==================== marray_ctrl
Fig. 1: marray_ctrl, metal 1
Bar = 20 um. Supply wires on this layer in grey.
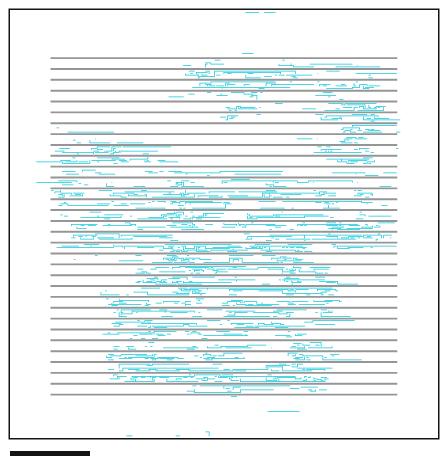
===== config.mk =====
export PLATFORM = sky130hd
export DESIGN_NAME = marray_ctrl
export DESIGN_NICKNAME = d
export VERILOG_FILES = /design/src/rtl/marray_ctrl_pkg.sv /design/src/rtl/marray_ctrl_mshift_seq.sv /design/src/rtl/marray_ctrl.sv
export SDC_FILE = /design/constraint.sdc
export NUM_CORES = 1
export LEC_CHECK = 0
export ABC_AREA = 0
export CORE_MARGIN = 10
export CORE_UTILIZATION = 41
export CTS_BUF_LIST = sky130_fd_sc_hd__clkbuf_2 sky130_fd_sc_hd__clkbuf_4 sky130_fd_sc_hd__clkbuf_8
export DETAILED_ROUTE_END_ITERATION = 10
export DONT_BUFFER_PORTS = 1
export PLACE_DENSITY = 0.64
export REMOVE_ABC_BUFFERS = 1
export SYNTH_ARGS = -nofsm -noshare
export SYNTH_HDL_FRONTEND = slang
export SYNTH_HIERARCHICAL = 1
export SYNTH_SLANG_ARGS = --single-unit

===== constraint.sdc =====
create_clock -name clk -period 3.1 [get_ports clk]
set_input_delay 0.62 -clock clk [delete_from_list [all_inputs] [get_ports clk]]
set_output_delay 0.62 -clock clk [all_outputs]
set_load 0.01 [all_outputs]

===== src/rtl/marray_ctrl_pkg.sv =====
// Shared buffer geometry, FSM state encoding and shift-code encoding for the
// matrix-array tile controller.
package Common;

    localparam int OBufBank  = 4;
    localparam int OBufDepth = 16;
    localparam int ABufDepth = 32;
    localparam int WBufDepth = 32;
    localparam int SBufDepth = 16;

    localparam int OBankW = $clog2(OBufBank);
    localparam int OAddrW = $clog2(OBufDepth);
    localparam int AAddrW = $clog2(ABufDepth);
    localparam int WAddrW = $clog2(WBufDepth);
    localparam int SAddrW = $clog2(SBufDepth);

    typedef enum logic [1:0] {
        IDLE  = 2'd0,
        ISSUE = 2'd1,
        DRAIN = 2'd2
    } state_e;

    typedef enum logic [1:0] {
        SH00 = 2'b00,
        SH01 = 2'b01,
        SH10 = 2'b10,
        SH11 = 2'b11
    } mshift_e;

    // Index of the final pass for a {aOutlier, wOutlier} mode (P-1).
    function automatic logic [1:0] last_pass_idx(input logic [1:0] mode);
        case (mode)
            2'b00:   return 2'd0;
            2'b11:   return 2'd3;
            default: return 2'd1;
        endcase
    endfunction

endpackage


===== src/rtl/marray_ctrl_mshift_seq.sv =====
// Per-step pass sequencer: walks the passes of one accumulate step and emits
// the shift code for each pass, flagging the last pass of the step.
module mshift_seq
    import Common::*;
(
    input  logic       clk,
    input  logic       rst_n,
    input  logic [1:0] mode,
    input  logic       advance,
    output logic [1:0] mShift,
    output logic       lastPass
);

    logic [1:0] pass_q;

    assign lastPass = (pass_q == last_pass_idx(mode));

    // Wraps to zero after the last pass, so it rests at 0 between tiles.
    always_ff @(posedge clk) begin
        if (!rst_n) begin
            pass_q <= 2'd0;
        end else if (advance) begin
            pass_q <= lastPass ? 2'd0 : pass_q + 2'd1;
        end
    end

    always_comb begin
        mShift = SH00;
        case (mode)
            2'b10:   mShift = pass_q[0] ? SH01 : SH00;
            2'b01:   mShift = pass_q[0] ? SH10 : SH00;
            2'b11:   mShift = pass_q;
            default: mShift = SH00;
        endcase
    end

endmodule


===== src/rtl/marray_ctrl.sv =====
// Tile controller: accepts a tile command, issues K*P back-to-back array
// cycles with buffer reads, drains the pipeline and pulses tileDone.
module marray_ctrl
    import Common::*;
#(
    parameter int DrainLat = 6,
    parameter int KWidth   = 8
) (
    input  logic                             clk,
    input  logic                             rst_n,
    input  logic                             cmdValid,
    output logic                             cmdReady,
    input  logic                             cmdAOutlier,
    input  logic                             cmdWOutlier,
    input  logic [KWidth-1:0]                cmdKSteps,
    input  logic [AAddrW-1:0]                cmdABase,
    input  logic [WAddrW-1:0]                cmdWBase,
    input  logic [SAddrW-1:0]                cmdSBase,
    input  logic [OAddrW-1:0]                cmdOBufAddr,
    input  logic [OBankW-1:0]                cmdOBufBank,
    output logic                             aBufREn,
    output logic [AAddrW-1:0]                aBufRAddr,
    output logic                             wBufREn,
    output logic [WAddrW-1:0]                wBufRAddr,
    output logic                             sBufREn,
    output logic [SAddrW-1:0]                sBufRAddr,
    output logic                             mValid,
    output logic [1:0]                       mShift,
    output logic                             mOutTileFinish,
    output logic [OBufBank-1:0][OAddrW-1:0]  oBufAddr,
    output logic [OBufBank-1:0]              oBufBankSel,
    input  logic                             mvWSync,
    output logic                             tileDone,
    output logic                             busy,
    output logic [7:0]                       wSyncCnt
);

    localparam int DrnW = (DrainLat > 1) ? $clog2(DrainLat) : 1;
    localparam logic [DrnW-1:0]   DrainEnd = DrnW'(DrainLat - 1);
    localparam logic [AAddrW-1:0] ALast    = AAddrW'(ABufDepth - 1);
    localparam logic [WAddrW-1:0] WLast    = WAddrW'(WBufDepth - 1);
    localparam logic [SAddrW-1:0] SLast    = SAddrW'(SBufDepth - 1);
    localparam logic [KWidth-1:0] KOne     = KWidth'(1);

    state_e              state_q;
    logic [KWidth-1:0]   k_q;
    logic [KWidth-1:0]   klast_q;
    logic [1:0]          mode_q;
    logic [AAddrW-1:0]   a_addr_q;
    logic [WAddrW-1:0]   w_addr_q;
    logic [SAddrW-1:0]   s_addr_q;
    logic [OAddrW-1:0]   obuf_addr_q;
    logic [OBankW-1:0]   bank_q;
    logic [DrnW-1:0]     drain_q;
    logic [7:0]          wsync_q;

    logic issue_w;
    logic last_pass_w;
    logic last_step_w;
    logic accept_w;

    assign issue_w     = (state_q == ISSUE);
    assign last_step_w = (k_q == klast_q);
    assign accept_w    = cmdValid && (state_q == IDLE);

    mshift_seq u_seq (
        .clk      (clk),
        .rst_n    (rst_n),
        .mode     (mode_q),
        .advance  (issue_w),
        .mShift   (mShift),
        .lastPass (last_pass_w)
    );

    // Read addresses live in their own registers and return to 0 on leaving
    // ISSUE, so they can be driven straight out without gating.
    always_ff @(posedge clk) begin
        if (!rst_n) begin
            state_q     <= IDLE;
            k_q         <= '0;
            klast_q     <= '0;
            mode_q      <= 2'b00;
            a_addr_q    <= '0;
            w_addr_q    <= '0;
            s_addr_q    <= '0;
            obuf_addr_q <= '0;
            bank_q      <= '0;
            drain_q     <= '0;
        end else begin
            case (state_q)
                IDLE: begin
                    if (cmdValid) begin
                        state_q     <= ISSUE;
                        k_q         <= '0;
                        klast_q     <= (cmdKSteps == '0) ? '0 : cmdKSteps - KOne;
                        mode_q      <= {cmdAOutlier, cmdWOutlier};
                        a_addr_q    <= cmdABase;
                        w_addr_q    <= cmdWBase;
                        s_addr_q    <= cmdSBase;
                        obuf_addr_q <= cmdOBufAddr;
                        bank_q      <= cmdOBufBank;
                    end
                end
                ISSUE: begin
                    if (last_pass_w) begin
                        if (last_step_w) begin
                            state_q  <= DRAIN;
                            drain_q  <= '0;
                            a_addr_q <= '0;
                            w_addr_q <= '0;
                            s_addr_q <= '0;
                        end else begin
                            k_q      <= k_q + KOne;
                            a_addr_q <= (a_addr_q == ALast) ? '0 : a_addr_q + AAddrW'(1);
                            w_addr_q <= (w_addr_q == WLast) ? '0 : w_addr_q + WAddrW'(1);
                            s_addr_q <= (s_addr_q == SLast) ? '0 : s_addr_q + SAddrW'(1);
                        end
                    end
                end
                DRAIN: begin
                    if (drain_q == DrainEnd) begin
                        state_q <= IDLE;
                    end else begin
                        drain_q <= drain_q + DrnW'(1);
                    end
                end
                default: state_q <= IDLE;
            endcase
        end
    end

    // Command accept clears the count even if a sync pulse lands that cycle.
    always_ff @(posedge clk) begin
        if (!rst_n) begin
            wsync_q <= 8'd0;
        end else if (accept_w) begin
            wsync_q <= 8'd0;
        end else if (mvWSync && (wsync_q != 8'hFF)) begin
            wsync_q <= wsync_q + 8'd1;
        end
    end

    assign cmdReady       = (state_q == IDLE);
    assign busy           = (state_q == ISSUE) || (state_q == DRAIN);
    assign mValid         = issue_w;
    assign aBufREn        = issue_w;
    assign wBufREn        = issue_w;
    assign sBufREn        = issue_w;
    assign aBufRAddr      = a_addr_q;
    assign wBufRAddr      = w_addr_q;
    assign sBufRAddr      = s_addr_q;
    assign mOutTileFinish = issue_w && last_pass_w && last_step_w;
    assign tileDone       = (state_q == DRAIN) && (drain_q == DrainEnd);
    assign wSyncCnt       = wsync_q;

    for (genvar gi = 0; gi < OBufBank; gi++) begin : g_obank
        assign oBufAddr[gi]    = busy ? obuf_addr_q : '0;
        assign oBufBankSel[gi] = busy && (bank_q == OBankW'(gi));
    end

endmodule


==> impl_metrics.ini <==
; yosys + openroad results
[final_layout]
num-nonclk-inverters = 13
fin_util = 0.4392
design.seq.count = 53
synthToLayoutAreaGrowth_pct = 3.126
seq_share = 0.3296
comb_cells = 284

[floorplanning]
coreArea_um2 = 7331

[worst_setup_path]
cpPeakStageDelay_ns = 0.49
critPathSlowestCell = nor4_2
worstReg2RegStart = mode_q[1]
crit_type = reg -> out
r2r_cells = 9
timing.critical_path.from = k_q[1]

[final_timing]
slew_violations = 0
final.setup.worst_slack_ns = 0.6081
rsz0062_at_grt = no

[global_routing]
antenna_found_initial = 1
grt_max_degree = 38

[min_path]
hold_path.startpoint = cmdKSteps[0]
hold_class = in -> reg

[placement]
port_buffers = 0
placed_area_um2 = 3098
place.gp.congestion = 0.7595

[clock_network]
h-tree-depth = 2
postCtsSetupBuffers = 0

[power]
p_comb_mw = 1.01
power_leader = registers

[logic_synthesis]
ys_warn_count = 6
top_cell = dfxtp_1

[outcome]
outcome = finished, final reports clean
About Fig. 1:
share of all routed wire	40%
main direction	horizontal
longest straight run	35.9 um


==================== mem_arb_flat
Fig. 2: mem_arb_flat, metal 1
Bar = 50 um. Supply wires on this layer in grey.
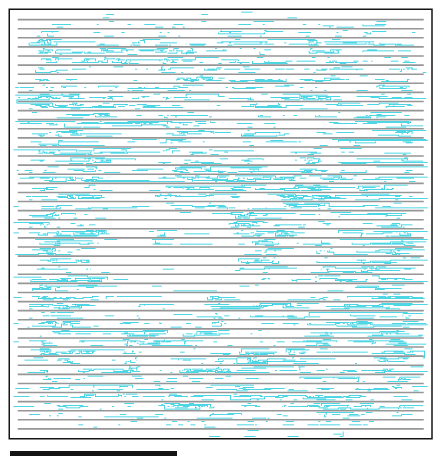
Fig. 3: mem_arb_flat, metal 2
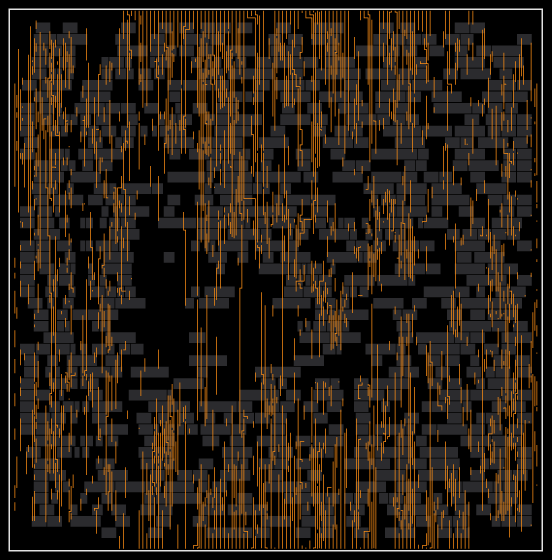
[src/rtl/mem_arb_if.sv]
// rtl/mem_arb_if.sv - requester, downstream memory and response signals of the memory-port arbiter
interface mem_arb_if;
  logic        hs_axis4arb_val;
  logic        hs_arb4axis_rdy;
  logic [31:0] i_axis_adr;
  logic [31:0] i_axis_wdat;
  logic [3:0]  i_axis_wen;
  logic        i_axis_ren;

  logic        hs_ag4arb_val;
  logic        hs_arb4ag_rdy;
  logic [31:0] i_ag_adr;
  logic [31:0] i_ag_wdat;
  logic [3:0]  i_ag_wen;
  logic        i_ag_ren;

  logic        hs_rd4arb_val;
  logic        hs_arb4rd_rdy;
  logic [31:0] i_pc;

  logic        o_m_val;
  logic        i_m_rdy;
  logic [31:0] o_m_adr;
  logic [31:0] o_m_wdat;
  logic [3:0]  o_m_wen;
  logic        o_m_ren;
  logic        i_m_rsp_val;
  logic [31:0] i_m_rdat;

  logic        o_rsp_val;
  logic [1:0]  o_rsp_id;
  logic        o_rsp_err;
  logic [31:0] o_rdat;

  // Arbiter side.
  modport slave (
    input  hs_axis4arb_val, i_axis_adr, i_axis_wdat, i_axis_wen, i_axis_ren,
    input  hs_ag4arb_val, i_ag_adr, i_ag_wdat, i_ag_wen, i_ag_ren,
    input  hs_rd4arb_val, i_pc,
    input  i_m_rdy, i_m_rsp_val, i_m_rdat,
    output hs_arb4axis_rdy, hs_arb4ag_rdy, hs_arb4rd_rdy,
    output o_m_val, o_m_adr, o_m_wdat, o_m_wen, o_m_ren,
    output o_rsp_val, o_rsp_id, o_rsp_err, o_rdat
  );

  // Requesters and downstream memory side.
  modport master (
    output hs_axis4arb_val, i_axis_adr, i_axis_wdat, i_axis_wen, i_axis_ren,
    output hs_ag4arb_val, i_ag_adr, i_ag_wdat, i_ag_wen, i_ag_ren,
    output hs_rd4arb_val, i_pc,
    output i_m_rdy, i_m_rsp_val, i_m_rdat,
    input  hs_arb4axis_rdy, hs_arb4ag_rdy, hs_arb4rd_rdy,
    input  o_m_val, o_m_adr, o_m_wdat, o_m_wen, o_m_ren,
    input  o_rsp_val, o_rsp_id, o_rsp_err, o_rdat
  );
endinterface

[src/rtl/mem_arb.sv]
// rtl/mem_arb.sv - three-way memory-port arbiter with one outstanding transaction,
// fetch anti-starvation and response timeout
module mem_arb #(
  parameter int STARVE_MAX = 4,
  parameter int TIMEOUT    = 255
) (
  input logic      clk,
  input logic      rst,
  mem_arb_if.slave bus
);
  typedef enum logic [1:0] {IDLE, REQ, WAIT} state_t;

  localparam logic [1:0] ID_RD   = 2'd0;
  localparam logic [1:0] ID_AG   = 2'd1;
  localparam logic [1:0] ID_AXIS = 2'd2;
  localparam logic [3:0] STARVE_LIM = 4'(STARVE_MAX);
  localparam logic [7:0] TMO_LAST   = 8'(TIMEOUT - 1);

  state_t     state, state_nx;
  logic [3:0] starve_cnt;
  logic [7:0] tmo_cnt;
  logic [1:0] owner;
  logic       grant;
  logic [1:0] win_id;
  logic       rsp_hit;
  logic       tmo_hit;

  always_comb begin
    state_nx = state;
    grant    = 1'b0;
    win_id   = ID_RD;
    rsp_hit  = (state == WAIT) && bus.i_m_rsp_val;
    // A response landing in the timeout cycle beats the abort.
    tmo_hit  = (state != IDLE) && (tmo_cnt == TMO_LAST) && !rsp_hit;
    case (state)
      IDLE: begin
        if (!rst) begin
          if (bus.hs_rd4arb_val && starve_cnt == STARVE_LIM) begin
            grant  = 1'b1;
            win_id = ID_RD;
          end else if (bus.hs_axis4arb_val) begin
            grant  = 1'b1;
            win_id = ID_AXIS;
          end else if (bus.hs_ag4arb_val) begin
            grant  = 1'b1;
            win_id = ID_AG;
          end else if (bus.hs_rd4arb_val) begin
            grant  = 1'b1;
            win_id = ID_RD;
          end
          if (grant) state_nx = REQ;
        end
      end
      REQ: begin
        if (tmo_hit)          state_nx = IDLE;
        else if (bus.i_m_rdy) state_nx = WAIT;
      end
      WAIT: begin
        if (rsp_hit || tmo_hit) state_nx = IDLE;
      end
      default: state_nx = IDLE;
    endcase
  end

  assign bus.hs_arb4axis_rdy = grant && (win_id == ID_AXIS);
  assign bus.hs_arb4ag_rdy   = grant && (win_id == ID_AG);
  assign bus.hs_arb4rd_rdy   = grant && (win_id == ID_RD);
  assign bus.o_m_val         = (state == REQ);

  always_ff @(posedge clk) begin
    if (rst) begin
      state         <= IDLE;
      starve_cnt    <= '0;
      tmo_cnt       <= '0;
      owner         <= ID_RD;
      bus.o_m_adr   <= '0;
      bus.o_m_wdat  <= '0;
      bus.o_m_wen   <= '0;
      bus.o_m_ren   <= 1'b0;
      bus.o_rsp_val <= 1'b0;
      bus.o_rsp_err <= 1'b0;
      bus.o_rsp_id  <= '0;
      bus.o_rdat    <= '0;
    end else begin
      state         <= state_nx;
      bus.o_rsp_val <= 1'b0;
      if (grant) begin
        owner   <= win_id;
        tmo_cnt <= '0;
        case (win_id)
          ID_AXIS: begin
            bus.o_m_adr  <= bus.i_axis_adr;
            bus.o_m_wdat <= bus.i_axis_wdat;
            bus.o_m_wen  <= bus.i_axis_wen;
            bus.o_m_ren  <= bus.i_axis_ren;
          end
          ID_AG: begin
            bus.o_m_adr  <= bus.i_ag_adr;
            bus.o_m_wdat <= bus.i_ag_wdat;
            bus.o_m_wen  <= bus.i_ag_wen;
            bus.o_m_ren  <= bus.i_ag_ren;
          end
          default: begin
            bus.o_m_adr  <= bus.i_pc;
            bus.o_m_wdat <= '0;
            bus.o_m_wen  <= '0;
            bus.o_m_ren  <= 1'b1;
          end
        endcase
        // Count data-side grants that jumped a waiting fetch.
        if (win_id == ID_RD)
          starve_cnt <= '0;
        else if (bus.hs_rd4arb_val && starve_cnt < STARVE_LIM)
          starve_cnt <= starve_cnt + 4'd1;
      end else if (state != IDLE) begin
        tmo_cnt <= tmo_cnt + 8'd1;
      end
      if (rsp_hit) begin
        bus.o_rsp_val <= 1'b1;
        bus.o_rsp_err <= 1'b0;
        bus.o_rsp_id  <= owner;
        bus.o_rdat    <= bus.i_m_rdat;
      end else if (tmo_hit) begin
        bus.o_rsp_val <= 1'b1;
        bus.o_rsp_err <= 1'b1;
        bus.o_rsp_id  <= owner;
        bus.o_rdat    <= '0;
      end
    end
  end
endmodule
[src/flat_wrapper.sv]
// flat-port wrapper written by rule: the top's interface ports become plain ports
module mem_arb_flat 
#(
  parameter int STARVE_MAX = 4,
  parameter int TIMEOUT    = 255
)
  (clk, rst, bus_hs_axis4arb_val, bus_i_axis_adr, bus_i_axis_wdat, bus_i_axis_wen, bus_i_axis_ren, bus_hs_ag4arb_val, bus_i_ag_adr, bus_i_ag_wdat, bus_i_ag_wen, bus_i_ag_ren, bus_hs_rd4arb_val, bus_i_pc, bus_i_m_rdy, bus_i_m_rsp_val, bus_i_m_rdat, bus_hs_arb4axis_rdy, bus_hs_arb4ag_rdy, bus_hs_arb4rd_rdy, bus_o_m_val, bus_o_m_adr, bus_o_m_wdat, bus_o_m_wen, bus_o_m_ren, bus_o_rsp_val, bus_o_rsp_id, bus_o_rsp_err, bus_o_rdat);
  mem_arb_if bus_i ();
  input logic clk;
  input logic rst;
  input wire logic [$bits(bus_i.hs_axis4arb_val)-1:0] bus_hs_axis4arb_val;
  input wire logic [$bits(bus_i.i_axis_adr)-1:0] bus_i_axis_adr;
  input wire logic [$bits(bus_i.i_axis_wdat)-1:0] bus_i_axis_wdat;
  input wire logic [$bits(bus_i.i_axis_wen)-1:0] bus_i_axis_wen;
  input wire logic [$bits(bus_i.i_axis_ren)-1:0] bus_i_axis_ren;
  input wire logic [$bits(bus_i.hs_ag4arb_val)-1:0] bus_hs_ag4arb_val;
  input wire logic [$bits(bus_i.i_ag_adr)-1:0] bus_i_ag_adr;
  input wire logic [$bits(bus_i.i_ag_wdat)-1:0] bus_i_ag_wdat;
  input wire logic [$bits(bus_i.i_ag_wen)-1:0] bus_i_ag_wen;
  input wire logic [$bits(bus_i.i_ag_ren)-1:0] bus_i_ag_ren;
  input wire logic [$bits(bus_i.hs_rd4arb_val)-1:0] bus_hs_rd4arb_val;
  input wire logic [$bits(bus_i.i_pc)-1:0] bus_i_pc;
  input wire logic [$bits(bus_i.i_m_rdy)-1:0] bus_i_m_rdy;
  input wire logic [$bits(bus_i.i_m_rsp_val)-1:0] bus_i_m_rsp_val;
  input wire logic [$bits(bus_i.i_m_rdat)-1:0] bus_i_m_rdat;
  output wire logic [$bits(bus_i.hs_arb4axis_rdy)-1:0] bus_hs_arb4axis_rdy;
  output wire logic [$bits(bus_i.hs_arb4ag_rdy)-1:0] bus_hs_arb4ag_rdy;
  output wire logic [$bits(bus_i.hs_arb4rd_rdy)-1:0] bus_hs_arb4rd_rdy;
  output wire logic [$bits(bus_i.o_m_val)-1:0] bus_o_m_val;
  output wire logic [$bits(bus_i.o_m_adr)-1:0] bus_o_m_adr;
  output wire logic [$bits(bus_i.o_m_wdat)-1:0] bus_o_m_wdat;
  output wire logic [$bits(bus_i.o_m_wen)-1:0] bus_o_m_wen;
  output wire logic [$bits(bus_i.o_m_ren)-1:0] bus_o_m_ren;
  output wire logic [$bits(bus_i.o_rsp_val)-1:0] bus_o_rsp_val;
  output wire logic [$bits(bus_i.o_rsp_id)-1:0] bus_o_rsp_id;
  output wire logic [$bits(bus_i.o_rsp_err)-1:0] bus_o_rsp_err;
  output wire logic [$bits(bus_i.o_rdat)-1:0] bus_o_rdat;
  assign bus_i.hs_axis4arb_val = bus_hs_axis4arb_val;
  assign bus_i.i_axis_adr = bus_i_axis_adr;
  assign bus_i.i_axis_wdat = bus_i_axis_wdat;
  assign bus_i.i_axis_wen = bus_i_axis_wen;
  assign bus_i.i_axis_ren = bus_i_axis_ren;
  assign bus_i.hs_ag4arb_val = bus_hs_ag4arb_val;
  assign bus_i.i_ag_adr = bus_i_ag_adr;
  assign bus_i.i_ag_wdat = bus_i_ag_wdat;
  assign bus_i.i_ag_wen = bus_i_ag_wen;
  assign bus_i.i_ag_ren = bus_i_ag_ren;
  assign bus_i.hs_rd4arb_val = bus_hs_rd4arb_val;
  assign bus_i.i_pc = bus_i_pc;
  assign bus_i.i_m_rdy = bus_i_m_rdy;
  assign bus_i.i_m_rsp_val = bus_i_m_rsp_val;
  assign bus_i.i_m_rdat = bus_i_m_rdat;
  assign bus_hs_arb4axis_rdy = bus_i.hs_arb4axis_rdy;
  assign bus_hs_arb4ag_rdy = bus_i.hs_arb4ag_rdy;
  assign bus_hs_arb4rd_rdy = bus_i.hs_arb4rd_rdy;
  assign bus_o_m_val = bus_i.o_m_val;
  assign bus_o_m_adr = bus_i.o_m_adr;
  assign bus_o_m_wdat = bus_i.o_m_wdat;
  assign bus_o_m_wen = bus_i.o_m_wen;
  assign bus_o_m_ren = bus_i.o_m_ren;
  assign bus_o_rsp_val = bus_i.o_rsp_val;
  assign bus_o_rsp_id = bus_i.o_rsp_id;
  assign bus_o_rsp_err = bus_i.o_rsp_err;
  assign bus_o_rdat = bus_i.o_rdat;
  mem_arb #(.STARVE_MAX(STARVE_MAX), .TIMEOUT(TIMEOUT)) u_core (.clk(clk), .rst(rst), .bus(bus_i));
endmodule
[config.mk]
export PLATFORM = sky130hd
export DESIGN_NAME = mem_arb_flat
export DESIGN_NICKNAME = d
export VERILOG_FILES = /design/src/rtl/mem_arb_if.sv /design/src/rtl/mem_arb.sv /design/src/flat_wrapper.sv
export SDC_FILE = /design/constraint.sdc
export NUM_CORES = 1
export LEC_CHECK = 0
export CAP_MARGIN = 15
export CORE_AREA = 2 2 124 126
export DETAILED_ROUTE_END_ITERATION = 12
export DIE_AREA = 0 0 126 128
export PLACE_DENSITY_LB_ADDON = 0.08
export SLEW_MARGIN = 40
export SYNTH_ARGS = -nofsm -noshare
export SYNTH_HDL_FRONTEND = slang
export SYNTH_SLANG_ARGS = --single-unit
[constraint.sdc]
create_clock -name clk -period 2.92 [get_ports clk]
set_input_delay 0.438 -clock clk [delete_from_list [all_inputs] [get_ports clk]]
set_output_delay 0.438 -clock clk [all_outputs]
set_load 0.03 [all_outputs]
==> impl_metrics.ini <==
; yosys + openroad results
[final_timing]
fin_tns_setup_ns = 0
slew_headroom = 0.6128
setup_viol = 0
fmax_mhz = 360.7

[clock_network]
cts_buffers = 17

[logic_synthesis]
synth_area_leader_cell = dfxtp_1
ys_warn_count = 0
synth_cells = 522

[worst_setup_path]
cp_data_required_time_ns = 2.48
crit_type = reg -> out
crit_fanout = 13
critPathBufInv = 2

[floorplanning]
placementRows = 45
die_h_um = 128
die_w_um = 126

[power]
seq_power_mw = 1.81

[min_path]
hold_path_end = u_core.owner[1]

[placement]
place.gp.congestion = 0.7731

[outcome]
outcome = finished, final reports clean

[routing]
wl_met1_um = 6836
drtIter0Drc = 252
postRouteAntennaNets = 0

[final_layout]
signal_buffers = 331
final_layout_size_suffix_gt1_frac = 0.07509
nets = 1042
seq_share = 0.2701
About Fig. 2:
share of all routed wire	40%
wire length on this layer	6,840 um
longest straight run	29.4 um

About Fig. 3:
longest straight run	55.9 um
share of all routed wire	51%
GR Util met2: 0.3646
drt total wl: 16,890 um
vias: 5,164


==================== ifu_prefetch
<file path="src/rtl/ifu_prefetch.sv">
// ifu_prefetch: fetch PC sequencer with a DEPTH-entry {pc, inst, fault} prefetch FIFO feeding decode
module ifu_prefetch #(
  parameter logic [31:0] RESET_PC = 32'h8000_0000,
  parameter int          DEPTH    = 4
) (
  input  logic                     clk,
  input  logic                     rst,
  output logic [31:0]              mem_bus_iaddr,
  input  logic [31:0]              mem_bus_rinst,
  input  logic                     fetch_en,
  input  logic                     redirect_valid,
  input  logic [31:0]              redirect_pc,
  output logic                     inst_valid,
  input  logic                     inst_ready,
  output logic [31:0]              inst_data,
  output logic [31:0]              inst_pc,
  output logic                     inst_fault,
  output logic [$clog2(DEPTH):0]   fifo_cnt
);
  localparam int AW = $clog2(DEPTH);
  localparam logic [AW:0] FULL = DEPTH[AW:0];
  typedef enum logic [1:0] {BOOT, RUN, FAULT, HALT} state_t;
  state_t state, state_nx;
  logic [31:0] fetch_pc, pc_nx;
  logic [AW-1:0] wr_ptr, rd_ptr;
  logic [AW:0] cnt;
  logic [31:0] pc_mem [DEPTH];
  logic [31:0] data_mem [DEPTH];
  logic fault_mem [DEPTH];
  logic push, push_fault, pop, empty;
  assign empty = cnt == '0;
  assign mem_bus_iaddr = fetch_pc;
  assign inst_valid = !empty && !redirect_valid;
  assign pop = inst_valid && inst_ready;
  assign fifo_cnt = cnt;
  assign inst_pc = empty ? 32'h0 : pc_mem[rd_ptr];
  assign inst_data = empty ? 32'h0 : data_mem[rd_ptr];
  assign inst_fault = !empty && fault_mem[rd_ptr];
  always_comb begin
    push_fault = state == FAULT;
    push = !redirect_valid && ((state == RUN && fetch_en && (cnt < FULL || pop)) || (push_fault && empty));
    state_nx = redirect_valid ? (redirect_pc[1:0] == 2'b00 ? RUN : FAULT)
             : state == BOOT ? RUN
             : (push_fault && empty) ? HALT
             : state;
    pc_nx = redirect_valid ? redirect_pc : (push && !push_fault) ? fetch_pc + 32'd4 : fetch_pc;
  end
  always_ff @(posedge clk) begin
    if (rst) begin
      state <= BOOT;
      fetch_pc <= RESET_PC;
      wr_ptr <= '0;
      rd_ptr <= '0;
      cnt <= '0;
    end else begin
      state <= state_nx;
      fetch_pc <= pc_nx;
      wr_ptr <= redirect_valid ? '0 : push ? wr_ptr + AW'(1) : wr_ptr;
      rd_ptr <= redirect_valid ? '0 : pop ? rd_ptr + AW'(1) : rd_ptr;
      cnt <= redirect_valid ? '0 : cnt + (AW+1)'(push) - (AW+1)'(pop);
    end
  end
  always_ff @(posedge clk) begin
    if (push) begin
      pc_mem[wr_ptr] <= fetch_pc;
      data_mem[wr_ptr] <= push_fault ? 32'h0000_0013 : mem_bus_rinst;
      fault_mem[wr_ptr] <= push_fault;
    end
  end
endmodule

</file>
<file path="config.mk">
export PLATFORM = sky130hd
export DESIGN_NAME = ifu_prefetch
export DESIGN_NICKNAME = d
export VERILOG_FILES = /design/src/rtl/ifu_prefetch.sv
export SDC_FILE = /design/constraint.sdc
export NUM_CORES = 1
export LEC_CHECK = 0
export ABC_AREA = 0
export CAP_MARGIN = 30
export CORE_MARGIN = 5
export CORE_UTILIZATION = 59
export CTS_CLUSTER_SIZE = 16
export DETAILED_ROUTE_END_ITERATION = 8
export GPL_TIMING_DRIVEN = 0
export HOLD_SLACK_MARGIN = 0.03
export PLACE_DENSITY = 0.92
export SLEW_MARGIN = 20
export SYNTH_ARGS = -nofsm -noshare
export SYNTH_HDL_FRONTEND = slang
export SYNTH_SLANG_ARGS = --single-unit
</file>
<file path="constraint.sdc">
create_clock -name clk -period 6.3 [get_ports clk]
set_input_delay 1.575 -clock clk [delete_from_list [all_inputs] [get_ports clk]]
set_output_delay 1.575 -clock clk [all_outputs]
set_load 0.02 [all_outputs]
</file>
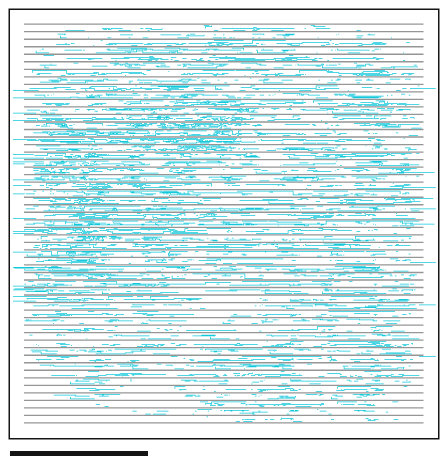
Fig. 4. Metal 1 (ifu_prefetch).
Bar = 50 um. Supply wires on this layer in grey.
share of all routed wire	37%
nets with wire on the layer	919
longest straight run	49.2 um
vias: 7,364
met1 Track Usage GR: 0.3255

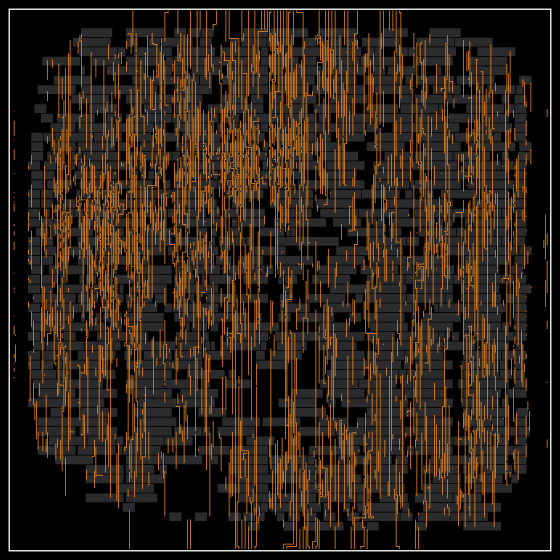
Fig. 5. Metal 2 (ifu_prefetch).
longest straight run	68.2 um
wire length on this layer	14,000 um
nets with wire on the layer	914
share of all routed wire	50%
main direction	vertical
drt total wl: 27,790 um
GR Util met2: 0.3881

==> impl_metrics.ini <==
; yosys + openroad results
[final_layout]
largest_cell_class = registers
fin_util = 0.7410
sh_comb_area = 0.2270
logic_area_um2 = 3502
nets = 1013

[clock_network]
clkTransAtPathRegs_ns = 0.06
cts_buffers = 29
h-tree-depth = 1

[placement]
place.gp.congestion = 0.8682
dp_cells = 1180
hpwl_um = 18040
port_buffers = 169

[power]
powerClk_mw = 1.72
power_frac_clock = 0.401
pwr-share-seq = 0.530

[min_path]
hold_path_end = state[1]

[outcome]
outcome = finished, final reports clean

[routing]
postRouteAntennaNets = 0
wl_met1_um = 10380
wl_per_cell_um = 22.56

[global_routing]
grt_max_degree = 38
track_usage = 0.2340

[worst_setup_path]
timing.critical_path.from = redirect_valid
start_kind = input port
crit_cells = 5

[logic_synthesis]
synth_area_leader_cell = edfxtp_1
yosysCellCount = 732
synth_cells = 732
yosys.area.top_type_share = 0.6318
aoi_share = 0.02835
mappedNetlistArea_um2 = 12360

[final_timing]
setup_viol = 0
slew_headroom = 0.4768
finalHoldViolCount = 0
finalCritPeriodShare = 0.7995

==================== pipe_select_mux
--- config.mk ---
export PLATFORM = sky130hd
export DESIGN_NAME = pipe_select_mux
export DESIGN_NICKNAME = d
export VERILOG_FILES = /design/src/rtl/pipe_select_mux.sv
export SDC_FILE = /design/constraint.sdc
export NUM_CORES = 1
export LEC_CHECK = 0
export CORE_MARGIN = 4
export CORE_UTILIZATION = 35
export CTS_CLUSTER_DIAMETER = 150
export CTS_CLUSTER_SIZE = 8
export DETAILED_ROUTE_END_ITERATION = 8
export HOLD_SLACK_MARGIN = 0.15
export SETUP_SLACK_MARGIN = 0.1
export SLEW_MARGIN = 20
export SYNTH_ARGS = -nofsm -noshare
export SYNTH_HDL_FRONTEND = slang
export SYNTH_HIERARCHICAL = 1
export SYNTH_SLANG_ARGS = --single-unit
--- constraint.sdc ---
create_clock -name clk -period 2 [get_ports clk]
set_input_delay 0.4 -clock clk [delete_from_list [all_inputs] [get_ports clk]]
set_output_delay 0.4 -clock clk [all_outputs]
set_load 0.02 [all_outputs]
--- src/rtl/pipe_select_mux.sv ---
// N-way select stage with a registered output and a 2-entry skid buffer.
// Select resolution happens per input lane on the input side. The resolved
// {data, err} word is then queued through OUT/SKID behind a valid/ready handshake.

// One input lane: decides whether this lane is the one selected and passes its data on.
module pipe_select_lane #(
  parameter int WIDTH  = 32,
  parameter int SEL_W  = 2,
  parameter int ONEHOT = 0,
  parameter int IDX    = 0
) (
  input  logic [SEL_W-1:0] sel,
  input  logic [WIDTH-1:0] din,
  output logic             hit,
  output logic [WIDTH-1:0] dout
);
  generate
    if (ONEHOT != 0) begin : g_oh
      // Lowest set bit wins, so this lane hits only when every lower bit is clear.
      localparam logic [SEL_W-1:0] LOW = SEL_W'((1 << IDX) - 1);
      assign hit = sel[IDX] & ~|(sel & LOW);
    end else begin : g_bin
      assign hit = (sel == SEL_W'(IDX));
    end
  endgenerate

  assign dout = hit ? din : '0;
endmodule

module pipe_select_mux #(
  parameter int WIDTH  = 32,
  parameter int NUM_IN = 4,
  parameter int ONEHOT = 0,
  parameter int SEL_W  = 2
) (
  input  logic                    clk,
  input  logic                    rst_n,
  input  logic [NUM_IN*WIDTH-1:0] in_data,
  input  logic [SEL_W-1:0]        in_sel,
  input  logic                    in_valid,
  output logic                    in_ready,
  output logic [WIDTH-1:0]        out_data,
  output logic                    out_err,
  output logic                    out_valid,
  input  logic                    out_ready
);
  typedef struct packed {
    logic [WIDTH-1:0] data;
    logic             err;
  } word_t;

  localparam logic [1:0] EMPTY = 2'd0;
  localparam logic [1:0] ONE   = 2'd1;
  localparam logic [1:0] FULL  = 2'd2;

  logic [NUM_IN-1:0]            hit;
  logic [NUM_IN-1:0][WIDTH-1:0] lane_d;
  word_t                        res;
  word_t                        out_q, skid_q;
  logic [1:0]                   state;
  logic                         in_x, out_x;

  genvar i;
  generate
    for (i = 0; i < NUM_IN; i++) begin : g_lane
      pipe_select_lane #(
        .WIDTH(WIDTH), .SEL_W(SEL_W), .ONEHOT(ONEHOT), .IDX(i)
      ) u_lane (
        .sel  (in_sel),
        .din  (in_data[i*WIDTH +: WIDTH]),
        .hit  (hit[i]),
        .dout (lane_d[i])
      );
    end
  endgenerate

  // At most one lane hits, so OR-ing the masked lanes gives the selected word.
  // No hit means an illegal select: data reads as zero and err is raised.
  always_comb begin
    res.data = '0;
    for (int k = 0; k < NUM_IN; k++) res.data = res.data | lane_d[k];
    res.err = ~|hit;
  end

  assign in_x  = in_valid & in_ready;
  assign out_x = out_valid & out_ready;

  // Occupancy FSM moving words through OUT and SKID. OUT is cleared when the
  // stage drains, so out_err cannot be seen set while out_valid is low.
  always_ff @(posedge clk or negedge rst_n) begin
    if (!rst_n) begin
      state  <= EMPTY;
      out_q  <= '0;
      skid_q <= '0;
    end else begin
      case (state)
        EMPTY: if (in_x) begin
          out_q <= res;
          state <= ONE;
        end
        ONE: begin
          if (in_x && out_x) out_q <= res;
          else if (in_x) begin
            skid_q <= res;
            state  <= FULL;
          end else if (out_x) begin
            out_q <= '0;
            state <= EMPTY;
          end
        end
        FULL: if (out_x) begin
          out_q  <= skid_q;
          skid_q <= '0;
          state  <= ONE;
        end
        default: state <= EMPTY;
      endcase
    end
  end

  // in_ready depends only on the state register, never on out_ready.
  assign in_ready  = (state != FULL);
  assign out_valid = (state != EMPTY);
  assign out_data  = out_q.data;
  assign out_err   = out_q.err;
endmodule

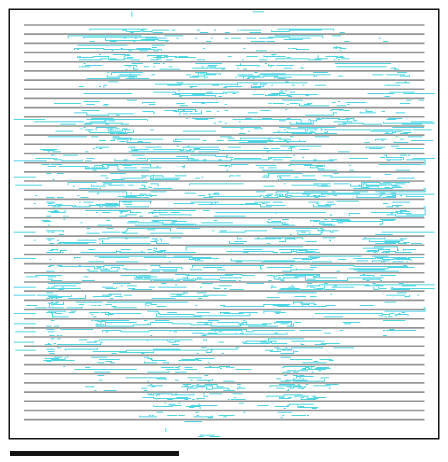
Fig. 6. Metal 1 (pipe_select_mux).
Bar = 50 um. Supply wires on this layer in grey.
share of all routed wire	42%
wire length on this layer	6,010 um
main direction	horizontal
longest straight run	34.5 um
nets with wire on the layer	713
met1 Track Usage GR: 0.2102
drt total wl: 14,150 um
vias: 4,233

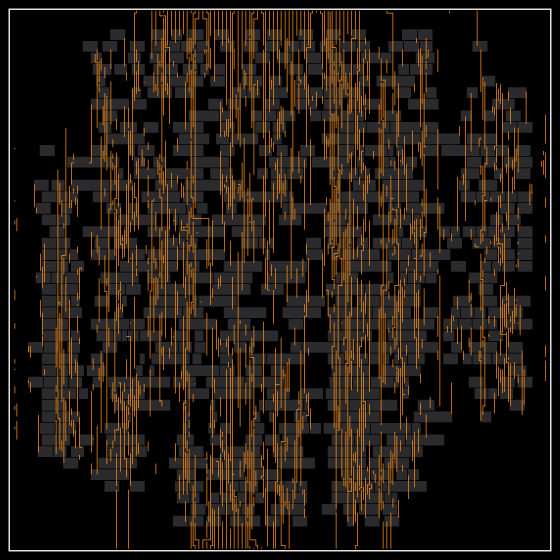
Fig. 7. Metal 2 (pipe_select_mux).
share of all routed wire	51%
wire length on this layer	7,200 um
nets with wire on the layer	692
main direction	vertical
longest straight run	58.3 um
GR Util met2: 0.3088

==> impl_metrics.ini <==
; yosys + openroad results
[outcome]
outcome = finished, final reports clean

[final_layout]
largest_cell_class = logic gates
nets = 800
regMostFlops = skid_q
comb_cells = 352

[global_routing]
gr-usage-met3 = 0.03789
grt_pass1_wl_um = 22860

[routing]
routed-wl-met3_um = 795
wl_per_cell_um = 16.72

[logic_synthesis]
top_cell = dfrtp_1
synth_adder_area_share = 0.01266
synth-edff-count = 0

[placement]
place.gp.congestion = 0.7691
dpl_worst_slack_ns = -0.09412

[power]
powerClk_mw = 1.63

[final_timing]
fin_crit_ns = 1.948

[worst_setup_path]
crit_fanout = 6
critPathTopFamily = flip-flops

[floorplanning]
die_h_um = 126.8

==================== if_fetch
Fig. 8: if_fetch, metal 1
Bar = 20 um. Supply wires on this layer in grey.
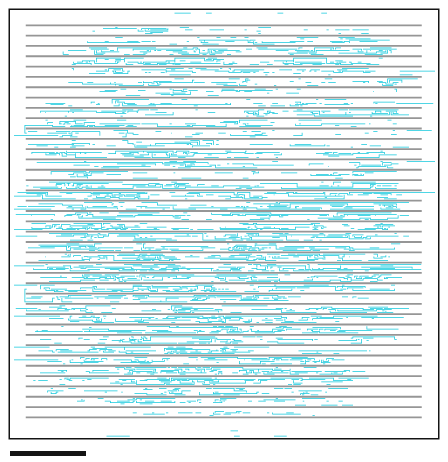
Fig. 9: if_fetch, metal 2
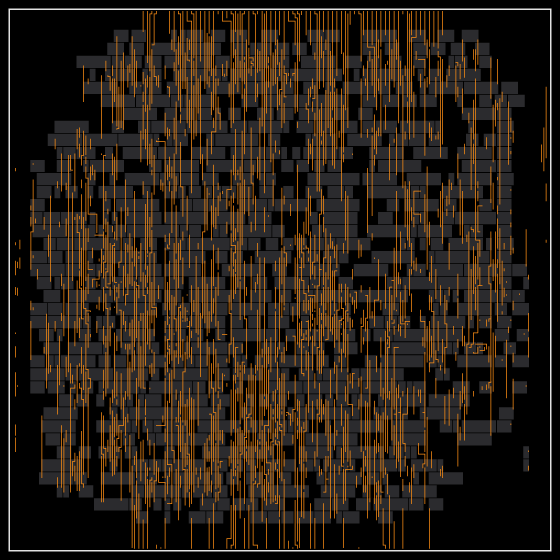
Fig. 10: if_fetch, the metal 3 layer
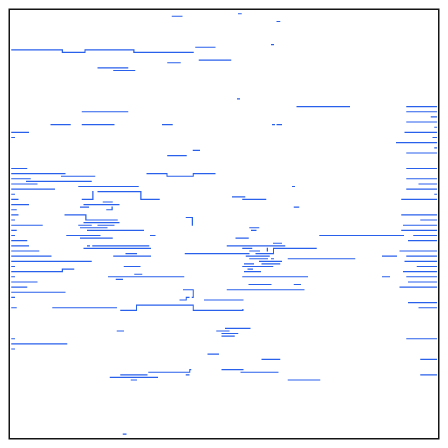
File: src/rtl/riscv_pkg.sv
// rtl/riscv_pkg.sv - shared constants and types for the RISC-V core
//
// Purpose: holds the canonical NOP encoding and the fetch-stage state type.
// Contents:
//   NOP_INSTR      addi x0, x0, 0; placed on instr_out whenever the slot is empty
//   fetch_state_t  REQ / WAIT / DRAIN state of the instruction-fetch stage
package riscv_pkg;

  localparam logic [31:0] NOP_INSTR = 32'h00000013;

  typedef enum logic [1:0] {
    REQ   = 2'd0,
    WAIT  = 2'd1,
    DRAIN = 2'd2
  } fetch_state_t;

endpackage

File: src/rtl/if_fetch.sv
// rtl/if_fetch.sv - instruction-fetch stage with redirect and in-flight drop
//
// Purpose: owns the PC, issues one word request at a time to instruction
// memory, and presents fetched instructions with their PC to IF/ID.
// Ports:
//   clk, rst                       clock, synchronous active-low reset
//   redirect_in, redirect_pc_in    control-flow redirect (wins over stall)
//   stall_in                       downstream cannot take the slot this cycle
//   imem_req_valid/addr/ready      request channel (valid is combinational)
//   imem_resp_valid/data           one response pulse per accepted request
//   instr_out, pc_out, valid_out   registered output slot
module if_fetch
  import riscv_pkg::*;
#(
  parameter logic [31:0] RESET_PC = 32'h00000000
) (
  input  logic        clk,
  input  logic        rst,
  input  logic        redirect_in,
  input  logic [31:0] redirect_pc_in,
  input  logic        stall_in,
  output logic        imem_req_valid,
  output logic [31:0] imem_req_addr,
  input  logic        imem_req_ready,
  input  logic        imem_resp_valid,
  input  logic [31:0] imem_resp_data,
  output logic [31:0] instr_out,
  output logic [31:0] pc_out,
  output logic        valid_out
);

  fetch_state_t state;
  fetch_state_t state_nxt;
  logic [31:0]  fetch_pc;
  logic [31:0]  pend_pc;
  logic         slot_free;
  logic         req_fire;
  logic         resp_load;

  // The slot is free if it is empty or is being consumed this cycle; a
  // request is only issued then, so a response never meets an occupied slot.
  assign slot_free     = !valid_out || !stall_in;
  assign req_fire      = imem_req_valid && imem_req_ready;
  assign resp_load     = (state == WAIT) && imem_resp_valid && !redirect_in;
  assign imem_req_addr = fetch_pc;

  // State register
  always_ff @(posedge clk) begin
    if (!rst) begin
      state <= REQ;
    end else begin
      state <= state_nxt;
    end
  end

  // Next-state logic. A redirect while waiting without a response moves to
  // DRAIN so the stale response is swallowed before the new PC is fetched.
  always_comb begin
    state_nxt = state;
    case (state)
      REQ: begin
        if (req_fire) state_nxt = WAIT;
      end
      WAIT: begin
        if (imem_resp_valid)  state_nxt = REQ;
        else if (redirect_in) state_nxt = DRAIN;
      end
      DRAIN: begin
        if (imem_resp_valid) state_nxt = REQ;
      end
      default: state_nxt = REQ;
    endcase
  end

  // Output logic: request valid is held low during reset and on a redirect
  // cycle, so the redirect target is requested no earlier than the next cycle.
  always_comb begin
    imem_req_valid = 1'b0;
    if (rst && (state == REQ) && slot_free && !redirect_in) begin
      imem_req_valid = 1'b1;
    end
  end

  // PC registers
  always_ff @(posedge clk) begin
    if (!rst) begin
      fetch_pc <= RESET_PC;
      pend_pc  <= RESET_PC;
    end else begin
      if (redirect_in) begin
        fetch_pc <= redirect_pc_in & 32'hFFFF_FFFC;
      end else if (req_fire) begin
        fetch_pc <= fetch_pc + 32'd4;
      end
      if (req_fire) begin
        pend_pc <= fetch_pc;
      end
    end
  end

  // Output slot: redirect clears, response loads, consume clears, else hold.
  always_ff @(posedge clk) begin
    if (!rst) begin
      valid_out <= 1'b0;
      instr_out <= NOP_INSTR;
      pc_out    <= 32'd0;
    end else if (redirect_in) begin
      valid_out <= 1'b0;
      instr_out <= NOP_INSTR;
      pc_out    <= 32'd0;
    end else if (resp_load) begin
      valid_out <= 1'b1;
      instr_out <= imem_resp_data;
      pc_out    <= pend_pc;
    end else if (valid_out && !stall_in) begin
      valid_out <= 1'b0;
      instr_out <= NOP_INSTR;
      pc_out    <= 32'd0;
    end
  end

endmodule

File: config.mk
export PLATFORM = sky130hd
export DESIGN_NAME = if_fetch
export DESIGN_NICKNAME = d
export VERILOG_FILES = /design/src/rtl/riscv_pkg.sv /design/src/rtl/if_fetch.sv
export SDC_FILE = /design/constraint.sdc
export NUM_CORES = 1
export LEC_CHECK = 0
export CAP_MARGIN = 20
export CORE_MARGIN = 4
export CORE_UTILIZATION = 46
export DETAILED_ROUTE_END_ITERATION = 12
export PLACE_DENSITY = 0.77
export SLEW_MARGIN = 20
export SYNTH_ARGS = -nofsm -noshare
export SYNTH_HDL_FRONTEND = slang
export SYNTH_SLANG_ARGS = --single-unit
File: constraint.sdc
create_clock -name clk -period 1.95 [get_ports clk]
set_input_delay 0.39 -clock clk [delete_from_list [all_inputs] [get_ports clk]]
set_output_delay 0.39 -clock clk [all_outputs]
set_load 0.05 [all_outputs]
==> impl_metrics.ini <==
; yosys + openroad results
[placement]
dp_cells = 892
dpl_worst_slack_ns = -0.4246
place.gp.congestion = 0.8556

[final_layout]
stdcell_count = 925
n_clock_buffer = 20
seq_share = 0.3331

[final_timing]
fin_hold_ws_ns = 0.4559
rsz0062_at_grt = yes

[run]
cap_violations = 0

[global_routing]
overflow = 0
track_usage = 0.2414

[clock_network]
root_buffer = clkbuf_8

[floorplanning]
die_h_um = 112.8
taps = 140

[worst_setup_path]
r2r_cells = 7
worstReg2RegStart = state[0]
cpPeakStageDelay_ns = 0.35

[logic_synthesis]
synth_adder_area_share = 0.002475
synth_flops = 125
simple_gate_share = 0.2193
top_cell = dfxtp_1

[min_path]
hold_path.startpoint = pend_pc[21]

[outcome]
outcome = finished, final reports clean
About Fig. 8:
longest straight run	34.0 um
share of all routed wire	42%
met1 Track Usage GR: 0.3113
drt total wl: 15,870 um
vias: 5,257

About Fig. 9:
longest straight run	45.2 um
main direction	vertical
nets with wire on the layer	742
GR Util met2: 0.4036

About Fig. 10:
longest straight run	22.1 um
main direction	horizontal
share of all routed wire	7.1%


==================== hazard_scoreboard_unit
--- config.mk ---
export PLATFORM = sky130hd
export DESIGN_NAME = hazard_scoreboard_unit
export DESIGN_NICKNAME = d
export VERILOG_FILES = /design/src/rtl/hazard_scoreboard_unit.sv
export SDC_FILE = /design/constraint.sdc
export NUM_CORES = 1
export LEC_CHECK = 0
export ABC_AREA = 1
export CORE_MARGIN = 5
export CORE_UTILIZATION = 40
export DETAILED_ROUTE_END_ITERATION = 7
export GPL_TIMING_DRIVEN = 0
export PLACE_DENSITY = 0.66
export REMOVE_ABC_BUFFERS = 1
export SYNTH_ARGS = -nofsm -noshare
export SYNTH_HDL_FRONTEND = slang
export SYNTH_SLANG_ARGS = --single-unit
--- constraint.sdc ---
create_clock -name clk -period 4.2 [get_ports clk]
set_input_delay 0.84 -clock clk [delete_from_list [all_inputs] [get_ports clk]]
set_output_delay 0.84 -clock clk [all_outputs]
set_load 0.02 [all_outputs]
--- src/rtl/hazard_scoreboard_unit.sv ---
`default_nettype none
// +--------------------------------------------------------------------------+
// | hazard_scoreboard_unit                                                   |
// | Per-register countdown interlock: load-use / flag-use stalls, flush seq. |
// | Rev 1.0                                                                  |
// +--------------------------------------------------------------------------+
module hazard_scoreboard_unit #(
    parameter int NUM_REGS  = 16,
    parameter int LOAD_LAT  = 1,
    parameter int FLAG_LAT  = 2,
    parameter int FLUSH_CYC = 1,
    parameter int ZERO_REG  = 1,
    parameter int CNT_W     = 3,
    localparam int ADDR_W   = $clog2(NUM_REGS)
) (
    input  logic                clk,
    input  logic                rst,
    input  logic                id_valid,
    input  logic [ADDR_W-1:0]   id_rs_addr,
    input  logic                id_rs_used,
    input  logic [ADDR_W-1:0]   id_rt_addr,
    input  logic                id_rt_used,
    input  logic [ADDR_W-1:0]   id_rd_addr,
    input  logic                id_rd_write,
    input  logic                id_is_load,
    input  logic                id_sets_flags,
    input  logic                id_uses_flags,
    input  logic                ex_br_taken,
    input  logic                mem_stall,
    output logic                stall,
    output logic                if_flush,
    output logic                id_flush,
    output logic [NUM_REGS-1:0] busy_map
);

    localparam logic [0:0] c_ST_RUN   = 1'b0;
    localparam logic [0:0] c_ST_FLUSH = 1'b1;

    localparam int c_FLUSH_W = (FLUSH_CYC > 1) ? $clog2(FLUSH_CYC) : 1;
    localparam logic [c_FLUSH_W-1:0] c_FLUSH_RELOAD = c_FLUSH_W'(FLUSH_CYC - 1);
    localparam logic [c_FLUSH_W-1:0] c_FLUSH_ONE    = c_FLUSH_W'(1);
    localparam logic [CNT_W-1:0]     c_LOAD_LAT     = CNT_W'(LOAD_LAT);
    localparam logic [CNT_W-1:0]     c_FLAG_LAT     = CNT_W'(FLAG_LAT);
    localparam logic [CNT_W-1:0]     c_CNT_ONE      = CNT_W'(1);

    logic [0:0]           r_state;
    logic [0:0]           w_stateNext;
    logic [c_FLUSH_W-1:0] r_flushCnt;
    logic [c_FLUSH_W-1:0] w_flushCntNext;
    logic [CNT_W-1:0]     r_flagCnt;
    logic [NUM_REGS-1:0]  w_busy;
    logic                 w_haz;
    logic                 w_issue;
    logic                 w_loadIssue;
    logic                 w_aluIssue;

    assign if_flush = ex_br_taken | (r_state == c_ST_FLUSH);
    assign w_haz    = id_valid & ((id_rs_used & w_busy[id_rs_addr]) |
                                  (id_rt_used & w_busy[id_rt_addr]) |
                                  (id_uses_flags & (r_flagCnt != '0)));
    // A squashed instruction never needs to wait, so flush masks the stall.
    assign stall    = w_haz & ~if_flush;
    assign id_flush = stall | if_flush;
    assign busy_map = w_busy;

    assign w_issue     = id_valid & ~stall & ~if_flush & ~mem_stall;
    assign w_loadIssue = w_issue & id_rd_write & id_is_load;
    assign w_aluIssue  = w_issue & id_rd_write & ~id_is_load;

    always_ff @(posedge clk) begin
        if (rst) begin
            r_state    <= c_ST_RUN;
            r_flushCnt <= '0;
        end else begin
            r_state    <= w_stateNext;
            r_flushCnt <= w_flushCntNext;
        end
    end

    always_comb begin
        w_stateNext    = r_state;
        w_flushCntNext = r_flushCnt;
        if (!mem_stall) begin
            case (r_state)
                c_ST_RUN: begin
                    if (ex_br_taken) begin
                        w_stateNext    = c_ST_FLUSH;
                        w_flushCntNext = c_FLUSH_RELOAD;
                    end
                end
                c_ST_FLUSH: begin
                    if (ex_br_taken) begin
                        w_flushCntNext = c_FLUSH_RELOAD;
                    end else if (r_flushCnt == '0) begin
                        w_stateNext = c_ST_RUN;
                    end else begin
                        w_flushCntNext = r_flushCnt - c_FLUSH_ONE;
                    end
                end
                default: begin
                    w_stateNext    = c_ST_RUN;
                    w_flushCntNext = '0;
                end
            endcase
        end
    end

    always_ff @(posedge clk) begin
        if (rst) begin
            r_flagCnt <= '0;
        end else if (!mem_stall) begin
            if (w_issue & id_sets_flags) begin
                r_flagCnt <= c_FLAG_LAT;
            end else if (r_flagCnt != '0) begin
                r_flagCnt <= r_flagCnt - c_CNT_ONE;
            end
        end
    end

    for (genvar gr = 0; gr < NUM_REGS; gr++) begin : g_reg
        if ((ZERO_REG != 0) && (gr == 0)) begin : g_zero
            assign w_busy[gr] = 1'b0;
        end else begin : g_track
            logic [CNT_W-1:0] r_cnt;
            logic             w_hit;
            assign w_hit      = (id_rd_addr == ADDR_W'(gr));
            assign w_busy[gr] = (r_cnt != '0);
            // Issue overrides the countdown; an ALU write forwards, so it clears any older load.
            always_ff @(posedge clk) begin
                if (rst) begin
                    r_cnt <= '0;
                end else if (!mem_stall) begin
                    if (w_loadIssue & w_hit) begin
                        r_cnt <= c_LOAD_LAT;
                    end else if (w_aluIssue & w_hit) begin
                        r_cnt <= '0;
                    end else if (r_cnt != '0) begin
                        r_cnt <= r_cnt - c_CNT_ONE;
                    end
                end
            end
        end
    end

    a_noStallDuringFlush: assert property (@(posedge clk) disable iff (rst) !(stall && if_flush));

endmodule
`default_nettype wire
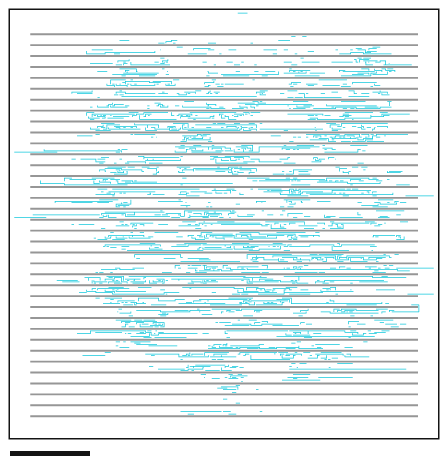
Fig. 11. Metal 1 (hazard_scoreboard_unit).
Bar = 20 um. Supply wires on this layer in grey.
nets with wire on the layer	637
main direction	horizontal
wire length on this layer	3,980 um
drt total wl: 8980 um
met1 Track Usage GR: 0.1967

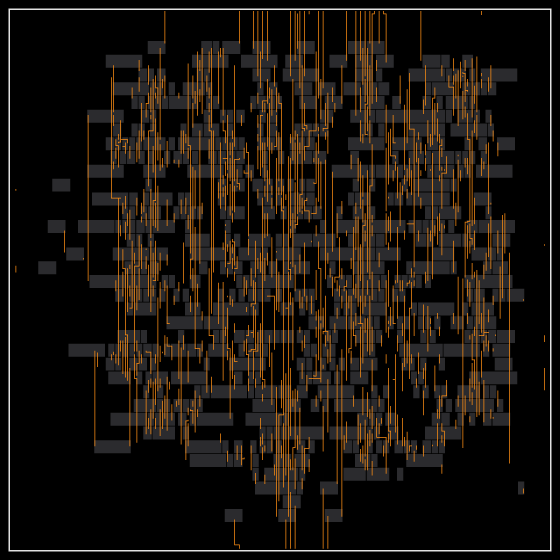
Fig. 12. Metal 2 (hazard_scoreboard_unit).
wire length on this layer	4,320 um
share of all routed wire	48%
longest straight run	48.3 um
vias: 3,602
GR Util met2: 0.2837

==> impl_metrics.ini <==
; yosys + openroad results
[outcome]
outcome = finished, final reports clean

[placement]
placed_area_um2 = 4192
hpwl_um = 6871

[final_layout]
largest_cell_class = logic gates
num-nonclk-inverters = 109
synthToLayoutAreaGrowth_pct = 14.42
antenna_cells = 0
layout.area.seq_um2 = 980.9
design.seq.count = 49
logic_area_um2 = 2257

[logic_synthesis]
yosysChipArea_um2 = 3739
ys_warn_count = 0
ys_seq_share = 0.2624
synth-edff-count = 0
ys_types = 33
yosysCellCount = 605
synth_area_leader_cell = dfxtp_1
mappedNetlistArea_um2 = 3739

[clock_network]
cts_hold_buf = 0
cts_tree = done
h-tree-depth = 2
cts_resized = 0
root_buffer = clkbuf_8

[power]
powerClk_mw = 0.283
p_sw_mw = 1.299
ir_worst_vdd_uv = 284.9
switching_share = 0.4748
p_int_mw = 1.436

[routing]
via_per_inst = 4.816
postRouteAntennaNets = 0
highest_layer = met4

[final_timing]
finalCritPeriodShare = 0.9171
slew_headroom = 0.3210
fin_worst_skew_ns = 0.005450

[run]
warning_count = 41

[min_path]
hold_path_end = r_flagCnt[0]
hold_path.startpoint = r_flagCnt[0]

[worst_setup_path]
crit_fanout = 9
reg2reg_to = g_reg[11].g_track.r_cnt[0]
crit_type = in -> out
critPathBufInv = 3
arrival_ns = 3.01
crit_top_cell = nand3_1

[floorplanning]
coreArea_um2 = 9196

[global_routing]
grt_pass1_vias = 3409

==================== fsm_result_tx_flat
Fig. 13: fsm_result_tx_flat, metal 1
Bar = 20 um. Supply wires on this layer in grey.
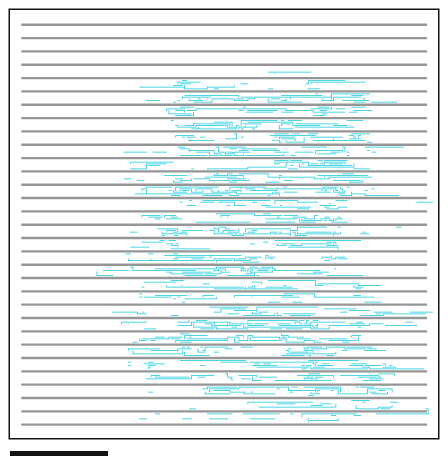
Fig. 14: fsm_result_tx_flat, metal 2
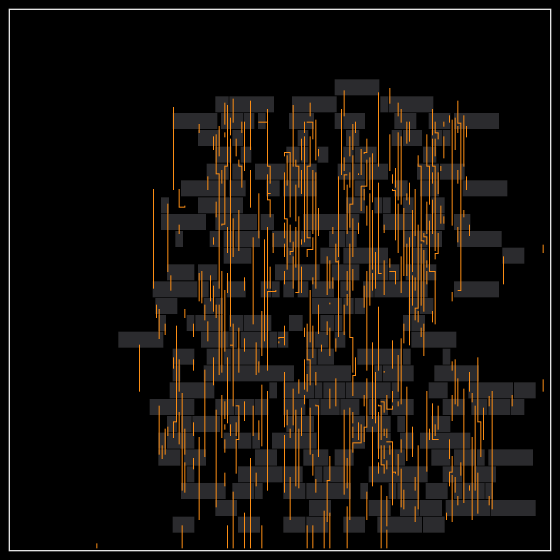
===== config.mk =====
export PLATFORM = sky130hd
export DESIGN_NAME = fsm_result_tx_flat
export DESIGN_NICKNAME = d
export VERILOG_FILES = /design/src/rtl/fsm_result_tx_if.sv /design/src/rtl/fsm_result_tx.sv /design/src/flat_wrapper.sv
export SDC_FILE = /design/constraint.sdc
export NUM_CORES = 1
export LEC_CHECK = 0
export CORE_MARGIN = 2
export CORE_UTILIZATION = 30
export CTS_CLUSTER_SIZE = 20
export DETAILED_ROUTE_END_ITERATION = 7
export SLEW_MARGIN = 25
export SYNTH_ARGS = -nofsm -noshare
export SYNTH_HDL_FRONTEND = slang
export SYNTH_SLANG_ARGS = --single-unit

===== constraint.sdc =====
create_clock -name clk -period 4.8 [get_ports clk]
set_input_delay 0.72 -clock clk [delete_from_list [all_inputs] [get_ports clk]]
set_output_delay 0.72 -clock clk [all_outputs]
set_load 0.01 [all_outputs]

===== src/rtl/fsm_result_tx_if.sv =====
// Result/serial bundle between the sequence FSM side and the result transmitter.
//   ena        capture enable
//   E, R1, R2  FSM status code and result nibbles
//   send       single-cycle retransmit request
//   tx         UART line, idle high
//   busy       frame in flight
//   frame_done one-cycle pulse at frame completion
// master: drives the FSM result and control inputs; slave: the transmitter.
interface fsm_result_tx_if;
  logic       ena;
  logic [1:0] E;
  logic [3:0] R1;
  logic [3:0] R2;
  logic       send;
  logic       tx;
  logic       busy;
  logic       frame_done;

  modport master (
    output ena, E, R1, R2, send,
    input  tx, busy, frame_done
  );

  modport slave (
    input  ena, E, R1, R2, send,
    output tx, busy, frame_done
  );
endinterface


===== src/rtl/fsm_result_tx.sv =====
// UART 8N1 transmitter for the FSM result word.
// Snapshots {E, R1, R2} when it differs from the last value sent, or on a send
// request, and emits two bytes: {HDR_NIBBLE, 2'b00, E} then {R1, R2}.
//   clk    system clock, rising edge
//   rst_n  synchronous active-low reset
//   bus    fsm_result_tx_if.slave (ena, E, R1, R2, send in; tx, busy, frame_done out)
module fsm_result_tx #(
  parameter int unsigned CLKS_PER_BIT = 8,
  parameter logic [3:0]  HDR_NIBBLE   = 4'hA
) (
  input logic             clk,
  input logic             rst_n,
  fsm_result_tx_if.slave  bus
);

  typedef enum logic [1:0] {StIdle, StStart, StData, StStop} state_e;

  state_e      state_q, state_d;
  logic [9:0]  snap_q, snap_d;
  logic [9:0]  last_q, last_d;
  logic        pending_q, pending_d;
  logic [15:0] baud_q, baud_d;
  logic [2:0]  bit_q, bit_d;
  logic        byte_q, byte_d;
  logic        done_q, done_d;

  logic [9:0]  cur_word;
  logic [7:0]  cur_byte;
  logic        baud_last;
  logic        trigger;
  logic        tx_bit;

  assign cur_word  = {bus.E, bus.R1, bus.R2};
  assign cur_byte  = byte_q ? snap_q[7:0] : {HDR_NIBBLE, 2'b00, snap_q[9:8]};
  assign baud_last = (baud_q == 16'(CLKS_PER_BIT - 1));
  assign trigger   = (state_q == StIdle) && bus.ena &&
                     ((cur_word != last_q) || bus.send || pending_q);

  always_comb begin
    state_d   = state_q;
    snap_d    = snap_q;
    last_d    = last_q;
    baud_d    = baud_q;
    bit_d     = bit_q;
    byte_d    = byte_q;
    done_d    = 1'b0;
    // Requests arriving while busy (or while ena is low) wait here until served.
    pending_d = trigger ? 1'b0 : (pending_q | bus.send);

    unique case (state_q)
      StIdle: begin
        if (trigger) begin
          snap_d  = cur_word;
          last_d  = cur_word;
          state_d = StStart;
          baud_d  = '0;
          bit_d   = '0;
          byte_d  = 1'b0;
        end
      end
      StStart: begin
        if (baud_last) begin
          baud_d  = '0;
          bit_d   = '0;
          state_d = StData;
        end else begin
          baud_d = baud_q + 16'd1;
        end
      end
      StData: begin
        if (baud_last) begin
          baud_d = '0;
          if (bit_q == 3'd7) state_d = StStop;
          else               bit_d   = bit_q + 3'd1;
        end else begin
          baud_d = baud_q + 16'd1;
        end
      end
      StStop: begin
        if (baud_last) begin
          baud_d = '0;
          if (byte_q) begin
            // Leaving via IDLE guarantees at least one idle cycle between frames.
            state_d = StIdle;
            byte_d  = 1'b0;
            done_d  = 1'b1;
          end else begin
            byte_d  = 1'b1;
            state_d = StStart;
          end
        end else begin
          baud_d = baud_q + 16'd1;
        end
      end
      default: state_d = StIdle;
    endcase
  end

  always_comb begin
    tx_bit = 1'b1;
    unique case (state_q)
      StStart: tx_bit = 1'b0;
      StData:  tx_bit = cur_byte[bit_q];
      default: tx_bit = 1'b1;
    endcase
  end

  assign bus.tx         = tx_bit;
  assign bus.busy       = (state_q != StIdle);
  assign bus.frame_done = done_q;

  always_ff @(posedge clk) begin
    if (!rst_n) begin
      state_q   <= StIdle;
      snap_q    <= '0;
      last_q    <= '0;
      pending_q <= 1'b0;
      baud_q    <= '0;
      bit_q     <= '0;
      byte_q    <= 1'b0;
      done_q    <= 1'b0;
    end else begin
      state_q   <= state_d;
      snap_q    <= snap_d;
      last_q    <= last_d;
      pending_q <= pending_d;
      baud_q    <= baud_d;
      bit_q     <= bit_d;
      byte_q    <= byte_d;
      done_q    <= done_d;
    end
  end

endmodule


===== src/flat_wrapper.sv =====
// flat-port wrapper written by rule: the top's interface ports become plain ports
module fsm_result_tx_flat 
#(
  parameter int unsigned CLKS_PER_BIT = 8,
  parameter logic [3:0]  HDR_NIBBLE   = 4'hA
)
  (clk, rst_n, bus_ena, bus_E, bus_R1, bus_R2, bus_send, bus_tx, bus_busy, bus_frame_done);
  fsm_result_tx_if bus_i ();
  input logic clk;
  input logic rst_n;
  input wire logic [$bits(bus_i.ena)-1:0] bus_ena;
  input wire logic [$bits(bus_i.E)-1:0] bus_E;
  input wire logic [$bits(bus_i.R1)-1:0] bus_R1;
  input wire logic [$bits(bus_i.R2)-1:0] bus_R2;
  input wire logic [$bits(bus_i.send)-1:0] bus_send;
  output wire logic [$bits(bus_i.tx)-1:0] bus_tx;
  output wire logic [$bits(bus_i.busy)-1:0] bus_busy;
  output wire logic [$bits(bus_i.frame_done)-1:0] bus_frame_done;
  assign bus_i.ena = bus_ena;
  assign bus_i.E = bus_E;
  assign bus_i.R1 = bus_R1;
  assign bus_i.R2 = bus_R2;
  assign bus_i.send = bus_send;
  assign bus_tx = bus_i.tx;
  assign bus_busy = bus_i.busy;
  assign bus_frame_done = bus_i.frame_done;
  fsm_result_tx #(.CLKS_PER_BIT(CLKS_PER_BIT), .HDR_NIBBLE(HDR_NIBBLE)) u_core (.clk(clk), .rst_n(rst_n), .bus(bus_i));
endmodule

==> impl_metrics.ini <==
; yosys + openroad results
[final_layout]
stdcell_count = 323
fillerInstances = 695
comb_cells = 175

[worst_setup_path]
crit_cells = 5
reg2reg_slack_ns = 2.33
critPathSlowestCell = mux4_2
start_kind = flop

[routing]
postRouteAntennaNets = 0
drc = 0
drtIter0Drc = 109
wl_per_cell_um = 14.38

[logic_synthesis]
yosys-top-cells-area = dfxtp_1 33%, mux2i_1 6.7%, ha_1 5.4%
ff_type = dfxtp_1
yosysCellCount = 236
top_cell = dfxtp_1
mappedNetlistArea_um2 = 2083

[floorplanning]
fp_util = 0.3083
ios = 17
die_h_um = 87.33

[power]
ir_worst_vdd_uv = 139.4
switching_share = 0.3945
power_leader = combinational logic
p_comb_frac = 0.444

[final_timing]
rsz0062_at_grt = no
setup_viol = 0
slew_violations = 0

[placement]
dpl_worst_slack_ns = 1.881

[outcome]
outcome = finished, final reports clean

[global_routing]
grt_max_degree = 22

[clock_network]
cts_resized = 0

[run]
cap_violations = 0
Notes on Fig. 13 above:
nets with wire on the layer	244
share of all routed wire	52%

Notes on Fig. 14 above:
longest straight run	30.3 um
nets with wire on the layer	216
share of all routed wire	44%
main direction	vertical
wire length on this layer	2,070 um
drt total wl: 4646 um
GR Util met2: 0.1942
vias: 1,743


==================== rect_rasterizer_flat
## config.mk

```make
export PLATFORM = sky130hd
export DESIGN_NAME = rect_rasterizer_flat
export DESIGN_NICKNAME = d
export VERILOG_FILES = /design/src/rtl/rect_rasterizer_if.sv /design/src/rtl/rect_rasterizer.sv /design/src/flat_wrapper.sv
export SDC_FILE = /design/constraint.sdc
export NUM_CORES = 1
export LEC_CHECK = 0
export ABC_AREA = 1
export CAP_MARGIN = 40
export CORE_MARGIN = 4
export CORE_UTILIZATION = 50
export CTS_BUF_LIST = sky130_fd_sc_hd__clkbuf_4
export CTS_CLUSTER_DIAMETER = 120
export DETAILED_ROUTE_END_ITERATION = 10
export HOLD_SLACK_MARGIN = 0.15
export PLACE_DENSITY = 0.73
export SYNTH_ARGS = -nofsm -noshare
export SYNTH_HDL_FRONTEND = slang
export SYNTH_SLANG_ARGS = --single-unit
```

## constraint.sdc

```tcl
create_clock -name clk -period 5.78 [get_ports clk]
set_clock_uncertainty 0.05 [all_clocks]
set_input_delay 1.156 -clock clk [delete_from_list [all_inputs] [get_ports clk]]
set_output_delay 1.156 -clock clk [all_outputs]
set_load 0.03 [all_outputs]
```

## src/rtl/rect_rasterizer_if.sv

```systemverilog
// Command stream and frame-buffer write port of the rectangle rasterizer.
// The producer drives commands through master; the rasterizer sits on slave.
interface rect_rasterizer_if #(
    parameter int HOR_ACTIVE_PIXELS = 640,
    parameter int VER_ACTIVE_PIXELS = 480
);
    localparam int X_WIDTH          = $clog2(HOR_ACTIVE_PIXELS);
    localparam int Y_WIDTH          = $clog2(VER_ACTIVE_PIXELS);
    localparam int PIXEL_ADDR_WIDTH = $clog2(HOR_ACTIVE_PIXELS * VER_ACTIVE_PIXELS);

    logic                        cmd_valid;
    logic                        cmd_ready;
    logic [X_WIDTH-1:0]          cmd_x0;
    logic [X_WIDTH-1:0]          cmd_x1;
    logic [Y_WIDTH-1:0]          cmd_y0;
    logic [Y_WIDTH-1:0]          cmd_y1;
    logic                        cmd_color;
    logic                        cmd_last;
    logic                        wr_en;
    logic [PIXEL_ADDR_WIDTH-1:0] wr_addr;
    logic                        wr_data;

    modport master (
        output cmd_valid, cmd_x0, cmd_x1, cmd_y0, cmd_y1, cmd_color, cmd_last,
        input  cmd_ready, wr_en, wr_addr, wr_data
    );

    modport slave (
        input  cmd_valid, cmd_x0, cmd_x1, cmd_y0, cmd_y1, cmd_color, cmd_last,
        output cmd_ready, wr_en, wr_addr, wr_data
    );
endinterface

```

## src/rtl/rect_rasterizer.sv

```systemverilog
// Renderer write stage: clears the back buffer on swap, then fills clipped
// rectangles in raster order, one pixel per enabled cycle.
module rect_rasterizer #(
    parameter int HOR_ACTIVE_PIXELS = 640,
    parameter int VER_ACTIVE_PIXELS = 480
) (
    input  logic                 clk,
    input  logic                 rst,
    input  logic                 ce,
    input  logic                 swap,
    rect_rasterizer_if.slave     bus,
    output logic                 frame_ready,
    output logic                 overrun
);
    localparam int W                = HOR_ACTIVE_PIXELS;
    localparam int H                = VER_ACTIVE_PIXELS;
    localparam int X_WIDTH          = $clog2(W);
    localparam int Y_WIDTH          = $clog2(H);
    localparam int PIXEL_ADDR_WIDTH = $clog2(W * H);

    localparam logic [X_WIDTH:0]          X_MAX     = (X_WIDTH + 1)'(W - 1);
    localparam logic [Y_WIDTH:0]          Y_MAX     = (Y_WIDTH + 1)'(H - 1);
    localparam logic [X_WIDTH:0]          X_LIM     = (X_WIDTH + 1)'(W);
    localparam logic [Y_WIDTH:0]          Y_LIM     = (Y_WIDTH + 1)'(H);
    localparam logic [PIXEL_ADDR_WIDTH-1:0] ADDR_LAST = PIXEL_ADDR_WIDTH'(W * H - 1);
    localparam logic [PIXEL_ADDR_WIDTH-1:0] ROW_STEP  = PIXEL_ADDR_WIDTH'(W);

    typedef enum logic [2:0] {IDLE, CLEAR, WAIT_CMD, SETUP, DRAW, DONE} state_t;

    state_t                      state_q, state_d;
    logic [X_WIDTH:0]            x_q, x_d, x0_q, x0_d, x1c_q, x1c_d;
    logic [Y_WIDTH:0]            y_q, y_d, y1c_q, y1c_d;
    logic                        color_q, color_d, last_q, last_d;
    logic [PIXEL_ADDR_WIDTH-1:0] row_base_q, row_base_d;
    logic                        wr_en_q, wr_en_d, wr_data_q, wr_data_d;
    logic [PIXEL_ADDR_WIDTH-1:0] wr_addr_q, wr_addr_d;
    logic                        cmd_ready_q, cmd_ready_d;
    logic                        frame_ready_q, frame_ready_d;
    logic                        overrun_q, overrun_d;

    // Incoming command widened by one bit so the bound compares never wrap.
    logic [X_WIDTH:0] cx0, cx1, cx1c;
    logic [Y_WIDTH:0] cy0, cy1, cy1c;
    logic             cmd_empty, busy;

    assign cx0       = {1'b0, bus.cmd_x0};
    assign cx1       = {1'b0, bus.cmd_x1};
    assign cy0       = {1'b0, bus.cmd_y0};
    assign cy1       = {1'b0, bus.cmd_y1};
    assign cx1c      = (cx1 > X_MAX) ? X_MAX : cx1;
    assign cy1c      = (cy1 > Y_MAX) ? Y_MAX : cy1;
    assign cmd_empty = (cx0 > cx1c) | (cy0 > cy1c) | (cx0 >= X_LIM) | (cy0 >= Y_LIM);
    assign busy      = (state_q == CLEAR) | (state_q == WAIT_CMD) |
                       (state_q == SETUP) | (state_q == DRAW);
    assign overrun_d = ce & swap & busy;

    always_comb begin
        state_d       = state_q;
        x_d           = x_q;
        y_d           = y_q;
        x0_d          = x0_q;
        x1c_d         = x1c_q;
        y1c_d         = y1c_q;
        color_d       = color_q;
        last_d        = last_q;
        row_base_d    = row_base_q;
        wr_en_d       = 1'b0;
        wr_addr_d     = wr_addr_q;
        wr_data_d     = wr_data_q;
        cmd_ready_d   = 1'b0;
        frame_ready_d = 1'b0;

        if (swap) begin
            // Swap pre-empts everything, including a coincident handshake.
            state_d   = CLEAR;
            wr_en_d   = 1'b1;
            wr_addr_d = '0;
            wr_data_d = 1'b0;
        end else begin
            case (state_q)
                CLEAR: begin
                    if (wr_addr_q == ADDR_LAST) begin
                        state_d     = WAIT_CMD;
                        cmd_ready_d = 1'b1;
                    end else begin
                        wr_en_d   = 1'b1;
                        wr_addr_d = wr_addr_q + 1'b1;
                        wr_data_d = 1'b0;
                    end
                end
                WAIT_CMD: begin
                    cmd_ready_d = 1'b1;
                    if (bus.cmd_valid) begin
                        x_d     = cx0;
                        x0_d    = cx0;
                        x1c_d   = cx1c;
                        y_d     = cy0;
                        y1c_d   = cy1c;
                        color_d = bus.cmd_color;
                        last_d  = bus.cmd_last;
                        if (!cmd_empty) begin
                            state_d     = SETUP;
                            cmd_ready_d = 1'b0;
                        end else if (bus.cmd_last) begin
                            state_d       = DONE;
                            cmd_ready_d   = 1'b0;
                            frame_ready_d = 1'b1;
                        end
                    end
                end
                SETUP: begin
                    row_base_d = PIXEL_ADDR_WIDTH'(y_q) * ROW_STEP;
                    state_d    = DRAW;
                end
                DRAW: begin
                    wr_en_d   = 1'b1;
                    wr_addr_d = row_base_q + PIXEL_ADDR_WIDTH'(x_q);
                    wr_data_d = color_q;
                    if (x_q != x1c_q) begin
                        x_d = x_q + 1'b1;
                    end else if (y_q != y1c_q) begin
                        x_d        = x0_q;
                        y_d        = y_q + 1'b1;
                        row_base_d = row_base_q + ROW_STEP;
                    end else if (last_q) begin
                        state_d       = DONE;
                        frame_ready_d = 1'b1;
                    end else begin
                        state_d     = WAIT_CMD;
                        cmd_ready_d = 1'b1;
                    end
                end
                DONE:    frame_ready_d = 1'b1;
                default: ;
            endcase
        end
    end

    always_ff @(posedge clk or posedge rst) begin
        if (rst) begin
            state_q       <= IDLE;
            x_q           <= '0;
            y_q           <= '0;
            x0_q          <= '0;
            x1c_q         <= '0;
            y1c_q         <= '0;
            color_q       <= 1'b0;
            last_q        <= 1'b0;
            row_base_q    <= '0;
            wr_en_q       <= 1'b0;
            wr_addr_q     <= '0;
            wr_data_q     <= 1'b0;
            cmd_ready_q   <= 1'b0;
            frame_ready_q <= 1'b0;
            overrun_q     <= 1'b0;
        end else begin
            // Overrun always clears after one cycle, independent of ce.
            overrun_q <= overrun_d;
            if (ce) begin
                state_q       <= state_d;
                x_q           <= x_d;
                y_q           <= y_d;
                x0_q          <= x0_d;
                x1c_q         <= x1c_d;
                y1c_q         <= y1c_d;
                color_q       <= color_d;
                last_q        <= last_d;
                row_base_q    <= row_base_d;
                wr_en_q       <= wr_en_d;
                wr_addr_q     <= wr_addr_d;
                wr_data_q     <= wr_data_d;
                cmd_ready_q   <= cmd_ready_d;
                frame_ready_q <= frame_ready_d;
            end
        end
    end

    assign bus.wr_en     = wr_en_q & ce;
    assign bus.wr_addr   = wr_addr_q;
    assign bus.wr_data   = wr_data_q;
    assign bus.cmd_ready = cmd_ready_q;
    assign frame_ready   = frame_ready_q;
    assign overrun       = overrun_q;
endmodule

```

## src/flat_wrapper.sv

```systemverilog
// flat-port wrapper written by rule: the top's interface ports become plain ports
module rect_rasterizer_flat 
#(
    parameter int HOR_ACTIVE_PIXELS = 640,
    parameter int VER_ACTIVE_PIXELS = 480
)
  (clk, rst, ce, swap, frame_ready, overrun, bus_cmd_valid, bus_cmd_x0, bus_cmd_x1, bus_cmd_y0, bus_cmd_y1, bus_cmd_color, bus_cmd_last, bus_cmd_ready, bus_wr_en, bus_wr_addr, bus_wr_data);
  rect_rasterizer_if #(.HOR_ACTIVE_PIXELS(HOR_ACTIVE_PIXELS), .VER_ACTIVE_PIXELS(VER_ACTIVE_PIXELS)) bus_i ();
  input  logic clk;
  input  logic rst;
  input  logic ce;
  input  logic swap;
  output logic frame_ready;
  output logic overrun;
  input wire logic [$bits(bus_i.cmd_valid)-1:0] bus_cmd_valid;
  input wire logic [$bits(bus_i.cmd_x0)-1:0] bus_cmd_x0;
  input wire logic [$bits(bus_i.cmd_x1)-1:0] bus_cmd_x1;
  input wire logic [$bits(bus_i.cmd_y0)-1:0] bus_cmd_y0;
  input wire logic [$bits(bus_i.cmd_y1)-1:0] bus_cmd_y1;
  input wire logic [$bits(bus_i.cmd_color)-1:0] bus_cmd_color;
  input wire logic [$bits(bus_i.cmd_last)-1:0] bus_cmd_last;
  output wire logic [$bits(bus_i.cmd_ready)-1:0] bus_cmd_ready;
  output wire logic [$bits(bus_i.wr_en)-1:0] bus_wr_en;
  output wire logic [$bits(bus_i.wr_addr)-1:0] bus_wr_addr;
  output wire logic [$bits(bus_i.wr_data)-1:0] bus_wr_data;
  assign bus_i.cmd_valid = bus_cmd_valid;
  assign bus_i.cmd_x0 = bus_cmd_x0;
  assign bus_i.cmd_x1 = bus_cmd_x1;
  assign bus_i.cmd_y0 = bus_cmd_y0;
  assign bus_i.cmd_y1 = bus_cmd_y1;
  assign bus_i.cmd_color = bus_cmd_color;
  assign bus_i.cmd_last = bus_cmd_last;
  assign bus_cmd_ready = bus_i.cmd_ready;
  assign bus_wr_en = bus_i.wr_en;
  assign bus_wr_addr = bus_i.wr_addr;
  assign bus_wr_data = bus_i.wr_data;
  rect_rasterizer #(.HOR_ACTIVE_PIXELS(HOR_ACTIVE_PIXELS), .VER_ACTIVE_PIXELS(VER_ACTIVE_PIXELS)) u_core (.clk(clk), .rst(rst), .ce(ce), .swap(swap), .bus(bus_i), .frame_ready(frame_ready), .overrun(overrun));
endmodule
```

==> impl_metrics.ini <==
; yosys + openroad results
[outcome]
outcome = finished, final reports clean

[floorplanning]
fp_util = 0.5091
ios = 69
die_h_um = 123.9
placementRows = 42
coreArea_um2 = 13190
die_w_um = 123.9

[routing]
wl_met2_um = 7422
wl_per_cell_um = 13.91
via_per_inst = 5.317
postRouteAntennaNets = 0
first_pass_iters = 6
routed-wl-met3_um = 793

[final_timing]
fmax_mhz = 271.4
fin_tns_setup_ns = 0

[worst_setup_path]
critPathSlowestCell = clkdlybuf4s50_1
timing.critical_path.from = ce
r2r_cells = 11

[logic_synthesis]
mux_area_frac = 0.006149
simple_gate_share = 0.2864
ys_sh_xor = 0.04174
common_cells = 237 x nand2_1, 93 x inv_1, 91 x dfrtp_1, 80 x o21ai_0, 74 x nand3_1
aoi_share = 0.1606

[placement]
place.gp.congestion = 0.8940

[clock_network]
h-tree-depth = 3
cts_num_sinks = 91
cts_resized = 0

[final_layout]
fillerInstances = 1243
layout.area.seq_um2 = 2277
antenna_cells = 3

[power]
pwr-share-seq = 0.356
ir_worst_vdd_uv = 173.0

[min_path]
hold_path.startpoint = u_core.x0_q[1]

[global_routing]
grt_max_degree = 52
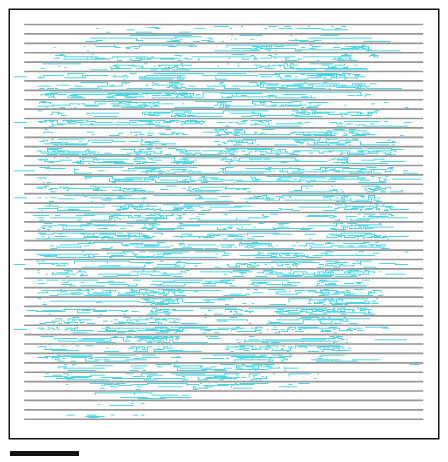
Fig. 15. Metal 1 (rect_rasterizer_flat).
Bar = 20 um. Supply wires on this layer in grey.
wire length on this layer	7,630 um
nets with wire on the layer	986
main direction	horizontal
longest straight run	45.5 um
share of all routed wire	47%
met1 Track Usage GR: 0.3210
vias: 6,205

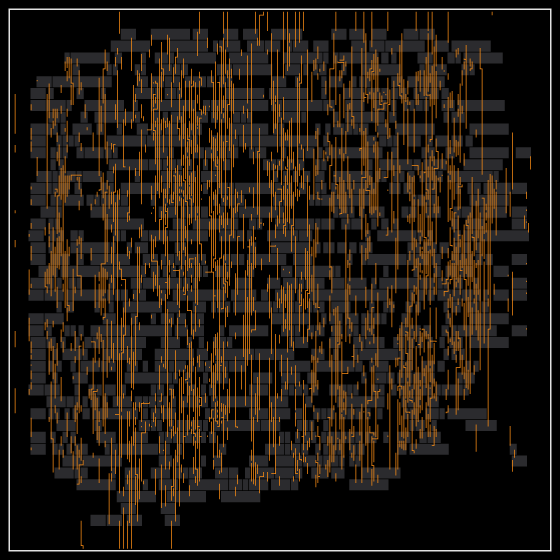
Fig. 16. Metal 2 (rect_rasterizer_flat).
nets with wire on the layer	811
share of all routed wire	46%
longest straight run	49.3 um
wire length on this layer	7,420 um

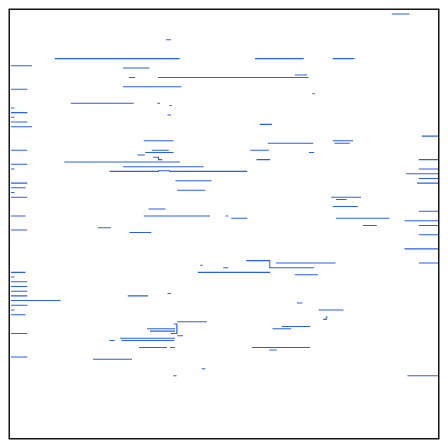
Fig. 17. The metal 3 layer (rect_rasterizer_flat).
share of all routed wire	4.9%
nets with wire on the layer	91
main direction	horizontal
wire length on this layer	793 um
met3 usage: 0.02770
drt total wl: 16,230 um


==================== alu_regfile_ctrl_flat
Fig. 18: alu_regfile_ctrl_flat, metal 1
Bar = 50 um. Supply wires on this layer in grey.
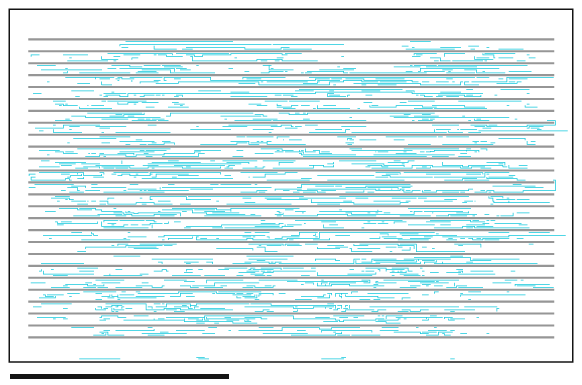
Fig. 19: alu_regfile_ctrl_flat, metal 2
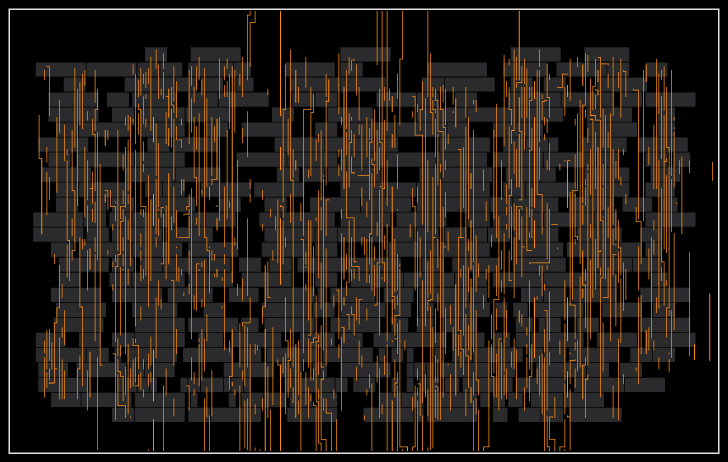
===== src/rtl/alu_pkg.sv =====
// Shared types for the ALU issue stage: opcodes, FSM states and flag bit positions.
package alu_pkg;

    typedef enum logic [2:0] {
        OP_ADD   = 3'b000,
        OP_SUB   = 3'b001,
        OP_AND   = 3'b010,
        OP_OR    = 3'b011,
        OP_XOR   = 3'b100,
        OP_NOT   = 3'b101,
        OP_MOVA  = 3'b110,
        OP_LOADI = 3'b111
    } op_e;

    typedef enum logic [1:0] {
        ST_IDLE = 2'b00,
        ST_EXEC = 2'b01,
        ST_WB   = 2'b10
    } state_e;

    localparam int unsigned FLAG_O = 2;
    localparam int unsigned FLAG_N = 1;
    localparam int unsigned FLAG_Z = 0;

endpackage


===== src/rtl/alu_regfile_ctrl_if.sv =====
// Bundle of instruction, ALU, write-back and debug signals between the issue stage and its neighbours.
interface alu_regfile_ctrl_if #(
    parameter int WIDTH = 8,
    parameter int AW    = 3
);
    logic             instr_valid;
    logic             instr_ready;
    logic [2:0]       instr_op;
    logic [AW-1:0]    instr_rd;
    logic [AW-1:0]    instr_ra;
    logic [AW-1:0]    instr_rb;
    logic [WIDTH-1:0] instr_imm;
    logic [WIDTH-1:0] alu_a;
    logic [WIDTH-1:0] alu_b;
    logic [2:0]       alu_op;
    logic [WIDTH-1:0] alu_y;
    logic [2:0]       alu_onz;
    logic [2:0]       flags;
    logic             wb_valid;
    logic [AW-1:0]    wb_addr;
    logic [WIDTH-1:0] wb_data;
    logic [AW-1:0]    dbg_addr;
    logic [WIDTH-1:0] dbg_data;

    modport master (
        output instr_valid, instr_op, instr_rd, instr_ra, instr_rb, instr_imm,
        output alu_y, alu_onz, dbg_addr,
        input  instr_ready, alu_a, alu_b, alu_op, flags,
        input  wb_valid, wb_addr, wb_data, dbg_data
    );

    modport slave (
        input  instr_valid, instr_op, instr_rd, instr_ra, instr_rb, instr_imm,
        input  alu_y, alu_onz, dbg_addr,
        output instr_ready, alu_a, alu_b, alu_op, flags,
        output wb_valid, wb_addr, wb_data, dbg_data
    );
endinterface


===== src/rtl/regfile.sv =====
// REGS x WIDTH register file: two combinational read ports, one debug read port, one synchronous write port.
module regfile #(
    parameter int WIDTH = 8,
    parameter int REGS  = 8,
    parameter int AW    = $clog2(REGS)
) (
    input  logic             clk,
    input  logic             rst_n,
    input  logic             we_i,
    input  logic [AW-1:0]    waddr_i,
    input  logic [WIDTH-1:0] wdata_i,
    input  logic [AW-1:0]    raddr_a_i,
    output logic [WIDTH-1:0] rdata_a_o,
    input  logic [AW-1:0]    raddr_b_i,
    output logic [WIDTH-1:0] rdata_b_o,
    input  logic [AW-1:0]    dbg_addr_i,
    output logic [WIDTH-1:0] dbg_data_o
);
    logic [WIDTH-1:0] mem_q [REGS];

    // Storage array: cleared on reset, single write per cycle.
    always_ff @(posedge clk or negedge rst_n) begin
        if (!rst_n) begin
            for (int i = 0; i < REGS; i++) begin
                mem_q[i] <= '0;
            end
        end else if (we_i) begin
            mem_q[waddr_i] <= wdata_i;
        end
    end

    assign rdata_a_o  = mem_q[raddr_a_i];
    assign rdata_b_o  = mem_q[raddr_b_i];
    assign dbg_data_o = mem_q[dbg_addr_i];

endmodule


===== src/rtl/alu_regfile_ctrl.sv =====
// Three-cycle instruction issue stage: accept, execute through the external ALU, write back.
module alu_regfile_ctrl
    import alu_pkg::*;
#(
    parameter int WIDTH = 8,
    parameter int REGS  = 8
) (
    input  logic            clk,
    input  logic            rst_n,
    alu_regfile_ctrl_if.slave bus
);
    localparam int AW = $clog2(REGS);

    state_e           state_q, state_d;
    op_e              op_q;
    logic [AW-1:0]    rd_q, ra_q, rb_q;
    logic [WIDTH-1:0] imm_q, res_q;
    logic [2:0]       flags_q;
    logic             ready_q, ready_d;
    logic             wb_valid_q, wb_valid_d;
    logic             accept_s, we_s;
    logic [WIDTH-1:0] rd_a_s, rd_b_s;

    assign accept_s = ready_q && bus.instr_valid;

    regfile #(.WIDTH(WIDTH), .REGS(REGS), .AW(AW)) u_regfile (
        .clk        (clk),
        .rst_n      (rst_n),
        .we_i       (we_s),
        .waddr_i    (rd_q),
        .wdata_i    (res_q),
        .raddr_a_i  (ra_q),
        .rdata_a_o  (rd_a_s),
        .raddr_b_i  (rb_q),
        .rdata_b_o  (rd_b_s),
        .dbg_addr_i (bus.dbg_addr),
        .dbg_data_o (bus.dbg_data)
    );

    // State register plus registered handshake and write-back strobe.
    always_ff @(posedge clk or negedge rst_n) begin
        if (!rst_n) begin
            state_q    <= ST_IDLE;
            ready_q    <= 1'b0;
            wb_valid_q <= 1'b0;
        end else begin
            state_q    <= state_d;
            ready_q    <= ready_d;
            wb_valid_q <= wb_valid_d;
        end
    end

    // Next-state logic.
    always_comb begin
        state_d = state_q;
        case (state_q)
            ST_IDLE: begin
                if (accept_s) state_d = ST_EXEC;
                else          state_d = ST_IDLE;
            end
            ST_EXEC: state_d = ST_WB;
            ST_WB:   state_d = ST_IDLE;
            default: state_d = ST_IDLE;
        endcase
    end

    // Outputs: ready/strobe are pre-computed from the next state so they come out of flops.
    always_comb begin
        ready_d    = (state_d == ST_IDLE);
        wb_valid_d = (state_d == ST_WB);
        we_s       = (state_q == ST_WB);
        if (state_q == ST_EXEC) begin
            bus.alu_a = rd_a_s;
            bus.alu_b = rd_b_s;
        end else begin
            bus.alu_a = '0;
            bus.alu_b = '0;
        end
    end

    // Instruction latch, result capture and flag register.
    always_ff @(posedge clk or negedge rst_n) begin
        if (!rst_n) begin
            op_q    <= OP_ADD;
            rd_q    <= '0;
            ra_q    <= '0;
            rb_q    <= '0;
            imm_q   <= '0;
            res_q   <= '0;
            flags_q <= 3'b000;
        end else begin
            if (accept_s) begin
                op_q  <= op_e'(bus.instr_op);
                rd_q  <= bus.instr_rd;
                ra_q  <= bus.instr_ra;
                rb_q  <= bus.instr_rb;
                imm_q <= bus.instr_imm;
            end
            if (state_q == ST_EXEC) begin
                if (op_q == OP_LOADI) begin
                    res_q <= imm_q;
                end else begin
                    res_q   <= bus.alu_y;
                    flags_q <= bus.alu_onz;
                end
            end
        end
    end

    assign bus.instr_ready = ready_q;
    assign bus.alu_op      = op_q;
    assign bus.flags       = flags_q;
    assign bus.wb_valid    = wb_valid_q;
    assign bus.wb_addr     = rd_q;
    assign bus.wb_data     = res_q;

endmodule


===== src/flat_wrapper.sv =====
// flat-port wrapper written by rule: the top's interface ports become plain ports
module alu_regfile_ctrl_flat import alu_pkg::*;
#(
    parameter int WIDTH = 8,
    parameter int REGS  = 8
)
  (clk, rst_n, bus_instr_valid, bus_instr_op, bus_instr_rd, bus_instr_ra, bus_instr_rb, bus_instr_imm, bus_alu_y, bus_alu_onz, bus_dbg_addr, bus_instr_ready, bus_alu_a, bus_alu_b, bus_alu_op, bus_flags, bus_wb_valid, bus_wb_addr, bus_wb_data, bus_dbg_data);
  alu_regfile_ctrl_if #(.WIDTH(WIDTH), .AW((3))) bus_i ();
  input  logic clk;
  input  logic rst_n;
  input wire logic [$bits(bus_i.instr_valid)-1:0] bus_instr_valid;
  input wire logic [$bits(bus_i.instr_op)-1:0] bus_instr_op;
  input wire logic [$bits(bus_i.instr_rd)-1:0] bus_instr_rd;
  input wire logic [$bits(bus_i.instr_ra)-1:0] bus_instr_ra;
  input wire logic [$bits(bus_i.instr_rb)-1:0] bus_instr_rb;
  input wire logic [$bits(bus_i.instr_imm)-1:0] bus_instr_imm;
  input wire logic [$bits(bus_i.alu_y)-1:0] bus_alu_y;
  input wire logic [$bits(bus_i.alu_onz)-1:0] bus_alu_onz;
  input wire logic [$bits(bus_i.dbg_addr)-1:0] bus_dbg_addr;
  output wire logic [$bits(bus_i.instr_ready)-1:0] bus_instr_ready;
  output wire logic [$bits(bus_i.alu_a)-1:0] bus_alu_a;
  output wire logic [$bits(bus_i.alu_b)-1:0] bus_alu_b;
  output wire logic [$bits(bus_i.alu_op)-1:0] bus_alu_op;
  output wire logic [$bits(bus_i.flags)-1:0] bus_flags;
  output wire logic [$bits(bus_i.wb_valid)-1:0] bus_wb_valid;
  output wire logic [$bits(bus_i.wb_addr)-1:0] bus_wb_addr;
  output wire logic [$bits(bus_i.wb_data)-1:0] bus_wb_data;
  output wire logic [$bits(bus_i.dbg_data)-1:0] bus_dbg_data;
  assign bus_i.instr_valid = bus_instr_valid;
  assign bus_i.instr_op = bus_instr_op;
  assign bus_i.instr_rd = bus_instr_rd;
  assign bus_i.instr_ra = bus_instr_ra;
  assign bus_i.instr_rb = bus_instr_rb;
  assign bus_i.instr_imm = bus_instr_imm;
  assign bus_i.alu_y = bus_alu_y;
  assign bus_i.alu_onz = bus_alu_onz;
  assign bus_i.dbg_addr = bus_dbg_addr;
  assign bus_instr_ready = bus_i.instr_ready;
  assign bus_alu_a = bus_i.alu_a;
  assign bus_alu_b = bus_i.alu_b;
  assign bus_alu_op = bus_i.alu_op;
  assign bus_flags = bus_i.flags;
  assign bus_wb_valid = bus_i.wb_valid;
  assign bus_wb_addr = bus_i.wb_addr;
  assign bus_wb_data = bus_i.wb_data;
  assign bus_dbg_data = bus_i.dbg_data;
  alu_regfile_ctrl #(.WIDTH(WIDTH), .REGS(REGS)) u_core (.clk(clk), .rst_n(rst_n), .bus(bus_i));
endmodule

===== config.mk =====
export PLATFORM = sky130hd
export DESIGN_NAME = alu_regfile_ctrl_flat
export DESIGN_NICKNAME = d
export VERILOG_FILES = /design/src/rtl/alu_pkg.sv /design/src/rtl/alu_regfile_ctrl_if.sv /design/src/rtl/regfile.sv /design/src/rtl/alu_regfile_ctrl.sv /design/src/flat_wrapper.sv
export SDC_FILE = /design/constraint.sdc
export NUM_CORES = 1
export LEC_CHECK = 0
export ABC_CLOCK_PERIOD_IN_PS = 2390
export CORE_ASPECT_RATIO = 0.6
export CORE_MARGIN = 4
export CORE_UTILIZATION = 64
export CTS_CLUSTER_DIAMETER = 50
export DETAILED_ROUTE_END_ITERATION = 8
export DONT_BUFFER_PORTS = 1
export HOLD_SLACK_MARGIN = 0.15
export PLACE_DENSITY = 0.8
export SYNTH_ARGS = -nofsm -noshare
export SYNTH_HDL_FRONTEND = slang
export SYNTH_HIERARCHICAL = 1
export SYNTH_SLANG_ARGS = --single-unit

===== constraint.sdc =====
create_clock -name clk -period 2.39 [get_ports clk]
set_input_delay 0.5975 -clock clk [delete_from_list [all_inputs] [get_ports clk]]
set_output_delay 0.5975 -clock clk [all_outputs]
set_load 0.01 [all_outputs]

==> impl_metrics.ini <==
; yosys + openroad results
[logic_synthesis]
yosysChipArea_um2 = 5550
simple_gate_share = 0.06041
mux_area_frac = 0.4497
synth_adder_area_share = 0
synth_cells = 351
yosys.area.top_type_share = 0.4418

[clock_network]
postCtsSetupBuffers = 0
h-tree-depth = 3

[final_timing]
final.setup.worst_slack_ns = -0.2101
setup_viol = 16
finalHoldViolCount = 98
fin_hold_ws_ns = -0.05453
fmax_mhz = 384.6

[worst_setup_path]
crit_fanout = 4
crit_cells = 4
r2r_cells = 4

[global_routing]
grt_pass1_vias = 3344

[outcome]
outcome = finished with violations
violations = negative hold slack, negative setup slack

[power]
switching_share = 0.3433
power_leader = combinational logic
pwr-share-seq = 0.411
p_sw_mw = 3.035

[placement]
dpl_worst_slack_ns = 0.1977

[final_layout]
antenna_cells = 0
postLayoutCellArea_um2 = 6015
design.seq.count = 98

[floorplanning]
placementRows = 25
die_w_um = 128.2

[routing]
wl_met2_um = 6194
## Picture notes: Fig. 18
wire length on this layer	5,490 um
longest straight run	42.8 um
met1 Track Usage GR: 0.3500
vias: 3,290

## Picture notes: Fig. 19
main direction	vertical
longest straight run	43.5 um
drt total wl: 13,010 um
GR Util met2: 0.4159


==================== bsdeser
Fig. 20: bsdeser, metal 1
Bar = 50 um. Supply wires on this layer in grey.
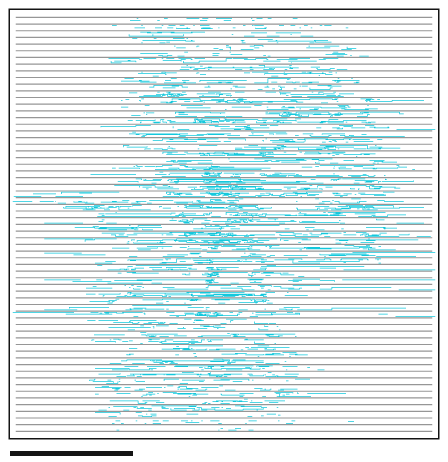
Fig. 21: bsdeser, metal 2
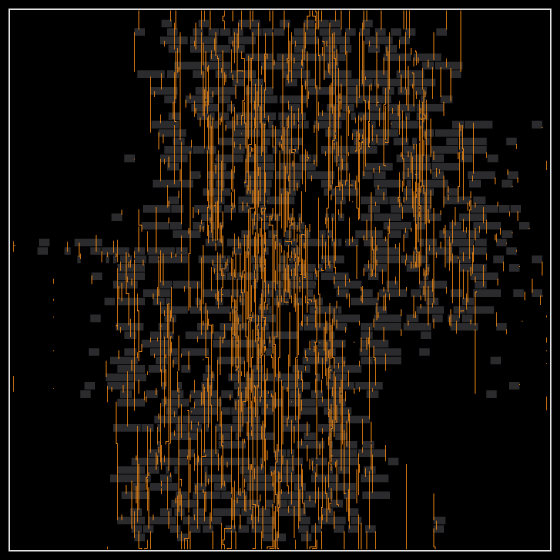
File: src/rtl/bsdeser.sv
// bsdeser: receives LSB-first serial words (data bit + bit-0 sync pulse) and presents them on a valid/ready port.
// Define BSDESER_FIFO2_EN to use a 2-entry output FIFO instead of a single output register.
module bsdeser #(
    parameter int LEN = 94
) (
    input  logic           clk,
    input  logic           reset,
    input  logic           is,
    input  logic           isync,
    output logic [LEN-1:0] q,
    output logic           qvalid,
    input  logic           qready,
    output logic           framerr,
    output logic           overrun
);
    localparam int CW = $clog2(LEN + 1);
    localparam logic [CW-1:0] LAST = CW'(LEN - 1);

    typedef enum logic {IDLE, RECV} state_t;

    state_t         state;
    logic [CW-1:0]  cnt;
    logic [LEN-2:0] shreg;
    logic           complete;
    logic [LEN-1:0] word;

    // The final bit is never stored in shreg; it goes straight into the completed word.
    assign complete = (state == RECV) && (cnt == LAST);
    assign word     = {is, shreg};

    always_ff @(posedge clk or posedge reset) begin
        if (reset) begin
            state   <= IDLE;
            cnt     <= '0;
            shreg   <= '0;
            framerr <= 1'b0;
        end else begin
            framerr <= 1'b0;
            case (state)
                IDLE: begin
                    if (isync) begin
                        shreg[0] <= is;
                        cnt      <= CW'(1);
                        state    <= RECV;
                    end
                end
                RECV: begin
                    if (cnt == LAST) begin
                        // cnt=0 in RECV means the next cycle is bit 0 of a word that was already synced
                        cnt   <= '0;
                        state <= isync ? RECV : IDLE;
                    end else if (isync && (cnt != '0)) begin
                        framerr  <= 1'b1;
                        shreg[0] <= is;
                        cnt      <= CW'(1);
                    end else begin
                        shreg[cnt] <= is;
                        cnt        <= cnt + CW'(1);
                    end
                end
                default: state <= IDLE;
            endcase
        end
    end

`ifdef BSDESER_FIFO2_EN
    logic [LEN-1:0] tail;
    logic [1:0]     count;
    logic           pop;

    assign qvalid = (count != 2'd0);
    assign pop    = qready && (count != 2'd0);

    // q is the head entry; tail only holds data when two words are buffered.
    always_ff @(posedge clk or posedge reset) begin
        if (reset) begin
            q       <= '0;
            tail    <= '0;
            count   <= 2'd0;
            overrun <= 1'b0;
        end else begin
            overrun <= 1'b0;
            if (pop && complete) begin
                if (count == 2'd2) begin
                    q    <= tail;
                    tail <= word;
                end else begin
                    q <= word;
                end
            end else if (pop) begin
                if (count == 2'd2) begin
                    q <= tail;
                end
                count <= count - 2'd1;
            end else if (complete) begin
                if (count == 2'd0) begin
                    q     <= word;
                    count <= 2'd1;
                end else if (count == 2'd1) begin
                    tail  <= word;
                    count <= 2'd2;
                end else begin
                    overrun <= 1'b1;
                end
            end
        end
    end
`else
    always_ff @(posedge clk or posedge reset) begin
        if (reset) begin
            q       <= '0;
            qvalid  <= 1'b0;
            overrun <= 1'b0;
        end else begin
            overrun <= 1'b0;
            if (complete) begin
                if (!qvalid || qready) begin
                    q      <= word;
                    qvalid <= 1'b1;
                end else begin
                    overrun <= 1'b1;
                end
            end else if (qready) begin
                qvalid <= 1'b0;
            end
        end
    end
`endif

endmodule
File: config.mk
export PLATFORM = sky130hd
export DESIGN_NAME = bsdeser
export DESIGN_NICKNAME = d
export VERILOG_FILES = /design/src/rtl/bsdeser.sv
export SDC_FILE = /design/constraint.sdc
export NUM_CORES = 1
export LEC_CHECK = 0
export ABC_AREA = 0
export CAP_MARGIN = 20
export CORE_MARGIN = 2
export CORE_UTILIZATION = 29
export CTS_CLUSTER_DIAMETER = 30
export DETAILED_ROUTE_END_ITERATION = 8
export HOLD_SLACK_MARGIN = 0.02
export SLEW_MARGIN = 10
export SYNTH_ARGS = -nofsm -noshare
export SYNTH_HDL_FRONTEND = slang
export SYNTH_SLANG_ARGS = --single-unit
File: constraint.sdc
create_clock -name clk -period 8.9 [get_ports clk]
set_clock_uncertainty 0.2 [all_clocks]
set_input_delay 1.335 -clock clk [delete_from_list [all_inputs] [get_ports clk]]
set_output_delay 1.335 -clock clk [all_outputs]
set_load 0.03 [all_outputs]
==> impl_metrics.ini <==
; yosys + openroad results
[outcome]
outcome = finished, final reports clean

[worst_setup_path]
critPathBufInv = 2
arrival_ns = 3.66
path_cells = clkdlybuf4s50_1, nand2b_1, and3_4, buf_4, mux2_2
start_kind = input port
timing.critical_path.from = qready
reg2reg_slack_ns = 5.43
cpPeakStageDelay_ns = 0.69

[routing]
routed-wl-met3_um = 923

[final_layout]
logic_area_um2 = 3163
buf_share = 0.1010
sh_comb_area = 0.3083
fin_util = 0.3584

[floorplanning]
coreArea_um2 = 28630
fp_util = 0.2941
taps = 384
placementRows = 62
die_w_um = 174.4

[placement]
dp_cells = 1061
placed_area_um2 = 9659

[logic_synthesis]
yosys.area.top_type_share = 0.5886
fp_nets = 632
top_cell = dfrtp_1
common_cells = 198 x dfrtp_1, 141 x mux2_2, 46 x mux2_1, 46 x nor3_1, 40 x nand2_1
ff_type = dfrtp_1

[final_timing]
fin_tns_setup_ns = 0
rsz0062_at_grt = no
slew_violations = 0

[power]
p_sw_mw = 0.6014
powerClk_mw = 0.761
powerDensity_nw_per_um2 = 194.7
power_leader = registers
pwr-share-seq = 0.491
p_int_mw = 1.396
power_leakage_nw = 4.748

[clock_network]
cts_num_sinks = 198
clk_latency_ns = 0.43

[global_routing]
antenna_found_initial = 0
track_usage = 0.1239
About Fig. 20:
nets with wire on the layer	634
main direction	horizontal
share of all routed wire	46%
drt total wl: 18,340 um
met1 Track Usage GR: 0.1676
vias: 4,965

About Fig. 21:
main direction	vertical
longest straight run	61.5 um
nets with wire on the layer	625
share of all routed wire	48%
GR Util met2: 0.1936


==================== demux_pipe_flat
Fig. 22: demux_pipe_flat, metal 1
Bar = 50 um. Supply wires on this layer in grey.
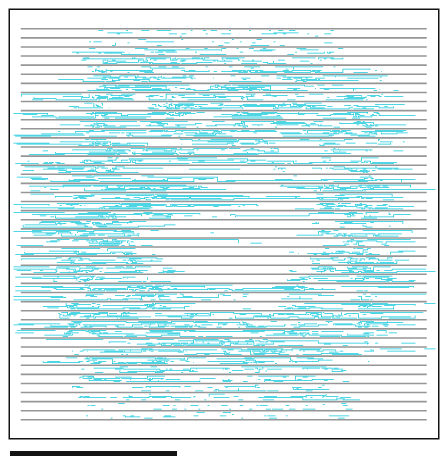
Fig. 23: demux_pipe_flat, metal 2
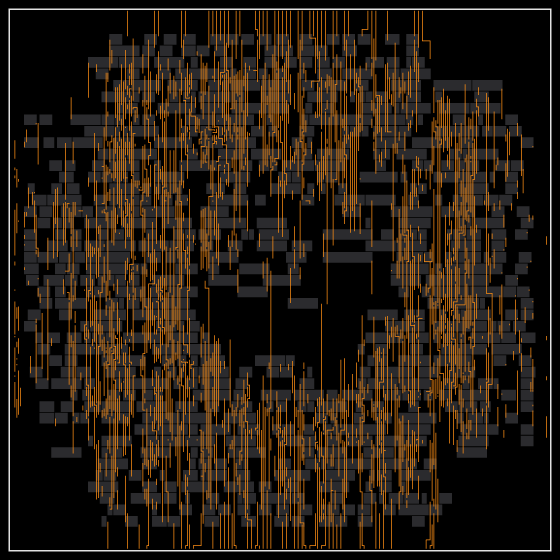
<file path="src/rtl/demux_pipe_if.sv">
// demux_pipe_if: steered-stream bundle between one producer and OUTPUTS consumers.
// The in_bcast wire exists only when DEMUX_BCAST_EN is defined.
interface demux_pipe_if #(
    parameter int WIDTH   = 32,
    parameter int OUTPUTS = 4,
    parameter int WSEL    = $clog2(OUTPUTS)
) ();
    logic                     in_valid;
    logic                     in_ready;
    logic [WIDTH-1:0]         in_data;
    logic [WSEL-1:0]          in_select;
`ifdef DEMUX_BCAST_EN
    logic                     in_bcast;
`endif
    logic [OUTPUTS-1:0]       out_valid;
    logic [OUTPUTS-1:0]       out_ready;
    logic [WIDTH*OUTPUTS-1:0] out_data;
    logic                     err_badsel;

    modport slave (
`ifdef DEMUX_BCAST_EN
        input  in_bcast,
`endif
        input  in_valid, in_data, in_select, out_ready,
        output in_ready, out_valid, out_data, err_badsel
    );

    modport master (
`ifdef DEMUX_BCAST_EN
        output in_bcast,
`endif
        output in_valid, in_data, in_select, out_ready,
        input  in_ready, out_valid, out_data, err_badsel
    );
endinterface

</file>
<file path="src/rtl/demux_pipe.sv">
// demux_pipe: registered 1-to-N demux with a one-entry holding register per channel.
// Optional broadcast to all channels is enabled by defining DEMUX_BCAST_EN.
module demux_pipe #(
    parameter int WIDTH   = 32,
    parameter int OUTPUTS = 4,
    parameter int WSEL    = $clog2(OUTPUTS)
) (
    input logic        clk,
    input logic        reset,
    demux_pipe_if.slave bus
);
    localparam int CODES = 2 ** WSEL;
    typedef enum logic {EMPTY, FULL} state_t;
    state_t                   state    [OUTPUTS];
    state_t                   state_nx [OUTPUTS];
    logic [OUTPUTS-1:0]       valid, free, load;
    logic [CODES-1:0]         code_ok, free_code, hit;
    logic                     bcast, bad, accept, err;
    logic [WIDTH*OUTPUTS-1:0] data;

`ifdef DEMUX_BCAST_EN
    assign bcast = bus.in_bcast;
`else
    assign bcast = 1'b0;
`endif

    // Select codes past OUTPUTS exist only when OUTPUTS is not a power of two.
    for (genvar i = 0; i < CODES; i++) begin : g_code
        assign code_ok[i] = (i < OUTPUTS);
    end

    always_comb begin
        for (int k = 0; k < OUTPUTS; k++) valid[k] = (state[k] == FULL);
        free         = ~valid | bus.out_ready;
        free_code    = CODES'(free);
        hit          = CODES'(1) << bus.in_select;
        bad          = ~code_ok[bus.in_select];
        bus.in_ready = bcast ? &free : bad | free_code[bus.in_select];
        accept       = bus.in_valid & bus.in_ready & ~reset;
        load         = ~accept ? '0 : bcast ? '1 : OUTPUTS'(hit & code_ok);
        for (int k = 0; k < OUTPUTS; k++)
            state_nx[k] = load[k] ? FULL : bus.out_ready[k] ? EMPTY : state[k];
    end

    always_ff @(posedge clk) begin
        if (reset) begin
            state <= '{default: EMPTY};
            data  <= '0;
            err   <= 1'b0;
        end else begin
            state <= state_nx;
            err   <= accept & bad & ~bcast;
            for (int k = 0; k < OUTPUTS; k++)
                if (load[k]) data[k*WIDTH +: WIDTH] <= bus.in_data;
        end
    end

    assign bus.out_valid  = valid;
    assign bus.out_data   = data;
    assign bus.err_badsel = err;
endmodule

</file>
<file path="src/flat_wrapper.sv">
// flat-port wrapper written by rule: the top's interface ports become plain ports
module demux_pipe_flat 
#(
    parameter int WIDTH   = 32,
    parameter int OUTPUTS = 4,
    parameter int WSEL    = $clog2(OUTPUTS)
)
  (clk, reset, bus_in_valid, bus_in_data, bus_in_select, bus_out_ready, bus_in_ready, bus_out_valid, bus_out_data, bus_err_badsel);
  demux_pipe_if #(.WIDTH(WIDTH), .OUTPUTS(OUTPUTS), .WSEL(WSEL)) bus_i ();
  input logic clk;
  input logic reset;
  input wire logic [$bits(bus_i.in_valid)-1:0] bus_in_valid;
  input wire logic [$bits(bus_i.in_data)-1:0] bus_in_data;
  input wire logic [$bits(bus_i.in_select)-1:0] bus_in_select;
  input wire logic [$bits(bus_i.out_ready)-1:0] bus_out_ready;
  output wire logic [$bits(bus_i.in_ready)-1:0] bus_in_ready;
  output wire logic [$bits(bus_i.out_valid)-1:0] bus_out_valid;
  output wire logic [$bits(bus_i.out_data)-1:0] bus_out_data;
  output wire logic [$bits(bus_i.err_badsel)-1:0] bus_err_badsel;
  assign bus_i.in_valid = bus_in_valid;
  assign bus_i.in_data = bus_in_data;
  assign bus_i.in_select = bus_in_select;
  assign bus_i.out_ready = bus_out_ready;
  assign bus_in_ready = bus_i.in_ready;
  assign bus_out_valid = bus_i.out_valid;
  assign bus_out_data = bus_i.out_data;
  assign bus_err_badsel = bus_i.err_badsel;
  demux_pipe #(.WIDTH(WIDTH), .OUTPUTS(OUTPUTS), .WSEL(WSEL)) u_core (.clk(clk), .reset(reset), .bus(bus_i));
endmodule
</file>
<file path="config.mk">
export PLATFORM = sky130hd
export DESIGN_NAME = demux_pipe_flat
export DESIGN_NICKNAME = d
export VERILOG_FILES = /design/src/rtl/demux_pipe_if.sv /design/src/rtl/demux_pipe.sv /design/src/flat_wrapper.sv
export SDC_FILE = /design/constraint.sdc
export NUM_CORES = 1
export LEC_CHECK = 0
export CORE_MARGIN = 3
export CORE_UTILIZATION = 35
export DETAILED_ROUTE_END_ITERATION = 10
export GPL_ROUTABILITY_DRIVEN = 0
export MAX_ROUTING_LAYER = met4
export PLACE_DENSITY = 0.67
export REMOVE_ABC_BUFFERS = 1
export SLEW_MARGIN = 10
export SYNTH_ARGS = -nofsm -noshare
export SYNTH_HDL_FRONTEND = slang
export SYNTH_SLANG_ARGS = --single-unit
</file>
<file path="constraint.sdc">
create_clock -name clk -period 1.5 [get_ports clk]
set_input_delay 0.3 -clock clk [delete_from_list [all_inputs] [get_ports clk]]
set_output_delay 0.3 -clock clk [all_outputs]
set_load 0.005 [all_outputs]
</file>
==> impl_metrics.ini <==
; yosys + openroad results
[logic_synthesis]
ys_seq_share = 0.5071
ys_types = 31
simple_gate_share = 0.08764
top_cell = dfxtp_1
ys_sh_xor = 0
yosys.area.top_type_share = 0.5071

[clock_network]
cts_resized = 174
cts.path.max_buffers = 2

[floorplanning]
coreArea_um2 = 14200
taps = 180

[global_routing]
grt_use_met2 = 0.3743
track_usage = 0.2398
grt_use_met1 = 0.3085
grt_max_degree = 73

[final_timing]
finalCritPeriodShare = 1.167
fin_worst_skew_ns = 0.007525
finalHoldViolCount = 0
final.setup.worst_slack_ns = -0.2510
slew_violations = 0
setup_viol = 1

[worst_setup_path]
crit_cells = 3
endpoint_kind = primary output

[routing]
first_pass_iters = 6
drtIter0Drc = 325
wl_met1_um = 8417

[power]
switching_share = 0.2340
powerClk_mw = 4.07
ir_worst_vdd_uv = 715.8
p_sw_mw = 2.007
p_comb_frac = 0.095

[final_layout]
final_layout_size_suffix_gt1_frac = 0.1797
fin_util = 0.5618
n_clock_buffer = 23
fillerInstances = 1275
largest_reg_flops = 128

[min_path]
hold_depth = 3
hold_class = in -> reg

[run]
warning_count = 27

[outcome]
outcome = finished with violations
violations = negative setup slack
## Picture notes: Fig. 22
wire length on this layer	8,420 um
longest straight run	36.8 um

## Picture notes: Fig. 23
share of all routed wire	47%
nets with wire on the layer	683


==================== mac_unit
Fig. 24: mac_unit, metal 1
Bar = 20 um. Supply wires on this layer in grey.
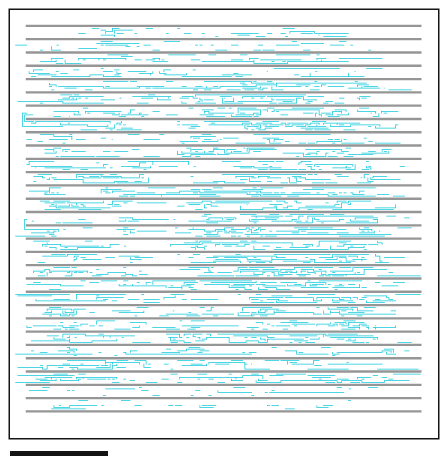
Fig. 25: mac_unit, metal 4
Supply wires on this layer in grey.
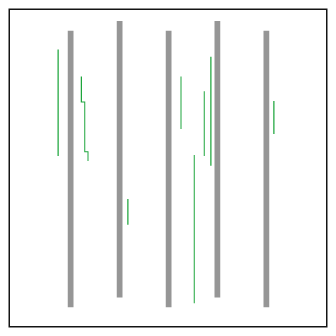
### config.mk
export PLATFORM = sky130hd
export DESIGN_NAME = mac_unit
export DESIGN_NICKNAME = d
export VERILOG_FILES = /design/src/rtl/mac_unit.sv
export SDC_FILE = /design/constraint.sdc
export NUM_CORES = 1
export LEC_CHECK = 0
export CORE_MARGIN = 3
export CORE_UTILIZATION = 53
export CTS_BUF_LIST = sky130_fd_sc_hd__clkbuf_8
export CTS_CLUSTER_SIZE = 24
export DETAILED_ROUTE_END_ITERATION = 10
export GPL_TIMING_DRIVEN = 0
export PLACE_DENSITY = 0.85
export RECOVER_POWER = 50
export SKIP_LAST_GASP = 1
export SYNTH_ARGS = -nofsm -noshare
export SYNTH_HDL_FRONTEND = slang
export SYNTH_SLANG_ARGS = --single-unit
### constraint.sdc
create_clock -name clk -period 6.5 [get_ports clk]
set_input_delay 0.975 -clock clk [delete_from_list [all_inputs] [get_ports clk]]
set_output_delay 0.975 -clock clk [all_outputs]
set_load 0.05 [all_outputs]
### src/rtl/mac_unit.sv
// mac_unit: multiply-accumulate controller around a 16-bit Booth multiplier; define MAC_SAT_EN to saturate MAC overflow
module mac_unit (
  input  logic        clk,
  input  logic        reset,
  input  logic        in_valid,
  output logic        in_ready,
  input  logic [1:0]  op,
  input  logic [15:0] a,
  input  logic [15:0] b,
  output logic [15:0] mul_x,
  output logic [15:0] mul_y,
  input  logic [15:0] mul_z16,
  input  logic        mul_cout,
  output logic        out_valid,
  input  logic        out_ready,
  output logic [15:0] acc,
  output logic        ovf
);
  typedef enum logic [1:0] {IDLE, MUL, ACC, DONE} state_t;
  state_t state;
  logic is_mac;
  logic pov;
  logic add_ovf;
  logic [15:0] prod;
  logic [15:0] sum;
  logic [15:0] acc_next;
  // next accumulator value: product for MUL, wrapped or saturated signed sum for MAC
  always_comb begin
    sum = acc + prod;
    add_ovf = is_mac && (acc[15] == prod[15]) && (sum[15] != acc[15]);
`ifdef MAC_SAT_EN
    acc_next = !is_mac ? prod : add_ovf ? (acc[15] ? 16'h8000 : 16'h7fff) : sum;
`else
    acc_next = is_mac ? sum : prod;
`endif
  end
  assign in_ready  = (state == IDLE) && !reset;
  assign out_valid = (state == DONE);
  // request accept, multiplier capture, accumulate and result hand-off sequence
  always_ff @(posedge clk) begin
    if (reset) begin
      state  <= IDLE;
      acc    <= '0;
      ovf    <= 1'b0;
      mul_x  <= '0;
      mul_y  <= '0;
      prod   <= '0;
      pov    <= 1'b0;
      is_mac <= 1'b0;
    end else begin
      case (state)
        IDLE: if (in_valid) begin
          if (!op[1]) begin
            mul_x  <= a;
            mul_y  <= b;
            is_mac <= op[0];
            state  <= MUL;
          end else begin
            if (!op[0]) begin
              acc <= '0;
              ovf <= 1'b0;
            end
            state <= DONE;
          end
        end
        MUL: begin
          prod  <= mul_z16;
          pov   <= mul_cout ^ mul_z16[15];
          state <= ACC;
        end
        ACC: begin
          acc   <= acc_next;
          ovf   <= ovf | pov | add_ovf;
          state <= DONE;
        end
        DONE: if (out_ready) state <= IDLE;
      endcase
    end
  end
endmodule

==> impl_metrics.ini <==
; yosys + openroad results
[global_routing]
grt_pass1_vias = 3540
gr-usage-met3 = 0.09784

[run]
warning_count = 29

[final_layout]
sh_comb_area = 0.4066
n_clock_buffer = 11
lay_top_count = nand2_1
largest_cell_class = logic gates

[logic_synthesis]
yosys-top-cells-area = dfxtp_1 39%, nand2_1 8.5%, a21oi_1 7.4%
simple_gate_share = 0.1933

[worst_setup_path]
reg2reg_slack_ns = 3.95

[floorplanning]
ios = 106
fp_util = 0.5523
placementRows = 29

[power]
p_comb_mw = 0.542

[clock_network]
clkTransAtPathRegs_ns = 0.08

[placement]
placed_area_um2 = 4664
port_buffers = 104

[outcome]
outcome = finished, final reports clean
Notes on Fig. 24 above:
wire length on this layer	3,760 um
nets with wire on the layer	539
drt total wl: 9868 um
vias: 3,559
met1 Track Usage GR: 0.2849

Notes on Fig. 25 above:
nets with wire on the layer	5
main direction	vertical
wire length on this layer	173 um
longest straight run	40.8 um


==================== mem_access_initiator
Fig. 26: mem_access_initiator, metal 1
Bar = 20 um. Supply wires on this layer in grey.
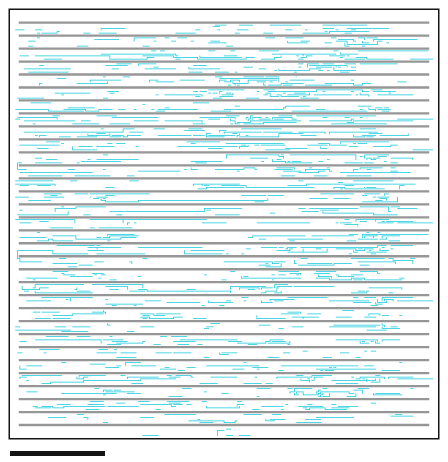
Fig. 27: mem_access_initiator, metal 2
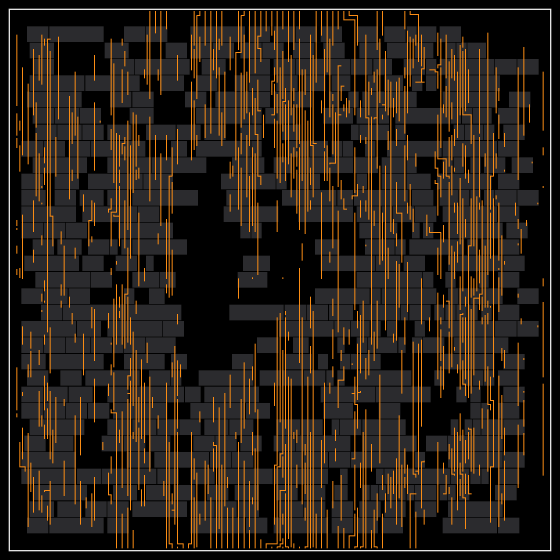
<file path="src/rtl/mem_access_pkg.sv">
// Shared size encodings and FSM state type for the MEM-stage RAM initiator.
// Latency: n/a (declarations only).
// Backpressure: n/a.
package mem_access_pkg;

    localparam logic [1:0] SIZE_BYTE = 2'b00;
    localparam logic [1:0] SIZE_HALF = 2'b01;
    localparam logic [1:0] SIZE_WORD = 2'b10;
    localparam logic [1:0] SIZE_ILL  = 2'b11;

    typedef enum logic [1:0] {
        IDLE   = 2'b00,
        ACCESS = 2'b01,
        RESP   = 2'b10
    } state_t;

endpackage

</file>
<file path="src/rtl/mem_access_initiator_load_extend.sv">
// Sign/zero-extends right-justified RAM read data to 32 bits by access size.
// Latency: combinational.
// Backpressure: none.
// Ports: data_i (raw RAM data), size_i (access size), signed_i (1 = sign-extend),
//        ext_o (extended result).
module load_extend
    import mem_access_pkg::*;
(
    input  logic [31:0] data_i,
    input  logic [1:0]  size_i,
    input  logic        signed_i,
    output logic [31:0] ext_o
);

    always_comb begin
        ext_o = data_i;
        case (size_i)
            SIZE_BYTE: ext_o = signed_i ? {{24{data_i[7]}}, data_i[7:0]}
                                        : {24'h0, data_i[7:0]};
            SIZE_HALF: ext_o = signed_i ? {{16{data_i[15]}}, data_i[15:0]}
                                        : {16'h0, data_i[15:0]};
            default:   ext_o = data_i;
        endcase
    end

endmodule

</file>
<file path="src/rtl/mem_access_initiator.sv">
// MEM-stage initiator: sequences one load/store at a time onto a byte-addressed RAM port.
// Latency: accept -> resp_valid after WAIT_CYCLES+1 cycles (1 cycle for faulting requests).
// Backpressure: req_ready only in IDLE/RESP; responses are single-cycle pulses with no backpressure.
// Ports: clk/reset (async active-high); req_* request in; resp_* completion out;
//        mem_* drive the RAM, mem_data_out returns read data.
// Optional feature: define MISALIGN_TRAP_EN to fault misaligned half/word accesses;
//        otherwise the address is forced aligned and the access proceeds.
module mem_access_initiator
    import mem_access_pkg::*;
#(
    parameter int ADDR_W      = 8,
    parameter int WAIT_CYCLES = 1
) (
    input  logic              clk,
    input  logic              reset,
    input  logic              req_valid,
    output logic              req_ready,
    input  logic              req_write,
    input  logic [1:0]        req_size,
    input  logic              req_signed,
    input  logic [ADDR_W-1:0] req_addr,
    input  logic [31:0]       req_wdata,
    output logic              resp_valid,
    output logic [31:0]       resp_rdata,
    output logic              resp_fault,
    output logic              mem_enable,
    output logic              mem_read_write,
    output logic [ADDR_W-1:0] mem_address,
    output logic [1:0]        mem_size,
    output logic [31:0]       mem_data_in,
    input  logic [31:0]       mem_data_out
);

    localparam int              CNT_W    = (WAIT_CYCLES > 1) ? $clog2(WAIT_CYCLES) : 1;
    localparam logic [CNT_W-1:0] CNT_LAST = CNT_W'(WAIT_CYCLES - 1);

    state_t             state_q;
    logic [CNT_W-1:0]   cnt_q;
    logic               mem_enable_q;
    logic               mem_rw_q;
    logic [ADDR_W-1:0]  mem_addr_q;
    logic [1:0]         mem_size_q;
    logic [31:0]        mem_din_q;
    logic               signed_q;
    logic               resp_valid_q;
    logic               resp_fault_q;
    logic [31:0]        resp_rdata_q;

    logic [ADDR_W-1:0]  addr_d;
    logic               fault_d;
    logic [31:0]        ext_rdata;

    // Request decode: address presented to the RAM and whether the request faults.
`ifdef MISALIGN_TRAP_EN
    logic misalign_d;
    assign misalign_d = ((req_size == SIZE_HALF) && req_addr[0]) ||
                        ((req_size == SIZE_WORD) && (req_addr[1:0] != 2'b00));
    assign fault_d    = (req_size == SIZE_ILL) || misalign_d;
    assign addr_d     = req_addr;
`else
    assign fault_d = (req_size == SIZE_ILL);
    always_comb begin
        addr_d = req_addr;
        case (req_size)
            SIZE_HALF: addr_d = {req_addr[ADDR_W-1:1], 1'b0};
            SIZE_WORD: addr_d = {req_addr[ADDR_W-1:2], 2'b00};
            default:   addr_d = req_addr;
        endcase
    end
`endif

    load_extend u_load_extend (
        .data_i   (mem_data_out),
        .size_i   (mem_size_q),
        .signed_i (signed_q),
        .ext_o    (ext_rdata)
    );

    // Gated by reset so the pipeline sees no acceptance while reset is held.
    assign req_ready = ~reset && ((state_q == IDLE) || (state_q == RESP));

    always_ff @(posedge clk or posedge reset) begin
        if (reset) begin
            state_q      <= IDLE;
            cnt_q        <= '0;
            mem_enable_q <= 1'b0;
            mem_rw_q     <= 1'b0;
            mem_addr_q   <= '0;
            mem_size_q   <= 2'b00;
            mem_din_q    <= 32'h0;
            signed_q     <= 1'b0;
            resp_valid_q <= 1'b0;
            resp_fault_q <= 1'b0;
            resp_rdata_q <= 32'h0;
        end else begin
            resp_valid_q <= 1'b0;
            case (state_q)
                IDLE, RESP: begin
                    mem_enable_q <= 1'b0;
                    resp_fault_q <= 1'b0;
                    resp_rdata_q <= 32'h0;
                    if (req_valid) begin
                        if (fault_d) begin
                            // No RAM access: mem_* keep their previous values.
                            state_q      <= RESP;
                            resp_valid_q <= 1'b1;
                            resp_fault_q <= 1'b1;
                        end else begin
                            state_q      <= ACCESS;
                            cnt_q        <= CNT_LAST;
                            mem_enable_q <= 1'b1;
                            mem_rw_q     <= req_write;
                            mem_addr_q   <= addr_d;
                            mem_size_q   <= req_size;
                            mem_din_q    <= req_wdata;
                            signed_q     <= req_signed;
                        end
                    end else begin
                        state_q <= IDLE;
                    end
                end
                ACCESS: begin
                    if (cnt_q == '0) begin
                        // Last enabled cycle: read data is sampled here.
                        mem_enable_q <= 1'b0;
                        if (!mem_rw_q) begin
                            resp_rdata_q <= ext_rdata;
                        end
                        state_q      <= RESP;
                        resp_valid_q <= 1'b1;
                    end else begin
                        cnt_q <= cnt_q - CNT_W'(1);
                    end
                end
                default: begin
                    state_q      <= IDLE;
                    mem_enable_q <= 1'b0;
                end
            endcase
        end
    end

    assign resp_valid     = resp_valid_q;
    assign resp_fault     = resp_fault_q;
    assign resp_rdata     = resp_rdata_q;
    assign mem_enable     = mem_enable_q;
    assign mem_read_write = mem_rw_q;
    assign mem_address    = mem_addr_q;
    assign mem_size       = mem_size_q;
    assign mem_data_in    = mem_din_q;

endmodule
</file>
<file path="config.mk">
export PLATFORM = sky130hd
export DESIGN_NAME = mem_access_initiator
export DESIGN_NICKNAME = d
export VERILOG_FILES = /design/src/rtl/mem_access_pkg.sv /design/src/rtl/mem_access_initiator_load_extend.sv /design/src/rtl/mem_access_initiator.sv
export SDC_FILE = /design/constraint.sdc
export NUM_CORES = 1
export LEC_CHECK = 0
export CORE_MARGIN = 1.5
export CORE_UTILIZATION = 44
export CTS_CLUSTER_SIZE = 14
export DETAILED_ROUTE_END_ITERATION = 10
export GPL_TIMING_DRIVEN = 0
export PLACE_DENSITY = 0.92
export SLEW_MARGIN = 20
export SYNTH_ARGS = -nofsm -noshare
export SYNTH_HDL_FRONTEND = slang
export SYNTH_SLANG_ARGS = --single-unit
</file>
<file path="constraint.sdc">
create_clock -name clk -period 5.67 [get_ports clk]
set_input_delay 0.567 -clock clk [delete_from_list [all_inputs] [get_ports clk]]
set_output_delay 0.567 -clock clk [all_outputs]
set_load 0.05 [all_outputs]
</file>
==> impl_metrics.ini <==
; yosys + openroad results
[final_layout]
lay_top_cells = 157 x clkdlybuf4s50_1, 80 x dfrtp_1, 43 x mux2_2
layout.area.seq_um2 = 2002
design.seq.count = 80
sh_comb_area = 0.2191

[outcome]
outcome = finished, final reports clean

[clock_network]
h-tree-depth = 3
cts_buffers = 9

[worst_setup_path]
crit_fanout = 10
critPathTopFamily = buffers and inverters
arrival_ns = 2.11

[placement]
dp_cells = 520
dpl_worst_slack_ns = 3.142
placed_area_um2 = 5024
hpwl_um = 6632

[global_routing]
antenna_found_initial = 0
top_usage_layer = met2

[power]
power_leader = registers
p_sw_mw = 0.6609
p_comb_frac = 0.376

[logic_synthesis]
common_cells = 80 x dfrtp_1, 43 x mux2_2, 40 x a21oi_1, 18 x nand2_1, 18 x nand3_1
synth_area_leader_cell = dfrtp_1
yosys-top-cells-area = dfrtp_1 61%, mux2_2 15%, a21oi_1 6.1%

[final_timing]
fin_tns_setup_ns = 0
final.setup.worst_slack_ns = 2.990
## Picture notes: Fig. 26
main direction	horizontal
nets with wire on the layer	435
wire length on this layer	3,340 um
share of all routed wire	38%
longest straight run	27.1 um
vias: 2,680
met1 Track Usage GR: 0.2510
drt total wl: 8816 um

## Picture notes: Fig. 27
nets with wire on the layer	462
wire length on this layer	4,650 um


==================== stopwatch_button_conditioner
Fig. 28: stopwatch_button_conditioner, the metal 3 layer
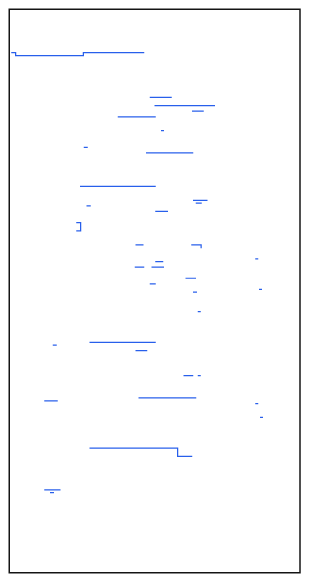
Fig. 29: stopwatch_button_conditioner, metal 1
Bar = 20 um. Supply wires on this layer in grey.
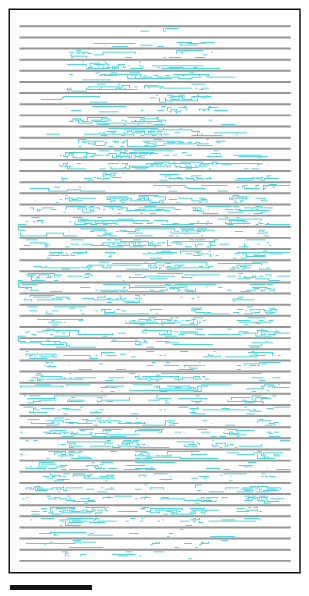
Fig. 30: stopwatch_button_conditioner, metal 2
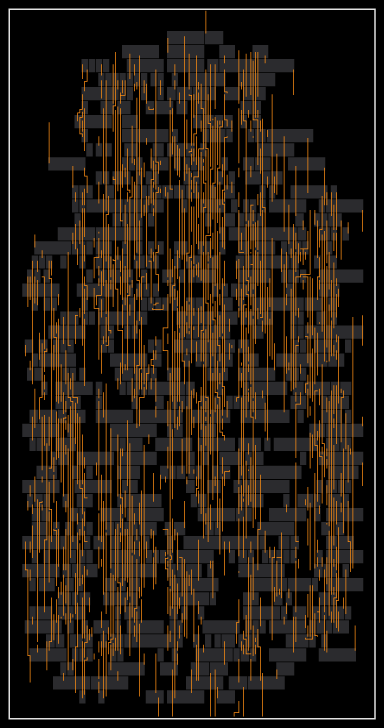
===== config.mk =====
export PLATFORM = sky130hd
export DESIGN_NAME = stopwatch_button_conditioner
export DESIGN_NICKNAME = d
export VERILOG_FILES = /design/src/rtl/stopwatch_button_conditioner.sv
export SDC_FILE = /design/constraint.sdc
export NUM_CORES = 1
export LEC_CHECK = 0
export ABC_AREA = 1
export ABC_CLOCK_PERIOD_IN_PS = 3250
export CAP_MARGIN = 10
export CORE_ASPECT_RATIO = 2
export CORE_MARGIN = 2
export CORE_UTILIZATION = 50
export DETAILED_ROUTE_END_ITERATION = 10
export PLACE_DENSITY = 0.66
export SLEW_MARGIN = 20
export SYNTH_ARGS = -nofsm -noshare
export SYNTH_HDL_FRONTEND = slang
export SYNTH_SLANG_ARGS = --single-unit

===== constraint.sdc =====
create_clock -name clk -period 3.25 [get_ports clk]
set_input_delay 0.325 -clock clk [delete_from_list [all_inputs] [get_ports clk]]
set_output_delay 0.325 -clock clk [all_outputs]
set_load 0.02 [all_outputs]

===== src/rtl/stopwatch_button_conditioner.sv =====
// Conditions the raw start/stop push-buttons into clean one-cycle start/stop pulses,
// plus a long-press clear pulse from the stop button.
module stopwatch_button_conditioner #(
    parameter int DEBOUNCE_CYCLES = 1000000,
    parameter int HOLD_CYCLES     = 200000000,
    parameter bit BTN_ACTIVE_LOW  = 1'b0
) (
    input  logic       clk,
    input  logic       rst,
    input  logic       btn_start_raw,
    input  logic       btn_stop_raw,
    output logic       start,
    output logic       stop,
    output logic       clear,
    output logic [1:0] btn_level
);
    localparam int CW = $clog2(DEBOUNCE_CYCLES + 1);
    localparam int HW = $clog2(HOLD_CYCLES + 1);
    localparam logic [CW-1:0] CNT_ONE   = CW'(1);
    localparam logic [CW-1:0] CNT_MAX   = CW'(DEBOUNCE_CYCLES);
    localparam logic [HW-1:0] HOLD_ONE  = HW'(1);
    localparam logic [HW-1:0] HOLD_LAST = HW'(HOLD_CYCLES - 1);
    localparam logic [HW-1:0] HOLD_MAX  = HW'(HOLD_CYCLES);

    typedef enum logic [1:0] {
        IDLE         = 2'd0,
        PRESS_WAIT   = 2'd1,
        PRESSED      = 2'd2,
        RELEASE_WAIT = 2'd3
    } state_t;

    // Index 0 is the start button, index 1 the stop button.
    logic [1:0]          raw;
    logic [1:0]          s1;
    logic [1:0]          s2;
    state_t              state      [2];
    state_t              state_next [2];
    logic [1:0][CW-1:0]  cnt;
    logic [1:0][CW-1:0]  cnt_next;
    logic [HW-1:0]       hold;
    logic [HW-1:0]       hold_next;
    logic [1:0]          press_req;
    logic [1:0]          level_next;
    logic                clear_req;

    assign raw = {btn_stop_raw, btn_start_raw} ^ {2{BTN_ACTIVE_LOW}};

    // State register: synchronizers, debounce FSMs and the stop hold counter.
    always_ff @(posedge clk) begin
        if (rst) begin
            s1       <= '0;
            s2       <= '0;
            state[0] <= IDLE;
            state[1] <= IDLE;
            cnt      <= '0;
            hold     <= '0;
        end else begin
            s1       <= raw;
            s2       <= s1;
            state[0] <= state_next[0];
            state[1] <= state_next[1];
            cnt      <= cnt_next;
            hold     <= hold_next;
        end
    end

    // Next-state logic, identical for both buttons.
    always_comb begin
        for (int i = 0; i < 2; i++) begin
            state_next[i] = state[i];
            cnt_next[i]   = cnt[i];
            case (state[i])
                IDLE: begin
                    cnt_next[i] = '0;
                    if (s2[i]) begin
                        state_next[i] = PRESS_WAIT;
                        cnt_next[i]   = CNT_ONE;
                    end
                end
                PRESS_WAIT: begin
                    if (!s2[i]) begin
                        state_next[i] = IDLE;
                        cnt_next[i]   = '0;
                    end else if (cnt[i] == CNT_MAX) begin
                        state_next[i] = PRESSED;
                        cnt_next[i]   = '0;
                    end else begin
                        cnt_next[i] = cnt[i] + CNT_ONE;
                    end
                end
                PRESSED: begin
                    cnt_next[i] = '0;
                    if (!s2[i]) begin
                        state_next[i] = RELEASE_WAIT;
                        cnt_next[i]   = CNT_ONE;
                    end
                end
                RELEASE_WAIT: begin
                    if (s2[i]) begin
                        state_next[i] = PRESSED;
                        cnt_next[i]   = '0;
                    end else if (cnt[i] == CNT_MAX) begin
                        state_next[i] = IDLE;
                        cnt_next[i]   = '0;
                    end else begin
                        cnt_next[i] = cnt[i] + CNT_ONE;
                    end
                end
                default: begin
                    state_next[i] = IDLE;
                    cnt_next[i]   = '0;
                end
            endcase
        end

        // Hold survives release bounces so clear still fires only once per accepted press.
        hold_next = hold;
        case (state[1])
            PRESSED:      if (hold != HOLD_MAX) hold_next = hold + HOLD_ONE;
            RELEASE_WAIT: hold_next = hold;
            default:      hold_next = '0;
        endcase
    end

    // Output decode; everything below is registered before leaving the block.
    always_comb begin
        press_req  = '0;
        level_next = '0;
        for (int i = 0; i < 2; i++) begin
            press_req[i]  = (state[i] == PRESS_WAIT) && s2[i] && (cnt[i] == CNT_MAX);
            level_next[i] = (state_next[i] == PRESSED) || (state_next[i] == RELEASE_WAIT);
        end
        clear_req = (state[1] == PRESSED) && (hold == HOLD_LAST);
    end

    // Stop wins a same-edge tie; the start press is then dropped for good.
    always_ff @(posedge clk) begin
        if (rst) begin
            start     <= 1'b0;
            stop      <= 1'b0;
            clear     <= 1'b0;
            btn_level <= '0;
        end else begin
            start     <= press_req[0] && !press_req[1];
            stop      <= press_req[1];
            clear     <= clear_req;
            btn_level <= level_next;
        end
    end
endmodule


==> impl_metrics.ini <==
; yosys + openroad results
[outcome]
outcome = finished, final reports clean

[worst_setup_path]
cp_data_required_time_ns = 3.49
critPathTopFamily = AND-OR/OR-AND gates
cp-endpoint = cnt[39]

[global_routing]
grt_pass1_vias = 3933

[power]
p_int_mw = 1.528
power_frac_clock = 0.484
powerClk_mw = 0.955

[final_timing]
fin_tns_setup_ns = 0
final.setup.worst_slack_ns = 1.374

[logic_synthesis]
yosys-top-cells-area = dfxtp_1 37%, nand2_1 12%, nor2_1 10%
ys_types = 39
mappedNetlistArea_um2 = 4439
aoi_share = 0.06060
synth_cells = 655
yosys.area.top_type_share = 0.3653
syn_area_per_cell_um2 = 6.777

[final_layout]
largest_reg_flops = 40
largest_cell_class = logic gates
num-nonclk-inverters = 92
layout.area.seq_um2 = 1622
design.seq.count = 81

[run]
warning_count = 29

[clock_network]
cts_buffers = 9
root_buffer = clkbuf_16
clkTransAtPathRegs_ns = 0.06
cts_hold_buf = 0

[floorplanning]
die_area_um2 = 9694
coreArea_um2 = 8648

[routing]
drtIter0Drc = 142
## Picture notes: Fig. 28
longest straight run	21.4 um
main direction	horizontal
nets with wire on the layer	18
share of all routed wire	1.9%
vias: 4,012
met3 usage: 0.04389
drt total wl: 10,140 um

## Picture notes: Fig. 29
share of all routed wire	36%
wire length on this layer	3,650 um
longest straight run	24.4 um
met1 Track Usage GR: 0.2004

## Picture notes: Fig. 30
wire length on this layer	5,890 um
main direction	vertical
share of all routed wire	58%
longest straight run	48.6 um
nets with wire on the layer	560


==================== parking_lot_controller
Fig. 31: parking_lot_controller, metal 1
Bar = 20 um. Supply wires on this layer in grey.
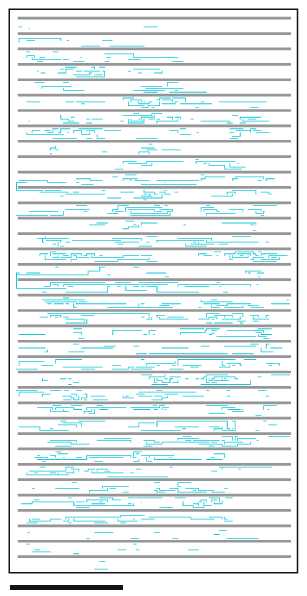
Fig. 32: parking_lot_controller, metal 2
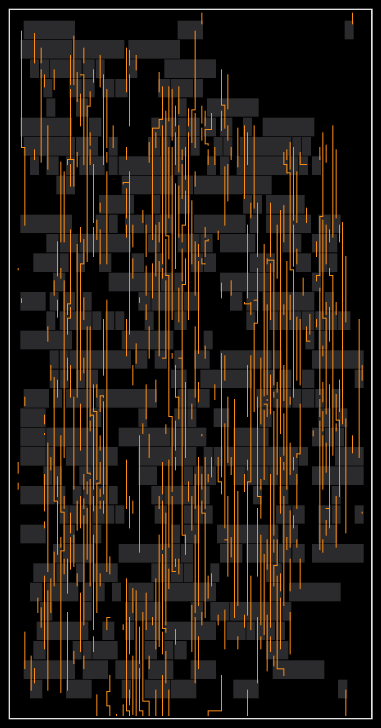
===== config.mk =====
export PLATFORM = sky130hd
export DESIGN_NAME = parking_lot_controller
export DESIGN_NICKNAME = d
export VERILOG_FILES = /design/src/rtl/parking_lot_controller.sv
export SDC_FILE = /design/constraint.sdc
export NUM_CORES = 1
export LEC_CHECK = 0
export ABC_AREA = 1
export CORE_ASPECT_RATIO = 2
export CORE_UTILIZATION = 45
export CTS_BUF_LIST = sky130_fd_sc_hd__clkbuf_4 sky130_fd_sc_hd__clkbuf_8
export CTS_CLUSTER_DIAMETER = 50
export DETAILED_ROUTE_END_ITERATION = 10
export PLACE_DENSITY_LB_ADDON = 0.12
export SETUP_SLACK_MARGIN = 0.05
export SKIP_LAST_GASP = 1
export SYNTH_ARGS = -nofsm -noshare
export SYNTH_HDL_FRONTEND = slang
export SYNTH_SLANG_ARGS = --single-unit

===== constraint.sdc =====
create_clock -name clock -period 3.4 [get_ports clock]
set_input_delay 0.68 -clock clock [delete_from_list [all_inputs] [get_ports clock]]
set_output_delay 0.68 -clock clock [all_outputs]
set_load 0.01 [all_outputs]

===== src/rtl/parking_lot_controller.sv =====
// Two-lane parking controller: password-gated entry FSM, independent exit FSM, saturating occupancy.
// Optional entry lockout after repeated wrong passwords is enabled by defining PARKING_LOCKOUT_EN.
module parking_lot_controller #(
    parameter int CAPACITY         = 8,
    parameter int CNT_W            = 4,
    parameter int PW_W             = 4,
    parameter int PASSWORD         = 13,
    parameter int TIMEOUT_CYCLES   = 10000,
    parameter int GATE_HOLD_CYCLES = 100,
    parameter int MAX_TRIES        = 3,
    parameter int LOCKOUT_CYCLES   = 1000
) (
    input  logic             clock,
    input  logic             reset,
    input  logic             entrance_sensor,
    input  logic             exit_sensor,
    input  logic [PW_W-1:0]  password_input,
    input  logic             password_valid,
    output logic             entrance_gate,
    output logic             exit_gate,
    output logic [CNT_W-1:0] occupancy,
    output logic             lot_full,
    output logic             lot_empty,
    output logic             denied,
    output logic             locked,
    output logic [6:0]       display
);

    localparam int TW = $clog2(TIMEOUT_CYCLES + 1);
    localparam int HW = $clog2(GATE_HOLD_CYCLES + 1);
    localparam int RW = $clog2(MAX_TRIES + 1);

    localparam logic [TW-1:0]    TIMEOUT_LAST = TW'(TIMEOUT_CYCLES - 1);
    localparam logic [HW-1:0]    HOLD_LAST    = HW'(GATE_HOLD_CYCLES - 1);
    localparam logic [RW-1:0]    TRIES_LAST   = RW'(MAX_TRIES - 1);
    localparam logic [CNT_W-1:0] CAP_VAL      = CNT_W'(CAPACITY);
    localparam logic [PW_W-1:0]  PW_VAL       = PW_W'(PASSWORD);

    generate
        if (CAPACITY < 1 || (2 ** CNT_W) <= CAPACITY || TIMEOUT_CYCLES < 1 || GATE_HOLD_CYCLES < 1
            || MAX_TRIES < 1 || LOCKOUT_CYCLES < 1) begin : g_bad_cfg
            $error("parking_lot_controller: invalid parameter set");
        end
    endgenerate

`ifdef PARKING_LOCKOUT_EN
    localparam int LW = $clog2(LOCKOUT_CYCLES + 1);
    localparam logic [LW-1:0] LOCK_LAST = LW'(LOCKOUT_CYCLES - 1);
    typedef enum logic [1:0] {E_IDLE = 2'd0, PASSWORD_ENTRY = 2'd1, ENTRY_OPEN = 2'd2, LOCKOUT = 2'd3} entry_state_t;
    logic [LW-1:0] r_lock_cnt;
`else
    typedef enum logic [1:0] {E_IDLE = 2'd0, PASSWORD_ENTRY = 2'd1, ENTRY_OPEN = 2'd2} entry_state_t;
`endif
    typedef enum logic {X_IDLE = 1'b0, EXIT_OPEN = 1'b1} exit_state_t;

    entry_state_t     r_e_state;
    exit_state_t      r_x_state;
    logic [TW-1:0]    r_timer;
    logic [RW-1:0]    r_tries;
    logic [HW-1:0]    r_hold_e;
    logic [HW-1:0]    r_hold_x;
    logic [CNT_W-1:0] r_occ;
    logic             r_denied;
    logic             r_ent_prev;
    logic             r_exit_prev;

    logic             w_full;
    logic             w_empty;
    logic             w_match;
    logic             w_entry_pass;
    logic             w_exit_pass;
    logic [6:0]       w_pw_disp;
    logic [6:0]       w_occ_disp;
    logic [6:0]       w_display;

    assign w_full       = (r_occ == CAP_VAL);
    assign w_empty      = (r_occ == {CNT_W{1'b0}});
    assign w_match      = (password_input == PW_VAL);
    // A passage is the sensor falling while its gate is open.
    assign w_entry_pass = (r_e_state == ENTRY_OPEN) && r_ent_prev && !entrance_sensor;
    assign w_exit_pass  = (r_x_state == EXIT_OPEN) && r_exit_prev && !exit_sensor;

    // Sensor history for falling-edge detection.
    always_ff @(posedge clock) begin
        if (reset) begin
            r_ent_prev  <= 1'b0;
            r_exit_prev <= 1'b0;
        end else begin
            r_ent_prev  <= entrance_sensor;
            r_exit_prev <= exit_sensor;
        end
    end

    // Entry lane FSM with password timer, retry count and gate hold timer.
    always_ff @(posedge clock) begin
        if (reset) begin
            r_e_state  <= E_IDLE;
            r_timer    <= '0;
            r_tries    <= '0;
            r_hold_e   <= '0;
            r_denied   <= 1'b0;
`ifdef PARKING_LOCKOUT_EN
            r_lock_cnt <= '0;
`endif
        end else begin
            r_denied <= 1'b0;
            case (r_e_state)
                E_IDLE: begin
                    r_timer  <= '0;
                    r_tries  <= '0;
                    r_hold_e <= '0;
                    if (entrance_sensor && !w_full) begin
                        r_e_state <= PASSWORD_ENTRY;
                    end
                end
                PASSWORD_ENTRY: begin
                    r_timer <= r_timer + TW'(1);
                    if (password_valid) begin
                        if (w_match) begin
                            r_e_state <= ENTRY_OPEN;
                            r_hold_e  <= '0;
                        end else begin
                            r_denied <= 1'b1;
                            r_tries  <= r_tries + RW'(1);
                            if (r_tries == TRIES_LAST) begin
`ifdef PARKING_LOCKOUT_EN
                                r_e_state  <= LOCKOUT;
                                r_lock_cnt <= '0;
`else
                                r_e_state <= E_IDLE;
`endif
                            end
                        end
                    end else if (r_timer == TIMEOUT_LAST) begin
                        r_e_state <= E_IDLE;
                    end
                end
                ENTRY_OPEN: begin
                    r_hold_e <= r_hold_e + HW'(1);
                    if (w_entry_pass || (r_hold_e == HOLD_LAST)) begin
                        r_e_state <= E_IDLE;
                    end
                end
`ifdef PARKING_LOCKOUT_EN
                LOCKOUT: begin
                    r_lock_cnt <= r_lock_cnt + LW'(1);
                    if (r_lock_cnt == LOCK_LAST) begin
                        r_e_state <= E_IDLE;
                    end
                end
`endif
                default: begin
                    r_e_state <= E_IDLE;
                end
            endcase
        end
    end

    // Exit lane FSM with gate hold timer.
    always_ff @(posedge clock) begin
        if (reset) begin
            r_x_state <= X_IDLE;
            r_hold_x  <= '0;
        end else begin
            case (r_x_state)
                X_IDLE: begin
                    r_hold_x <= '0;
                    if (exit_sensor && !w_empty) begin
                        r_x_state <= EXIT_OPEN;
                    end
                end
                EXIT_OPEN: begin
                    r_hold_x <= r_hold_x + HW'(1);
                    if (w_exit_pass || (r_hold_x == HOLD_LAST)) begin
                        r_x_state <= X_IDLE;
                    end
                end
                default: begin
                    r_x_state <= X_IDLE;
                end
            endcase
        end
    end

    // Occupancy: simultaneous entry and exit cancel; saturates at both ends.
    always_ff @(posedge clock) begin
        if (reset) begin
            r_occ <= '0;
        end else if (w_entry_pass && !w_exit_pass && !w_full) begin
            r_occ <= r_occ + CNT_W'(1);
        end else if (w_exit_pass && !w_entry_pass && !w_empty) begin
            r_occ <= r_occ - CNT_W'(1);
        end else begin
            r_occ <= r_occ;
        end
    end

    generate
        if (PW_W >= 7) begin : g_pw_trunc
            assign w_pw_disp = password_input[6:0];
        end else begin : g_pw_ext
            assign w_pw_disp = {{(7 - PW_W){1'b0}}, password_input};
        end
        if (CNT_W >= 7) begin : g_occ_trunc
            assign w_occ_disp = r_occ[6:0];
        end else begin : g_occ_ext
            assign w_occ_disp = {{(7 - CNT_W){1'b0}}, r_occ};
        end
    endgenerate

`ifdef PARKING_LOCKOUT_EN
    assign locked = (r_e_state == LOCKOUT);
`else
    assign locked = 1'b0;
`endif

    // Display source selection: lockout banner, then keypad echo, then occupancy.
    always_comb begin
        w_display = 7'd0;
        if (locked) begin
            w_display = 7'h7F;
        end else if (r_e_state == PASSWORD_ENTRY) begin
            w_display = w_pw_disp;
        end else begin
            w_display = w_occ_disp;
        end
    end

    assign entrance_gate = (r_e_state == ENTRY_OPEN);
    assign exit_gate     = (r_x_state == EXIT_OPEN);
    assign occupancy     = r_occ;
    assign lot_full      = w_full;
    assign lot_empty     = w_empty;
    assign denied        = r_denied;
    assign display       = w_display;

endmodule


==> impl_metrics.ini <==
; yosys + openroad results
[clock_network]
cts_num_sinks = 40
root_buffer = clkbuf_8
postCtsSetupBuffers = 0

[logic_synthesis]
syn_area_per_cell_um2 = 6.859
synth_cells = 311
synth_area_leader_cell = dfxtp_1
synth_adder_area_share = 0.04457
postSynth.asyncResetShare = 0
ys_seq_share = 0.3754

[outcome]
outcome = finished, final reports clean

[floorplanning]
die_area_um2 = 5037
ios = 26
taps = 55

[routing]
wl_met1_um = 1800
routed_wl_um = 4764

[worst_setup_path]
r2r_cells = 12

[final_timing]
finalHoldViolCount = 0
fin_hold_ws_ns = 0.4545
setup_viol = 0
fmax_mhz = 366.9

[global_routing]
antenna_found_initial = 0
grt_pass1_vias = 1905

[power]
powerDensity_nw_per_um2 = 382.3
seq_power_mw = 0.484
p_int_mw = 0.7229
p_comb_frac = 0.079
p_comb_mw = 0.0751
powerClk_mw = 0.387
fin_total_pwr_mw = 0.9460
power_leakage_nw = 0.9136

[final_layout]
seq_share = 0.3236
stdcell_count = 390
synthToLayoutAreaGrowth_pct = 16.01
num-nonclk-inverters = 42
sh_comb_area = 0.4510

[run]
warning_count = 26

[placement]
dp_cells = 382

[min_path]
hold_depth = 1
Notes on Fig. 31 above:
nets with wire on the layer	324
main direction	horizontal
share of all routed wire	38%
longest straight run	18.4 um

Notes on Fig. 32 above:
wire length on this layer	2,800 um
share of all routed wire	59%
longest straight run	38.1 um
nets with wire on the layer	297


==================== alu_ctrl_fsm
### src/rtl/alu_ctrl_fsm.sv
// Multicycle control unit for the 8-bit ALU/register-file datapath.
// Fetches over a req/valid handshake, then decodes, executes and writes back.
module alu_ctrl_fsm #(
  parameter int              PC_W     = 8,
  parameter logic [PC_W-1:0] RESET_PC = '0
) (
  input  logic            clk_i,
  input  logic            rst_n_i,
  output logic            imem_req_o,
  output logic [PC_W-1:0] imem_addr_o,
  input  logic            imem_valid_i,
  input  logic [7:0]      imem_data_i,
  output logic [1:0]      rf_raddr1_o,
  output logic [1:0]      rf_raddr2_o,
  output logic            rf_we_o,
  output logic [1:0]      rf_waddr_o,
  output logic [1:0]      alu_op_o,
  output logic            imm_sel_o,
  output logic [1:0]      imm2_o,
  input  logic            alu_zero_i,
  output logic [PC_W-1:0] pc_o,
  output logic            z_flag_o,
  output logic            halted_o
);

  // state   | meaning
  // S_FETCH | request imem[pc], wait for valid, latch ir
  // S_EXEC  | ALU op: drive controls; branch/jump/nop: update pc
  // S_WB    | write rd, latch zero flag, pc+1
  // S_HALT  | idle until reset
  typedef enum logic [1:0] {S_FETCH, S_EXEC, S_WB, S_HALT} state_e;

  localparam logic [1:0] OP_NULL = 2'b11;

  state_e          state_q;
  logic [PC_W-1:0] pc_q;
  logic [7:0]      ir_q;
  logic            z_q;
  logic            req_q;
  logic            halted_q;
  logic            rf_we_q;
  logic [1:0]      rf_waddr_q;
  logic [1:0]      raddr1_q;
  logic [1:0]      raddr2_q;
  logic [1:0]      alu_op_q;
  logic            imm_sel_q;
  logic [1:0]      imm2_q;

  logic [2:0]      data_op;
  logic            data_is_alu;
  logic [2:0]      ir_op;
  logic            ir_is_alu;
  logic [PC_W-1:0] pc_inc;
  logic [PC_W-1:0] br_target;
  logic [PC_W-1:0] jmp_target;

  assign data_op     = imem_data_i[7:5];
  assign data_is_alu = (data_op < 3'd3);
  assign ir_op       = ir_q[7:5];
  assign ir_is_alu   = (ir_op < 3'd3);
  assign pc_inc      = pc_q + PC_W'(1);
  // Offset is sign-extended so backward branches wrap modulo 2^PC_W.
  assign br_target   = pc_q + {{(PC_W-5){ir_q[4]}}, ir_q[4:0]};
  assign jmp_target  = {{(PC_W-5){1'b0}}, ir_q[4:0]};

  always_ff @(posedge clk_i) begin
    if (!rst_n_i) begin
      state_q    <= S_FETCH;
      pc_q       <= RESET_PC;
      ir_q       <= '0;
      z_q        <= 1'b0;
      req_q      <= 1'b0;
      halted_q   <= 1'b0;
      rf_we_q    <= 1'b0;
      rf_waddr_q <= '0;
      raddr1_q   <= '0;
      raddr2_q   <= '0;
      alu_op_q   <= OP_NULL;
      imm_sel_q  <= 1'b0;
      imm2_q     <= '0;
    end else begin
      case (state_q)
        S_FETCH: begin
          req_q <= 1'b1;
          // Only accept data against a request we are actually driving.
          if (req_q && imem_valid_i) begin
            ir_q    <= imem_data_i;
            req_q   <= 1'b0;
            state_q <= S_EXEC;
            if (data_is_alu) begin
              alu_op_q  <= data_op[1:0];
              raddr1_q  <= imem_data_i[4:3];
              raddr2_q  <= imem_data_i[2:1];
              imm_sel_q <= imem_data_i[0];
              imm2_q    <= imem_data_i[2:1];
            end
          end
        end
        S_EXEC: begin
          if (ir_is_alu) begin
            rf_we_q    <= 1'b1;
            rf_waddr_q <= ir_q[4:3];
            state_q    <= S_WB;
          end else if (ir_op == 3'b111) begin
            halted_q <= 1'b1;
            state_q  <= S_HALT;
          end else begin
            case (ir_op)
              3'b100:  pc_q <= z_q ? br_target : pc_inc;
              3'b101:  pc_q <= jmp_target;
              default: pc_q <= pc_inc;
            endcase
            req_q   <= 1'b1;
            state_q <= S_FETCH;
          end
        end
        S_WB: begin
          z_q        <= alu_zero_i;
          pc_q       <= pc_inc;
          rf_we_q    <= 1'b0;
          rf_waddr_q <= '0;
          raddr1_q   <= '0;
          raddr2_q   <= '0;
          alu_op_q   <= OP_NULL;
          imm_sel_q  <= 1'b0;
          imm2_q     <= '0;
          req_q      <= 1'b1;
          state_q    <= S_FETCH;
        end
        S_HALT: begin
          halted_q <= 1'b1;
        end
        default: begin
          req_q   <= 1'b0;
          state_q <= S_FETCH;
        end
      endcase
    end
  end

  assign imem_req_o  = req_q;
  assign imem_addr_o = pc_q;
  assign pc_o        = pc_q;
  assign z_flag_o    = z_q;
  assign halted_o    = halted_q;
  assign rf_we_o     = rf_we_q;
  assign rf_waddr_o  = rf_waddr_q;
  assign rf_raddr1_o = raddr1_q;
  assign rf_raddr2_o = raddr2_q;
  assign alu_op_o    = alu_op_q;
  assign imm_sel_o   = imm_sel_q;
  assign imm2_o      = imm2_q;

endmodule

### config.mk
export PLATFORM = sky130hd
export DESIGN_NAME = alu_ctrl_fsm
export DESIGN_NICKNAME = d
export VERILOG_FILES = /design/src/rtl/alu_ctrl_fsm.sv
export SDC_FILE = /design/constraint.sdc
export NUM_CORES = 1
export LEC_CHECK = 0
export ABC_AREA = 1
export CORE_AREA = 3 3 69 71
export CTS_CLUSTER_SIZE = 8
export DETAILED_ROUTE_END_ITERATION = 10
export DIE_AREA = 0 0 72 74
export PLACE_DENSITY = 0.76
export SYNTH_ARGS = -nofsm -noshare
export SYNTH_HDL_FRONTEND = slang
export SYNTH_SLANG_ARGS = --single-unit
### constraint.sdc
create_clock -name clk_i -period 2.1 [get_ports clk_i]
set_input_delay 0.21 -clock clk_i [delete_from_list [all_inputs] [get_ports clk_i]]
set_output_delay 0.21 -clock clk_i [all_outputs]
set_load 0.005 [all_outputs]
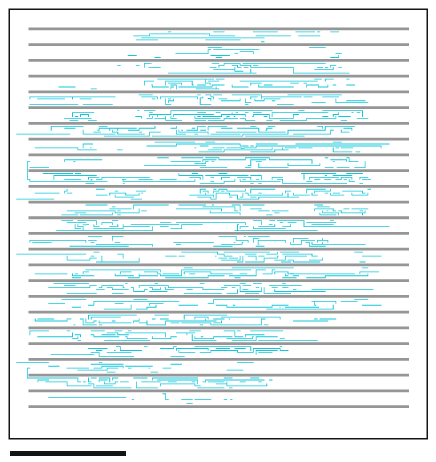
Fig. 33. Metal 1 (alu_ctrl_fsm).
Bar = 20 um. Supply wires on this layer in grey.
share of all routed wire	47%
main direction	horizontal
nets with wire on the layer	339

==> impl_metrics.ini <==
; yosys + openroad results
[outcome]
outcome = finished, final reports clean

[worst_setup_path]
crit_type = reg -> reg
path_cells = ha_1, fa_1, nand3_1, nand3_1, nand2_1, nand2_1, nand2_1, nand3_1, nand2_1, nand2_1, a21oi_1
reg2reg_slack_ns = 0.34
reg2reg_to = imem_addr_o[4]
critPathSlowestCell = fa_1
start_kind = flop

[routing]
wl_met1_um = 2445
wl_per_cell_um = 12.86

[clock_network]
root_buffer = clkbuf_8
postCtsSetupBuffers = 0

[floorplanning]
placementRows = 24
die_w_um = 72

[logic_synthesis]
top_logic_kind = simple AND/OR/NAND/NOR gates
simple_gate_share = 0.2770
yosysChipArea_um2 = 2087
synth_adder_area_share = 0.08153
yosysCellCount = 314
top_cell = nand2_1
yosys.area.top_type_share = 0.2974
synth-edff-count = 0

[min_path]
hold_class = reg -> reg
hold_path_end = halted_o

[final_timing]
final.setup.worst_slack_ns = 0.3426
finalCritPeriodShare = 0.8369
finalHoldViolCount = 0

[run]
warning_count = 29

[power]
powerDensity_nw_per_um2 = 1114
power_frac_clock = 0.165
pwr-share-seq = 0.305

[final_layout]
nets = 378
final_layout_size_suffix_gt1_frac = 0.08475
sh_comb_area = 0.4491

[placement]
place.gp.congestion = 0.8601
port_buffers = 42
placed_area_um2 = 2516
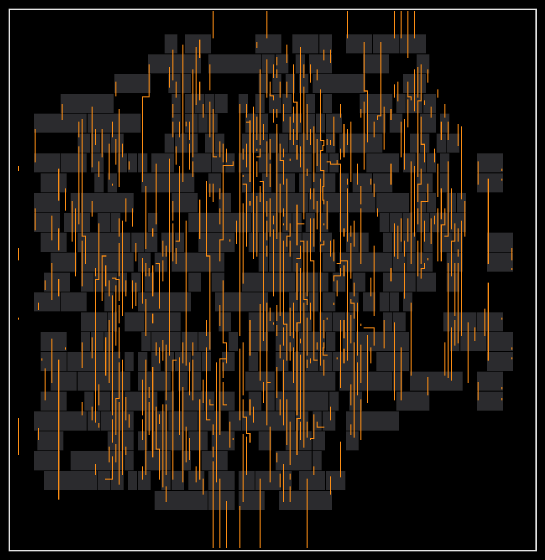
Fig. 34. Metal 2 (alu_ctrl_fsm).
wire length on this layer	2,240 um
nets with wire on the layer	301
main direction	vertical


==================== multicycle_control
Fig. 35: multicycle_control, the metal 3 layer
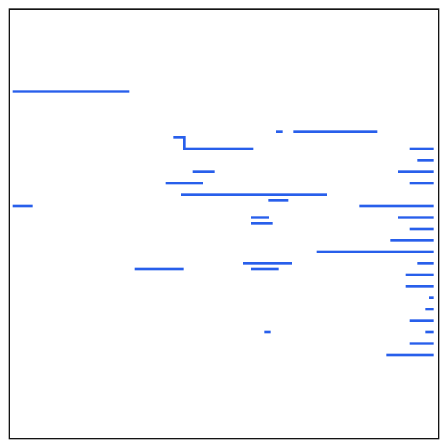
Fig. 36: multicycle_control, metal 1
Bar = 20 um. Supply wires on this layer in grey.
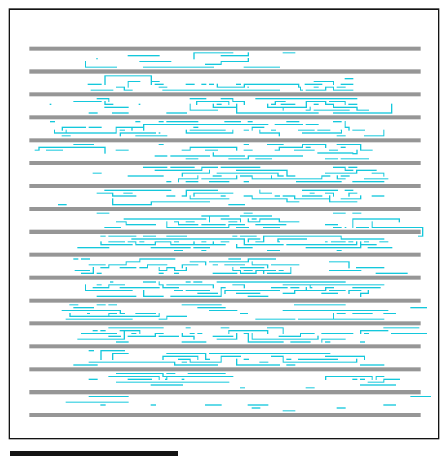
**src/rtl/multicycle_control.sv**
```systemverilog
// -----------------------------------------------------------------------------
// multicycle_control
//
// Sequencing controller for a multicycle implementation of the custom 32-bit
// ISA (lw, sw, add, nor, nori, not, rolv, rorv, bleu, jr, jal). One memory port
// and one ALU are shared across the FETCH / DECODE / EXECUTE / MEM / WRITEBACK
// steps. This block steps through those phases and drives every datapath
// select, write enable and ALU code on every cycle.
//
// Outputs are a Moore-style decode of the current state, qualified by the
// opcode (ALU code, writeback destination), alu_leu (branch taken) and
// mem_ready (completion of a memory step). While reset is high every output
// is forced to 0.
//
// Ports
//   clk          system clock, all state changes on the rising edge
//   reset        synchronous, active-high reset
//   opcode[5:0]  instruction register bits [31:26]
//   mem_ready    memory finished the current read or write this cycle
//   alu_leu      ALU unsigned less-or-equal flag (used by bleu)
//   mem_read     memory read request
//   mem_write    memory write request
//   iord         address select: 0 = PC, 1 = ALUOut
//   ir_write     instruction register load
//   pc_write     PC load
//   pc_src[1:0]  00 = ALU result, 01 = ALUOut, 10 = reg A, 11 = jump target
//   reg_write    register file write enable
//   reg_dst[1:0] 00 = rt, 01 = rd, 10 = r31
//   mem_to_reg   00 = ALUOut, 01 = MDR, 10 = PC
//   alu_src_a    0 = PC, 1 = reg A
//   alu_src_b    00 = reg B, 01 = 4, 10 = sign-extended imm, 11 = imm << 2
//   alu_control  ALU operation code
//   instr_done   one-cycle pulse on the last cycle of each instruction
//   illegal      high while halted (unknown opcode or memory timeout)
//   mem_timeout  sticky: a memory step waited too long for mem_ready
// -----------------------------------------------------------------------------
module multicycle_control #(
  parameter int MEM_WAIT_MAX = 15
) (
  input  logic       clk,
  input  logic       reset,
  input  logic [5:0] opcode,
  input  logic       mem_ready,
  input  logic       alu_leu,
  output logic       mem_read,
  output logic       mem_write,
  output logic       iord,
  output logic       ir_write,
  output logic       pc_write,
  output logic [1:0] pc_src,
  output logic       reg_write,
  output logic [1:0] reg_dst,
  output logic [1:0] mem_to_reg,
  output logic       alu_src_a,
  output logic [1:0] alu_src_b,
  output logic [4:0] alu_control,
  output logic       instr_done,
  output logic       illegal,
  output logic       mem_timeout
);

  typedef enum logic [3:0] {
    FETCH  = 4'd0,
    DECODE = 4'd1,
    ADDR   = 4'd2,
    MEM_RD = 4'd3,
    LW_WB  = 4'd4,
    MEM_WR = 4'd5,
    EXEC_R = 4'd6,
    EXEC_I = 4'd7,
    ALU_WB = 4'd8,
    BRANCH = 4'd9,
    JR     = 4'd10,
    JAL    = 4'd11,
    HALT   = 4'd12
  } state_t;

  localparam logic [5:0] OP_LW   = 6'b100011;
  localparam logic [5:0] OP_SW   = 6'b101011;
  localparam logic [5:0] OP_ADD  = 6'b100000;
  localparam logic [5:0] OP_NOR  = 6'b100110;
  localparam logic [5:0] OP_NOT  = 6'b000100;
  localparam logic [5:0] OP_ROLV = 6'b000000;
  localparam logic [5:0] OP_RORV = 6'b000010;
  localparam logic [5:0] OP_NORI = 6'b001110;
  localparam logic [5:0] OP_BLEU = 6'b010000;
  localparam logic [5:0] OP_JR   = 6'b001000;
  localparam logic [5:0] OP_JAL  = 6'b000011;

  localparam logic [4:0] ALU_ADD  = 5'b10000;
  localparam logic [4:0] ALU_BLEU = 5'b01000;

  // The counter holds the number of not-ready cycles already seen, so the
  // MEM_WAIT_MAX-th consecutive not-ready cycle is the one where it equals
  // MEM_WAIT_MAX-1. That keeps the count within 4 bits for the default of 15.
  localparam logic [3:0] WAIT_LAST = 4'(MEM_WAIT_MAX - 1);

  state_t     state;
  state_t     state_next;
  logic [3:0] wait_cnt;
  logic [3:0] wait_cnt_next;
  logic       timeout_q;
  logic       waiting;
  logic       wait_expired;

  // First execution state for the opcode held in the instruction register.
  function automatic state_t decode_target(input logic [5:0] op);
    state_t t;
    case (op)
      OP_LW, OP_SW:                             t = ADDR;
      OP_ADD, OP_NOR, OP_NOT, OP_ROLV, OP_RORV: t = EXEC_R;
      OP_NORI:                                  t = EXEC_I;
      OP_BLEU:                                  t = BRANCH;
      OP_JR:                                    t = JR;
      OP_JAL:                                   t = JAL;
      default:                                  t = HALT;
    endcase
    return t;
  endfunction

  // States that own the memory port and may stall on mem_ready.
  assign waiting      = (state == FETCH) || (state == MEM_RD) || (state == MEM_WR);
  assign wait_expired = waiting && !mem_ready && (wait_cnt == WAIT_LAST);

  // Counter restarts whenever the stall ends, either by completion or by
  // giving up and halting.
  assign wait_cnt_next = (waiting && !mem_ready && !wait_expired) ? wait_cnt + 4'd1 : 4'd0;

  always_ff @(posedge clk) begin
    if (reset) begin
      state     <= FETCH;
      wait_cnt  <= 4'd0;
      timeout_q <= 1'b0;
    end else begin
      state    <= state_next;
      wait_cnt <= wait_cnt_next;
      if (wait_expired) begin
        timeout_q <= 1'b1;
      end
    end
  end

  always_comb begin
    state_next = state;
    case (state)
      FETCH: begin
        if (mem_ready)         state_next = DECODE;
        else if (wait_expired) state_next = HALT;
      end
      DECODE: state_next = decode_target(opcode);
      ADDR:   state_next = (opcode == OP_SW) ? MEM_WR : MEM_RD;
      MEM_RD: begin
        if (mem_ready)         state_next = LW_WB;
        else if (wait_expired) state_next = HALT;
      end
      LW_WB:  state_next = FETCH;
      MEM_WR: begin
        if (mem_ready)         state_next = FETCH;
        else if (wait_expired) state_next = HALT;
      end
      EXEC_R: state_next = ALU_WB;
      EXEC_I: state_next = ALU_WB;
      ALU_WB: state_next = FETCH;
      BRANCH: state_next = FETCH;
      JR:     state_next = FETCH;
      JAL:    state_next = FETCH;
      HALT:   state_next = HALT;
      default: state_next = FETCH;
    endcase
  end

  always_comb begin
    mem_read    = 1'b0;
    mem_write   = 1'b0;
    iord        = 1'b0;
    ir_write    = 1'b0;
    pc_write    = 1'b0;
    pc_src      = 2'b00;
    reg_write   = 1'b0;
    reg_dst     = 2'b00;
    mem_to_reg  = 2'b00;
    alu_src_a   = 1'b0;
    alu_src_b   = 2'b00;
    alu_control = 5'b00000;
    instr_done  = 1'b0;
    illegal     = 1'b0;
    mem_timeout = 1'b0;

    if (!reset) begin
      mem_timeout = timeout_q;
      case (state)
        FETCH: begin
          // ALU computes PC+4 while the instruction is read; both land on
          // the edge where memory reports ready.
          mem_read    = 1'b1;
          alu_src_b   = 2'b01;
          alu_control = ALU_ADD;
          if (mem_ready) begin
            ir_write = 1'b1;
            pc_write = 1'b1;
          end
        end
        DECODE: begin
          // Speculative branch target (PC+4 + imm<<2) into ALUOut.
          alu_src_b   = 2'b11;
          alu_control = ALU_ADD;
        end
        ADDR: begin
          alu_src_a   = 1'b1;
          alu_src_b   = 2'b10;
          alu_control = ALU_ADD;
        end
        MEM_RD: begin
          mem_read = 1'b1;
          iord     = 1'b1;
        end
        LW_WB: begin
          reg_write  = 1'b1;
          mem_to_reg = 2'b01;
          instr_done = 1'b1;
        end
        MEM_WR: begin
          mem_write  = 1'b1;
          iord       = 1'b1;
          instr_done = mem_ready;
        end
        EXEC_R: begin
          alu_src_a   = 1'b1;
          alu_control = opcode[5:1];
        end
        EXEC_I: begin
          alu_src_a   = 1'b1;
          alu_src_b   = 2'b10;
          alu_control = opcode[5:1];
        end
        ALU_WB: begin
          reg_write  = 1'b1;
          reg_dst    = (opcode == OP_NORI) ? 2'b00 : 2'b01;
          instr_done = 1'b1;
        end
        BRANCH: begin
          alu_src_a   = 1'b1;
          alu_control = ALU_BLEU;
          pc_src      = 2'b01;
          pc_write    = alu_leu;
          instr_done  = 1'b1;
        end
        JR: begin
          pc_write   = 1'b1;
          pc_src     = 2'b10;
          instr_done = 1'b1;
        end
        JAL: begin
          // r31 receives the current PC (already PC+4) on the same edge the
          // PC takes the jump target.
          reg_write  = 1'b1;
          reg_dst    = 2'b10;
          mem_to_reg = 2'b10;
          pc_write   = 1'b1;
          pc_src     = 2'b11;
          instr_done = 1'b1;
        end
        HALT: begin
          illegal = 1'b1;
        end
        default: begin
        end
      endcase
    end
  end

endmodule

```
**config.mk**
```make
export PLATFORM = sky130hd
export DESIGN_NAME = multicycle_control
export DESIGN_NICKNAME = d
export VERILOG_FILES = /design/src/rtl/multicycle_control.sv
export SDC_FILE = /design/constraint.sdc
export NUM_CORES = 1
export LEC_CHECK = 0
export ABC_CLOCK_PERIOD_IN_PS = 5080
export CORE_MARGIN = 2
export CORE_UTILIZATION = 50
export DETAILED_ROUTE_END_ITERATION = 8
export PLACE_DENSITY = 0.84
export SYNTH_ARGS = -nofsm -noshare
export SYNTH_HDL_FRONTEND = slang
export SYNTH_SLANG_ARGS = --single-unit
```
**constraint.sdc**
```tcl
create_clock -name clk -period 5.08 [get_ports clk]
set_input_delay 0.762 -clock clk [delete_from_list [all_inputs] [get_ports clk]]
set_output_delay 0.762 -clock clk [all_outputs]
set_load 0.1 [all_outputs]
```
==> impl_metrics.ini <==
; yosys + openroad results
[outcome]
outcome = finished, final reports clean

[power]
p_int_mw = 0.1557
p_sw_mw = 0.1575
fin_total_pwr_mw = 0.3133

[final_layout]
final_layout_size_suffix_gt1_frac = 0.08065
lay_top_count = clkdlybuf4s50_1
layout.area.seq_um2 = 180.2
logic_area_um2 = 834.6
antenna_cells = 0
stdcell_count = 213
n_clock_buffer = 4

[worst_setup_path]
critPathBufInv = 2
critPathTopFamily = buffers and inverters
crit_fanout = 19
cp_data_required_time_ns = 4.32
r2r_cells = 3
cp-endpoint = alu_control[2]
crit_type = in -> out
cpPeakStageDelay_ns = 1.17

[logic_synthesis]
simple_gate_share = 0.4646
synth_area_leader_cell = dfxtp_1
ys_seq_share = 0.1644
syn_area_per_cell_um2 = 6.643
yosys-top-cells-area = dfxtp_1 16%, nor2_1 7.9%, a21oi_1 4.6%
ys_sh_xor = 0.04795
yosysCellCount = 165

[placement]
port_buffers = 32
hpwl_um = 2023

[floorplanning]
placementRows = 16
taps = 27

[routing]
first_pass_iters = 4
drc = 0

[min_path]
hold_path.startpoint = wait_cnt[0]

[global_routing]
top_usage_layer = met2
track_usage = 0.2415

[final_timing]
finalHoldViolCount = 0
fin_hold_ws_ns = 0.4689
fin_tns_setup_ns = 0

[clock_network]
clk_latency_ns = 0.27
About Fig. 35:
nets with wire on the layer	28
main direction	horizontal
share of all routed wire	5.1%
longest straight run	17.0 um
met3 usage: 0.03801
vias: 1,279

About Fig. 36:
nets with wire on the layer	172
share of all routed wire	45%
drt total wl: 2812 um
met1 Track Usage GR: 0.3092



==> notes/layouts.md <==
Pictures saved along the way, in no particular order.

The metal 3 layer.
panel A
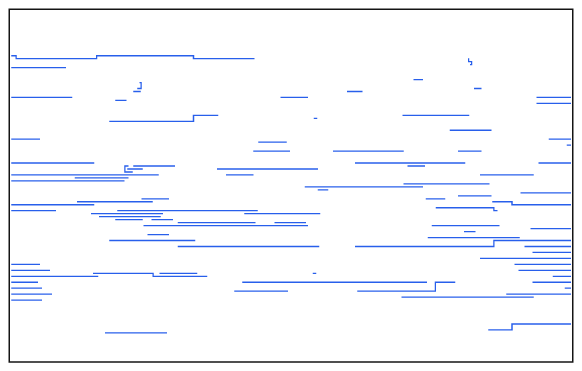
panel B
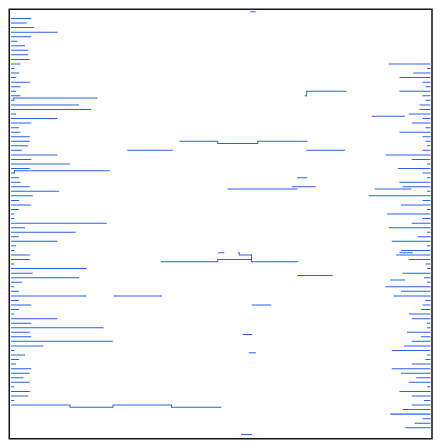
panel C
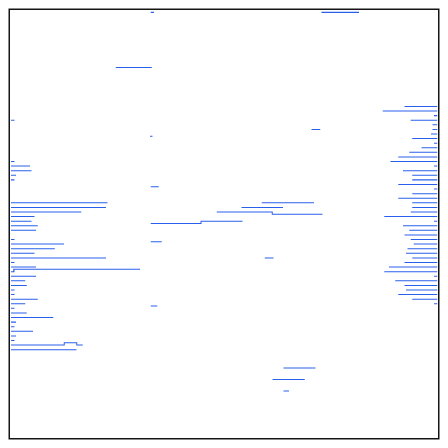
panel D
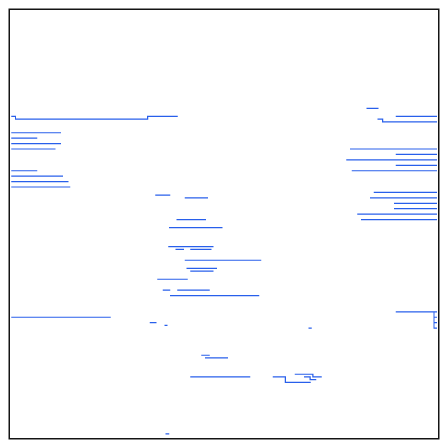
panel E
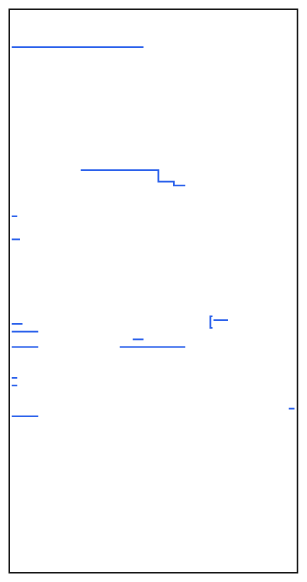
panel F
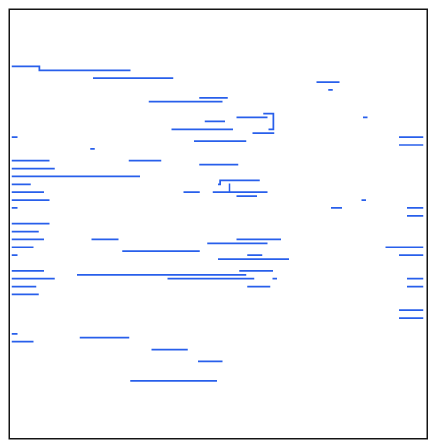
- alu_ctrl_fsm = panel F
- pipe_select_mux = panel C
- alu_regfile_ctrl_flat = panel A
- marray_ctrl = panel D
- mem_arb_flat = panel B
- parking_lot_controller = panel E


==> screenshots <==
The metal 3 layer.
image #1
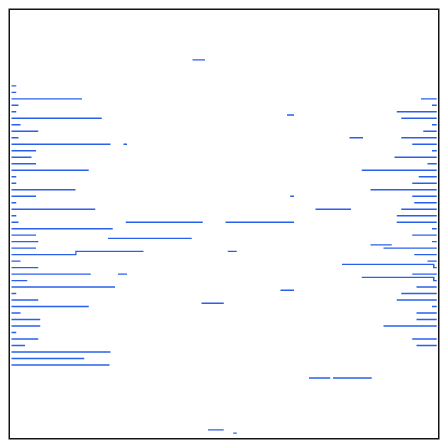
image #2
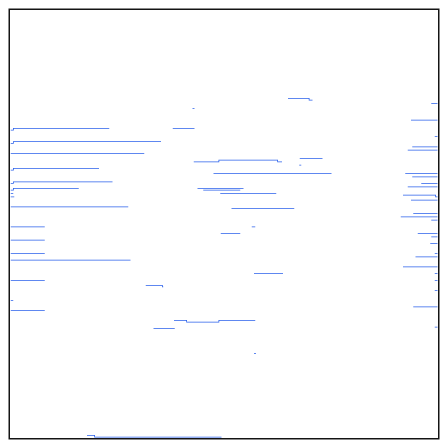
image #3
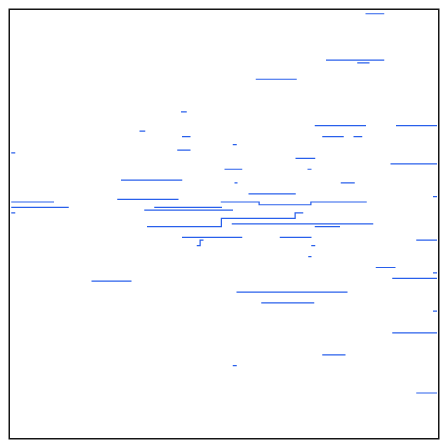
image #4
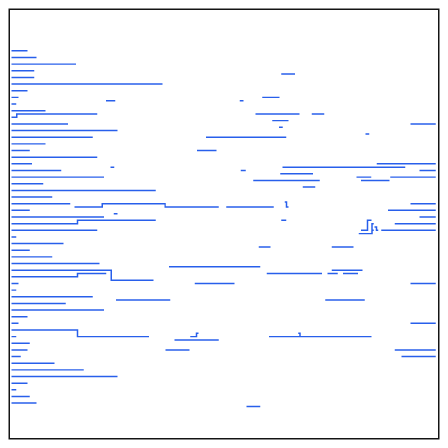
image #5
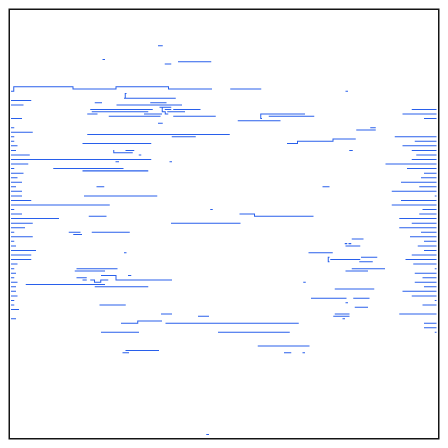
image #6
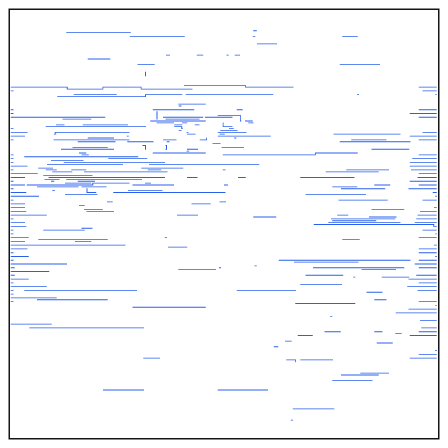
For hazard_scoreboard_unit, see image #3.
For demux_pipe_flat, see image #5.
For mac_unit, see image #4.
For ifu_prefetch, see image #6.
For mem_access_initiator, see image #1.
For bsdeser, see image #2.

Power and IR drop assume default switching activity.
